######## block 1 ########
Block 1, selected gate families:
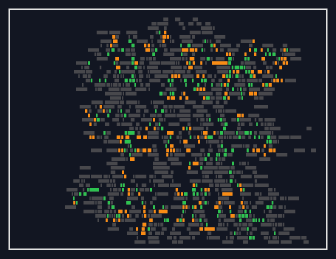

==> src/rtl/fsm_key_multi.sv <==
// -----------------------------------------------------------------------------
// fsm_key_multi
//   Multi-key debouncer with one independent FSM per key. Each raw key input is
//   brought into the clock domain through a 2-FF synchroniser and then
//   debounced. The block emits a debounced level, one-cycle press and release
//   pulses, a long-press pulse once per hold, and periodic auto-repeat pulses.
//
// Ports
//   clk          in   1      system clock
//   rst          in   1      synchronous reset, active-high
//   key_in       in   KEY_W  raw asynchronous key inputs
//   key_state    out  KEY_W  debounced level, 1 = pressed
//   key_press    out  KEY_W  1-cycle pulse on debounced press
//   key_release  out  KEY_W  1-cycle pulse on debounced release
//   key_long     out  KEY_W  1-cycle pulse, TIME_LONG held cycles after press
//   key_repeat   out  KEY_W  1-cycle pulse every TIME_REPEAT held cycles after key_long
// -----------------------------------------------------------------------------
module fsm_key_multi #(
  parameter int KEY_W       = 3,
  parameter int TIME_20MS   = 1_000_000,
  parameter int TIME_LONG   = 50_000_000,
  parameter int TIME_REPEAT = 10_000_000,
  parameter int ACTIVE_LOW  = 1
) (
  input  logic             clk,
  input  logic             rst,
  input  logic [KEY_W-1:0] key_in,
  output logic [KEY_W-1:0] key_state,
  output logic [KEY_W-1:0] key_press,
  output logic [KEY_W-1:0] key_release,
  output logic [KEY_W-1:0] key_long,
  output logic [KEY_W-1:0] key_repeat
);

  localparam int DB_W     = $clog2(TIME_20MS);
  localparam int HOLD_MAX = (TIME_LONG > TIME_REPEAT) ? TIME_LONG : TIME_REPEAT;
  localparam int HOLD_W   = $clog2(HOLD_MAX + 1);

  localparam logic [1:0] ST_IDLE     = 2'd0;
  localparam logic [1:0] ST_PRESS_DB = 2'd1;
  localparam logic [1:0] ST_HOLD     = 2'd2;
  localparam logic [1:0] ST_REL_DB   = 2'd3;

  localparam logic [DB_W-1:0]   DB_LAST   = DB_W'(TIME_20MS - 1);
  localparam logic [HOLD_W-1:0] LONG_LAST = HOLD_W'(TIME_LONG - 1);
  localparam logic [HOLD_W-1:0] REP_LAST  = HOLD_W'(TIME_REPEAT - 1);
  localparam bit                REPEAT_EN = (TIME_REPEAT != 0);

  // Raw level that means "released"; the synchroniser resets to it so that a
  // reset never looks like a key edge.
  localparam logic [KEY_W-1:0] REL_LEVEL = (ACTIVE_LOW != 0) ? '1 : '0;

  logic [KEY_W-1:0] sync1_q, sync2_q;
  logic [KEY_W-1:0] pressed;

  always_ff @(posedge clk) begin
    if (rst) begin
      sync1_q <= REL_LEVEL;
      sync2_q <= REL_LEVEL;
    end else begin
      // NOTE: clocked state uses non-blocking assignments so every flop samples
      // pre-edge values and the two synchroniser stages really are two stages.
      sync1_q <= key_in;
      sync2_q <= sync1_q;
    end
  end

  // Polarity-normalised pressed flag: 1 = pressed, whatever ACTIVE_LOW says.
  assign pressed = sync2_q ^ REL_LEVEL;

  for (genvar k = 0; k < KEY_W; k++) begin : g_key
    logic [1:0]        st_q, st_d;
    logic [DB_W-1:0]   db_q, db_d;
    logic [HOLD_W-1:0] hold_q, hold_d;
    logic              long_done_q, long_done_d;
    logic              state_q, state_d;
    logic              press_q, press_d;
    logic              release_q, release_d;
    logic              long_q, long_d;
    logic              repeat_q, repeat_d;
    logic              p;

    assign p = pressed[k];

    always_comb begin
      // NOTE: every output of this block gets a default first, so no path can
      // leave a signal unassigned and infer a latch.
      st_d        = st_q;
      db_d        = db_q;
      hold_d      = hold_q;
      long_done_d = long_done_q;
      state_d     = state_q;
      press_d     = 1'b0;
      release_d   = 1'b0;
      long_d      = 1'b0;
      repeat_d    = 1'b0;

      unique case (st_q)
        ST_IDLE: begin
          if (p) begin
            st_d = ST_PRESS_DB;
            db_d = '0;
          end
        end
        ST_PRESS_DB: begin
          if (!p) begin
            st_d = ST_IDLE;                   // glitch rejected silently
          end else if (db_q == DB_LAST) begin
            st_d        = ST_HOLD;
            press_d     = 1'b1;
            state_d     = 1'b1;
            hold_d      = '0;
            long_done_d = 1'b0;
          end else begin
            db_d = db_q + DB_W'(1);
          end
        end
        default: begin                        // ST_HOLD, ST_REL_DB
          if (!p && st_q == ST_HOLD) begin
            st_d = ST_REL_DB;                 // hold_cnt frozen from here
            db_d = '0;
          end else if (!p) begin
            if (db_q == DB_LAST) begin
              st_d      = ST_IDLE;
              release_d = 1'b1;
              state_d   = 1'b0;
            end else begin
              db_d = db_q + DB_W'(1);
            end
          end else begin
            // Key seen pressed: count this cycle as held time. Returning from
            // REL_DB counts too, so a glitch of N cycles delays long/repeat by
            // exactly N cycles.
            st_d = ST_HOLD;
            if (!long_done_q && hold_q == LONG_LAST) begin
              long_d      = 1'b1;
              long_done_d = 1'b1;
              hold_d      = '0;
            end else if (long_done_q && REPEAT_EN && hold_q == REP_LAST) begin
              repeat_d = 1'b1;
              hold_d   = '0;
            end else if (!long_done_q || REPEAT_EN) begin
              // With repeat disabled the counter parks after key_long, so it
              // can never wrap during an arbitrarily long hold.
              hold_d = hold_q + HOLD_W'(1);
            end
          end
        end
      endcase
    end

    always_ff @(posedge clk) begin
      if (rst) begin
        st_q        <= ST_IDLE;
        db_q        <= '0;
        hold_q      <= '0;
        long_done_q <= 1'b0;
        state_q     <= 1'b0;
        press_q     <= 1'b0;
        release_q   <= 1'b0;
        long_q      <= 1'b0;
        repeat_q    <= 1'b0;
      end else begin
        st_q        <= st_d;
        db_q        <= db_d;
        hold_q      <= hold_d;
        long_done_q <= long_done_d;
        state_q     <= state_d;
        press_q     <= press_d;
        release_q   <= release_d;
        long_q      <= long_d;
        repeat_q    <= repeat_d;
      end
    end

    assign key_state[k]   = state_q;
    assign key_press[k]   = press_q;
    assign key_release[k] = release_q;
    assign key_long[k]    = long_q;
    assign key_repeat[k]  = repeat_q;
  end

endmodule

==> config.mk <==
export PLATFORM = sky130hd
export DESIGN_NAME = fsm_key_multi
export DESIGN_NICKNAME = d
export VERILOG_FILES = /design/src/rtl/fsm_key_multi.sv
export SDC_FILE = /design/constraint.sdc
export NUM_CORES = 1
export LEC_CHECK = 0
export CORE_ASPECT_RATIO = 0.75
export CORE_MARGIN = 2
export CORE_UTILIZATION = 30
export DETAILED_ROUTE_END_ITERATION = 8
export HOLD_SLACK_MARGIN = 0.08
export SLEW_MARGIN = 20
export SYNTH_ARGS = -nofsm -noshare
export SYNTH_HDL_FRONTEND = slang
export SYNTH_SLANG_ARGS = --single-unit
==> constraint.sdc <==
create_clock -name clk -period 2.55 [get_ports clk]
set_input_delay 0.765 -clock clk [delete_from_list [all_inputs] [get_ports clk]]
set_output_delay 0.765 -clock clk [all_outputs]
set_load 0.02 [all_outputs]
######## block 2 ########
$ cat config.mk
export PLATFORM = sky130hd
export DESIGN_NAME = dmem_arbiter
export DESIGN_NICKNAME = d
export VERILOG_FILES = /design/src/rtl/dmem_pkg.sv /design/src/rtl/rr_arb2.sv /design/src/rtl/dmem_arbiter.sv
export SDC_FILE = /design/constraint.sdc
export NUM_CORES = 1
export LEC_CHECK = 0
export CAP_MARGIN = 20
export CORE_MARGIN = 5
export CORE_UTILIZATION = 30
export DETAILED_ROUTE_END_ITERATION = 7
export PLACE_DENSITY = 0.62
export SYNTH_ARGS = -nofsm -noshare
export SYNTH_HDL_FRONTEND = slang
export SYNTH_SLANG_ARGS = --single-unit
$ cat constraint.sdc
create_clock -name clk -period 4.61 [get_ports clk]
set_input_delay 1.1525 -clock clk [delete_from_list [all_inputs] [get_ports clk]]
set_output_delay 1.1525 -clock clk [all_outputs]
set_load 0.01 [all_outputs]
$ cat src/rtl/dmem_pkg.sv
// dmem_pkg: shared types and constants for the data-memory arbiter
package dmem_pkg;
  typedef enum logic [1:0] {IDLE, ISSUE, WAIT, RESP} state_e;
  typedef enum logic {OWN_CPU, OWN_DBG} owner_e;
  localparam int MEM_LAT_MAX = 4;
  localparam int CNT_W = $clog2(MEM_LAT_MAX);
endpackage

$ cat src/rtl/rr_arb2.sv
// rr_arb2: two-input round-robin picker, favours the port that did not own the last transaction
module rr_arb2
  import dmem_pkg::*;
(
  input  logic [1:0] req,
  input  owner_e     last,
  input  logic       en,
  output logic [1:0] gnt
);
  always_comb begin
    gnt[0] = en && req[0] && (!req[1] || last == OWN_DBG);
    gnt[1] = en && req[1] && (!req[0] || last == OWN_CPU);
  end
endmodule

$ cat src/rtl/dmem_arbiter.sv
// dmem_arbiter: shares the single-port data memory between the CPU and the debug/loader port
module dmem_arbiter
  import dmem_pkg::*;
#(
  parameter int ADDR_W  = 32,
  parameter int DATA_W  = 32,
  parameter int MEM_LAT = 1
) (
  input  logic              clk,
  input  logic              rst_n,
  input  logic              cpu_req,
  input  logic              cpu_we,
  input  logic [ADDR_W-1:0] cpu_addr,
  input  logic [DATA_W-1:0] cpu_wdata,
  output logic              cpu_gnt,
  output logic              cpu_rvalid,
  output logic [DATA_W-1:0] cpu_rdata,
  input  logic              dbg_req,
  input  logic              dbg_we,
  input  logic [ADDR_W-1:0] dbg_addr,
  input  logic [DATA_W-1:0] dbg_wdata,
  output logic              dbg_gnt,
  output logic              dbg_rvalid,
  output logic [DATA_W-1:0] dbg_rdata,
  output logic              mem_en,
  output logic              mem_we,
  output logic [ADDR_W-3:0] mem_addr,
  output logic [DATA_W-1:0] mem_wdata,
  input  logic [DATA_W-1:0] mem_rdata,
  output logic              busy,
  output logic              misalign
);
  localparam logic [CNT_W-1:0] LAT_M1 = CNT_W'(MEM_LAT - 1);

  state_e            state_q, state_d;
  owner_e            last_q, last_d, sel_own;
  logic [CNT_W-1:0]  cnt_q, cnt_d;
  logic              mem_en_q, mem_en_d, mem_we_q, mem_we_d;
  logic [ADDR_W-3:0] mem_addr_q, mem_addr_d;
  logic [DATA_W-1:0] mem_wdata_q, mem_wdata_d;
  logic [DATA_W-1:0] cpu_rdata_q, cpu_rdata_d, dbg_rdata_q, dbg_rdata_d;
  logic              cpu_rvalid_q, cpu_rvalid_d, dbg_rvalid_q, dbg_rvalid_d;
  logic              misalign_q, misalign_d;
  logic [1:0]        gnt;
  logic              acc, cap, sel_we;
  logic [ADDR_W-1:0] sel_addr;
  logic [DATA_W-1:0] sel_wdata;

  rr_arb2 u_arb (
    .req ({dbg_req, cpu_req}),
    .last(last_q),
    .en  (state_q == IDLE),
    .gnt (gnt)
  );

  assign cpu_gnt    = gnt[0];
  assign dbg_gnt    = gnt[1];
  assign acc        = |gnt;
  assign cap        = state_q == WAIT && cnt_q == '0;
  assign busy       = state_q != IDLE;
  assign mem_en     = mem_en_q;
  assign mem_we     = mem_we_q;
  assign mem_addr   = mem_addr_q;
  assign mem_wdata  = mem_wdata_q;
  assign cpu_rdata  = cpu_rdata_q;
  assign dbg_rdata  = dbg_rdata_q;
  assign cpu_rvalid = cpu_rvalid_q;
  assign dbg_rvalid = dbg_rvalid_q;
  assign misalign   = misalign_q;

  always_comb begin
    sel_own      = gnt[1] ? OWN_DBG : OWN_CPU;
    sel_we       = gnt[1] ? dbg_we : cpu_we;
    sel_addr     = gnt[1] ? dbg_addr : cpu_addr;
    sel_wdata    = gnt[1] ? dbg_wdata : cpu_wdata;
    mem_en_d     = acc;
    mem_we_d     = acc && sel_we;
    mem_addr_d   = acc ? sel_addr[ADDR_W-1:2] : mem_addr_q;
    mem_wdata_d  = acc ? sel_wdata : mem_wdata_q;
    misalign_d   = misalign_q || (acc && sel_addr[1:0] != 2'b00);
    cpu_rvalid_d = cap && last_q == OWN_CPU;
    dbg_rvalid_d = cap && last_q == OWN_DBG;
    cpu_rdata_d  = cpu_rvalid_d ? mem_rdata : cpu_rdata_q;
    dbg_rdata_d  = dbg_rvalid_d ? mem_rdata : dbg_rdata_q;
    state_d      = state_q;
    last_d       = last_q;
    cnt_d        = cnt_q;
    case (state_q)
      IDLE: begin
        state_d = acc ? ISSUE : IDLE;
        last_d  = acc ? sel_own : last_q;
      end
      ISSUE: begin
        state_d = mem_we_q ? IDLE : WAIT;
        cnt_d   = LAT_M1;
      end
      WAIT: begin
        state_d = cap ? RESP : WAIT;
        cnt_d   = cnt_q - 1'b1;
      end
      default: state_d = IDLE;
    endcase
  end

  always_ff @(posedge clk) begin
    if (rst_n) begin
      state_q      <= IDLE;
      last_q       <= OWN_DBG;
      cnt_q        <= '0;
      mem_en_q     <= 1'b0;
      mem_we_q     <= 1'b0;
      mem_addr_q   <= '0;
      mem_wdata_q  <= '0;
      cpu_rdata_q  <= '0;
      dbg_rdata_q  <= '0;
      cpu_rvalid_q <= 1'b0;
      dbg_rvalid_q <= 1'b0;
      misalign_q   <= 1'b0;
    end else begin
      state_q      <= state_d;
      last_q       <= last_d;
      cnt_q        <= cnt_d;
      mem_en_q     <= mem_en_d;
      mem_we_q     <= mem_we_d;
      mem_addr_q   <= mem_addr_d;
      mem_wdata_q  <= mem_wdata_d;
      cpu_rdata_q  <= cpu_rdata_d;
      dbg_rdata_q  <= dbg_rdata_d;
      cpu_rvalid_q <= cpu_rvalid_d;
      dbg_rvalid_q <= dbg_rvalid_d;
      misalign_q   <= misalign_d;
    end
  end
endmodule

######## block 3 ########
$ cat src/rtl/calc_port_responder.sv
// calc_port_responder: responder end of one calculator2 port.
// A request is two cycles long. The command, operand 1 and the tag arrive
// first, and operand 2 arrives in the next cycle. The result is computed when
// operand 2 is captured. It then travels through a LATENCY-deep pipeline and
// is presented for exactly one cycle.
//
// Handshake: the request side has no ready signal. A nonzero req_cmd_in seen
// in IDLE is always accepted, and the next cycle is always taken as operand 2.
// The response side has no backpressure. out_resp != 0 marks a valid response
// for exactly one cycle, together with out_data and out_tag.
module calc_port_responder #(
    parameter int LATENCY = 3
) (
    input  logic        c_clk,
    input  logic        reset,
    input  logic [3:0]  req_cmd_in,
    input  logic [31:0] req_data_in,
    input  logic [1:0]  req_tag_in,
    output logic [1:0]  out_resp,
    output logic [31:0] out_data,
    output logic [1:0]  out_tag,
    output logic        proto_err,
    output logic        dbg_state
);

    localparam logic [1:0] RESP_OK  = 2'd1;
    localparam logic [1:0] RESP_ERR = 2'd2;

    typedef enum logic {
        ST_IDLE = 1'b0,
        ST_OP2  = 1'b1
    } state_t;

    // owner marks the entry that set its tag bit. Only that entry may clear
    // the bit, so a conflicting duplicate never releases someone else's tag.
    typedef struct packed {
        logic        valid;
        logic        owner;
        logic [1:0]  resp;
        logic [31:0] data;
        logic [1:0]  tag;
    } entry_t;

    state_t      state_q, state_d;
    logic [3:0]  cmd_q;
    logic [31:0] op1_q;
    logic [1:0]  tag_q;
    logic        capture;
    logic        launch;
    logic        proto_d;

    entry_t      pipe_q [LATENCY];
    entry_t      new_entry;
    entry_t      retire;

    logic [3:0]  busy_q, busy_d, busy_cleared;
    logic        conflict;
    logic [1:0]  calc_resp;
    logic [31:0] calc_data;
    logic [32:0] sum;

    assign dbg_state = state_q;
    assign retire    = pipe_q[LATENCY-1];

    // Capture FSM: the register process.
    always_ff @(posedge c_clk or negedge reset) begin
        if (!reset) state_q <= ST_IDLE;
        else        state_q <= state_d;
    end

    // Capture FSM: next state and the capture, launch and protocol-error
    // strobes.
    always_comb begin
        state_d = state_q;
        capture = 1'b0;
        launch  = 1'b0;
        proto_d = 1'b0;
        case (state_q)
            ST_IDLE: begin
                if (req_cmd_in != 4'd0) begin
                    capture = 1'b1;
                    state_d = ST_OP2;
                end
            end
            ST_OP2: begin
                // Always taken as operand 2. A command seen here is only
                // flagged as a protocol error.
                launch  = 1'b1;
                proto_d = (req_cmd_in != 4'd0);
                state_d = ST_IDLE;
            end
            default: state_d = ST_IDLE;
        endcase
    end

    // Latch the command, operand 1 and the tag in the command cycle.
    always_ff @(posedge c_clk or negedge reset) begin
        if (!reset) begin
            cmd_q <= 4'd0;
            op1_q <= 32'd0;
            tag_q <= 2'd0;
        end else if (capture) begin
            cmd_q <= req_cmd_in;
            op1_q <= req_data_in;
            tag_q <= req_tag_in;
        end
    end

    // Compute the result from the latched operand 1 and the live operand 2.
    always_comb begin
        sum       = {1'b0, op1_q} + {1'b0, req_data_in};
        calc_resp = RESP_ERR;
        calc_data = 32'd0;
        case (cmd_q)
            4'd1: begin
                if (!sum[32]) begin
                    calc_resp = RESP_OK;
                    calc_data = sum[31:0];
                end
            end
            4'd2: begin
                if (req_data_in <= op1_q) begin
                    calc_resp = RESP_OK;
                    calc_data = op1_q - req_data_in;
                end
            end
            4'd5: begin
                calc_resp = RESP_OK;
                calc_data = op1_q << req_data_in[4:0];
            end
            4'd6: begin
                calc_resp = RESP_OK;
                calc_data = op1_q >> req_data_in[4:0];
            end
            default: begin
                calc_resp = RESP_ERR;
                calc_data = 32'd0;
            end
        endcase
    end

    // Tag bitmap update. A retiring owner's clear is applied first, so a tag
    // freed on this edge can be reused by the request launching on this edge.
    always_comb begin
        busy_cleared = busy_q;
        if (retire.valid && retire.owner) busy_cleared[retire.tag] = 1'b0;
        conflict = busy_cleared[tag_q];
        busy_d   = busy_cleared;
        if (launch && !conflict) busy_d[tag_q] = 1'b1;

        new_entry = '0;
        if (launch) begin
            new_entry.valid = 1'b1;
            new_entry.owner = !conflict;
            new_entry.resp  = conflict ? RESP_ERR : calc_resp;
            new_entry.data  = conflict ? 32'd0 : calc_data;
            new_entry.tag   = tag_q;
        end
    end

    // Latency pipeline and bitmap. A reset drops every in-flight entry.
    always_ff @(posedge c_clk or negedge reset) begin
        if (!reset) begin
            busy_q <= 4'd0;
            for (int i = 0; i < LATENCY; i++) pipe_q[i] <= '0;
        end else begin
            busy_q    <= busy_d;
            pipe_q[0] <= new_entry;
            for (int i = 1; i < LATENCY; i++) pipe_q[i] <= pipe_q[i-1];
        end
    end

    // Registered response outputs and the protocol-error pulse. The outputs
    // are zero in every cycle in which no entry retires.
    always_ff @(posedge c_clk or negedge reset) begin
        if (!reset) begin
            out_resp  <= 2'd0;
            out_data  <= 32'd0;
            out_tag   <= 2'd0;
            proto_err <= 1'b0;
        end else begin
            out_resp  <= retire.valid ? retire.resp : 2'd0;
            out_data  <= (retire.valid && retire.resp == RESP_OK) ? retire.data : 32'd0;
            out_tag   <= retire.valid ? retire.tag : 2'd0;
            proto_err <= proto_d;
        end
    end

endmodule

$ cat config.mk
export PLATFORM = sky130hd
export DESIGN_NAME = calc_port_responder
export DESIGN_NICKNAME = d
export VERILOG_FILES = /design/src/rtl/calc_port_responder.sv
export SDC_FILE = /design/constraint.sdc
export NUM_CORES = 1
export LEC_CHECK = 0
export CAP_MARGIN = 20
export CORE_UTILIZATION = 35
export DETAILED_ROUTE_END_ITERATION = 10
export PLACE_DENSITY = 0.51
export SYNTH_ARGS = -nofsm -noshare
export SYNTH_HDL_FRONTEND = slang
export SYNTH_SLANG_ARGS = --single-unit
export TNS_END_PERCENT = 5
$ cat constraint.sdc
create_clock -name c_clk -period 4.66 [get_ports c_clk]
set_clock_uncertainty 0.2 [all_clocks]
set_input_delay 0.699 -clock c_clk [delete_from_list [all_inputs] [get_ports c_clk]]
set_output_delay 0.699 -clock c_clk [all_outputs]
set_load 0.1 [all_outputs]
######## block 4 ########
File: src/rtl/illness_update_scheduler.sv
// Tick-paced arbiter that shares the illness level resource among NREQ requesters and
// issues registered inc/dec/fast/setval pulses, with a post-setval settle lock-out.
module illness_update_scheduler #(
  parameter int unsigned NREQ       = 4,
  parameter int unsigned TICK_DIV   = 16,
  parameter int unsigned HOLD_TICKS = 2
) (
  input  logic              clk,
  input  logic              rst,
  input  logic [NREQ-1:0]   req,
  input  logic [2*NREQ-1:0] op,
  input  logic [NREQ-1:0]   fast_req,
  input  logic              freeze,
  output logic [NREQ-1:0]   gnt,
  output logic              inc,
  output logic              dec,
  output logic              fast,
  output logic              setval,
  output logic              hold
);

  localparam int unsigned CW = $clog2(TICK_DIV);
  localparam int unsigned PW = $clog2(NREQ);

  localparam logic [1:0] OpInc    = 2'b00;
  localparam logic [1:0] OpDec    = 2'b01;
  localparam logic [1:0] OpSetval = 2'b10;

  typedef enum logic [0:0] {StRun, StHold} state_e;

  state_e          state_q, state_d;
  logic [CW-1:0]   cnt_q, cnt_d;
  logic [PW-1:0]   ptr_q, ptr_d;
  logic [3:0]      hold_cnt_q, hold_cnt_d;
  logic [NREQ-1:0] gnt_q, gnt_d;
  logic            inc_q, inc_d;
  logic            dec_q, dec_d;
  logic            fast_q, fast_d;
  logic            setval_q, setval_d;
  logic            hold_q, hold_d;

  logic            tick;
  logic            found;
  logic            sv_hit;
  logic [PW-1:0]   win;
  logic [PW-1:0]   cand;
  logic [1:0]      win_op;
  logic            win_fast;
  int unsigned     idx;

  assign tick = (cnt_q == CW'(TICK_DIV - 1));

  // Setval requests override round-robin; otherwise search upward from the pointer.
  always_comb begin
    found  = 1'b0;
    sv_hit = 1'b0;
    win    = '0;
    cand   = '0;
    idx    = 0;
    for (int i = 0; i < NREQ; i++) begin
      if (!found && req[i] && (op[2*i +: 2] == OpSetval)) begin
        found  = 1'b1;
        sv_hit = 1'b1;
        win    = PW'(i);
      end
    end
    for (int k = 0; k < NREQ; k++) begin
      idx  = (int'(ptr_q) + k) % NREQ;
      cand = PW'(idx);
      if (!found && req[cand]) begin
        found = 1'b1;
        win   = cand;
      end
    end
    win_op   = op[{win, 1'b0} +: 2];
    win_fast = fast_req[win];
  end

  always_comb begin
    state_d    = state_q;
    cnt_d      = tick ? '0 : cnt_q + CW'(1);
    ptr_d      = ptr_q;
    hold_cnt_d = hold_cnt_q;
    gnt_d      = '0;
    inc_d      = 1'b0;
    dec_d      = 1'b0;
    fast_d     = 1'b0;
    setval_d   = 1'b0;
    hold_d     = hold_q;
    if (tick) begin
      unique case (state_q)
        StRun: begin
          if (!freeze && (req != '0)) begin
            gnt_d[win] = 1'b1;
            if (!sv_hit) begin
              ptr_d = (win == PW'(NREQ - 1)) ? '0 : win + PW'(1);
            end
            case (win_op)
              OpInc: begin
                inc_d  = 1'b1;
                fast_d = win_fast;
              end
              OpDec: begin
                dec_d  = 1'b1;
                fast_d = win_fast;
              end
              OpSetval: begin
                setval_d = 1'b1;
                if (HOLD_TICKS > 0) begin
                  state_d    = StHold;
                  hold_cnt_d = 4'(HOLD_TICKS);
                  hold_d     = 1'b1;
                end
              end
              default: ;
            endcase
          end
        end
        StHold: begin
          // Freeze does not pause the settle countdown.
          if (hold_cnt_q == 4'd1) begin
            state_d    = StRun;
            hold_cnt_d = '0;
            hold_d     = 1'b0;
          end else begin
            hold_cnt_d = hold_cnt_q - 4'd1;
          end
        end
        default: state_d = StRun;
      endcase
    end
  end

  always_ff @(posedge clk) begin
    if (rst) begin
      state_q    <= StRun;
      cnt_q      <= '0;
      ptr_q      <= '0;
      hold_cnt_q <= '0;
      gnt_q      <= '0;
      inc_q      <= 1'b0;
      dec_q      <= 1'b0;
      fast_q     <= 1'b0;
      setval_q   <= 1'b0;
      hold_q     <= 1'b0;
    end else begin
      state_q    <= state_d;
      cnt_q      <= cnt_d;
      ptr_q      <= ptr_d;
      hold_cnt_q <= hold_cnt_d;
      gnt_q      <= gnt_d;
      inc_q      <= inc_d;
      dec_q      <= dec_d;
      fast_q     <= fast_d;
      setval_q   <= setval_d;
      hold_q     <= hold_d;
    end
  end

  assign gnt    = gnt_q;
  assign inc    = inc_q;
  assign dec    = dec_q;
  assign fast   = fast_q;
  assign setval = setval_q;
  assign hold   = hold_q;

endmodule

File: config.mk
export PLATFORM = sky130hd
export DESIGN_NAME = illness_update_scheduler
export DESIGN_NICKNAME = d
export VERILOG_FILES = /design/src/rtl/illness_update_scheduler.sv
export SDC_FILE = /design/constraint.sdc
export NUM_CORES = 1
export LEC_CHECK = 0
export ABC_AREA = 1
export CAP_MARGIN = 20
export CORE_MARGIN = 5
export CORE_UTILIZATION = 43
export CTS_CLUSTER_DIAMETER = 150
export DETAILED_ROUTE_END_ITERATION = 10
export GPL_TIMING_DRIVEN = 0
export PLACE_DENSITY = 0.67
export SYNTH_ARGS = -nofsm -noshare
export SYNTH_HDL_FRONTEND = slang
export SYNTH_SLANG_ARGS = --single-unit
File: constraint.sdc
create_clock -name clk -period 4.65 [get_ports clk]
set_input_delay 1.1625 -clock clk [delete_from_list [all_inputs] [get_ports clk]]
set_output_delay 1.1625 -clock clk [all_outputs]
set_load 0.05 [all_outputs]
Block 2, selected gate families:
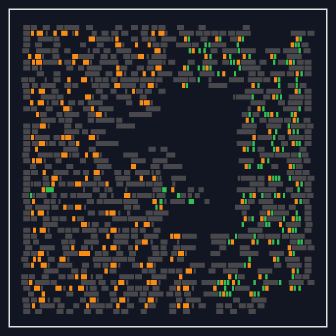
legend:
  green:
    family: NAND gates
    cells: 135
    most_used: nand2_1
  orange:
    family: inverting AOI/OAI gates
    cells: 198
    most_used: a21oi_1
    where: all over the die

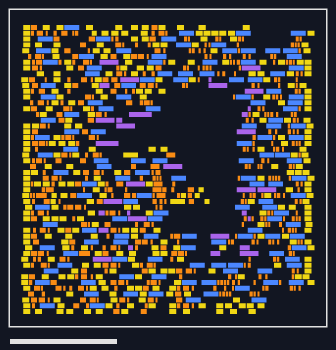
Block 2: cell classes on the final placement
Scale bar: 50 um.
legend:
  blue:
    class: flip-flops
    cells: 136
  yellow:
    class: other buffers and delay cells
    cells: 307
  purple:
    class: clock drivers and dummy loads
    cells: 32
  orange:
    class: all other logic
    cells: 485
Core Box Area: 18800 um2
sequential portion of the cell area: 28.9%
post-route design area: 9430 um2

==> run summary, block 2 <==
run metrics: CTS Root Buffer Type=sky130_fd_sc_hd__clkbuf_16, terminus of the critical flop-to-flop path=mem_addr[3]$_SDFFE_PP0P_, actual transition at the worst max-transition pin=a little under 1 ns, minimum setup slack in the final design=0.833 ns, synthesized net count=roughly 860, Final min period=about 3.8 ns, summed instance area of the synthesized netlist=about 5700 um2, parity-gate share of the synthesized area counting xor and xnor cells=0%, element type at the critical path end=output pin, chip area in the Yosys report=~5700 um2, worst hold margin=around 0.45 ns, longest individual stage delay on the worst path=roughly 0.62 ns, beginning of the critical path=dbg_req, cycle use final=81.9%, worst setup timing slack at the placement stage=~0.82 ns, GR Layer Usage met1=between 10% and 20%, CP Data Required Time=3.46 ns, worst path buffer plus inverter count=2, power in combinational cells=1120 uW, CTS tree=done, cell with the most instances after synthesis=sky130_fd_sc_hd__dfxtp_1, multiplexer area fraction after synthesis=0%, worst IR drop on VDD=between 0.0003 and 0.0004 V, combinational gate area=between 2000 and 3000 um2, run status=finished, final reports clean, clock sink total=around 140
[block 2: per-layer routing]
metal,up-vias,share of wire (%)
met5,-,0
met4,0,1.9
met3,22,12
met2,217,47
met1,2543,40
li1,2941,-
[block 2: kinds of logic after synthesis]
| family | count (synthesis) |
|---|---|
| fa+ha+maj | 5 |
| buf+inv | 78 |
| compound gates | 200 |
| flops | 136 |
| simple gates | 273 |
[block 2: cell type report]
cell class                 count  area share (%)
sequential                   136            28.9
clock buffer                  21            5.10
clock inverter                11            1.29
timing repair buffer         307            32.6
multi-input combinational    478            28.7
antenna                        1          0.0265
inverter                       7           0.279
tap                          234            3.11
[block 2: metrics by stage]
stage	power (uW)	utilization (%)
2_1_floorplan	2000	-
3_3_place_gp	2570	47.0
3_5_place_dp	2580	47.0
4_1_cts	3980	50.2
5_1_grt	4140	50.2
6_report	3920	50.2
[block 2: flip-flops by register name, indices dropped and copies added, names as in the netlist]
name,flops
mem_we,1
dbg_rvalid,1
mem_en,1
cpu_rvalid,1
mem_wdata,32
misalign,1
cpu_rdata,32
mem_addr,30
last_q,1
state_q,2
dbg_rdata,32
cnt_q,2
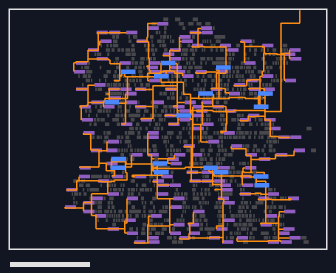
Block 1: clock distribution
Scale bar: 50 um.
legend:
  blue:
    item: cells driving clock nets
    count: 17
  purple:
    item: flip-flops
    count: 168
  orange:
    item: clock wires
    length: 2230 um
routed clock nets: 18
clock share of power: 47.7%
Post-Route Skew: 0.0135 ns
P_clk: 2600 uW

## Picture notes: 'selected gate families' of block 1
legend:
  green:
    family: NAND gates
    cells: 198
    most_used: nand2_1
  orange:
    family: inverting AOI/OAI gates
    cells: 165
    most_used: a21oi_1
Top cell excl fill/tap: sky130_fd_sc_hd__dfxtp_1
tally of non-filler cells in the final layout: 1382

==> run summary, block 1 <==
run metrics: run status=finished, final reports clean, combinational gate area=about 4700 um2, adder share=less than 1%, proportion of final cell area spent on non-clock buffers=between 4 and 5%, largest fanout on the critical path=8, CTS tree=done, Total Neg Setup Slack=0 ns, final-report hold violation count=0, main logic family after synthesis=simple AND/OR/NAND/NOR gates, H-tree lvl count=4, clock sink total=between 150 and 200, CP Class=reg2reg, antenna violations before repair=0, Total Routing Usage GR=between 10% and 20%, most frequent cells after synthesis=168 x sky130_fd_sc_hd__dfxtp_1, 128 x sky130_fd_sc_hd__nor2_1, 81 x sky130_fd_sc_hd__nand2_1, part of the power in combinational logic=~3.3%, library cells used by synthesis=about 75, number of vias after detailed routing=7180, fraction of power spent switching nets=around a quarter, worst hold path stage count=1, horizontal die dimension=197 um, actual transition at the worst max-transition pin=~0.9 ns, clock tree buffer depth=2, RSZ-0062 raised after global routing=no, cell type with the highest aggregate area in the netlist=sky130_fd_sc_hd__dfxtp_1, met2 usage in global routing=19.3%, share of total power in sequential cells=about half
[block 1: kinds of logic (layout without fill, tap and decap cells)]
| group | count (synthesis) | in the layout |
|---|---|---|
| compound gates | 175 | 175 |
| xor+xnor | 78 | 78 |
| fa+ha+maj | 6 | 6 |
| mux | 3 | 3 |
| simple gates | 504 | 504 |
| flops | 168 | 168 |
| buf+inv | 71 | 97 |
[block 1: cell usage in the layout (no fill, tap or decap), drive strengths merged, types with 17 or more instances in the layout]
master	count
and3	21
o21ai	34
a31oi	19
clkbuf	17
nor4	27
nand4	34
inv	21
xor2	29
nor2	129
dfxtp	168
xnor2	49
nand3	66
buf	32
nor3	47
clkdlybuf4s50	18
nand2	81
a21oi	72
[block 1: stage by stage]
| step | worst slack (ns) | hold WS (ns) |
|---|---|---|
| 2_1_floorplan | 0.500 | 0.389 |
| 3_3_place_gp | 0.201 | 0.393 |
| 3_5_place_dp | 0.110 | 0.396 |
| 4_1_cts | 0.0984 | 0.412 |
| 5_1_grt | 0.0196 | 0.420 |
| 6_report | 0.163 | 0.410 |
[block 1: repair_timing]
action | in CTS | in global routing
setup buffers | 0 | 0
resized | 0 | 3
endpoints found under the setup margin | 0 | 5
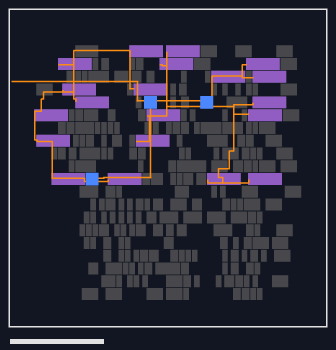
Block 4: clock distribution
Scale bar: 20 um.
legend:
  purple:
    item: flip-flops
    count: 20
  orange:
    item: clock wires
    length: 251 um
  blue:
    item: cells driving clock nets
    count: 3
routed clock nets: 4

==> run summary, block 4 <==
run metrics: slowest cell on the critical path=sky130_fd_sc_hd__clkdlybuf4s50_1, element type at the critical path end=flip-flop, DRC violation total after the first TritonRoute iteration=~75, beginning of the critical path=req[1], register area=400 um2, CTS Root Buffer Type=sky130_fd_sc_hd__clkbuf_4, final count of pins violating max slew=0, flop2flop setup slack=~2.6 ns, Core Box Area=about 3100 um2, Synth Seq Share=28.4%, clock sink total=20, parity-gate share of the synthesized area counting xor and xnor cells=roughly 1.2%, Worst Hold Path EP=cnt_q[0]$_SDFF_PP0_, run status=finished, final reports clean, chip area in the Yosys report=1410 um2, Post-Route M1 WL=1520 um, gpl congestion=~0.84, number of enable-type register cells in the synthesized netlist=0, end point of the critical path=hold_cnt_q[2]$_SDFFE_PP0P_
block 4: per-stage QoR:
step	hold slack (ns)	instance area, um2	worst slack, ns
after floorplan	0.418	1410	2.01
after global placement	0.432	1740	1.20
after global routing	0.496	1770	1.28
final	0.456	1770	1.49
after detailed placement	0.438	1740	1.17
after CTS	0.455	1770	1.51
block 4: power by group:
part	total (uW)	internal, uW	switching [uW]	leakage, uW
logic	89.7	37.0	52.7	0.000657
clock network	102	47.8	54.0	0.0000210
registers	175	173	1.45	0.000162
total	366	258	108	0.000840
block 4: cells in the final DEF (no fill, tap or decap), drive strengths merged, types with 2 or more instances in the layout:
cell type and n:
a21oi 10, nand4 3, o21ai 8, nor2 23, nand2 68, clkbuf 4, buf 2, dfxtp 20
nand3 32, ha 7, inv 31, nor3 2, clkdlybuf4s50 27
block 4: layout make-up:
| cell class | instances | share of cell area [%] |
|---|---|---|
| inverter | 31 | 6.85 |
| sequential | 20 | 22.6 |
| timing repair buffer | 27 | 15.3 |
| clock buffer | 4 | 2.05 |
| tap | 44 | 3.11 |
| multi-input combinational | 159 | 48.7 |
| buffer | 2 | 1.48 |
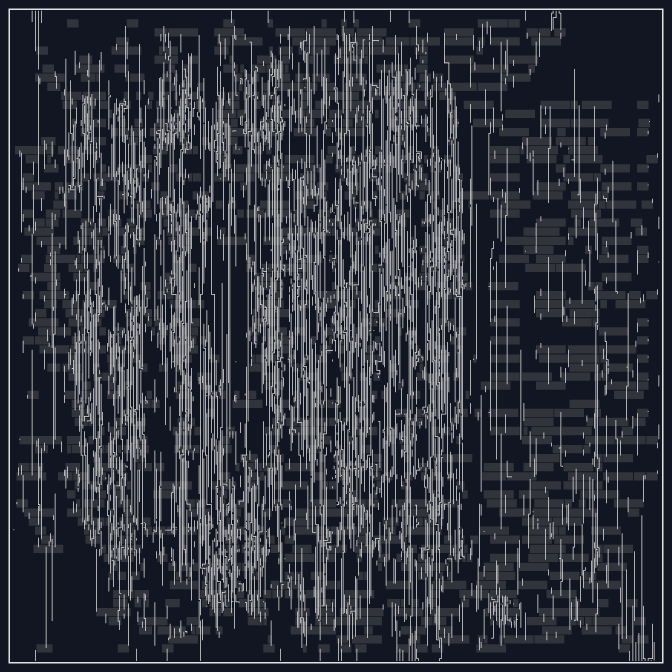
Block 3: signal wires on met2
longest straight run: 81.6 um
main direction: vertical
wire length on this layer: 21.3 mm
nets with wire on the layer: 1335
Post-Route WL: 45900 um
number of vias after detailed routing: 11.7k

==> run summary, block 3 <==
run metrics: endpoints failing setup=0, CP Data Required Time=4.75 ns, launch point of the worst reg-to-reg path=op1_q[29]$_DFFE_PN0P_, run status=finished, final reports clean, flop2flop setup slack=0.35 ns, register with the most flip-flops=pipe_q, fraction of registers with async set or reset after synthesis=100%, share of Yosys cell area claimed by the top area cell type=a little under two fifths, minimum setup slack in the final design=0.0366 ns, DRC violation total after the first TritonRoute iteration=around 1.1k, pin count of the biggest net entering global routing=95, adder share=approximately 6.5%, CP startpoint kind=input port, synthesis-to-finish area growth=16.6%, total of buffers placed on input and output ports=77, worst setup timing slack at the placement stage=-0.303 ns, number of cells on the critical path=13, most area-consuming cells after synthesis=sky130_fd_sc_hd__dfrtp_1 37%, sky130_fd_sc_hd__ha_1 6.2%, sky130_fd_sc_hd__a21oi_1 5.1%, sky130_fd_sc_hd__mux2i_1 4.0%, sky130_fd_sc_hd__nand2_1 3.8%, ys flop type=sky130_fd_sc_hd__dfrtp_1, number of nets in the layout=around 1.7k, vias in the first global route=11.6k, cycle use final=a little under 100%, detailed placer's ending HPWL=35700 um, final count of pins violating max slew=0, Top cell excl fill/tap=sky130_fd_sc_hd__dfrtp_1, Top Layout Cells=194 x sky130_fd_sc_hd__dfrtp_1, 133 x sky130_fd_sc_hd__nand2_1, 133 x sky130_fd_sc_hd__a21oi_1, number of detailed-routing iterations run before antenna repair=7, Final min period=between 4 and 5 ns, Total Routing Usage GR=roughly 24%, clock tree buffer depth=2
## block 3: routing by layer
metal | routed length [um] | vias to the layer above | GRT usage, %
met4 | 1350 | 0 | 8.10
li1 | - | 5457 | -
met3 | 2330 | 74 | 3.25
met5 | 0 | - | 0
met1 | 21000 | 5750 | 33.7
met2 | 21300 | 390 | 39.3
## block 3: final cells by class
| type | count | area [um2] | area share [%] |
|---|---|---|---|
| multi-input combinational | 1108 | 7580 | 49.5 |
| sequential | 194 | 4850 | 31.7 |
| timing repair buffer | 160 | 1420 | 9.24 |
| tap | 468 | 586 | 3.82 |
| clock buffer | 19 | 433 | 2.83 |
| inverter | 79 | 297 | 1.94 |
| clock inverter | 12 | 156 | 1.02 |
| antenna | 1 | 2.50 | 0.0163 |
## block 3: through the flow
stage               TNS [ns]  hold slack, ns  std cells  util [%]
floorplan                  0           0.131       1474         -
global placement       -2.42           0.131       2009      40.0
detailed placement     -1.96           0.135       2009      40.0
CTS                        0          0.0940       2040      41.6
global route               0           0.103       2040      41.6
finish                     0          0.0299       2041      41.6
## block 3: where the power goes
group          total [uW]  internal (uW)  switching, uW
logic                3140           1190           1940
registers            2070           1820            247
clock network        1490            802            691
total                6700           3820           2880

######## block 5 ########
`src/rtl/online_to_conv_pkg.sv`:
```
// rtl/online_to_conv_pkg.sv - shared online-arithmetic digit codes and FSM states
package online_to_conv_pkg;

  // Signed-digit codes; 2'b00 and 2'b11 both mean zero.
  localparam logic [1:0] POS = 2'b10;
  localparam logic [1:0] NEG = 2'b01;

  typedef enum logic [1:0] {
    IDLE = 2'b00,
    CONV = 2'b01,
    DONE = 2'b10
  } conv_state_t;

endpackage

```
`src/rtl/otf_digit_update.sv`:
```
// rtl/otf_digit_update.sv - one on-the-fly conversion step for the Q/QM register pair
module otf_digit_update
  import online_to_conv_pkg::*;
#(
  parameter int N = 8
) (
  input  logic [N:0] q,
  input  logic [N:0] qm,
  input  logic [1:0] digit,
  output logic [N:0] q_next,
  output logic [N:0] qm_next
);

  // QM always tracks Q minus one ulp, so a -1 digit never needs a borrow chain.
  always_comb begin
    q_next  = {q[N-1:0], 1'b0};
    qm_next = {qm[N-1:0], 1'b1};
    case (digit)
      POS: begin
        q_next  = {q[N-1:0], 1'b1};
        qm_next = {q[N-1:0], 1'b0};
      end
      NEG: begin
        q_next  = {qm[N-1:0], 1'b1};
        qm_next = {qm[N-1:0], 1'b0};
      end
      default: begin
        q_next  = {q[N-1:0], 1'b0};
        qm_next = {qm[N-1:0], 1'b1};
      end
    endcase
  end

endmodule

```
`src/rtl/online_to_conv.sv`:
```
// rtl/online_to_conv.sv - serial signed-digit to two's-complement converter, one digit per cycle
module online_to_conv
  import online_to_conv_pkg::*;
#(
  parameter int N = 8
) (
  input  logic          clk,
  input  logic          rst,
  input  logic          in_valid,
  output logic          in_ready,
  input  logic [2*N-1:0] in_z,
  output logic          out_valid,
  input  logic          out_ready,
  output logic [N:0]    out_q
);

  localparam int WL = 2 * N;
  localparam int CW = (N > 1) ? $clog2(N) : 1;

  conv_state_t   state, state_next;
  logic [CW-1:0] cnt;
  logic [WL-1:0] sreg;
  logic [N:0]    q, qm;
  logic [N:0]    q_upd, qm_upd;
  logic          accept;
  logic          last_digit;

  otf_digit_update #(.N(N)) u_update (
    .q       (q),
    .qm      (qm),
    .digit   (sreg[WL-1 -: 2]),
    .q_next  (q_upd),
    .qm_next (qm_upd)
  );

  assign last_digit = (cnt == CW'(N - 1));
  assign accept     = in_valid && in_ready;

  always_comb begin
    state_next = state;
    in_ready   = 1'b0;
    out_valid  = 1'b0;
    case (state)
      IDLE: begin
        in_ready = 1'b1;
        if (in_valid) state_next = CONV;
      end
      CONV: begin
        if (last_digit) state_next = DONE;
      end
      DONE: begin
        out_valid = 1'b1;
        in_ready  = out_ready;
        // Handing off the result and taking the next word share one cycle.
        if (out_ready) state_next = in_valid ? CONV : IDLE;
      end
      default: state_next = IDLE;
    endcase
  end

  always_ff @(posedge clk or posedge rst) begin
    if (rst) begin
      state <= IDLE;
      cnt   <= '0;
      sreg  <= '0;
      q     <= '0;
      qm    <= '1;
    end else begin
      state <= state_next;
      if (accept) begin
        sreg <= in_z;
        q    <= '0;
        qm   <= '1;
        cnt  <= '0;
      end else if (state == CONV) begin
        sreg <= {sreg[WL-3:0], 2'b00};
        q    <= q_upd;
        qm   <= qm_upd;
        cnt  <= cnt + CW'(1);
      end
    end
  end

  assign out_q = q;

endmodule

```
`config.mk`:
```
export PLATFORM = sky130hd
export DESIGN_NAME = online_to_conv
export DESIGN_NICKNAME = d
export VERILOG_FILES = /design/src/rtl/online_to_conv_pkg.sv /design/src/rtl/otf_digit_update.sv /design/src/rtl/online_to_conv.sv
export SDC_FILE = /design/constraint.sdc
export NUM_CORES = 1
export LEC_CHECK = 0
export CORE_MARGIN = 2
export CORE_UTILIZATION = 56
export DETAILED_ROUTE_END_ITERATION = 10
export GPL_ROUTABILITY_DRIVEN = 1
export PLACE_DENSITY = 0.88
export SKIP_LAST_GASP = 1
export SLEW_MARGIN = 25
export SYNTH_ARGS = -nofsm -noshare
export SYNTH_HDL_FRONTEND = slang
export SYNTH_SLANG_ARGS = --single-unit
```
`constraint.sdc`:
```
create_clock -name clk -period 2.4 [get_ports clk]
set_input_delay 0.48 -clock clk [delete_from_list [all_inputs] [get_ports clk]]
set_output_delay 0.48 -clock clk [all_outputs]
set_load 0.02 [all_outputs]
```
######## block 6 ########
`src/rtl/aclk_pkg.sv`:
```
// Shared alarm-clock types and constants: BCD digit type, time-of-day limits and tick defaults.
package aclk_pkg;

    typedef logic [3:0] bcd_t;

    localparam bcd_t MAX_LS_DIGIT    = 4'd9;
    localparam bcd_t MAX_MS_MIN      = 4'd5;
    localparam bcd_t MAX_MS_HR       = 4'd2;
    localparam bcd_t WRAP_LS_HR_AT_2 = 4'd3;

    localparam int unsigned DEF_TICKS_PER_MIN = 15360;
    localparam int unsigned DEF_TICKS_FAST    = 256;
    localparam int unsigned DEF_CNT_W         = 14;

    // True when the four digits form a legal 24-hour HH:MM value.
    function automatic logic time_valid(bcd_t ms_hr, bcd_t ls_hr, bcd_t ms_min, bcd_t ls_min);
        logic w_digits_ok;
        logic w_hours_ok;
        w_digits_ok = (ls_min <= MAX_LS_DIGIT) && (ms_min <= MAX_MS_MIN) &&
                      (ls_hr <= MAX_LS_DIGIT) && (ms_hr <= MAX_MS_HR);
        w_hours_ok  = (ms_hr < MAX_MS_HR) || (ls_hr <= WRAP_LS_HR_AT_2);
        return w_digits_ok && w_hours_ok;
    endfunction

endpackage

```
`src/rtl/aclk_prescaler.sv`:
```
// Minute prescaler: counts clk cycles in normal or fast period and flags the last count.
module aclk_prescaler
    import aclk_pkg::*;
#(
    parameter int unsigned TICKS_PER_MIN = DEF_TICKS_PER_MIN,
    parameter int unsigned TICKS_FAST    = DEF_TICKS_FAST,
    parameter int unsigned CNT_W         = DEF_CNT_W
) (
    input  logic i_clk,
    input  logic i_reset_n,
    input  logic i_fast_watch,
    input  logic i_clear,
    output logic o_tick
);

    localparam logic [CNT_W-1:0] LAST_NORMAL = CNT_W'(TICKS_PER_MIN - 1);
    localparam logic [CNT_W-1:0] LAST_FAST   = CNT_W'(TICKS_FAST - 1);
    localparam logic [CNT_W-1:0] CNT_ONE     = CNT_W'(1);

    logic [CNT_W-1:0] r_cnt;
    logic [CNT_W-1:0] w_last;
    logic             w_tick;

    assign w_last = i_fast_watch ? LAST_FAST : LAST_NORMAL;
    // >= so a count left above the fast limit after a mode switch wraps at once.
    assign w_tick = (r_cnt >= w_last);
    assign o_tick = w_tick;

    always_ff @(posedge i_clk) begin
        if (!i_reset_n) begin
            r_cnt <= '0;
        end else if (i_clear || w_tick) begin
            r_cnt <= '0;
        end else begin
            r_cnt <= r_cnt + CNT_ONE;
        end
    end

endmodule

```
`src/rtl/aclk_time_counter.sv`:
```
// HH:MM BCD time-of-day counter with minute prescaler and validated parallel load.
module aclk_time_counter
    import aclk_pkg::*;
#(
    parameter int unsigned TICKS_PER_MIN = DEF_TICKS_PER_MIN,
    parameter int unsigned TICKS_FAST    = DEF_TICKS_FAST,
    parameter int unsigned CNT_W         = DEF_CNT_W
) (
    input  logic       clk,
    input  logic       reset_n,
    input  logic       fast_watch,
    input  logic       load_new_c,
    input  logic [3:0] new_current_time_ms_hr,
    input  logic [3:0] new_current_time_ls_hr,
    input  logic [3:0] new_current_time_ms_min,
    input  logic [3:0] new_current_time_ls_min,
    output logic [3:0] current_time_ms_hr,
    output logic [3:0] current_time_ls_hr,
    output logic [3:0] current_time_ms_min,
    output logic [3:0] current_time_ls_min,
    output logic       one_minute,
    output logic       load_err
);

    bcd_t r_ms_hr, r_ls_hr, r_ms_min, r_ls_min;
    bcd_t w_ms_hr, w_ls_hr, w_ms_min, w_ls_min;
    logic r_one_minute;
    logic r_load_err;
    logic w_tick;
    logic w_valid;
    logic w_load_ok;

    assign w_valid   = time_valid(new_current_time_ms_hr, new_current_time_ls_hr,
                                  new_current_time_ms_min, new_current_time_ls_min);
    assign w_load_ok = load_new_c && w_valid;

    aclk_prescaler #(
        .TICKS_PER_MIN (TICKS_PER_MIN),
        .TICKS_FAST    (TICKS_FAST),
        .CNT_W         (CNT_W)
    ) u_prescaler (
        .i_clk        (clk),
        .i_reset_n    (reset_n),
        .i_fast_watch (fast_watch),
        .i_clear      (w_load_ok),
        .o_tick       (w_tick)
    );

    // Time one minute later; the whole cascade settles in a single cycle.
    always_comb begin
        w_ms_hr  = r_ms_hr;
        w_ls_hr  = r_ls_hr;
        w_ms_min = r_ms_min;
        w_ls_min = r_ls_min;
        if (r_ls_min != MAX_LS_DIGIT) begin
            w_ls_min = r_ls_min + 4'd1;
        end else begin
            w_ls_min = 4'd0;
            if (r_ms_min != MAX_MS_MIN) begin
                w_ms_min = r_ms_min + 4'd1;
            end else begin
                w_ms_min = 4'd0;
                if ((r_ms_hr == MAX_MS_HR) && (r_ls_hr == WRAP_LS_HR_AT_2)) begin
                    w_ms_hr = 4'd0;
                    w_ls_hr = 4'd0;
                end else if (r_ls_hr == MAX_LS_DIGIT) begin
                    w_ls_hr = 4'd0;
                    w_ms_hr = r_ms_hr + 4'd1;
                end else begin
                    w_ls_hr = r_ls_hr + 4'd1;
                end
            end
        end
    end

    always_ff @(posedge clk) begin
        if (!reset_n) begin
            r_ms_hr      <= 4'd0;
            r_ls_hr      <= 4'd0;
            r_ms_min     <= 4'd0;
            r_ls_min     <= 4'd0;
            r_one_minute <= 1'b0;
            r_load_err   <= 1'b0;
        end else begin
            r_one_minute <= 1'b0;
            r_load_err   <= load_new_c && !w_valid;
            if (w_load_ok) begin
                r_ms_hr  <= new_current_time_ms_hr;
                r_ls_hr  <= new_current_time_ls_hr;
                r_ms_min <= new_current_time_ms_min;
                r_ls_min <= new_current_time_ls_min;
            end else if (w_tick) begin
                r_ms_hr      <= w_ms_hr;
                r_ls_hr      <= w_ls_hr;
                r_ms_min     <= w_ms_min;
                r_ls_min     <= w_ls_min;
                r_one_minute <= 1'b1;
            end
        end
    end

    assign current_time_ms_hr  = r_ms_hr;
    assign current_time_ls_hr  = r_ls_hr;
    assign current_time_ms_min = r_ms_min;
    assign current_time_ls_min = r_ls_min;
    assign one_minute          = r_one_minute;
    assign load_err            = r_load_err;

endmodule

```
`config.mk`:
```
export PLATFORM = sky130hd
export DESIGN_NAME = aclk_time_counter
export DESIGN_NICKNAME = d
export VERILOG_FILES = /design/src/rtl/aclk_pkg.sv /design/src/rtl/aclk_prescaler.sv /design/src/rtl/aclk_time_counter.sv
export SDC_FILE = /design/constraint.sdc
export NUM_CORES = 1
export LEC_CHECK = 0
export CORE_ASPECT_RATIO = 0.5
export CORE_MARGIN = 2
export CORE_UTILIZATION = 50
export DETAILED_ROUTE_END_ITERATION = 10
export HOLD_SLACK_MARGIN = 0.02
export PLACE_DENSITY = 0.76
export SLEW_MARGIN = 5
export SYNTH_ARGS = -nofsm -noshare
export SYNTH_HDL_FRONTEND = slang
export SYNTH_SLANG_ARGS = --single-unit
```
`constraint.sdc`:
```
create_clock -name clk -period 2.5 [get_ports clk]
set_input_delay 0.25 -clock clk [delete_from_list [all_inputs] [get_ports clk]]
set_output_delay 0.25 -clock clk [all_outputs]
set_load 0.03 [all_outputs]
```
######## block 7 ########
**config.mk**
```make
export PLATFORM = sky130hd
export DESIGN_NAME = digital_calc_param
export DESIGN_NICKNAME = d
export VERILOG_FILES = /design/src/rtl/digital_calc_pkg.sv /design/src/rtl/digital_calc_param_divider.sv /design/src/rtl/digital_calc_param.sv
export SDC_FILE = /design/constraint.sdc
export NUM_CORES = 1
export LEC_CHECK = 0
export CORE_MARGIN = 10
export CORE_UTILIZATION = 59
export DETAILED_ROUTE_END_ITERATION = 6
export PLACE_DENSITY = 0.76
export RECOVER_POWER = 100
export SYNTH_ARGS = -nofsm -noshare
export SYNTH_HDL_FRONTEND = slang
export SYNTH_SLANG_ARGS = --single-unit
```
**constraint.sdc**
```tcl
create_clock -name clk -period 11.6 [get_ports clk]
set_input_delay 2.32 -clock clk [delete_from_list [all_inputs] [get_ports clk]]
set_output_delay 2.32 -clock clk [all_outputs]
set_load 0.005 [all_outputs]
```
**src/rtl/digital_calc_pkg.sv**
```systemverilog
`default_nettype none
// +--------------------------------------------------------------------------+
// | digital_calc_pkg : shared types, segment codes and BCD helper            |
// | Rev 1.0                                                                  |
// +--------------------------------------------------------------------------+
package digital_calc_pkg;

  typedef enum logic [2:0] {
    S_A   = 3'd0,
    S_OP  = 3'd1,
    S_DIV = 3'd2,
    S_RES = 3'd3,
    S_ERR = 3'd4
  } state_e;

  typedef enum logic [1:0] {
    OP_ADD = 2'd0,
    OP_SUB = 2'd1,
    OP_MUL = 2'd2,
    OP_DIV = 2'd3
  } op_e;

  // BCD conversion covers the largest supported display (8 digits, 27 bits).
  localparam int c_BCD_DIGITS = 8;
  localparam int c_BCD_BIN_W  = 27;

  // Active-low {dp,g,f,e,d,c,b,a}
  localparam logic [7:0] c_SEG_BLANK = 8'hFF;
  localparam logic [7:0] c_SEG_E     = 8'h86;
  localparam logic [7:0] c_SEG_MINUS = 8'hBF;

  function automatic logic [7:0] seg_digit(input logic [3:0] d);
    case (d)
      4'd0:    return 8'hC0;
      4'd1:    return 8'hF9;
      4'd2:    return 8'hA4;
      4'd3:    return 8'hB0;
      4'd4:    return 8'h99;
      4'd5:    return 8'h92;
      4'd6:    return 8'h82;
      4'd7:    return 8'hF8;
      4'd8:    return 8'h80;
      4'd9:    return 8'h90;
      default: return c_SEG_BLANK;
    endcase
  endfunction

  function automatic logic [31:0] pow10(input int n);
    logic [31:0] p;
    p = 32'd1;
    for (int i = 0; i < n; i++) p = p * 32'd10;
    return p;
  endfunction

  // Double dabble; callers keep only the low 4*DIGITS bits they display.
  function automatic logic [4*c_BCD_DIGITS-1:0] bin2bcd(input logic [c_BCD_BIN_W-1:0] bin);
    logic [4*c_BCD_DIGITS-1:0] bcd;
    bcd = '0;
    for (int i = c_BCD_BIN_W - 1; i >= 0; i--) begin
      for (int d = 0; d < c_BCD_DIGITS; d++) begin
        if (bcd[4*d +: 4] > 4'd4) bcd[4*d +: 4] = bcd[4*d +: 4] + 4'd3;
      end
      bcd = {bcd[4*c_BCD_DIGITS-2:0], bin[i]};
    end
    return bcd;
  endfunction

endpackage
`default_nettype wire

```
**src/rtl/digital_calc_param_divider.sv**
```systemverilog
`default_nettype none
// +--------------------------------------------------------------------------+
// | calc_seq_divider : W-bit restoring divider, one quotient bit per cycle   |
// | Rev 1.0                                                                  |
// +--------------------------------------------------------------------------+
module calc_seq_divider #(
  parameter int W = 14
) (
  input  logic         clk,
  input  logic         rst_n,
  input  logic         i_start,
  input  logic         i_abort,
  input  logic [W-1:0] i_dividend,
  input  logic [W-1:0] i_divisor,
  output logic         o_busy,
  output logic         o_done,
  output logic [W-1:0] o_quot
);

  localparam int CW = $clog2(W);

  logic [CW-1:0] r_cnt;
  logic [W-1:0]  r_rem;
  logic [W-1:0]  r_quo;
  logic [W-1:0]  r_dvs;
  logic          r_busy;
  logic [W:0]    w_shift;
  logic [W:0]    w_diff;
  logic [W-1:0]  w_rem_nxt;
  logic [W-1:0]  w_quo_nxt;

  // Bit W of the difference doubles as the borrow: set means "does not fit".
  always_comb begin
    w_shift   = {r_rem, r_quo[W-1]};
    w_diff    = w_shift - {1'b0, r_dvs};
    w_rem_nxt = w_diff[W] ? w_shift[W-1:0] : w_diff[W-1:0];
    w_quo_nxt = {r_quo[W-2:0], ~w_diff[W]};
  end

  assign o_busy = r_busy;
  assign o_done = r_busy && (r_cnt == CW'(W - 1));
  assign o_quot = w_quo_nxt;

  always_ff @(posedge clk or negedge rst_n) begin
    if (!rst_n) begin
      r_busy <= 1'b0;
      r_cnt  <= '0;
      r_rem  <= '0;
      r_quo  <= '0;
      r_dvs  <= '0;
    end else if (i_abort) begin
      r_busy <= 1'b0;
    end else if (i_start) begin
      r_busy <= 1'b1;
      r_cnt  <= '0;
      r_rem  <= '0;
      r_quo  <= i_dividend;
      r_dvs  <= i_divisor;
    end else if (r_busy) begin
      r_rem <= w_rem_nxt;
      r_quo <= w_quo_nxt;
      r_cnt <= r_cnt + CW'(1);
      if (o_done) r_busy <= 1'b0;
    end
  end

endmodule
`default_nettype wire

```
**src/rtl/digital_calc_param.sv**
```systemverilog
`default_nettype none
// +--------------------------------------------------------------------------+
// | digital_calc_param : keypad calculator core with 7-segment scan output   |
// | Rev 1.0                                                                  |
// +--------------------------------------------------------------------------+
module digital_calc_param
  import digital_calc_pkg::*;
#(
  parameter int DIGITS      = 4,
  parameter int W           = 14,
  parameter int REFRESH_DIV = 1024
) (
  input  logic              clk,
  input  logic              rst_n,
  input  logic              key_digit,
  input  logic [3:0]        key_val,
  input  logic              key_add,
  input  logic              key_sub,
  input  logic              key_mul,
  input  logic              key_div,
  input  logic              key_eq,
  input  logic              key_clr,
  output logic [DIGITS-1:0] digit_sel,
  output logic [7:0]        seg,
  output logic [W-1:0]      result,
  output logic              neg,
  output logic              err,
  output logic              busy
);

  localparam int c_K_DIG = 0, c_K_ADD = 1, c_K_SUB = 2, c_K_MUL = 3;
  localparam int c_K_DIV = 4, c_K_EQ  = 5, c_K_CLR = 6;
  localparam int IW = $clog2(DIGITS);
  localparam int SW = $clog2(REFRESH_DIV);
  localparam logic [2*W-1:0] c_MAX = (2*W)'(pow10(DIGITS) - 32'd1);
  localparam logic [W-1:0]   c_LIM = W'(pow10(DIGITS - 1));
  localparam logic [W-1:0]   c_TEN = W'(10);

  logic [6:0]  w_keys, r_key_q, r_ev;
  logic [3:0]  r_val;
  state_e      r_state, w_state_nxt;
  op_e         r_op, w_op_nxt, w_op_sel;
  logic [W-1:0] r_a, r_b, r_res, w_a_nxt, w_b_nxt, w_res_nxt;
  logic [W-1:0] w_val_ext, w_a_dig, w_b_dig;
  logic        r_bent, r_neg, w_bent_nxt, w_neg_nxt, w_op_ev;
  logic [2*W-1:0] w_arith;
  logic        w_arith_neg, w_div_start, w_div_done;
  logic [W-1:0] w_div_quot;

  assign w_keys = {key_clr, key_eq, key_div, key_mul, key_sub, key_add, key_digit};

  always_ff @(posedge clk or negedge rst_n) begin
    if (!rst_n) begin
      r_key_q <= '0;
      r_ev    <= '0;
      r_val   <= '0;
    end else begin
      r_key_q <= w_keys;
      r_ev    <= w_keys & ~r_key_q;
      r_val   <= key_val;
    end
  end

  assign w_val_ext = {{(W-4){1'b0}}, r_val};
  assign w_a_dig   = r_a * c_TEN + w_val_ext;
  assign w_b_dig   = r_b * c_TEN + w_val_ext;
  assign w_op_ev   = r_ev[c_K_DIV] | r_ev[c_K_MUL] | r_ev[c_K_SUB] | r_ev[c_K_ADD];

  always_comb begin
    w_op_sel = OP_ADD;
    if      (r_ev[c_K_DIV]) w_op_sel = OP_DIV;
    else if (r_ev[c_K_MUL]) w_op_sel = OP_MUL;
    else if (r_ev[c_K_SUB]) w_op_sel = OP_SUB;
  end

  always_comb begin
    w_arith     = '0;
    w_arith_neg = 1'b0;
    case (r_op)
      OP_ADD: w_arith = (2*W)'(r_a) + (2*W)'(r_b);
      OP_SUB: begin
        w_arith_neg = (r_b > r_a);
        w_arith     = w_arith_neg ? (2*W)'(r_b - r_a) : (2*W)'(r_a - r_b);
      end
      OP_MUL: w_arith = (2*W)'(r_a) * (2*W)'(r_b);
      default: w_arith = '0;
    endcase
  end

  // Event priority falls out of the if/else order: clr, eq, operators, digit.
  always_comb begin
    w_state_nxt = r_state;
    w_a_nxt     = r_a;
    w_b_nxt     = r_b;
    w_op_nxt    = r_op;
    w_bent_nxt  = r_bent;
    w_res_nxt   = r_res;
    w_neg_nxt   = r_neg;
    w_div_start = 1'b0;
    if (r_ev[c_K_CLR]) begin
      w_state_nxt = S_A;
      w_a_nxt     = '0;
      w_b_nxt     = '0;
      w_op_nxt    = OP_ADD;
      w_bent_nxt  = 1'b0;
      w_res_nxt   = '0;
      w_neg_nxt   = 1'b0;
    end else if (r_state == S_DIV) begin
      if (w_div_done) begin
        w_res_nxt   = w_div_quot;
        w_neg_nxt   = 1'b0;
        w_state_nxt = S_RES;
      end
    end else if (r_state != S_ERR) begin
      if (r_ev[c_K_EQ]) begin
        if (r_state == S_OP) begin
          if (r_op == OP_DIV) begin
            if (r_b == '0) begin
              w_state_nxt = S_ERR;
            end else begin
              w_div_start = 1'b1;
              w_state_nxt = S_DIV;
            end
          end else if (w_arith > c_MAX) begin
            w_state_nxt = S_ERR;
          end else begin
            w_res_nxt   = w_arith[W-1:0];
            w_neg_nxt   = w_arith_neg;
            w_state_nxt = S_RES;
          end
        end
      end else if (w_op_ev) begin
        w_op_nxt = w_op_sel;
        if (r_state != S_OP) begin
          w_b_nxt     = '0;
          w_bent_nxt  = 1'b0;
          w_state_nxt = S_OP;
          if (r_state == S_RES) begin
            w_a_nxt   = r_res;
            w_neg_nxt = 1'b0;
          end
        end
      end else if (r_ev[c_K_DIG] && (r_val <= 4'd9)) begin
        case (r_state)
          S_A:  if (r_a < c_LIM) w_a_nxt = w_a_dig;
          S_OP: if (r_b < c_LIM) begin
            w_b_nxt    = w_b_dig;
            w_bent_nxt = 1'b1;
          end
          S_RES: begin
            w_a_nxt     = w_val_ext;
            w_state_nxt = S_A;
          end
          default: ;
        endcase
      end
    end
  end

  always_ff @(posedge clk or negedge rst_n) begin
    if (!rst_n) begin
      r_state <= S_A;
      r_op    <= OP_ADD;
      r_a     <= '0;
      r_b     <= '0;
      r_bent  <= 1'b0;
      r_res   <= '0;
      r_neg   <= 1'b0;
    end else begin
      r_state <= w_state_nxt;
      r_op    <= w_op_nxt;
      r_a     <= w_a_nxt;
      r_b     <= w_b_nxt;
      r_bent  <= w_bent_nxt;
      r_res   <= w_res_nxt;
      r_neg   <= w_neg_nxt;
    end
  end

  calc_seq_divider #(.W(W)) u_div (
    .clk        (clk),
    .rst_n      (rst_n),
    .i_start    (w_div_start),
    .i_abort    (r_ev[c_K_CLR]),
    .i_dividend (r_a),
    .i_divisor  (r_b),
    .o_busy     (busy),
    .o_done     (w_div_done),
    .o_quot     (w_div_quot)
  );

  assign result = r_res;
  assign neg    = r_neg;
  assign err    = (r_state == S_ERR);

  logic [W-1:0]           w_disp_val;
  logic                   w_disp_neg;
  logic [c_BCD_BIN_W-1:0] w_bin;
  logic [4*DIGITS-1:0]    w_bcd;
  logic [3:0]             w_ndig, w_idx4, w_digit;
  logic [7:0]             w_seg;
  logic [IW-1:0]          r_idx;
  logic [SW-1:0]          r_scan_cnt;

  always_comb begin
    w_disp_val = r_a;
    if (r_state == S_RES) w_disp_val = r_res;
    else if ((r_state == S_OP || r_state == S_DIV) && r_bent) w_disp_val = r_b;
    w_disp_neg = (r_state == S_RES) && r_neg;
    w_bin      = '0;
    w_bin[W-1:0] = w_disp_val;
    w_bcd      = (4*DIGITS)'(bin2bcd(w_bin));
    w_ndig     = 4'd1;
    for (int i = 0; i < DIGITS; i++) begin
      if (w_bcd[4*i +: 4] != 4'd0) w_ndig = 4'(i + 1);
    end
  end

  // Sign sits just left of the number; with no room left it moves to the top dp.
  always_comb begin
    w_idx4  = 4'(r_idx);
    w_digit = w_bcd[{r_idx, 2'b00} +: 4];
    w_seg   = c_SEG_BLANK;
    if (r_state == S_ERR) begin
      if (r_idx == '0) w_seg = c_SEG_E;
    end else begin
      if (w_idx4 < w_ndig) w_seg = seg_digit(w_digit);
      else if (w_disp_neg && (w_idx4 == w_ndig)) w_seg = c_SEG_MINUS;
      if (w_disp_neg && (w_ndig == 4'(DIGITS)) && (w_idx4 == 4'(DIGITS - 1))) w_seg[7] = 1'b0;
    end
  end

  always_ff @(posedge clk or negedge rst_n) begin
    if (!rst_n) begin
      r_scan_cnt <= '0;
      r_idx      <= '0;
      digit_sel  <= '1;
      seg        <= c_SEG_BLANK;
    end else if (r_scan_cnt == SW'(REFRESH_DIV - 1)) begin
      r_scan_cnt <= '0;
      digit_sel  <= ~(DIGITS'(1) << r_idx);
      seg        <= w_seg;
      r_idx      <= (r_idx == IW'(DIGITS - 1)) ? '0 : r_idx + IW'(1);
    end else begin
      r_scan_cnt <= r_scan_cnt + SW'(1);
    end
  end

endmodule
`default_nettype wire

```
######## block 8 ########
$ cat src/rtl/sad_tree_pipe_if.sv
// Row-beat input bundle and block/best SAD result bundle for sad_tree_pipe.
// The master side feeds pixel rows and search control; the slave side is the SAD engine.
interface sad_tree_pipe_if #(
    parameter int LANES    = 16,
    parameter int PIX_W    = 8,
    parameter int MAX_ROWS = 16,
    parameter int IDX_W    = 8
);
    localparam int ACC_W = PIX_W + $clog2(LANES) + $clog2(MAX_ROWS);

    logic                   in_valid;
    logic                   in_first;
    logic                   in_last;
    logic [IDX_W-1:0]       cand_idx;
    logic [LANES*PIX_W-1:0] a_pix;
    logic [LANES*PIX_W-1:0] b_pix;
    logic                   search_clear;
    logic                   sad_valid;
    logic [ACC_W-1:0]       sad_out;
    logic [IDX_W-1:0]       sad_idx;
    logic                   best_valid;
    logic [ACC_W-1:0]       best_sad;
    logic [IDX_W-1:0]       best_idx;

    modport master (
        output in_valid, in_first, in_last, cand_idx, a_pix, b_pix, search_clear,
        input  sad_valid, sad_out, sad_idx, best_valid, best_sad, best_idx
    );

    modport slave (
        input  in_valid, in_first, in_last, cand_idx, a_pix, b_pix, search_clear,
        output sad_valid, sad_out, sad_idx, best_valid, best_sad, best_idx
    );
endinterface

$ cat src/rtl/sad_tree_pipe.sv
// Pipelined sum-of-absolute-differences engine: per-lane |a-b|, registered adder tree,
// saturating per-block accumulator and a running-minimum tracker over a search.
module sad_tree_pipe #(
    parameter int LANES    = 16,
    parameter int PIX_W    = 8,
    parameter int MAX_ROWS = 16,
    parameter int IDX_W    = 8
) (
    input  logic           clk,
    input  logic           rst,
    sad_tree_pipe_if.slave bus
);
    localparam int LOG2  = $clog2(LANES);
    localparam int L     = LOG2 + 1;
    localparam int RS_W  = PIX_W + LOG2;
    localparam int ACC_W = RS_W + $clog2(MAX_ROWS);

    function automatic logic [PIX_W-1:0] absdiff(input logic [PIX_W-1:0] a, input logic [PIX_W-1:0] b);
        return (a > b) ? a - b : b - a;
    endfunction

    // Level 0 holds the lane differences; each further level halves the node count.
    genvar gi;
    generate
        for (gi = 0; gi <= LOG2; gi++) begin : lvl
            localparam int N = LANES >> gi;
            localparam int W = PIX_W + gi;
            logic [W-1:0] node [N];

            if (gi == 0) begin : g_abs
                always_ff @(posedge clk) begin
                    for (int j = 0; j < N; j++) begin
                        node[j] <= absdiff(bus.a_pix[j*PIX_W +: PIX_W], bus.b_pix[j*PIX_W +: PIX_W]);
                    end
                end
            end else begin : g_add
                always_ff @(posedge clk) begin
                    for (int j = 0; j < N; j++) begin
                        node[j] <= W'(lvl[gi-1].node[2*j]) + W'(lvl[gi-1].node[2*j+1]);
                    end
                end
            end
        end
    endgenerate

    logic [RS_W-1:0] row_sum;
    assign row_sum = lvl[LOG2].node[0];

    // Sideband markers ride along with the tree so they emerge alongside row_sum.
    logic [L-1:0]     vld_reg;
    logic [L-1:0]     first_reg;
    logic [L-1:0]     last_reg;
    logic [IDX_W-1:0] idx_reg [L];

    always_ff @(posedge clk or posedge rst) begin
        if (rst) begin
            vld_reg   <= '0;
            first_reg <= '0;
            last_reg  <= '0;
            for (int k = 0; k < L; k++) idx_reg[k] <= '0;
        end else begin
            vld_reg   <= {vld_reg[L-2:0], bus.in_valid};
            first_reg <= {first_reg[L-2:0], bus.in_valid & bus.in_first};
            last_reg  <= {last_reg[L-2:0], bus.in_valid & bus.in_last};
            idx_reg[0] <= bus.cand_idx;
            for (int k = 1; k < L; k++) idx_reg[k] <= idx_reg[k-1];
        end
    end

    logic [ACC_W-1:0] acc_reg;
    logic [ACC_W-1:0] acc_base;
    logic [ACC_W:0]   acc_sum;
    logic [ACC_W-1:0] acc_next;

    always_comb begin
        acc_base = first_reg[L-1] ? '0 : acc_reg;
        acc_sum  = {1'b0, acc_base} + (ACC_W+1)'(row_sum);
        acc_next = acc_sum[ACC_W] ? '1 : acc_sum[ACC_W-1:0];
    end

    logic             sad_valid_reg;
    logic [ACC_W-1:0] sad_out_reg;
    logic [IDX_W-1:0] sad_idx_reg;

    // The accumulator is cleared on every block end so an unmarked next beat starts from 0.
    always_ff @(posedge clk or posedge rst) begin
        if (rst) begin
            acc_reg       <= '0;
            sad_valid_reg <= 1'b0;
            sad_out_reg   <= '0;
            sad_idx_reg   <= '0;
        end else begin
            sad_valid_reg <= 1'b0;
            if (vld_reg[L-1]) begin
                if (last_reg[L-1]) begin
                    sad_valid_reg <= 1'b1;
                    sad_out_reg   <= acc_next;
                    sad_idx_reg   <= idx_reg[L-1];
                    acc_reg       <= '0;
                end else begin
                    acc_reg <= acc_next;
                end
            end
        end
    end

    logic             best_valid_reg, best_valid_next;
    logic [ACC_W-1:0] best_sad_reg, best_sad_next;
    logic [IDX_W-1:0] best_idx_reg, best_idx_next;

    // A clear coinciding with a new SAD makes that SAD the first entry of the new search.
    always_comb begin
        best_valid_next = best_valid_reg;
        best_sad_next   = best_sad_reg;
        best_idx_next   = best_idx_reg;
        if (sad_valid_reg && (bus.search_clear || !best_valid_reg || (sad_out_reg < best_sad_reg))) begin
            best_valid_next = 1'b1;
            best_sad_next   = sad_out_reg;
            best_idx_next   = sad_idx_reg;
        end else if (bus.search_clear) begin
            best_valid_next = 1'b0;
            best_sad_next   = '1;
            best_idx_next   = '0;
        end
    end

    always_ff @(posedge clk or posedge rst) begin
        if (rst) begin
            best_valid_reg <= 1'b0;
            best_sad_reg   <= '1;
            best_idx_reg   <= '0;
        end else begin
            best_valid_reg <= best_valid_next;
            best_sad_reg   <= best_sad_next;
            best_idx_reg   <= best_idx_next;
        end
    end

    assign bus.sad_valid  = sad_valid_reg;
    assign bus.sad_out    = sad_out_reg;
    assign bus.sad_idx    = sad_idx_reg;
    assign bus.best_valid = best_valid_reg;
    assign bus.best_sad   = best_sad_reg;
    assign bus.best_idx   = best_idx_reg;
endmodule

$ cat src/flat_wrapper.sv
// flat-port wrapper written by rule: the top's interface ports become plain ports
module sad_tree_pipe_flat 
#(
    parameter int LANES    = 16,
    parameter int PIX_W    = 8,
    parameter int MAX_ROWS = 16,
    parameter int IDX_W    = 8
)
  (clk, rst, bus_in_valid, bus_in_first, bus_in_last, bus_cand_idx, bus_a_pix, bus_b_pix, bus_search_clear, bus_sad_valid, bus_sad_out, bus_sad_idx, bus_best_valid, bus_best_sad, bus_best_idx);
  sad_tree_pipe_if #(.LANES(LANES), .PIX_W(PIX_W), .MAX_ROWS(MAX_ROWS), .IDX_W(IDX_W)) bus_i ();
  input  logic clk;
  input  logic rst;
  input wire logic [$bits(bus_i.in_valid)-1:0] bus_in_valid;
  input wire logic [$bits(bus_i.in_first)-1:0] bus_in_first;
  input wire logic [$bits(bus_i.in_last)-1:0] bus_in_last;
  input wire logic [$bits(bus_i.cand_idx)-1:0] bus_cand_idx;
  input wire logic [$bits(bus_i.a_pix)-1:0] bus_a_pix;
  input wire logic [$bits(bus_i.b_pix)-1:0] bus_b_pix;
  input wire logic [$bits(bus_i.search_clear)-1:0] bus_search_clear;
  output wire logic [$bits(bus_i.sad_valid)-1:0] bus_sad_valid;
  output wire logic [$bits(bus_i.sad_out)-1:0] bus_sad_out;
  output wire logic [$bits(bus_i.sad_idx)-1:0] bus_sad_idx;
  output wire logic [$bits(bus_i.best_valid)-1:0] bus_best_valid;
  output wire logic [$bits(bus_i.best_sad)-1:0] bus_best_sad;
  output wire logic [$bits(bus_i.best_idx)-1:0] bus_best_idx;
  assign bus_i.in_valid = bus_in_valid;
  assign bus_i.in_first = bus_in_first;
  assign bus_i.in_last = bus_in_last;
  assign bus_i.cand_idx = bus_cand_idx;
  assign bus_i.a_pix = bus_a_pix;
  assign bus_i.b_pix = bus_b_pix;
  assign bus_i.search_clear = bus_search_clear;
  assign bus_sad_valid = bus_i.sad_valid;
  assign bus_sad_out = bus_i.sad_out;
  assign bus_sad_idx = bus_i.sad_idx;
  assign bus_best_valid = bus_i.best_valid;
  assign bus_best_sad = bus_i.best_sad;
  assign bus_best_idx = bus_i.best_idx;
  sad_tree_pipe #(.LANES(LANES), .PIX_W(PIX_W), .MAX_ROWS(MAX_ROWS), .IDX_W(IDX_W)) u_core (.clk(clk), .rst(rst), .bus(bus_i));
endmodule
$ cat config.mk
export PLATFORM = sky130hd
export DESIGN_NAME = sad_tree_pipe_flat
export DESIGN_NICKNAME = d
export VERILOG_FILES = /design/src/rtl/sad_tree_pipe_if.sv /design/src/rtl/sad_tree_pipe.sv /design/src/flat_wrapper.sv
export SDC_FILE = /design/constraint.sdc
export NUM_CORES = 1
export LEC_CHECK = 0
export CAP_MARGIN = 20
export CORE_AREA = 2 2 214 216
export CTS_BUF_LIST = sky130_fd_sc_hd__clkbuf_2 sky130_fd_sc_hd__clkbuf_4 sky130_fd_sc_hd__clkbuf_8
export DETAILED_ROUTE_END_ITERATION = 6
export DIE_AREA = 0 0 216 218
export PLACE_DENSITY_LB_ADDON = 0.3
export SLEW_MARGIN = 20
export SYNTH_ARGS = -nofsm -noshare
export SYNTH_HDL_FRONTEND = slang
export SYNTH_SLANG_ARGS = --single-unit
$ cat constraint.sdc
create_clock -name clk -period 5.8 [get_ports clk]
set_clock_uncertainty 0.15 [all_clocks]
set_input_delay 1.16 -clock clk [delete_from_list [all_inputs] [get_ports clk]]
set_output_delay 1.16 -clock clk [all_outputs]
set_load 0.01 [all_outputs]
Block 5, cell classes on the final placement:
Scale bar: 20 um.
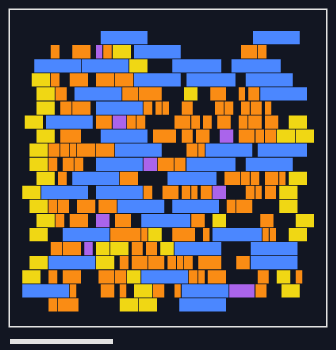
legend:
  orange:
    class: all other logic
    cells: 116
  purple:
    class: clock drivers and dummy loads
    cells: 8
  blue:
    class: flip-flops
    cells: 38
  yellow:
    class: other buffers and delay cells
    cells: 37
share of the core filled with cells in the final layout: 71.8%
Core Box Area: 3080 um2
number of standard-cell rows in the floorplan: 20

==> run summary, block 5 <==
run metrics: total of buffers placed on input and output ports=30, Die Span Y=between 60 and 70 um, minimum setup slack in the final design=about 0.11 ns, sequential portion of the cell area=a little over two fifths, CTS tree=done, Synth Seq Share=between 50% and 60%, actual transition at the worst max-transition pin=~0.63 ns, gpl congestion=a little over 0.8, synthesis-to-finish area growth=21.0%, detailed-route vias per instance=around 6.2, clock tree buffer depth=2, clock insertion delay at the later pin of the skew report=between 0.3 and 0.4 ns, chip area in the Yosys report=between 1500 and 2000 um2, final count of pins violating max slew=0, share of Yosys cell area claimed by the top area cell type=approximately 40%, ratio of cells with drive above 1 in the final layout=between 10% and 20%, run status=finished, final reports clean, antenna violations before repair=0, #MultiIn Comb=approximately 110, worst path buffer plus inverter count=2, count of synthesis-stage warnings from yosys=0, number of detailed-routing iterations run before antenna repair=4, Synth Area per Inst=10.9 um2, Basic Gates by Area=about an eighth, longest individual stage delay on the worst path=0.60 ns
[block 5: metal layers]
metal  wire [um]  global-route usage [%]
met1        1600                    30.2
met2        2110                    43.6
met3         213                    3.99
met4          53                    8.39
met5           0                       0
[block 5: through the flow]
stage	util, %	instances	area [um2]
2_1_floorplan	-	168	1830
3_3_place_gp	69.9	235	2150
3_5_place_dp	69.9	235	2150
4_1_cts	71.8	243	2210
5_1_grt	71.8	243	2210
6_report	71.8	243	2210
[block 5: sequential cells by signal, summed over array words and instances, names as in the netlist]
| name | count |
|---|---|
| out_q | 9 |
| qm | 8 |
| sreg | 16 |
| state | 2 |
| cnt | 3 |
[block 5: path summary, 6_finish.rpt]
path,from,end,depth (start not counted)
min in group asynchronous,rst,out_q[8]$_DFFE_PP0P_,3
max in group asynchronous,rst,qm[3]$_DFFE_PP1P_,3
hold reg to reg,cnt[0]$_DFFE_PP0P_,cnt[0]$_DFFE_PP0P_,1
setup / recovery,out_ready,in_ready,4
hold / removal,cnt[0]$_DFFE_PP0P_,cnt[0]$_DFFE_PP0P_,1
setup reg to reg,sreg[14]$_DFFE_PP0P_,out_q[4]$_DFFE_PP0P_,5
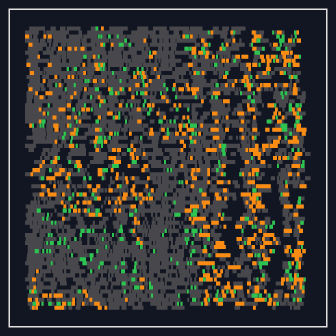
Block 7: selected gate families
legend:
  orange:
    family: inverting AOI/OAI gates
    cells: 579
    most_used: a21oi_1
    where: all over the die
  green:
    family: NAND gates
    cells: 427
    most_used: nand2_1
    where: all over the die
logic share of the area: 71.2%
Top cell excl fill/tap: sky130_fd_sc_hd__nand2_1
tally of non-filler cells in the final layout: 3224

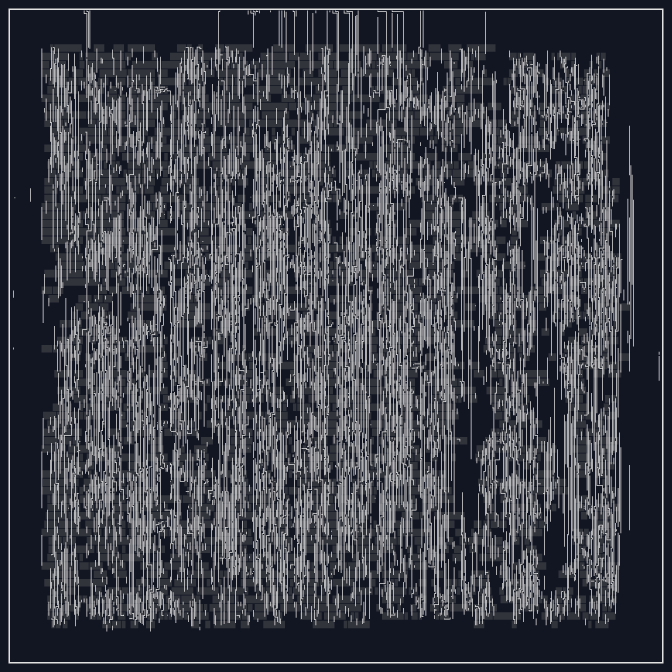
Block 7: signal wires on met2
nets with wire on the layer: 2691
share of all routed wire: 48%
main direction: vertical
number of vias after detailed routing: 21.0k
Post-Route WL: 71000 um

==> run summary, block 7 <==
run metrics: GR Layer Usage met1=39.4%, CP Class=reg2reg, Worst path most repeated cell=sky130_fd_sc_hd__ha_1, horizontal die dimension=between 200 and 250 um, count of mapped cells out of synthesis=between 2k and 3k, GRT busiest layer=met2, most area-consuming cells after synthesis=sky130_fd_sc_hd__dfrtp_1 14%, sky130_fd_sc_hd__fa_1 14%, sky130_fd_sc_hd__ha_1 13%, sky130_fd_sc_hd__nand2_1 5.3%, sky130_fd_sc_hd__nor2_1 4.9%, terminus of the critical flop-to-flop path=seg[0]$_DFFE_PN1N_, summed instance area of the synthesized netlist=between 20000 and 25000 um2, run status=finished, final reports clean, detailed-route wire length per cell=between 20 and 25 um, cycle use final=93.2%
==> block 7: metrics by stage <==
stage,utilization [%]
CTS,64.5
floorplan,-
global route,65.0
finish,65.0
global placement,62.7
detailed placement,62.7
==> block 7: area by class of cell <==
class | count | area, um2 | share of cell area, %
inverter | 291 | 1100 | 4.62
multi-input combinational | 2170 | 16900 | 71.2
timing repair buffer | 125 | 1050 | 4.42
clock inverter | 14 | 183 | 0.770
tap | 468 | 586 | 2.47
clock buffer | 18 | 439 | 1.85
sequential | 138 | 3470 | 14.6
==> block 7: registers in the layout, indices dropped and copies added (netlist names) <==
name,flops
r_key_q,7
u_div.r_quo,14
r_state,3
neg,1
r_idx,2
result,14
r_bent,1
digit_sel,4
r_b,14
u_div.r_dvs,14
u_div.r_cnt,4
u_div.r_rem,14
r_op,2
r_ev,7
r_scan_cnt,10
seg,8
r_a,14
r_val,4
u_div.o_busy,1
==> block 7: critical path, delay by kind of cell (launching register included) <==
family	cells	cell delay [ns]
AND-OR/OR-AND	22	4.83
XOR/XNOR	1	0.20
AND/OR/NAND/NOR	12	2.75
flip-flops	1	0.46
buffers and inverters	8	0.92
adder cells (fa/ha/maj)	7	1.54
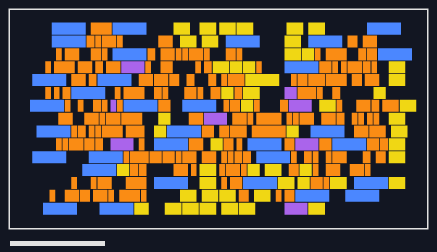
Block 6: cell classes on the final placement
Scale bar: 20 um.
legend:
  orange:
    class: all other logic
    cells: 174
  blue:
    class: flip-flops
    cells: 32
  purple:
    class: clock drivers and dummy loads
    cells: 8
  yellow:
    class: other buffers and delay cells
    cells: 52

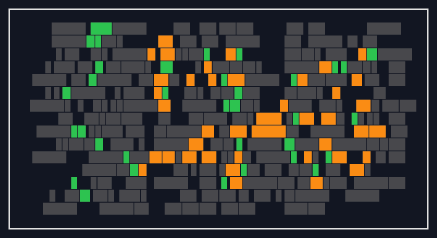
Block 6: selected gate families
legend:
  green:
    family: NAND gates
    cells: 34
    most_used: nand2_1
  orange:
    family: inverting AOI/OAI gates
    cells: 41

==> run summary, block 6 <==
run metrics: run status=finished, final reports clean, worst setup timing slack at the placement stage=-0.413 ns, ratio of cells with drive above 1 in the final layout=11.7%, synthesis-to-finish area growth=35.1%, H-tree lvl count=2, Die Span Y=about 46 um, area of the die=4070 um2, number of detailed-routing iterations run before antenna repair=5, summed instance area of the synthesized netlist=1770 um2, terminus of the critical flop-to-flop path=current_time_ls_min[1]$_SDFFE_PN0P_, final count of pins violating max slew=0, core utilization before placement=about 52%, highest metal used=met4, CP Data Required Time=between 2 and 3 ns, Synth Seq Share=36.1%, Core Box Area=3420 um2
==> block 6: timing repair <==
action	in CTS	in global routing
pin swaps	1	0
gates resized	3	2
setup endpoints to repair	10	2
==> block 6: final cells by class <==
type / instances / area [um2]
multi-input cells: 160 / 1050
fillers: 280 / 1020
flip-flops and latches: 32 / 641
repair buffers: 52 / 494
clock buffers: 7 / 86.3
well taps: 51 / 63.8
inverters: 14 / 52.6
clock inverters: 1 / 7.51
==> block 6: cell families (layout without fill, tap and decap cells) <==
group | count (synthesis) | after routing
simple gates | 89 | 89
flops | 32 | 32
buf+inv | 22 | 74
mux | 1 | 1
compound gates | 45 | 45
fa+ha+maj | 8 | 8
xor+xnor | 17 | 17
==> block 6: worst max-delay path: stages (launching register included) <==
cell and delay, ns:
sky130_fd_sc_hd__dfxtp_1 0.36, sky130_fd_sc_hd__ha_1 0.30, sky130_fd_sc_hd__nand3_1 0.09, sky130_fd_sc_hd__or4_4 0.59, sky130_fd_sc_hd__and2_4 0.19, sky130_fd_sc_hd__or4_1 0.47
sky130_fd_sc_hd__a311oi_1 0.29
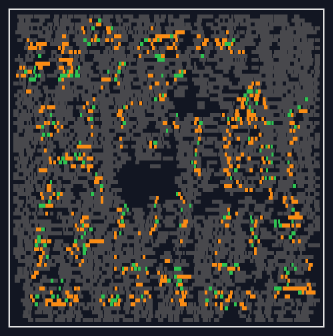
Block 8: selected gate families
legend:
  orange:
    family: inverting AOI/OAI gates
    cells: 474
    most_used: a21oi_1
    where: all over the die
  green:
    family: NAND gates
    cells: 201
    most_used: nand2_1
    where: all over the die

==> run summary, block 8 <==
run metrics: run status=finished, final reports clean, Die Span Y=~220 um, depth of the worst register-to-register path=10, library cells used by synthesis=~66, detailed placer's ending HPWL=roughly 43000 um, detailed-route vias per instance=between 5 and 6, number of enable-type register cells in the synthesized netlist=0, total placed instance area=29400 um2, detailed-route wire length per cell=between 10 and 15 um, first-pass GRT wire length=90000 um, count of synthesis-stage warnings from yosys=0, synthesis-to-finish area growth=19.4%, Top Layout Cells=398 x sky130_fd_sc_hd__ha_1, 339 x sky130_fd_sc_hd__inv_1, 319 x sky130_fd_sc_hd__clkdlybuf4s50_1, minimum setup slack in the final design=2.09 ns, worst setup timing slack at the placement stage=1.87 ns, Total Neg Setup Slack=0 ns, final-report hold violation count=0
==> block 8: routing by layer <==
layer	GRT usage [%]	wire (um)
met1	28.4	23900
met2	40.1	25700
met3	3.05	2080
met4	6.39	1150
met5	0	13
==> block 8: cell families after synthesis <==
logic type / after synthesis
xor+xnor: 197
simple gates: 531
buf+inv: 383
fa+ha+maj: 446
mux: 119
compound gates: 597
flops: 395
==> block 8: stage by stage <==
step | hold slack (ns)
finish | 0.195
global route | 0.204
floorplan | 0.181
detailed placement | 0.185
global placement | 0.182
CTS | 0.186
==> block 8: cell type report <==
type | instances | area (um2) | share of cell area (%)
Timing Repair Buffer | 320 | 3200 | 10.4
Multi-Input combinational cell | 1890 | 15700 | 51.0
Clock inverter | 12 | 97.6 | 0.317
Clock buffer | 99 | 1220 | 3.98
Tap cell | 600 | 751 | 2.44
Inverter | 340 | 1280 | 4.16
Sequential cell | 395 | 8530 | 27.7

==> layout pictures side by side <==
Placement view.
image #1
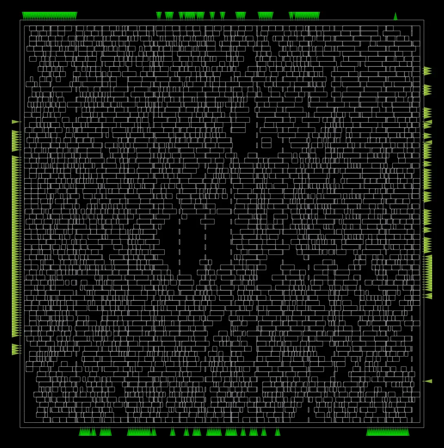
image #2
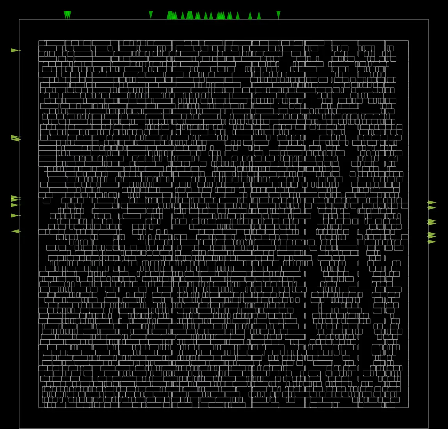
image #3
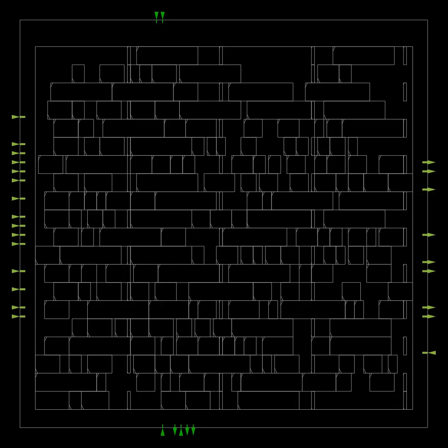
The one with the most sequential cells is image #1.
The one with the fewest sequential cells is image #3.
image #1 -> block 8
image #3 -> block 5
image #2 -> block 7


######## block 9 ########
Block 9, signal wires on met2:
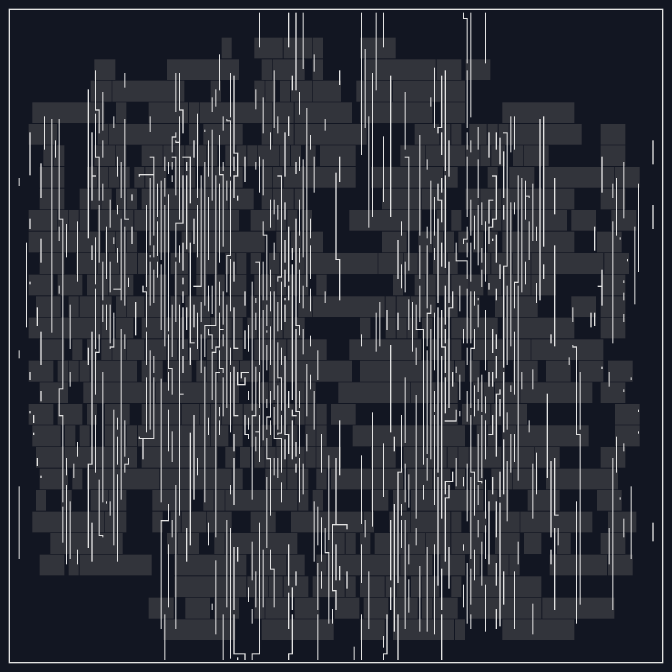

`config.mk`:
```
export PLATFORM = sky130hd
export DESIGN_NAME = pipe_hazard_ctrl_flat
export DESIGN_NICKNAME = d
export VERILOG_FILES = /design/src/rtl/pipe_hazard_ctrl_if.sv /design/src/rtl/pipe_hazard_ctrl.sv /design/src/flat_wrapper.sv
export SDC_FILE = /design/constraint.sdc
export NUM_CORES = 1
export LEC_CHECK = 0
export ABC_AREA = 1
export CAP_MARGIN = 20
export CORE_MARGIN = 2
export CORE_UTILIZATION = 51
export DETAILED_ROUTE_END_ITERATION = 10
export PLACE_DENSITY = 0.85
export SLEW_MARGIN = 20
export SYNTH_ARGS = -nofsm -noshare
export SYNTH_HDL_FRONTEND = slang
export SYNTH_SLANG_ARGS = --single-unit
```
`constraint.sdc`:
```
create_clock -name clk -period 1.8 [get_ports clk]
set_clock_uncertainty 0.15 [all_clocks]
set_input_delay 0.36 -clock clk [delete_from_list [all_inputs] [get_ports clk]]
set_output_delay 0.36 -clock clk [all_outputs]
set_load 0.02 [all_outputs]
```
`src/rtl/pipe_hazard_ctrl_if.sv`:
```
// Issue-stage handshake bundle for pipe_hazard_ctrl.
//   master : datapath side; drives the decoded ISS instruction and flush, and
//            receives stall, stage valids, forwarding selects and retire info.
//   slave  : hazard controller side.
interface pipe_hazard_ctrl_if #(
  parameter int unsigned RA_W  = 5,
  parameter int unsigned CNT_W = 32
);
  logic            iss_valid_i;
  logic [RA_W-1:0] iss_rs_i;
  logic [RA_W-1:0] iss_rt_i;
  logic            iss_use_rs_i;
  logic            iss_use_rt_i;
  logic            iss_reg_wr_i;
  logic            iss_mem_to_reg_i;
  logic [RA_W-1:0] iss_rd_i;
  logic            flush_i;

  logic             stall_o;
  logic             ex_valid_o;
  logic             mem_valid_o;
  logic             wb_valid_o;
  logic [1:0]       fwd_p1_o;
  logic [1:0]       fwd_p2_o;
  logic             retire_o;
  logic [CNT_W-1:0] retire_cnt_o;

  modport master (
    output iss_valid_i, iss_rs_i, iss_rt_i, iss_use_rs_i, iss_use_rt_i,
           iss_reg_wr_i, iss_mem_to_reg_i, iss_rd_i, flush_i,
    input  stall_o, ex_valid_o, mem_valid_o, wb_valid_o, fwd_p1_o, fwd_p2_o,
           retire_o, retire_cnt_o
  );

  modport slave (
    input  iss_valid_i, iss_rs_i, iss_rt_i, iss_use_rs_i, iss_use_rt_i,
           iss_reg_wr_i, iss_mem_to_reg_i, iss_rd_i, flush_i,
    output stall_o, ex_valid_o, mem_valid_o, wb_valid_o, fwd_p1_o, fwd_p2_o,
           retire_o, retire_cnt_o
  );
endinterface

```
`src/rtl/pipe_hazard_ctrl.sv`:
```
// Registered pipeline control for the 5-stage MIPS core.
// Tracks valid/reg_wr/rd/mem_to_reg for EX, MEM and WB, produces the issue
// stall, inserts bubbles into EX, registers operand forwarding selects and
// counts retired instructions.
//   clk   : rising-edge clock
//   reset : asynchronous active-low reset
//   bus   : slave side of pipe_hazard_ctrl_if (ISS instruction in, control out)
// FWD_EN=1 forwards and interlocks only on load-use; FWD_EN=0 stalls on any
// in-flight RAW hazard and ties the forwarding selects to the register file.
module pipe_hazard_ctrl #(
  parameter int unsigned RA_W   = 5,
  parameter int unsigned CNT_W  = 32,
  parameter bit          FWD_EN = 1'b1
) (
  input logic               clk,
  input logic               reset,
  pipe_hazard_ctrl_if.slave bus
);

  localparam logic [1:0] SelRf  = 2'b00;
  localparam logic [1:0] SelMem = 2'b01;
  localparam logic [1:0] SelWb  = 2'b10;
  localparam logic [1:0] SelRet = 2'b11;

  logic            ex_valid_q, ex_reg_wr_q, ex_ld_q;
  logic [RA_W-1:0] ex_rd_q;
  logic            mem_valid_q, mem_reg_wr_q, mem_ld_q;
  logic [RA_W-1:0] mem_rd_q;
  logic            wb_valid_q, wb_reg_wr_q, wb_ld_q;
  logic [RA_W-1:0] wb_rd_q;
  logic [1:0]      fwd_p1_q, fwd_p1_d;
  logic [1:0]      fwd_p2_q, fwd_p2_d;
  logic [CNT_W-1:0] retire_cnt_q;

  logic ex_rs, ex_rt, mem_rs, mem_rt, wb_rs, wb_rt;
  logic stall, issue;

  // Register 0 is hardwired zero, so writes to it never create a hazard.
  function automatic logic hit(input logic v, input logic wr, input logic [RA_W-1:0] rd,
                               input logic [RA_W-1:0] r);
    return v & wr & (rd == r) & (r != '0);
  endfunction

  // Youngest writer wins; each select names where that writer will be next cycle.
  function automatic logic [1:0] pick(input logic e, input logic m, input logic w);
    if (e)      return SelMem;
    else if (m) return SelWb;
    else if (w) return SelRet;
    else        return SelRf;
  endfunction

  always_comb begin
    ex_rs  = bus.iss_use_rs_i & hit(ex_valid_q, ex_reg_wr_q, ex_rd_q, bus.iss_rs_i);
    ex_rt  = bus.iss_use_rt_i & hit(ex_valid_q, ex_reg_wr_q, ex_rd_q, bus.iss_rt_i);
    mem_rs = bus.iss_use_rs_i & hit(mem_valid_q, mem_reg_wr_q, mem_rd_q, bus.iss_rs_i);
    mem_rt = bus.iss_use_rt_i & hit(mem_valid_q, mem_reg_wr_q, mem_rd_q, bus.iss_rt_i);
    wb_rs  = bus.iss_use_rs_i & hit(wb_valid_q, wb_reg_wr_q, wb_rd_q, bus.iss_rs_i);
    wb_rt  = bus.iss_use_rt_i & hit(wb_valid_q, wb_reg_wr_q, wb_rd_q, bus.iss_rt_i);

    if (FWD_EN) begin
      stall = bus.iss_valid_i & ~bus.flush_i & (ex_rs | ex_rt) & ex_ld_q;
    end else begin
      // RF reads return the old value on a same-cycle write, so WB must stall too.
      stall = bus.iss_valid_i & ~bus.flush_i &
              (ex_rs | ex_rt | mem_rs | mem_rt | wb_rs | wb_rt);
    end

    issue    = bus.iss_valid_i & ~bus.flush_i & ~stall;
    fwd_p1_d = SelRf;
    fwd_p2_d = SelRf;
    if (FWD_EN && issue) begin
      fwd_p1_d = pick(ex_rs, mem_rs, wb_rs);
      fwd_p2_d = pick(ex_rt, mem_rt, wb_rt);
    end
  end

  always_ff @(posedge clk or negedge reset) begin
    if (!reset) begin
      ex_valid_q   <= 1'b0;
      ex_reg_wr_q  <= 1'b0;
      ex_ld_q      <= 1'b0;
      ex_rd_q      <= '0;
      mem_valid_q  <= 1'b0;
      mem_reg_wr_q <= 1'b0;
      mem_ld_q     <= 1'b0;
      mem_rd_q     <= '0;
      wb_valid_q   <= 1'b0;
      wb_reg_wr_q  <= 1'b0;
      wb_ld_q      <= 1'b0;
      wb_rd_q      <= '0;
      fwd_p1_q     <= SelRf;
      fwd_p2_q     <= SelRf;
      retire_cnt_q <= '0;
    end else begin
      wb_valid_q   <= mem_valid_q;
      wb_reg_wr_q  <= mem_reg_wr_q;
      wb_ld_q      <= mem_ld_q;
      wb_rd_q      <= mem_rd_q;
      mem_valid_q  <= ex_valid_q;
      mem_reg_wr_q <= ex_reg_wr_q;
      mem_ld_q     <= ex_ld_q;
      mem_rd_q     <= ex_rd_q;
      if (issue) begin
        ex_valid_q  <= 1'b1;
        ex_reg_wr_q <= bus.iss_reg_wr_i;
        ex_ld_q     <= bus.iss_mem_to_reg_i;
        ex_rd_q     <= bus.iss_rd_i;
      end else begin
        ex_valid_q  <= 1'b0;
        ex_reg_wr_q <= 1'b0;
        ex_ld_q     <= 1'b0;
        ex_rd_q     <= '0;
      end
      fwd_p1_q <= fwd_p1_d;
      fwd_p2_q <= fwd_p2_d;
      if (wb_valid_q) retire_cnt_q <= retire_cnt_q + CNT_W'(1);
    end
  end

  assign bus.stall_o      = stall;
  assign bus.ex_valid_o   = ex_valid_q;
  assign bus.mem_valid_o  = mem_valid_q;
  assign bus.wb_valid_o   = wb_valid_q;
  assign bus.fwd_p1_o     = fwd_p1_q;
  assign bus.fwd_p2_o     = fwd_p2_q;
  assign bus.retire_o     = wb_valid_q;
  assign bus.retire_cnt_o = retire_cnt_q;

endmodule

```
`src/flat_wrapper.sv`:
```
// flat-port wrapper written by rule: the top's interface ports become plain ports
module pipe_hazard_ctrl_flat 
#(
  parameter int unsigned RA_W   = 5,
  parameter int unsigned CNT_W  = 32,
  parameter bit          FWD_EN = 1'b1
)
  (clk, reset, bus_iss_valid_i, bus_iss_rs_i, bus_iss_rt_i, bus_iss_use_rs_i, bus_iss_use_rt_i, bus_iss_reg_wr_i, bus_iss_mem_to_reg_i, bus_iss_rd_i, bus_flush_i, bus_stall_o, bus_ex_valid_o, bus_mem_valid_o, bus_wb_valid_o, bus_fwd_p1_o, bus_fwd_p2_o, bus_retire_o, bus_retire_cnt_o);
  pipe_hazard_ctrl_if #(.RA_W(RA_W), .CNT_W(CNT_W)) bus_i ();
  input logic clk;
  input logic reset;
  input wire logic [$bits(bus_i.iss_valid_i)-1:0] bus_iss_valid_i;
  input wire logic [$bits(bus_i.iss_rs_i)-1:0] bus_iss_rs_i;
  input wire logic [$bits(bus_i.iss_rt_i)-1:0] bus_iss_rt_i;
  input wire logic [$bits(bus_i.iss_use_rs_i)-1:0] bus_iss_use_rs_i;
  input wire logic [$bits(bus_i.iss_use_rt_i)-1:0] bus_iss_use_rt_i;
  input wire logic [$bits(bus_i.iss_reg_wr_i)-1:0] bus_iss_reg_wr_i;
  input wire logic [$bits(bus_i.iss_mem_to_reg_i)-1:0] bus_iss_mem_to_reg_i;
  input wire logic [$bits(bus_i.iss_rd_i)-1:0] bus_iss_rd_i;
  input wire logic [$bits(bus_i.flush_i)-1:0] bus_flush_i;
  output wire logic [$bits(bus_i.stall_o)-1:0] bus_stall_o;
  output wire logic [$bits(bus_i.ex_valid_o)-1:0] bus_ex_valid_o;
  output wire logic [$bits(bus_i.mem_valid_o)-1:0] bus_mem_valid_o;
  output wire logic [$bits(bus_i.wb_valid_o)-1:0] bus_wb_valid_o;
  output wire logic [$bits(bus_i.fwd_p1_o)-1:0] bus_fwd_p1_o;
  output wire logic [$bits(bus_i.fwd_p2_o)-1:0] bus_fwd_p2_o;
  output wire logic [$bits(bus_i.retire_o)-1:0] bus_retire_o;
  output wire logic [$bits(bus_i.retire_cnt_o)-1:0] bus_retire_cnt_o;
  assign bus_i.iss_valid_i = bus_iss_valid_i;
  assign bus_i.iss_rs_i = bus_iss_rs_i;
  assign bus_i.iss_rt_i = bus_iss_rt_i;
  assign bus_i.iss_use_rs_i = bus_iss_use_rs_i;
  assign bus_i.iss_use_rt_i = bus_iss_use_rt_i;
  assign bus_i.iss_reg_wr_i = bus_iss_reg_wr_i;
  assign bus_i.iss_mem_to_reg_i = bus_iss_mem_to_reg_i;
  assign bus_i.iss_rd_i = bus_iss_rd_i;
  assign bus_i.flush_i = bus_flush_i;
  assign bus_stall_o = bus_i.stall_o;
  assign bus_ex_valid_o = bus_i.ex_valid_o;
  assign bus_mem_valid_o = bus_i.mem_valid_o;
  assign bus_wb_valid_o = bus_i.wb_valid_o;
  assign bus_fwd_p1_o = bus_i.fwd_p1_o;
  assign bus_fwd_p2_o = bus_i.fwd_p2_o;
  assign bus_retire_o = bus_i.retire_o;
  assign bus_retire_cnt_o = bus_i.retire_cnt_o;
  pipe_hazard_ctrl #(.RA_W(RA_W), .CNT_W(CNT_W), .FWD_EN(FWD_EN)) u_core (.clk(clk), .reset(reset), .bus(bus_i));
endmodule
```
######## block 10 ########
--- config.mk ---
export PLATFORM = sky130hd
export DESIGN_NAME = cache_ctrl_burst
export DESIGN_NICKNAME = d
export VERILOG_FILES = /design/src/rtl/cache_ctrl_burst.sv
export SDC_FILE = /design/constraint.sdc
export NUM_CORES = 1
export LEC_CHECK = 0
export CORE_MARGIN = 2
export CORE_UTILIZATION = 31
export DETAILED_ROUTE_END_ITERATION = 16
export GPL_TIMING_DRIVEN = 1
export PLACE_DENSITY_LB_ADDON = 0.25
export SYNTH_ARGS = -nofsm -noshare
export SYNTH_HDL_FRONTEND = slang
export SYNTH_SLANG_ARGS = --single-unit
--- constraint.sdc ---
create_clock -name clk -period 2.9 [get_ports clk]
set_input_delay 0.87 -clock clk [delete_from_list [all_inputs] [get_ports clk]]
set_output_delay 0.87 -clock clk [all_outputs]
set_load 0.05 [all_outputs]
--- src/rtl/cache_ctrl_burst.sv ---
// Direct-mapped write-through cache controller with burst line refill and optional write-allocate.
// Drives the tag/valid/data RAM enables and the system-bus handshakes; holds no cache data itself.
//
// state   | meaning
// --------+-------------------------------------------------------------
// IDLE    | waiting for a processor read or write request
// RD_HIT  | read hit, completion pulse to the processor
// RD_ADDR | presenting the refill burst address on the read channel
// RD_FILL | accepting refill beats into the data RAM
// WR_REQ  | write-through address/data handshakes (independent)
// WR_RESP | waiting for the write response; updates data RAM on OKAY hit
module cache_ctrl_burst #(
   parameter int LINE_WORDS     = 4,
   parameter int WRITE_ALLOCATE = 0,
   parameter int IDX_W          = (LINE_WORDS > 1) ? $clog2(LINE_WORDS) : 1
) (
   input  logic             clk,
   input  logic             rst,
   input  logic [3:0]       p_w_en,
   input  logic             p_r_en,
   input  logic             hit,
   input  logic             readAddr_ready,
   input  logic             readData_valid,
   input  logic             writeAddr_ready,
   input  logic             writeData_ready,
   input  logic             writeResp_valid,
   input  logic [31:0]      writeResp_msg,
   output logic             readAddr_valid,
   output logic             readData_ready,
   output logic             writeAddr_valid,
   output logic             writeData_valid,
   output logic             writeResp_ready,
   output logic [7:0]       readLen,
   output logic [IDX_W-1:0] refill_idx,
   output logic             dataram_sel,
   output logic             p_valid,
   output logic             p_err,
   output logic             w_tagram,
   output logic             w_validram,
   output logic             w_dataram,
   output logic             validin,
   output logic             busy
);

   typedef enum logic [2:0] {
      IDLE,
      RD_HIT,
      RD_ADDR,
      RD_FILL,
      WR_REQ,
      WR_RESP
   } state_t;

   localparam logic [IDX_W-1:0] LAST_IDX = IDX_W'(LINE_WORDS - 1);

   state_t           state, state_nxt;
   logic             pend_wr, pend_wr_nxt;
   logic             aw_done, aw_done_nxt;
   logic             w_done, w_done_nxt;
   logic             upd, upd_nxt;
   logic [IDX_W-1:0] cnt, cnt_nxt;
   logic             rd_req, wr_req;
   logic             aw_hs, w_hs;

   assign readLen = 8'(LINE_WORDS - 1);
   assign busy    = (state != IDLE);
   assign rd_req  = p_r_en;
   assign wr_req  = |p_w_en;

   always_ff @(posedge clk) begin
      if (rst) begin
         state   <= IDLE;
         pend_wr <= 1'b0;
         aw_done <= 1'b0;
         w_done  <= 1'b0;
         upd     <= 1'b0;
         cnt     <= '0;
      end else begin
         state   <= state_nxt;
         pend_wr <= pend_wr_nxt;
         aw_done <= aw_done_nxt;
         w_done  <= w_done_nxt;
         upd     <= upd_nxt;
         cnt     <= cnt_nxt;
      end
   end

   always_comb begin
      state_nxt       = state;
      pend_wr_nxt     = pend_wr;
      aw_done_nxt     = aw_done;
      w_done_nxt      = w_done;
      upd_nxt         = upd;
      cnt_nxt         = cnt;
      aw_hs           = 1'b0;
      w_hs            = 1'b0;
      readAddr_valid  = 1'b0;
      readData_ready  = 1'b0;
      writeAddr_valid = 1'b0;
      writeData_valid = 1'b0;
      writeResp_ready = 1'b0;
      refill_idx      = '0;
      dataram_sel     = 1'b0;
      p_valid         = 1'b0;
      p_err           = 1'b0;
      w_tagram        = 1'b0;
      w_validram      = 1'b0;
      w_dataram       = 1'b0;
      validin         = 1'b0;

      case (state)
         IDLE: begin
            // simultaneous read and write is malformed and dropped without a response
            if (rd_req && !wr_req) begin
               state_nxt = hit ? RD_HIT : RD_ADDR;
            end else if (wr_req && !rd_req) begin
               if (hit) begin
                  state_nxt = WR_REQ;
                  upd_nxt   = 1'b1;
               end else if (WRITE_ALLOCATE != 0) begin
                  state_nxt   = RD_ADDR;
                  pend_wr_nxt = 1'b1;
               end else begin
                  state_nxt = WR_REQ;
                  upd_nxt   = 1'b0;
               end
            end
         end

         RD_HIT: begin
            p_valid   = 1'b1;
            state_nxt = IDLE;
         end

         RD_ADDR: begin
            readAddr_valid = 1'b1;
            if (readAddr_ready) begin
               state_nxt = RD_FILL;
               cnt_nxt   = '0;
            end
         end

         RD_FILL: begin
            readData_ready = 1'b1;
            refill_idx     = cnt;
            if (readData_valid) begin
               w_dataram = 1'b1;
               // the line is invalid while partially overwritten; last beat revalidates it
               if (cnt == '0) begin
                  w_validram = 1'b1;
                  validin    = 1'b0;
               end
               if (cnt == LAST_IDX) begin
                  w_tagram   = 1'b1;
                  w_validram = 1'b1;
                  validin    = 1'b1;
                  if (pend_wr) begin
                     pend_wr_nxt = 1'b0;
                     upd_nxt     = 1'b1;
                     state_nxt   = WR_REQ;
                  end else begin
                     p_valid   = 1'b1;
                     state_nxt = IDLE;
                  end
               end else begin
                  cnt_nxt = cnt + 1'b1;
               end
            end
         end

         WR_REQ: begin
            writeAddr_valid = !aw_done;
            writeData_valid = !w_done;
            aw_hs           = !aw_done && writeAddr_ready;
            w_hs            = !w_done && writeData_ready;
            if ((aw_done || aw_hs) && (w_done || w_hs)) begin
               state_nxt   = WR_RESP;
               aw_done_nxt = 1'b0;
               w_done_nxt  = 1'b0;
            end else begin
               aw_done_nxt = aw_done || aw_hs;
               w_done_nxt  = w_done || w_hs;
            end
         end

         WR_RESP: begin
            writeResp_ready = 1'b1;
            if (writeResp_valid) begin
               p_valid   = 1'b1;
               p_err     = |writeResp_msg;
               state_nxt = IDLE;
               if (upd && !(|writeResp_msg)) begin
                  dataram_sel = 1'b1;
                  w_dataram   = 1'b1;
               end
            end
         end

         default: state_nxt = IDLE;
      endcase
   end

endmodule

Block 9, selected gate families:
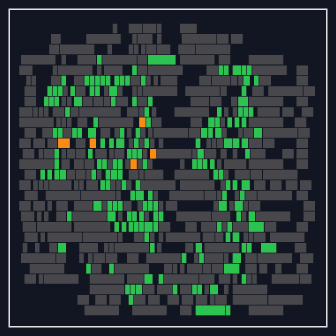
legend:
  green:
    family: NAND gates
    cells: 164
    most_used: nand2_1
  orange:
    family: inverting AOI/OAI gates
    cells: 5
    where: centre
tally of non-filler cells in the final layout: 581
logic share of the area: 34.4%

Notes on 'signal wires on met2' of block 9 above:
share of all routed wire: 50%
nets with wire on the layer: 440
longest straight run: 26.9 um

==> run summary, block 9 <==
run metrics: run status=finished with violations, violated checks=negative setup slack, synthesized net count=422, gpl congestion=0.959, endpoints failing setup=1, Final min period=2.05 ns, antenna violations before repair=0, minimum setup slack in the final design=-0.250 ns, chip area in the Yosys report=roughly 3100 um2, worst hold margin=about 0.24 ns, flip-flop count of the largest register, all copies and words added=32, overflow left after global routing=0, CP startpoint kind=input port, worst hold path stage count=0, areal power density over the cells=732 nW/um2, crit path cell chain=dlygate4sd2_1, nor2_2, nand2_1, nor2_2, nor2_1, nand2_2, nand2_1, nand2_1, inv_1, buf_6, number of filler cells placed in the layout=roughly 470, depth of the worst register-to-register path=10, post-synthesis register bit count=58, Total Neg Setup Slack=-0.250 ns, ratio of cells with drive above 1 in the final layout=roughly 18%, DRC violation total after the first TritonRoute iteration=roughly 150
==> block 9: cell type report <==
type                       count  area (um2)  share of cell area, %
multi-input combinational    274        1460                   34.4
sequential                    58        1450                   34.2
tap                           75        93.8                   2.21
clock buffer                  13         139                   3.27
clock inverter                 3        40.0                  0.942
timing repair buffer          94         821                   19.3
inverter                      64         243                   5.71
==> block 9: cell families after synthesis <==
logic type	after synthesis	synth area share (%)
AND/OR/NAND/NOR	234	34.3
XOR/XNOR	34	9.76
flip-flops	58	46.4
buffers and inverters	66	8.36
adder cells (fa/ha/maj)	1	0.400
AND-OR/OR-AND	5	0.800
==> block 9: where the power goes <==
part	internal [uW]	switching [uW]	total [uW]	leakage [uW]
Clock	638	504	1140	0.0000914
Sequential	1380	83.8	1460	0.000788
Combinational	218	288	506	0.00157
==> block 9: routing by layer <==
layer	GRT usage [%]	share of wire, %	wire (um)	vias up
li1	-	-	-	1404
met1	27.8	42	3010	1326
met2	40.8	50	3520	90
met3	6.52	5.1	360	20
met4	11.7	2.7	194	0
met5	0	0	0	-
==> block 9: worst max-delay path: cells and delay by family <==
kind | cells | cell delay, ns
buffers and inverters | 3 | 0.45
AND/OR/NAND/NOR | 7 | 0.71
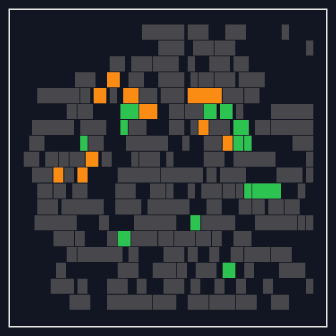
Block 10: selected gate families
legend:
  orange:
    family: inverting AOI/OAI gates
    cells: 10
    most_used: a21oi_1
  green:
    family: NAND gates
    cells: 13
    most_used: nand2_1

==> run summary, block 10 <==
run metrics: Top Layout Cells=15 x sky130_fd_sc_hd__clkbuf_2, 13 x sky130_fd_sc_hd__clkdlybuf4s50_1, 11 x sky130_fd_sc_hd__buf_4, detailed placer's ending HPWL=slightly below 2000 um, H-tree lvl count=1, antenna violations before repair=0, number of standard-cell rows in the floorplan=18, run status=finished, final reports clean, number of filler cells placed in the layout=around 230, worst setup timing slack at the placement stage=-0.341 ns, DRC violation total after the first TritonRoute iteration=5, endpoints failing setup=0, switching power summed over all nets=approximately 210 uW, cell count in the Yosys report=between 90 and 100, antenna cells=0, Synth Area per Inst=~7.9 um2, cell with the most instances after synthesis=sky130_fd_sc_hd__buf_4, Leak Pwr=approximately 0.00067 uW, first-pass GRT wire length=3840 um, crit path cell chain=clkdlybuf4s15_1, nor4_1, nand4_1, nor3_4, nand2b_4, buf_12, Flop+latch power=between 100 and 150 uW, number of detailed-routing iterations run before antenna repair=4, flop2flop setup slack=1.33 ns, CTS clock-pin slew for the worst setup and hold paths=0.05 ns, Core Box Area=2430 um2, fraction of registers with async set or reset after synthesis=0%, count of mapped cells out of synthesis=99, share of total power in sequential cells=~28%, number of enable-type register cells in the synthesized netlist=0, detailed-route vias per instance=4.79, max-cap viol count=0, clock share of power=16.0%, Basic Gates by Area=between 30% and 40%, actual transition at the worst max-transition pin=approximately 0.5 ns, Die Span Y=approximately 54 um, post-route design area=around 1400 um2, summed instance area of the synthesized netlist=slightly below 800 um2, worst IR drop on VDD=between 0.0003 and 0.0004 V, ratio of cells with drive above 1 in the final layout=34.6%, number of vias after detailed routing=905, area of the die=2930 um2
==> block 10: sequential cells by signal, indices dropped and copies added, names as in the netlist <==
register and count:
w_done 1, state 3, cnt 2, upd 1
aw_done 1
==> block 10: critical path: cells and delay by family <==
| kind | cells | cell delay [ns] |
|---|---|---|
| AND/OR/NAND/NOR | 4 | 0.81 |
| buffers and inverters | 2 | 0.29 |
==> block 10: timing repair <==
item,in CTS,in global routing
setup buffers,0,0
setup endpoints to repair,3,5
gates cloned,0,0
pin swaps,11,11
resized,63,39
==> block 10: final cells by class <==
cell class / count / area, um2 / area share [%]
clock buffer: 3 / 22.5 / 1.57
multi-input combinational: 80 / 613 / 42.6
timing repair buffer: 64 / 589 / 41.0
inverter: 4 / 15.0 / 1.04
sequential: 8 / 160 / 11.1
tap: 30 / 37.5 / 2.61
==> block 10: per-layer routing <==
layer / routed length, um / GRT usage, % / up-vias / share of wire (%)
met2: 1220 / 32.9 / 27 / 53
li1: - / - / 471 / -
met5: 0 / 0 / - / 0
met3: 107 / 4.17 / 4 / 4.6
met4: 50 / 5.42 / 0 / 2.2
met1: 938 / 20.2 / 403 / 41

==> notes/layouts.md <==
Pictures saved along the way, in no particular order.

Placement view.
panel A
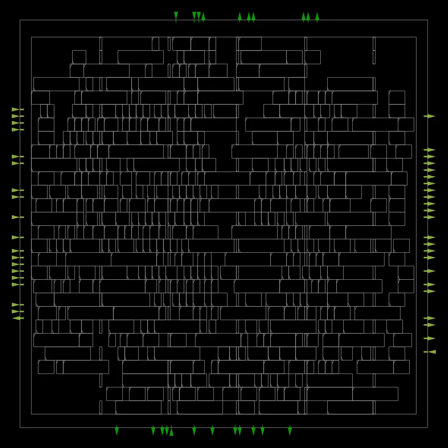
panel B
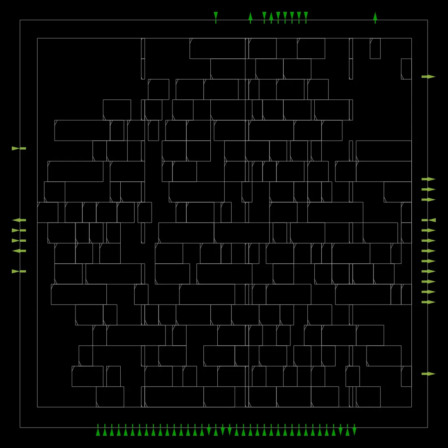
| picture | from |
|---|---|
| panel A | block 9 |
| panel B | block 10 |


######## block 11 ########
Block 11, clock distribution:
Scale bar: 20 um.
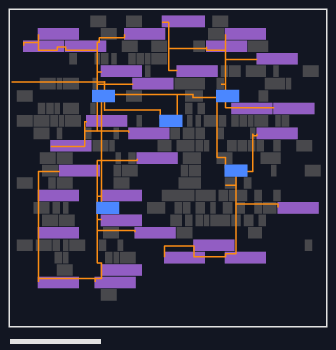

### src/rtl/spi_reg_writer_if.sv
// Request and SPI pin bundle for spi_reg_writer.
//   master : request source (drives req_valid/rw/addr/data, observes the rest)
//   slave  : spi_reg_writer (drives req_ready, sclk, cs, mosi, busy, done)
interface spi_reg_writer_if;
  logic       req_valid;
  logic       req_ready;
  logic       req_rw;
  logic [6:0] req_addr;
  logic [7:0] req_data;
  logic       sclk;
  logic       cs;
  logic       mosi;
  logic       busy;
  logic       done;

  modport master (
    output req_valid, req_rw, req_addr, req_data,
    input  req_ready, sclk, cs, mosi, busy, done
  );

  modport slave (
    input  req_valid, req_rw, req_addr, req_data,
    output req_ready, sclk, cs, mosi, busy, done
  );
endinterface

### src/rtl/spi_reg_writer.sv
// SPI mode-0 master that writes one 16-bit frame {rw, addr[6:0], data[7:0]},
// MSB first, per accepted request.
// Ports:
//   clk, rst_n : system clock, asynchronous active-low reset
//   bus        : slave side of spi_reg_writer_if
//                req_valid/req_ready/req_rw/req_addr/req_data - request handshake
//                sclk/cs/mosi - SPI pins; busy - frame plus gap in progress;
//                done - one-cycle pulse on the first cs-high cycle after a frame
module spi_reg_writer #(
  parameter int unsigned CLK_DIV      = 4,
  parameter int unsigned SETUP_CYCLES = 4,
  parameter int unsigned GAP_CYCLES   = 8
) (
  input  logic              clk,
  input  logic              rst_n,
  spi_reg_writer_if.slave   bus
);

  localparam int unsigned FRAME_BITS = 16;
  localparam int unsigned BIT_W      = 5;
  localparam int unsigned MAX_AB     = (CLK_DIV > SETUP_CYCLES) ? CLK_DIV : SETUP_CYCLES;
  localparam int unsigned MAX_CYC    = (MAX_AB > GAP_CYCLES) ? MAX_AB : GAP_CYCLES;
  localparam int unsigned CNT_W      = (MAX_CYC > 1) ? $clog2(MAX_CYC) : 1;

  typedef enum logic [2:0] {
    IDLE,
    SETUP,
    SCLK_HIGH,
    SCLK_LOW,
    GAP
  } state_t;

  state_t                  state_q, state_d;
  logic [CNT_W-1:0]        cnt_q, cnt_d;
  logic [BIT_W-1:0]        bitcnt_q, bitcnt_d;
  logic [FRAME_BITS-1:0]   shreg_q, shreg_d;
  logic                    sclk_q, sclk_d;
  logic                    cs_q, cs_d;
  logic                    busy_q, busy_d;
  logic                    done_q, done_d;

  // State and output registers
  always_ff @(posedge clk or negedge rst_n) begin
    if (!rst_n) begin
      state_q  <= IDLE;
      cnt_q    <= '0;
      bitcnt_q <= '0;
      shreg_q  <= '0;
      sclk_q   <= 1'b0;
      cs_q     <= 1'b1;
      busy_q   <= 1'b0;
      done_q   <= 1'b0;
    end else begin
      state_q  <= state_d;
      cnt_q    <= cnt_d;
      bitcnt_q <= bitcnt_d;
      shreg_q  <= shreg_d;
      sclk_q   <= sclk_d;
      cs_q     <= cs_d;
      busy_q   <= busy_d;
      done_q   <= done_d;
    end
  end

  // Next-state and next-output logic; cnt counts cycles spent in the current phase
  always_comb begin
    state_d  = state_q;
    cnt_d    = cnt_q + CNT_W'(1);
    bitcnt_d = bitcnt_q;
    shreg_d  = shreg_q;
    sclk_d   = sclk_q;
    cs_d     = cs_q;
    busy_d   = busy_q;
    done_d   = 1'b0;

    unique case (state_q)
      IDLE: begin
        cnt_d = '0;
        if (bus.req_valid) begin
          shreg_d  = {bus.req_rw, bus.req_addr, bus.req_data};
          bitcnt_d = '0;
          cs_d     = 1'b0;
          busy_d   = 1'b1;
          state_d  = SETUP;
        end
      end

      SETUP: begin
        bitcnt_d = '0;
        if (cnt_q == CNT_W'(SETUP_CYCLES - 1)) begin
          cnt_d   = '0;
          sclk_d  = 1'b1;
          state_d = SCLK_HIGH;
        end
      end

      SCLK_HIGH: begin
        // Shift on the falling edge so mosi is stable across the whole high phase;
        // zeros shifted in leave mosi low after the last bit.
        if (cnt_q == CNT_W'(CLK_DIV - 1)) begin
          cnt_d    = '0;
          sclk_d   = 1'b0;
          shreg_d  = {shreg_q[FRAME_BITS-2:0], 1'b0};
          bitcnt_d = bitcnt_q + BIT_W'(1);
          state_d  = SCLK_LOW;
        end
      end

      SCLK_LOW: begin
        if (cnt_q == CNT_W'(CLK_DIV - 1)) begin
          cnt_d = '0;
          if (bitcnt_q == BIT_W'(FRAME_BITS)) begin
            cs_d    = 1'b1;
            done_d  = 1'b1;
            state_d = GAP;
          end else begin
            sclk_d  = 1'b1;
            state_d = SCLK_HIGH;
          end
        end
      end

      GAP: begin
        if (cnt_q == CNT_W'(GAP_CYCLES - 1)) begin
          cnt_d   = '0;
          busy_d  = 1'b0;
          state_d = IDLE;
        end
      end

      default: begin
        state_d = IDLE;
      end
    endcase
  end

  // mosi is the shift register MSB, so it is registered and reads 0 whenever shreg is empty
  assign bus.req_ready = (state_q == IDLE);
  assign bus.sclk      = sclk_q;
  assign bus.cs        = cs_q;
  assign bus.mosi      = shreg_q[FRAME_BITS-1];
  assign bus.busy      = busy_q;
  assign bus.done      = done_q;

endmodule

### src/flat_wrapper.sv
// flat-port wrapper written by rule: the top's interface ports become plain ports
module spi_reg_writer_flat 
#(
  parameter int unsigned CLK_DIV      = 4,
  parameter int unsigned SETUP_CYCLES = 4,
  parameter int unsigned GAP_CYCLES   = 8
)
  (clk, rst_n, bus_req_valid, bus_req_rw, bus_req_addr, bus_req_data, bus_req_ready, bus_sclk, bus_cs, bus_mosi, bus_busy, bus_done);
  spi_reg_writer_if bus_i ();
  input  logic clk;
  input  logic rst_n;
  input wire logic [$bits(bus_i.req_valid)-1:0] bus_req_valid;
  input wire logic [$bits(bus_i.req_rw)-1:0] bus_req_rw;
  input wire logic [$bits(bus_i.req_addr)-1:0] bus_req_addr;
  input wire logic [$bits(bus_i.req_data)-1:0] bus_req_data;
  output wire logic [$bits(bus_i.req_ready)-1:0] bus_req_ready;
  output wire logic [$bits(bus_i.sclk)-1:0] bus_sclk;
  output wire logic [$bits(bus_i.cs)-1:0] bus_cs;
  output wire logic [$bits(bus_i.mosi)-1:0] bus_mosi;
  output wire logic [$bits(bus_i.busy)-1:0] bus_busy;
  output wire logic [$bits(bus_i.done)-1:0] bus_done;
  assign bus_i.req_valid = bus_req_valid;
  assign bus_i.req_rw = bus_req_rw;
  assign bus_i.req_addr = bus_req_addr;
  assign bus_i.req_data = bus_req_data;
  assign bus_req_ready = bus_i.req_ready;
  assign bus_sclk = bus_i.sclk;
  assign bus_cs = bus_i.cs;
  assign bus_mosi = bus_i.mosi;
  assign bus_busy = bus_i.busy;
  assign bus_done = bus_i.done;
  spi_reg_writer #(.CLK_DIV(CLK_DIV), .SETUP_CYCLES(SETUP_CYCLES), .GAP_CYCLES(GAP_CYCLES)) u_core (.clk(clk), .rst_n(rst_n), .bus(bus_i));
endmodule
### config.mk
export PLATFORM = sky130hd
export DESIGN_NAME = spi_reg_writer_flat
export DESIGN_NICKNAME = d
export VERILOG_FILES = /design/src/rtl/spi_reg_writer_if.sv /design/src/rtl/spi_reg_writer.sv /design/src/flat_wrapper.sv
export SDC_FILE = /design/constraint.sdc
export NUM_CORES = 1
export LEC_CHECK = 0
export CAP_MARGIN = 40
export CORE_UTILIZATION = 35
export CTS_CLUSTER_DIAMETER = 50
export CTS_CLUSTER_SIZE = 25
export DETAILED_ROUTE_END_ITERATION = 6
export GPL_TIMING_DRIVEN = 0
export PLACE_DENSITY = 0.58
export SKIP_LAST_GASP = 1
export SLEW_MARGIN = 20
export SYNTH_ARGS = -nofsm -noshare
export SYNTH_HDL_FRONTEND = slang
export SYNTH_SLANG_ARGS = --single-unit
### constraint.sdc
create_clock -name clk -period 2.9 [get_ports clk]
set_clock_uncertainty 0.1 [all_clocks]
set_input_delay 0.58 -clock clk [delete_from_list [all_inputs] [get_ports clk]]
set_output_delay 0.58 -clock clk [all_outputs]
set_load 0.05 [all_outputs]
######## block 12 ########
==> config.mk <==
export PLATFORM = sky130hd
export DESIGN_NAME = cache_mem_arbiter_flat
export DESIGN_NICKNAME = d
export VERILOG_FILES = /design/src/rtl/cpu_types_pkg.sv /design/src/rtl/cache_mem_arbiter_if.sv /design/src/rtl/starve_counter.sv /design/src/rtl/cache_mem_arbiter.sv /design/src/flat_wrapper.sv
export SDC_FILE = /design/constraint.sdc
export NUM_CORES = 1
export LEC_CHECK = 0
export CAP_MARGIN = 20
export CORE_AREA = 2 2 103 105
export DETAILED_ROUTE_END_ITERATION = 8
export DIE_AREA = 0 0 105 107
export GPL_ROUTABILITY_DRIVEN = 0
export MAX_ROUTING_LAYER = met4
export PLACE_DENSITY_LB_ADDON = 0.3
export SKIP_LAST_GASP = 1
export SYNTH_ARGS = -nofsm -noshare
export SYNTH_HDL_FRONTEND = slang
export SYNTH_HIERARCHICAL = 1
export SYNTH_SLANG_ARGS = --single-unit
==> constraint.sdc <==
create_clock -name CLK -period 2.6 [get_ports CLK]
set_input_delay 0.39 -clock CLK [delete_from_list [all_inputs] [get_ports CLK]]
set_output_delay 0.39 -clock CLK [all_outputs]
set_load 0.01 [all_outputs]
==> src/rtl/cpu_types_pkg.sv <==
// ============================================================================
// cpu_types_pkg: shared word, RAM-state and arbiter-state types for the caches.
// Rev 1.0
// ============================================================================
`default_nettype none

package cpu_types_pkg;

  localparam int WORD_W       = 32;
  localparam int STARVE_CNT_W = 4;

  typedef logic [WORD_W-1:0]       word_t;
  typedef logic [STARVE_CNT_W-1:0] starve_cnt_t;

  typedef enum logic [1:0] {
    FREE   = 2'd0,
    BUSY   = 2'd1,
    ACCESS = 2'd2,
    ERROR  = 2'd3
  } ramstate_t;

  typedef enum logic [1:0] {
    IDLE   = 2'd0,
    IGRANT = 2'd1,
    DGRANT = 2'd2
  } arb_state_t;

  // A write beats a read when the dcache raises both.
  function automatic logic dcache_wants_ram(input logic ren, input logic wen);
    return ren | wen;
  endfunction

endpackage

`default_nettype wire

==> src/rtl/cache_mem_arbiter_if.sv <==
// ============================================================================
// cache_mem_arbiter_if: cache-side request/response and RAM-side bus bundle.
// Rev 1.0
// ============================================================================
`default_nettype none

interface cache_mem_arbiter_if;
  import cpu_types_pkg::*;

  // icache side
  logic      iREN;
  word_t     iaddr;
  logic      iwait;
  word_t     iload;

  // dcache side
  logic      dREN;
  logic      dWEN;
  word_t     daddr;
  word_t     dstore;
  logic      dwait;
  word_t     dload;

  // RAM side
  logic      ramREN;
  logic      ramWEN;
  word_t     ramaddr;
  word_t     ramstore;
  word_t     ramload;
  ramstate_t ramstate;
  logic      ramerr;

  // The arbiter is the single master of the RAM port.
  modport master (
    input  iREN, iaddr, dREN, dWEN, daddr, dstore, ramload, ramstate,
    output iwait, iload, dwait, dload,
    output ramREN, ramWEN, ramaddr, ramstore, ramerr
  );

  // Caches and RAM model as seen from outside the arbiter.
  modport slave (
    output iREN, iaddr, dREN, dWEN, daddr, dstore, ramload, ramstate,
    input  iwait, iload, dwait, dload,
    input  ramREN, ramWEN, ramaddr, ramstore, ramerr
  );

endinterface

`default_nettype wire

==> src/rtl/starve_counter.sv <==
// ============================================================================
// starve_counter: saturating count of dcache wins while icache is waiting.
// Rev 1.0
// ============================================================================
`default_nettype none

module starve_counter
  import cpu_types_pkg::*;
#(
  parameter int LIMIT = 4
) (
  input  logic clk,
  input  logic rst,
  input  logic inc,
  input  logic clr,
  output logic at_limit
);

  localparam starve_cnt_t LIMIT_CNT = starve_cnt_t'(LIMIT);

  starve_cnt_t count;

  // Clear wins over increment; the two are never requested together.
  always_ff @(posedge clk) begin
    if (rst) begin
      count <= '0;
    end else if (clr) begin
      count <= '0;
    end else if (inc && (count < LIMIT_CNT)) begin
      count <= count + starve_cnt_t'(1);
    end
  end

  assign at_limit = (count >= LIMIT_CNT);

endmodule

`default_nettype wire

==> src/rtl/cache_mem_arbiter.sv <==
// ============================================================================
// cache_mem_arbiter: dcache-priority RAM arbiter with bounded icache starvation.
// Rev 1.0
// ============================================================================
`default_nettype none

module cache_mem_arbiter
  import cpu_types_pkg::*;
#(
  parameter int STARVE_LIMIT = 4
) (
  input  logic                CLK,
  input  logic                RST,
  cache_mem_arbiter_if.master bus
);

  arb_state_t state;
  arb_state_t state_next;
  arb_state_t cur_state;

  logic  d_req;
  logic  starved;
  logic  starve_inc;
  logic  starve_clr;

  logic  ren;
  logic  wen;
  word_t addr;
  word_t store;
  logic  iwait;
  logic  dwait;
  logic  err;

  starve_counter #(
    .LIMIT (STARVE_LIMIT)
  ) u_starve (
    .clk      (CLK),
    .rst      (RST),
    .inc      (starve_inc),
    .clr      (starve_clr),
    .at_limit (starved)
  );

  always_ff @(posedge CLK) begin
    if (RST) begin
      state <= IDLE;
    end else begin
      state <= state_next;
    end
  end

  // Reset masks the registered state so an abandoned access can never
  // flash a wait-low or an enable during the reset cycle itself.
  assign cur_state = RST ? IDLE : state;
  assign d_req     = dcache_wants_ram(bus.dREN, bus.dWEN);

  always_comb begin
    state_next = cur_state;
    ren        = 1'b0;
    wen        = 1'b0;
    addr       = '0;
    store      = '0;
    iwait      = 1'b1;
    dwait      = 1'b1;
    err        = 1'b0;
    starve_inc = 1'b0;
    starve_clr = 1'b0;

    case (cur_state)
      IDLE: begin
        starve_clr = ~bus.iREN;
        if (d_req && !starved) begin
          state_next = DGRANT;
        end else if (bus.iREN) begin
          state_next = IGRANT;
        end else if (d_req) begin
          state_next = DGRANT;
        end
      end

      IGRANT: begin
        ren  = bus.iREN;
        addr = bus.iaddr;
        if (!bus.iREN) begin
          state_next = IDLE;
        end else if (bus.ramstate == ACCESS) begin
          iwait      = 1'b0;
          starve_clr = 1'b1;
          state_next = IDLE;
        end else if (bus.ramstate == ERROR) begin
          err        = 1'b1;
          state_next = IDLE;
        end
      end

      DGRANT: begin
        wen   = bus.dWEN;
        ren   = bus.dREN & ~bus.dWEN;
        addr  = bus.daddr;
        store = bus.dstore;
        if (!d_req) begin
          state_next = IDLE;
        end else if (bus.ramstate == ACCESS) begin
          dwait      = 1'b0;
          starve_inc = bus.iREN;
          state_next = IDLE;
        end else if (bus.ramstate == ERROR) begin
          err        = 1'b1;
          state_next = IDLE;
        end
      end

      default: begin
        state_next = IDLE;
      end
    endcase
  end

  assign bus.ramREN   = ren;
  assign bus.ramWEN   = wen;
  assign bus.ramaddr  = addr;
  assign bus.ramstore = store;
  assign bus.ramerr   = err;
  assign bus.iwait    = iwait;
  assign bus.dwait    = dwait;
  assign bus.iload    = bus.ramload;
  assign bus.dload    = bus.ramload;

endmodule

`default_nettype wire

==> src/flat_wrapper.sv <==
// flat-port wrapper written by rule: the top's interface ports become plain ports
module cache_mem_arbiter_flat import cpu_types_pkg::*;
#(
  parameter int STARVE_LIMIT = 4
)
  (CLK, RST, bus_iREN, bus_iaddr, bus_dREN, bus_dWEN, bus_daddr, bus_dstore, bus_ramload, bus_ramstate, bus_iwait, bus_iload, bus_dwait, bus_dload, bus_ramREN, bus_ramWEN, bus_ramaddr, bus_ramstore, bus_ramerr);
  cache_mem_arbiter_if bus_i ();
  input  logic CLK;
  input  logic RST;
  input wire logic [$bits(bus_i.iREN)-1:0] bus_iREN;
  input wire logic [$bits(bus_i.iaddr)-1:0] bus_iaddr;
  input wire logic [$bits(bus_i.dREN)-1:0] bus_dREN;
  input wire logic [$bits(bus_i.dWEN)-1:0] bus_dWEN;
  input wire logic [$bits(bus_i.daddr)-1:0] bus_daddr;
  input wire logic [$bits(bus_i.dstore)-1:0] bus_dstore;
  input wire logic [$bits(bus_i.ramload)-1:0] bus_ramload;
  input wire logic [$bits(bus_i.ramstate)-1:0] bus_ramstate;
  output wire logic [$bits(bus_i.iwait)-1:0] bus_iwait;
  output wire logic [$bits(bus_i.iload)-1:0] bus_iload;
  output wire logic [$bits(bus_i.dwait)-1:0] bus_dwait;
  output wire logic [$bits(bus_i.dload)-1:0] bus_dload;
  output wire logic [$bits(bus_i.ramREN)-1:0] bus_ramREN;
  output wire logic [$bits(bus_i.ramWEN)-1:0] bus_ramWEN;
  output wire logic [$bits(bus_i.ramaddr)-1:0] bus_ramaddr;
  output wire logic [$bits(bus_i.ramstore)-1:0] bus_ramstore;
  output wire logic [$bits(bus_i.ramerr)-1:0] bus_ramerr;
  assign bus_i.iREN = bus_iREN;
  assign bus_i.iaddr = bus_iaddr;
  assign bus_i.dREN = bus_dREN;
  assign bus_i.dWEN = bus_dWEN;
  assign bus_i.daddr = bus_daddr;
  assign bus_i.dstore = bus_dstore;
  assign bus_i.ramload = bus_ramload;
  assign bus_i.ramstate = bus_ramstate;
  assign bus_iwait = bus_i.iwait;
  assign bus_iload = bus_i.iload;
  assign bus_dwait = bus_i.dwait;
  assign bus_dload = bus_i.dload;
  assign bus_ramREN = bus_i.ramREN;
  assign bus_ramWEN = bus_i.ramWEN;
  assign bus_ramaddr = bus_i.ramaddr;
  assign bus_ramstore = bus_i.ramstore;
  assign bus_ramerr = bus_i.ramerr;
  cache_mem_arbiter #(.STARVE_LIMIT(STARVE_LIMIT)) u_core (.CLK(CLK), .RST(RST), .bus(bus_i));
endmodule
######## block 13 ########
$ cat config.mk
export PLATFORM = sky130hd
export DESIGN_NAME = lsu_mem_initiator
export DESIGN_NICKNAME = d
export VERILOG_FILES = /design/src/rtl/lsu_pkg.sv /design/src/rtl/lsu_align.sv /design/src/rtl/lsu_mem_initiator.sv
export SDC_FILE = /design/constraint.sdc
export NUM_CORES = 1
export LEC_CHECK = 0
export ABC_CLOCK_PERIOD_IN_PS = 4300
export CAP_MARGIN = 20
export CELL_PAD_IN_SITES_DETAIL_PLACEMENT = 1
export CELL_PAD_IN_SITES_GLOBAL_PLACEMENT = 1
export CORE_MARGIN = 5
export CORE_UTILIZATION = 42
export CTS_BUF_LIST = sky130_fd_sc_hd__clkbuf_16
export DETAILED_ROUTE_END_ITERATION = 6
export PLACE_DENSITY = 0.95
export SETUP_SLACK_MARGIN = 0.15
export SYNTH_ARGS = -nofsm -noshare
export SYNTH_HDL_FRONTEND = slang
export SYNTH_HIERARCHICAL = 1
export SYNTH_SLANG_ARGS = --single-unit
$ cat constraint.sdc
create_clock -name clk_in -period 4.3 [get_ports clk_in]
set_clock_uncertainty 0.2 [all_clocks]
set_input_delay 1.29 -clock clk_in [delete_from_list [all_inputs] [get_ports clk_in]]
set_output_delay 1.29 -clock clk_in [all_outputs]
set_load 0.02 [all_outputs]
$ cat src/rtl/lsu_pkg.sv
// rtl/lsu_pkg.sv - shared types, funct3 constants and request decode helpers for the load/store initiator
package lsu_pkg;

  // RV32I load/store funct3 encodings
  localparam logic [2:0] F3_B  = 3'd0;
  localparam logic [2:0] F3_H  = 3'd1;
  localparam logic [2:0] F3_W  = 3'd2;
  localparam logic [2:0] F3_BU = 3'd4;
  localparam logic [2:0] F3_HU = 3'd5;

  typedef enum logic [1:0] {
    ST_IDLE    = 2'd0,
    ST_RD_WAIT = 2'd1,
    ST_WR      = 2'd2,
    ST_DONE    = 2'd3
  } lsu_state_e;

  typedef enum logic [1:0] {
    SZ_B = 2'd0,
    SZ_H = 2'd1,
    SZ_W = 2'd2
  } lsu_size_e;

  // funct3[1:0] carries the access size for both loads and stores
  function automatic lsu_size_e f3_size(input logic [2:0] f3);
    case (f3[1:0])
      2'd0:    return SZ_B;
      2'd1:    return SZ_H;
      default: return SZ_W;
    endcase
  endfunction

  // Misaligned address or an unused funct3 encoding for the access kind
  function automatic logic req_illegal(input logic       is_store,
                                       input logic [2:0] f3,
                                       input logic [1:0] addr_lo);
    logic bad_f3;
    logic misaligned;
    if (is_store) bad_f3 = (f3 > F3_W);
    else          bad_f3 = (f3 == 3'd3) || (f3 == 3'd6) || (f3 == 3'd7);
    misaligned = ((f3_size(f3) == SZ_H) && addr_lo[0]) ||
                 ((f3_size(f3) == SZ_W) && (addr_lo != 2'd0));
    return bad_f3 || misaligned;
  endfunction

endpackage

$ cat src/rtl/lsu_align.sv
// rtl/lsu_align.sv - combinational store-merge and load extract/extend datapath
//
// Ports:
//   old_word  word read back from memory
//   wdata     store data (low byte/half used for SB/SH)
//   size      access size
//   byte_off  addr[1:0] of the request
//   funct3    load funct3, selects sign/zero extension
//   merged    old_word with the target lane replaced by wdata
//   rdata     aligned, extended load result
module lsu_align
  import lsu_pkg::*;
(
  input  logic [31:0] old_word,
  input  logic [31:0] wdata,
  input  lsu_size_e   size,
  input  logic [1:0]  byte_off,
  input  logic [2:0]  funct3,
  output logic [31:0] merged,
  output logic [31:0] rdata
);

  logic [7:0]  lane_b;
  logic [15:0] lane_h;

  always_comb begin
    merged = old_word;
    case (size)
      SZ_B:    merged[{byte_off, 3'b000} +: 8]     = wdata[7:0];
      SZ_H:    merged[{byte_off[1], 4'b0000} +: 16] = wdata[15:0];
      default: merged = wdata;
    endcase
  end

  always_comb begin
    lane_b = old_word[{byte_off, 3'b000} +: 8];
    lane_h = old_word[{byte_off[1], 4'b0000} +: 16];
    case (funct3)
      F3_B:    rdata = {{24{lane_b[7]}}, lane_b};
      F3_H:    rdata = {{16{lane_h[15]}}, lane_h};
      F3_W:    rdata = old_word;
      F3_BU:   rdata = {24'd0, lane_b};
      F3_HU:   rdata = {16'd0, lane_h};
      default: rdata = 32'd0;
    endcase
  end

endmodule

$ cat src/rtl/lsu_mem_initiator.sv
// rtl/lsu_mem_initiator.sv - single-outstanding RV32I load/store initiator for a word-wide data memory
//
// Ports:
//   clk_in, rst_n_in            clock, asynchronous active-low reset
//   req_valid_in/req_ready_out  request handshake (ready only when idle)
//   is_store_in, funct3_in      access kind and RV32I funct3
//   addr_in, wdata_in           byte address and store data
//   resp_valid_out              one-cycle response pulse
//   resp_rdata_out              extended load data (0 for stores/errors)
//   resp_err_out                misaligned or illegal funct3
//   mem_store_en_out            word write strobe
//   mem_load_en_out             word read strobe
//   mem_addr_out                word index, held for the whole access
//   mem_wdata_out, mem_rdata_in memory write/read data
module lsu_mem_initiator
  import lsu_pkg::*;
#(
  parameter int ADDR_W       = 10,
  parameter int LOAD_LATENCY = 1
) (
  input  logic              clk_in,
  input  logic              rst_n_in,
  input  logic              req_valid_in,
  output logic              req_ready_out,
  input  logic              is_store_in,
  input  logic [2:0]        funct3_in,
  input  logic [31:0]       addr_in,
  input  logic [31:0]       wdata_in,
  output logic              resp_valid_out,
  output logic [31:0]       resp_rdata_out,
  output logic              resp_err_out,
  output logic              mem_store_en_out,
  output logic              mem_load_en_out,
  output logic [ADDR_W-1:0] mem_addr_out,
  output logic [31:0]       mem_wdata_out,
  input  logic [31:0]       mem_rdata_in
);

  localparam int CNT_W = (LOAD_LATENCY < 1) ? 1 : $clog2(LOAD_LATENCY + 1);
  localparam logic [CNT_W-1:0] CNT_LAST = CNT_W'(LOAD_LATENCY);

  lsu_state_e       state;
  logic             is_store_q;
  logic [2:0]       f3_q;
  logic [1:0]       off_q;
  logic [31:0]      wdata_q;
  logic [CNT_W-1:0] lat_cnt;

  logic [31:0]      merged_word;
  logic [31:0]      load_word;
  logic             illegal;

  // Upper address bits only alias onto the implemented words
  logic unused_addr_hi;
  assign unused_addr_hi = ^addr_in[31:ADDR_W+2];

  assign illegal = req_illegal(is_store_in, funct3_in, addr_in[1:0]);

  // Datapath works on captured request fields so the RMW is immune to input changes
  lsu_align u_align (
    .old_word (mem_rdata_in),
    .wdata    (wdata_q),
    .size     (f3_size(f3_q)),
    .byte_off (off_q),
    .funct3   (f3_q),
    .merged   (merged_word),
    .rdata    (load_word)
  );

  always_ff @(posedge clk_in or negedge rst_n_in) begin
    if (!rst_n_in) begin
      state            <= ST_IDLE;
      is_store_q       <= 1'b0;
      f3_q             <= 3'd0;
      off_q            <= 2'd0;
      wdata_q          <= 32'd0;
      lat_cnt          <= '0;
      req_ready_out    <= 1'b1;
      resp_valid_out   <= 1'b0;
      resp_rdata_out   <= 32'd0;
      resp_err_out     <= 1'b0;
      mem_store_en_out <= 1'b0;
      mem_load_en_out  <= 1'b0;
      mem_addr_out     <= '0;
      mem_wdata_out    <= 32'd0;
    end else begin
      case (state)
        ST_IDLE: begin
          if (req_valid_in) begin
            is_store_q    <= is_store_in;
            f3_q          <= funct3_in;
            off_q         <= addr_in[1:0];
            wdata_q       <= wdata_in;
            lat_cnt       <= '0;
            mem_addr_out  <= addr_in[ADDR_W+1:2];
            req_ready_out <= 1'b0;
            if (illegal) begin
              state          <= ST_DONE;
              resp_valid_out <= 1'b1;
              resp_err_out   <= 1'b1;
              resp_rdata_out <= 32'd0;
            end else if (is_store_in && (f3_size(funct3_in) == SZ_W)) begin
              state            <= ST_WR;
              mem_store_en_out <= 1'b1;
              mem_wdata_out    <= wdata_in;
            end else begin
              // Loads and sub-word stores both start with a word read
              state           <= ST_RD_WAIT;
              mem_load_en_out <= 1'b1;
            end
          end
        end

        ST_RD_WAIT: begin
          mem_load_en_out <= 1'b0;
          if (lat_cnt == CNT_LAST) begin
            if (is_store_q) begin
              state            <= ST_WR;
              mem_store_en_out <= 1'b1;
              mem_wdata_out    <= merged_word;
            end else begin
              state          <= ST_DONE;
              resp_valid_out <= 1'b1;
              resp_rdata_out <= load_word;
            end
          end else begin
            lat_cnt <= lat_cnt + 1'b1;
          end
        end

        ST_WR: begin
          mem_store_en_out <= 1'b0;
          state            <= ST_DONE;
          resp_valid_out   <= 1'b1;
          resp_rdata_out   <= 32'd0;
          resp_err_out     <= 1'b0;
        end

        default: begin
          state          <= ST_IDLE;
          resp_valid_out <= 1'b0;
          resp_rdata_out <= 32'd0;
          resp_err_out   <= 1'b0;
          req_ready_out  <= 1'b1;
        end
      endcase
    end
  end

endmodule


==> notes/layouts.md <==
Pictures saved along the way, in no particular order.

Cell classes on the final placement.
shot_01.png
Scale bar: 20 um.
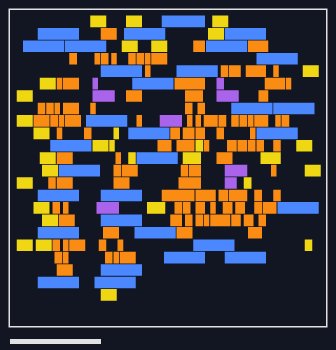
shot_02.png
Scale bar: 50 um.
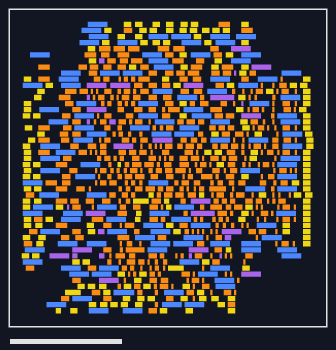
shot_03.png
Scale bar: 20 um.
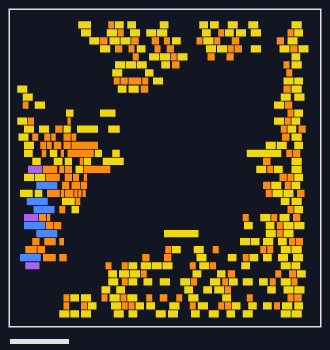
The one with the highest utilization is shot_02.png.
The one with the fewest sequential cells is shot_03.png.
- shot_01.png = block 11
- shot_02.png = block 13
- shot_03.png = block 12

Block 12, clock distribution:
Scale bar: 20 um.
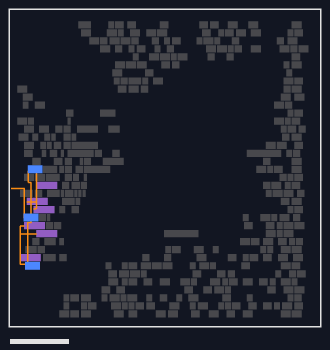
legend:
  orange:
    item: clock wires
    length: 95.0 um
  purple:
    item: flip-flops
    count: 6
  blue:
    item: cells driving clock nets
    count: 3
routed clock nets: 4

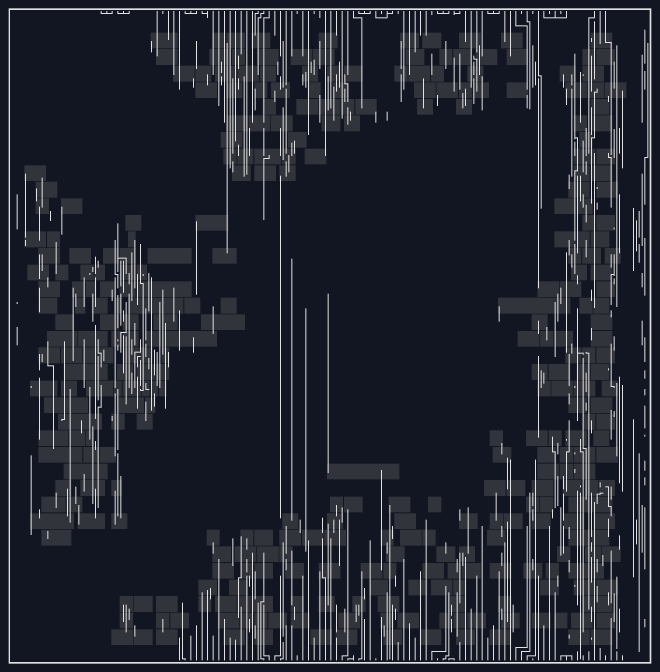
Block 12: signal wires on met2
wire length on this layer: 3630 um
share of all routed wire: 53%
met2 usage in global routing: 21.6%
Post-Route WL: 6830 um

==> run summary, block 12 <==
run metrics: count of clock-net buffers in the final layout=3, run status=finished, final reports clean, terminus of the critical flop-to-flop path=u_core/u_starve/count[0]$_SDFFE_PP0P_, final-report hold violation count=0, CP startpoint kind=input port, critical path data arrival time=around 1.8 ns, worst IR drop on VDD=around 0.00026 V, Synth Area per Inst=7.20 um2, synthesized net count=365, DRC violation total after the first TritonRoute iteration=between 60 and 70, number of vias after detailed routing=approximately 1.9k, count of mapped cells out of synthesis=226, element type at the critical path end=output pin, library cells used by synthesis=30, main logic family after synthesis=buffers and inverters, clk cell area share=1.29%, routed wire length on met3=637 um, CP Data Required Time=roughly 2.2 ns, number of detailed-routing iterations run before antenna repair=4, areal power density over the cells=184 nW/um2, depth of the worst register-to-register path=8, proportion of final cell area spent on non-clock buffers=57.8%, Total Routing Usage GR=11.4%, flop2flop setup slack=~0.71 ns, number of well taps=136, cell type with the highest aggregate area in the netlist=sky130_fd_sc_hd__buf_4, detailed placer's ending HPWL=5320 um
block 12: critical path, delay by kind of cell:
| kind | cells | cell delay, ns |
|---|---|---|
| adder cells (fa/ha/maj) | 1 | 0.19 |
| buffers and inverters | 4 | 0.94 |
| AND/OR/NAND/NOR | 2 | 0.30 |
block 12: per-stage QoR:
step	instance area (um2)	utilization, %	instances	TNS, ns	worst slack, ns
floorplan	1630	-	226	0	0.574
global placement	3100	30.7	469	-7.38	-0.209
detailed placement	3100	30.7	469	-9.04	-0.228
CTS	3180	31.5	474	-0.132	-0.132
global route	3190	31.7	474	0	0.286
finish	3190	31.7	474	0	0.380
block 12: power by group:
group	internal, uW	leakage [uW]	switching [uW]
clock network	99.1	0.0000216	36.2
registers	94.9	0.0000487	2.23
logic	240	0.00137	116
total	434	0.00144	154
block 12: timing repair:
item	CTS	global route
cloned	2	0
buffers inserted	0	0
hold endpoints to repair	0	0
endpoints found under the setup margin	66	21
resized	74	4
block 12: state kept, by name, indices dropped and copies added (netlist names):
register,flops
u_core/u_starve/count,4
u_core/state,2
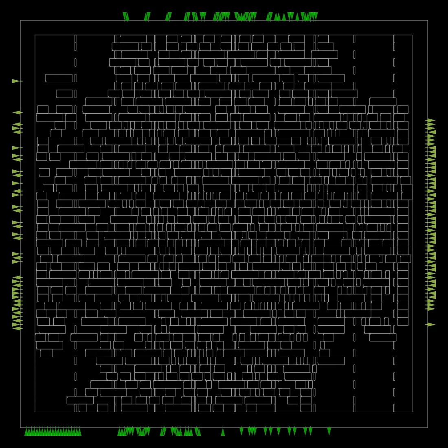
Block 13: placement view
share of the core filled with cells in the final layout: 55.9%
tally of non-filler cells in the final layout: 1042
number of filler cells placed in the layout: 1832

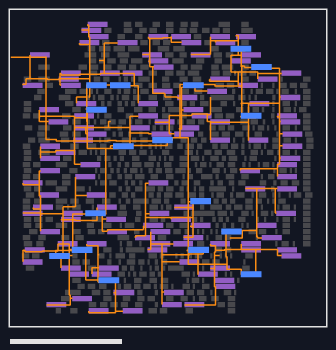
Block 13: clock distribution
Scale bar: 50 um.
legend:
  purple:
    item: flip-flops
    count: 120
  orange:
    item: clock wires
    length: 1840 um
  blue:
    item: cells driving clock nets
    count: 17
flops lie: all over the die

==> run summary, block 13 <==
run metrics: run status=finished, final reports clean, synthesized net count=slightly below 800, antenna cells=0, most frequent cells after synthesis=119 x sky130_fd_sc_hd__dfrtp_1, 94 x sky130_fd_sc_hd__mux2_2, 80 x sky130_fd_sc_hd__nand2_1, Total Routing Usage GR=23.6%, Synth Seq Share=approximately two fifths, worst setup timing slack at the placement stage=between 0.5 and 0.6 ns, GR Layer Usage met1=~30%, part of the power in combinational logic=~57%, combinational gate area=3780 um2, number of detailed-routing iterations run before antenna repair=5, Int Pwr=4810 uW, Post-CTS Hold Buffers=0, post-synthesis register bit count=~120, CP Class=in2reg, clock sink total=around 120, largest registers in the final layout=mem_wdata_out (32), resp_rdata_out (32), wdata_q (32), share of total power in sequential cells=26.2%, max-cap viol count=0, Worst Hold Path EP=resp_err_out$_DFFE_PN0P_, count of clock-net buffers in the final layout=17, total CTS buffers=17, element type at the critical path end=flip-flop, worst path buffer plus inverter count=2, total placed instance area=around 9000 um2, area of the die=19900 um2, ratio of cells with drive above 1 in the final layout=23.6%, chip area in the Yosys report=slightly above 7000 um2, clock insertion delay at the later pin of the skew report=between 0.4 and 0.5 ns, summed instance area of the synthesized netlist=7210 um2, routed wire length on met3=around 1500 um, share of Yosys cell area claimed by the top area cell type=between 40 and 50%, RSZ-0062 raised after global routing=no, inverter count=between 40 and 50, worst hold margin=slightly below 0.3 ns, CTS tree=done, overall power of the completed layout=8200 uW, largest fanout on the critical path=32, slowest cell on the critical path=sky130_fd_sc_hd__buf_4, I/O pin count=182, count of plain and timing-repair buffers in the layout=172, clk cell area share=under 10%
==> block 13: how the worst max path moves through the flow <==
stage / startpoint / to / slack [ns] / cells after the start
after floorplan: funct3_in[2] / mem_wdata_out[10]$_DFFE_PN0P_ / 1.31 / 5
after global placement: funct3_in[2] / mem_wdata_out[3]$_DFFE_PN0P_ / 0.57 / 6
after detailed placement: funct3_in[2] / mem_wdata_out[17]$_DFFE_PN0P_ / 0.52 / 6
after CTS: funct3_in[2] / mem_wdata_out[17]$_DFFE_PN0P_ / 0.96 / 6
after global routing: req_valid_in / mem_wdata_out[1]$_DFFE_PN0P_ / 0.84 / 6
final: req_valid_in / mem_wdata_out[1]$_DFFE_PN0P_ / 0.93 / 6
==> block 13: cell families (layout without fill, tap and decap cells) <==
kind of cell	after synthesis	after routing	share of synthesized area (%)
muxes	179	179	28.7
AOI/OAI and AO/OA	115	115	11.9
DFF	120	120	41.6
and+or+nand+nor	142	142	10.2
adders and majority gates	9	9	1.56
buffers and inverters	97	252	6.04
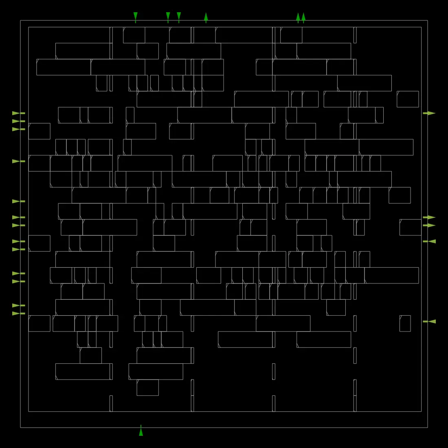
Block 11: placement view
seq_cells: 31
tally of non-filler cells in the final layout: 234

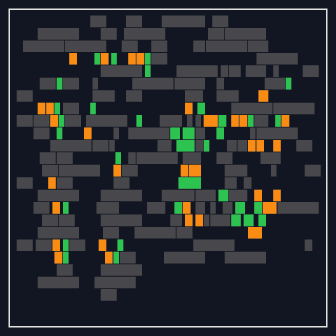
Block 11: selected gate families
legend:
  orange:
    family: inverting AOI/OAI gates
    cells: 33
    most_used: o21ai_1
  green:
    family: NAND gates
    cells: 34
    most_used: nand2_1
logic share of the area: 37.7%
Top cell excl fill/tap: sky130_fd_sc_hd__dfrtp_1

Notes on 'clock distribution' of block 11 above:
legend:
  orange:
    item: clock wires
    length: 423 um
  blue:
    item: cells driving clock nets
    count: 5
  purple:
    item: flip-flops
    count: 31
routed clock nets: 6
flops lie: all over the die

==> run summary, block 11 <==
run metrics: highest clock frequency the design can meet=between 400 and 500 MHz, #MultiIn Comb=~110, cell group occupying the most layout area=sequential cells, proportion of final cell area spent on non-clock buffers=~14%, areal power density over the cells=417 nW/um2, antenna violations before repair=0, actual transition at the worst max-transition pin=~0.71 ns, overall power of the completed layout=slightly above 800 uW, run status=finished, final reports clean, gpl congestion=0.748, CP Data Required Time=2.22 ns, number of nets in the layout=205, cycle use final=around 83%, quantity of gates resized following cts=0, clock insertion delay at the later pin of the skew report=approximately 0.28 ns, worst path buffer plus inverter count=2, clk cell area share=4.33%
## block 11: sequential cells by signal, summed over array words and instances (netlist names)
register / cells
u_core.shreg_q: 16
u_core.bus.sclk: 1
u_core.bitcnt_q: 5
u_core.state_q: 3
u_core.cnt_q: 3
u_core.bus.busy: 1
u_core.bus.done: 1
u_core.bus.cs: 1
## block 11: stage by stage
stage / setup WS, ns / cells / util [%]
final: 0.495 / 234 / 45.1
after CTS: 0.0675 / 234 / 45.1
after global routing: 0.387 / 234 / 45.1
after detailed placement: 0.384 / 226 / 43.1
after floorplan: 0.869 / 150 / -
after global placement: 0.381 / 226 / 43.2
## block 11: report_power, final
part | switching, uW | total, uW | internal (uW)
Sequential | 3.65 | 442 | 439
Combinational | 21.5 | 49.1 | 27.6
Clock | 161 | 328 | 167
## block 11: cell usage in the layout, fill, tap and decap left out, drive strengths merged, types with 2 or more instances in the layout
cell           instances
a21oi                  5
a32o                   2
buf                    6
clkbuf                 8
clkdlybuf4s50         22
dfrtp                 30
ha                     5
inv                    4
mux2i                 15
nand2                 20
nand2b                 3
nand3                  6
nand4                  3
nor2                   5
nor2b                  2
nor3                   2
nor3b                  2
o21ai                 23
o311ai                 2
or3                    2


==> layout pictures side by side <==
Signal wires on met2.
picture 1
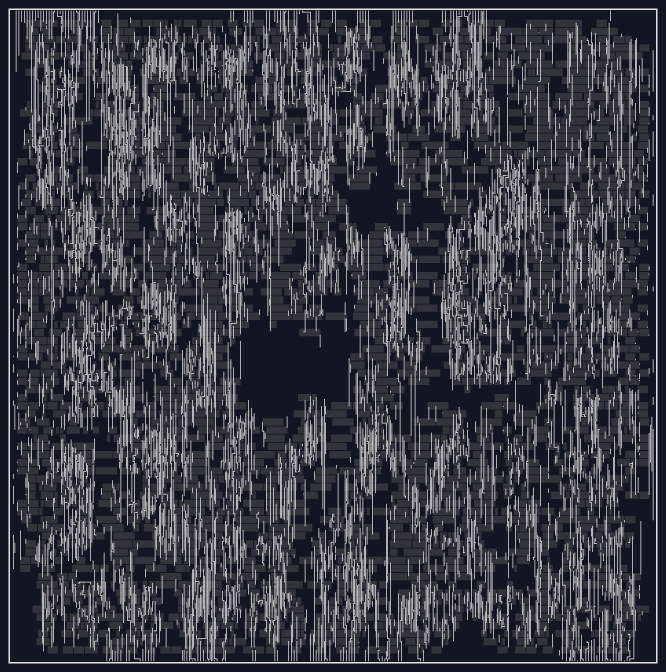
picture 2
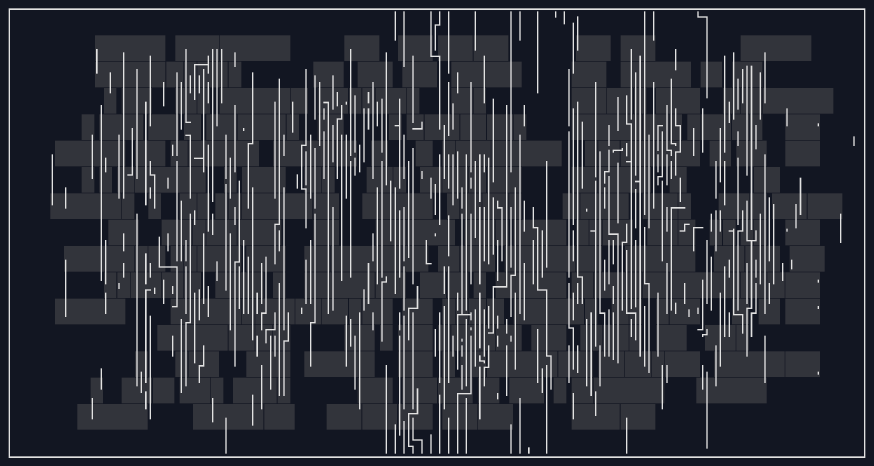
picture 3
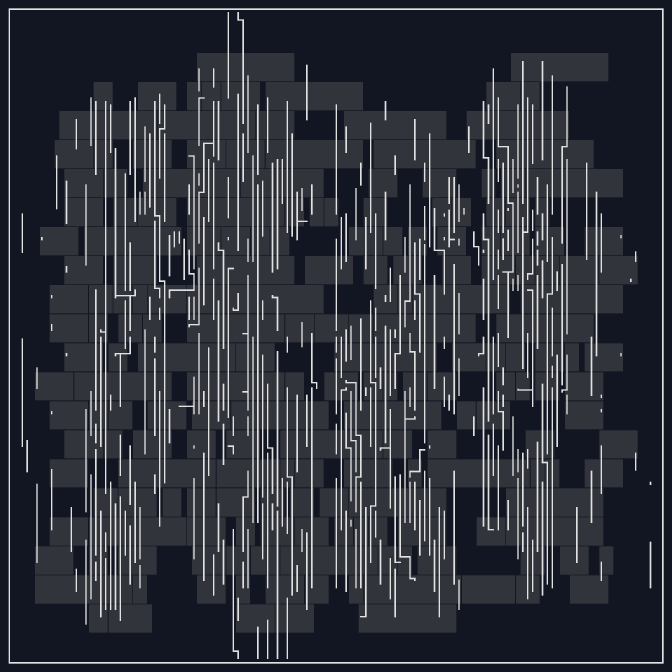
picture 4
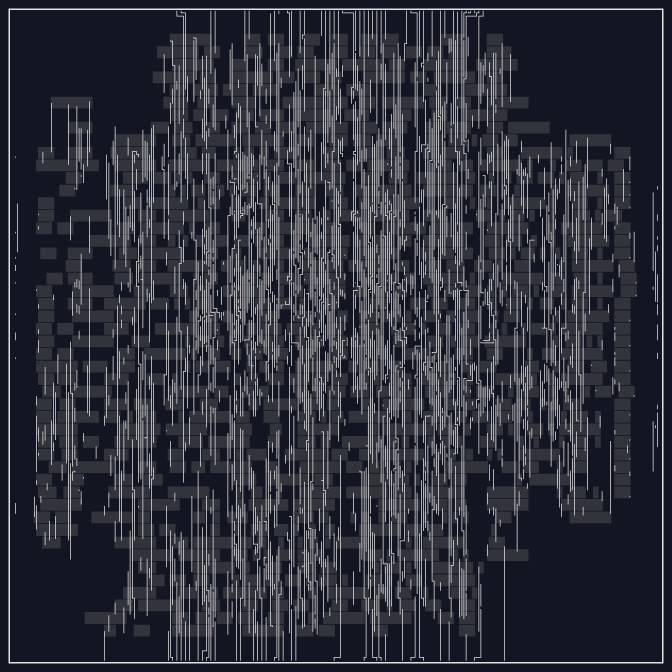
picture 5
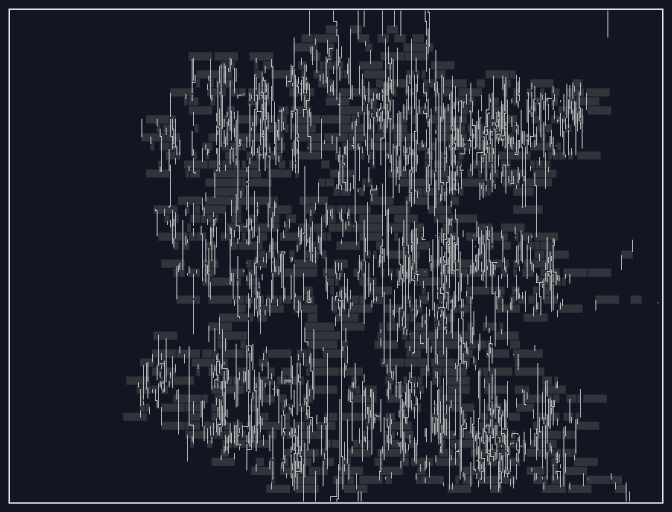
picture 6
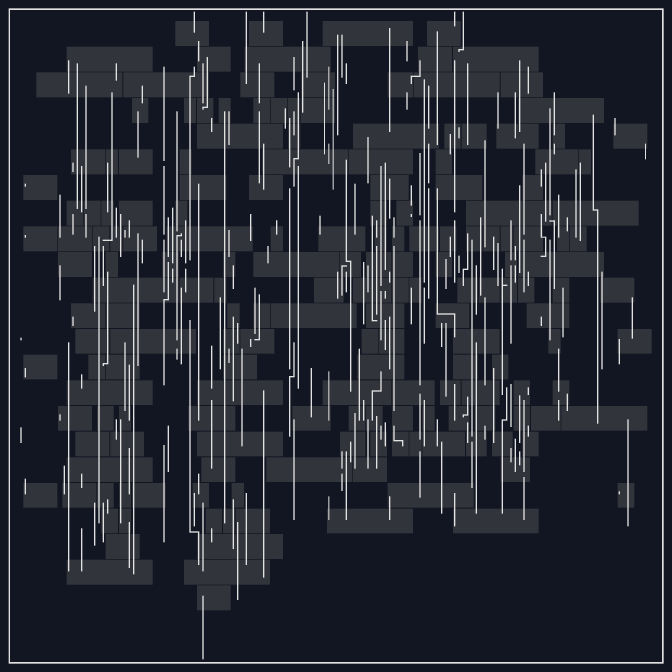
Block 6 is picture 2.
Block 1 is picture 5.
Block 13 is picture 4.
Block 8 is picture 1.
Block 11 is picture 6.
Block 5 is picture 3.

Key to picture 4:
wire length on this layer: 11400 um
main direction: vertical
nets with wire on the layer: 823
share of all routed wire: 49%


==> layout pictures side by side <==
Placement view.
Plate I
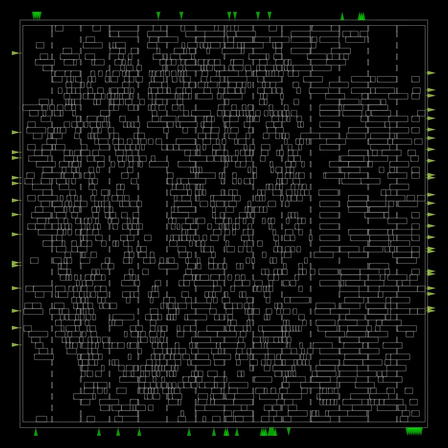
Plate II
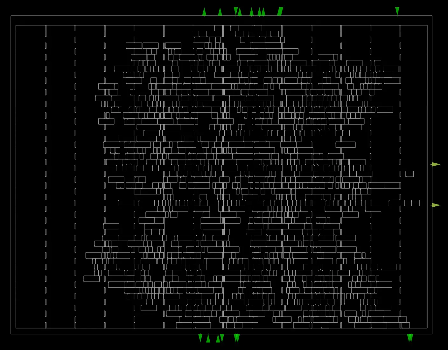
Plate III
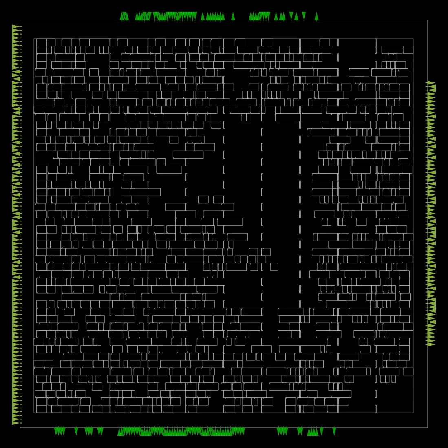
Plate IV
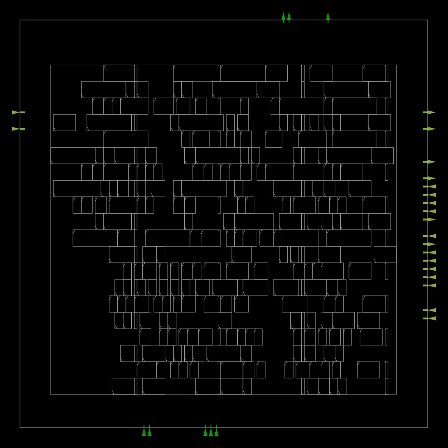
Plate V
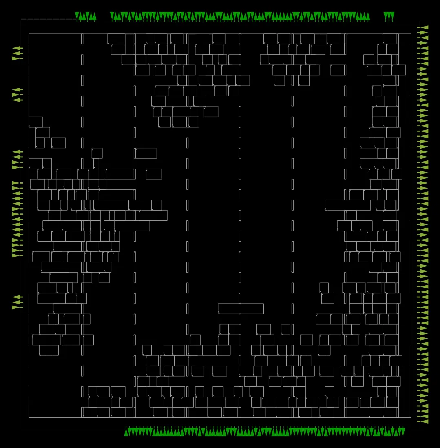
Plate III comes from block 2.
Plate IV comes from block 4.
Plate I comes from block 3.
Plate II comes from block 1.
Plate V comes from block 12.

Power figures rest on the tool's default switching activity, not on a simulated workload.
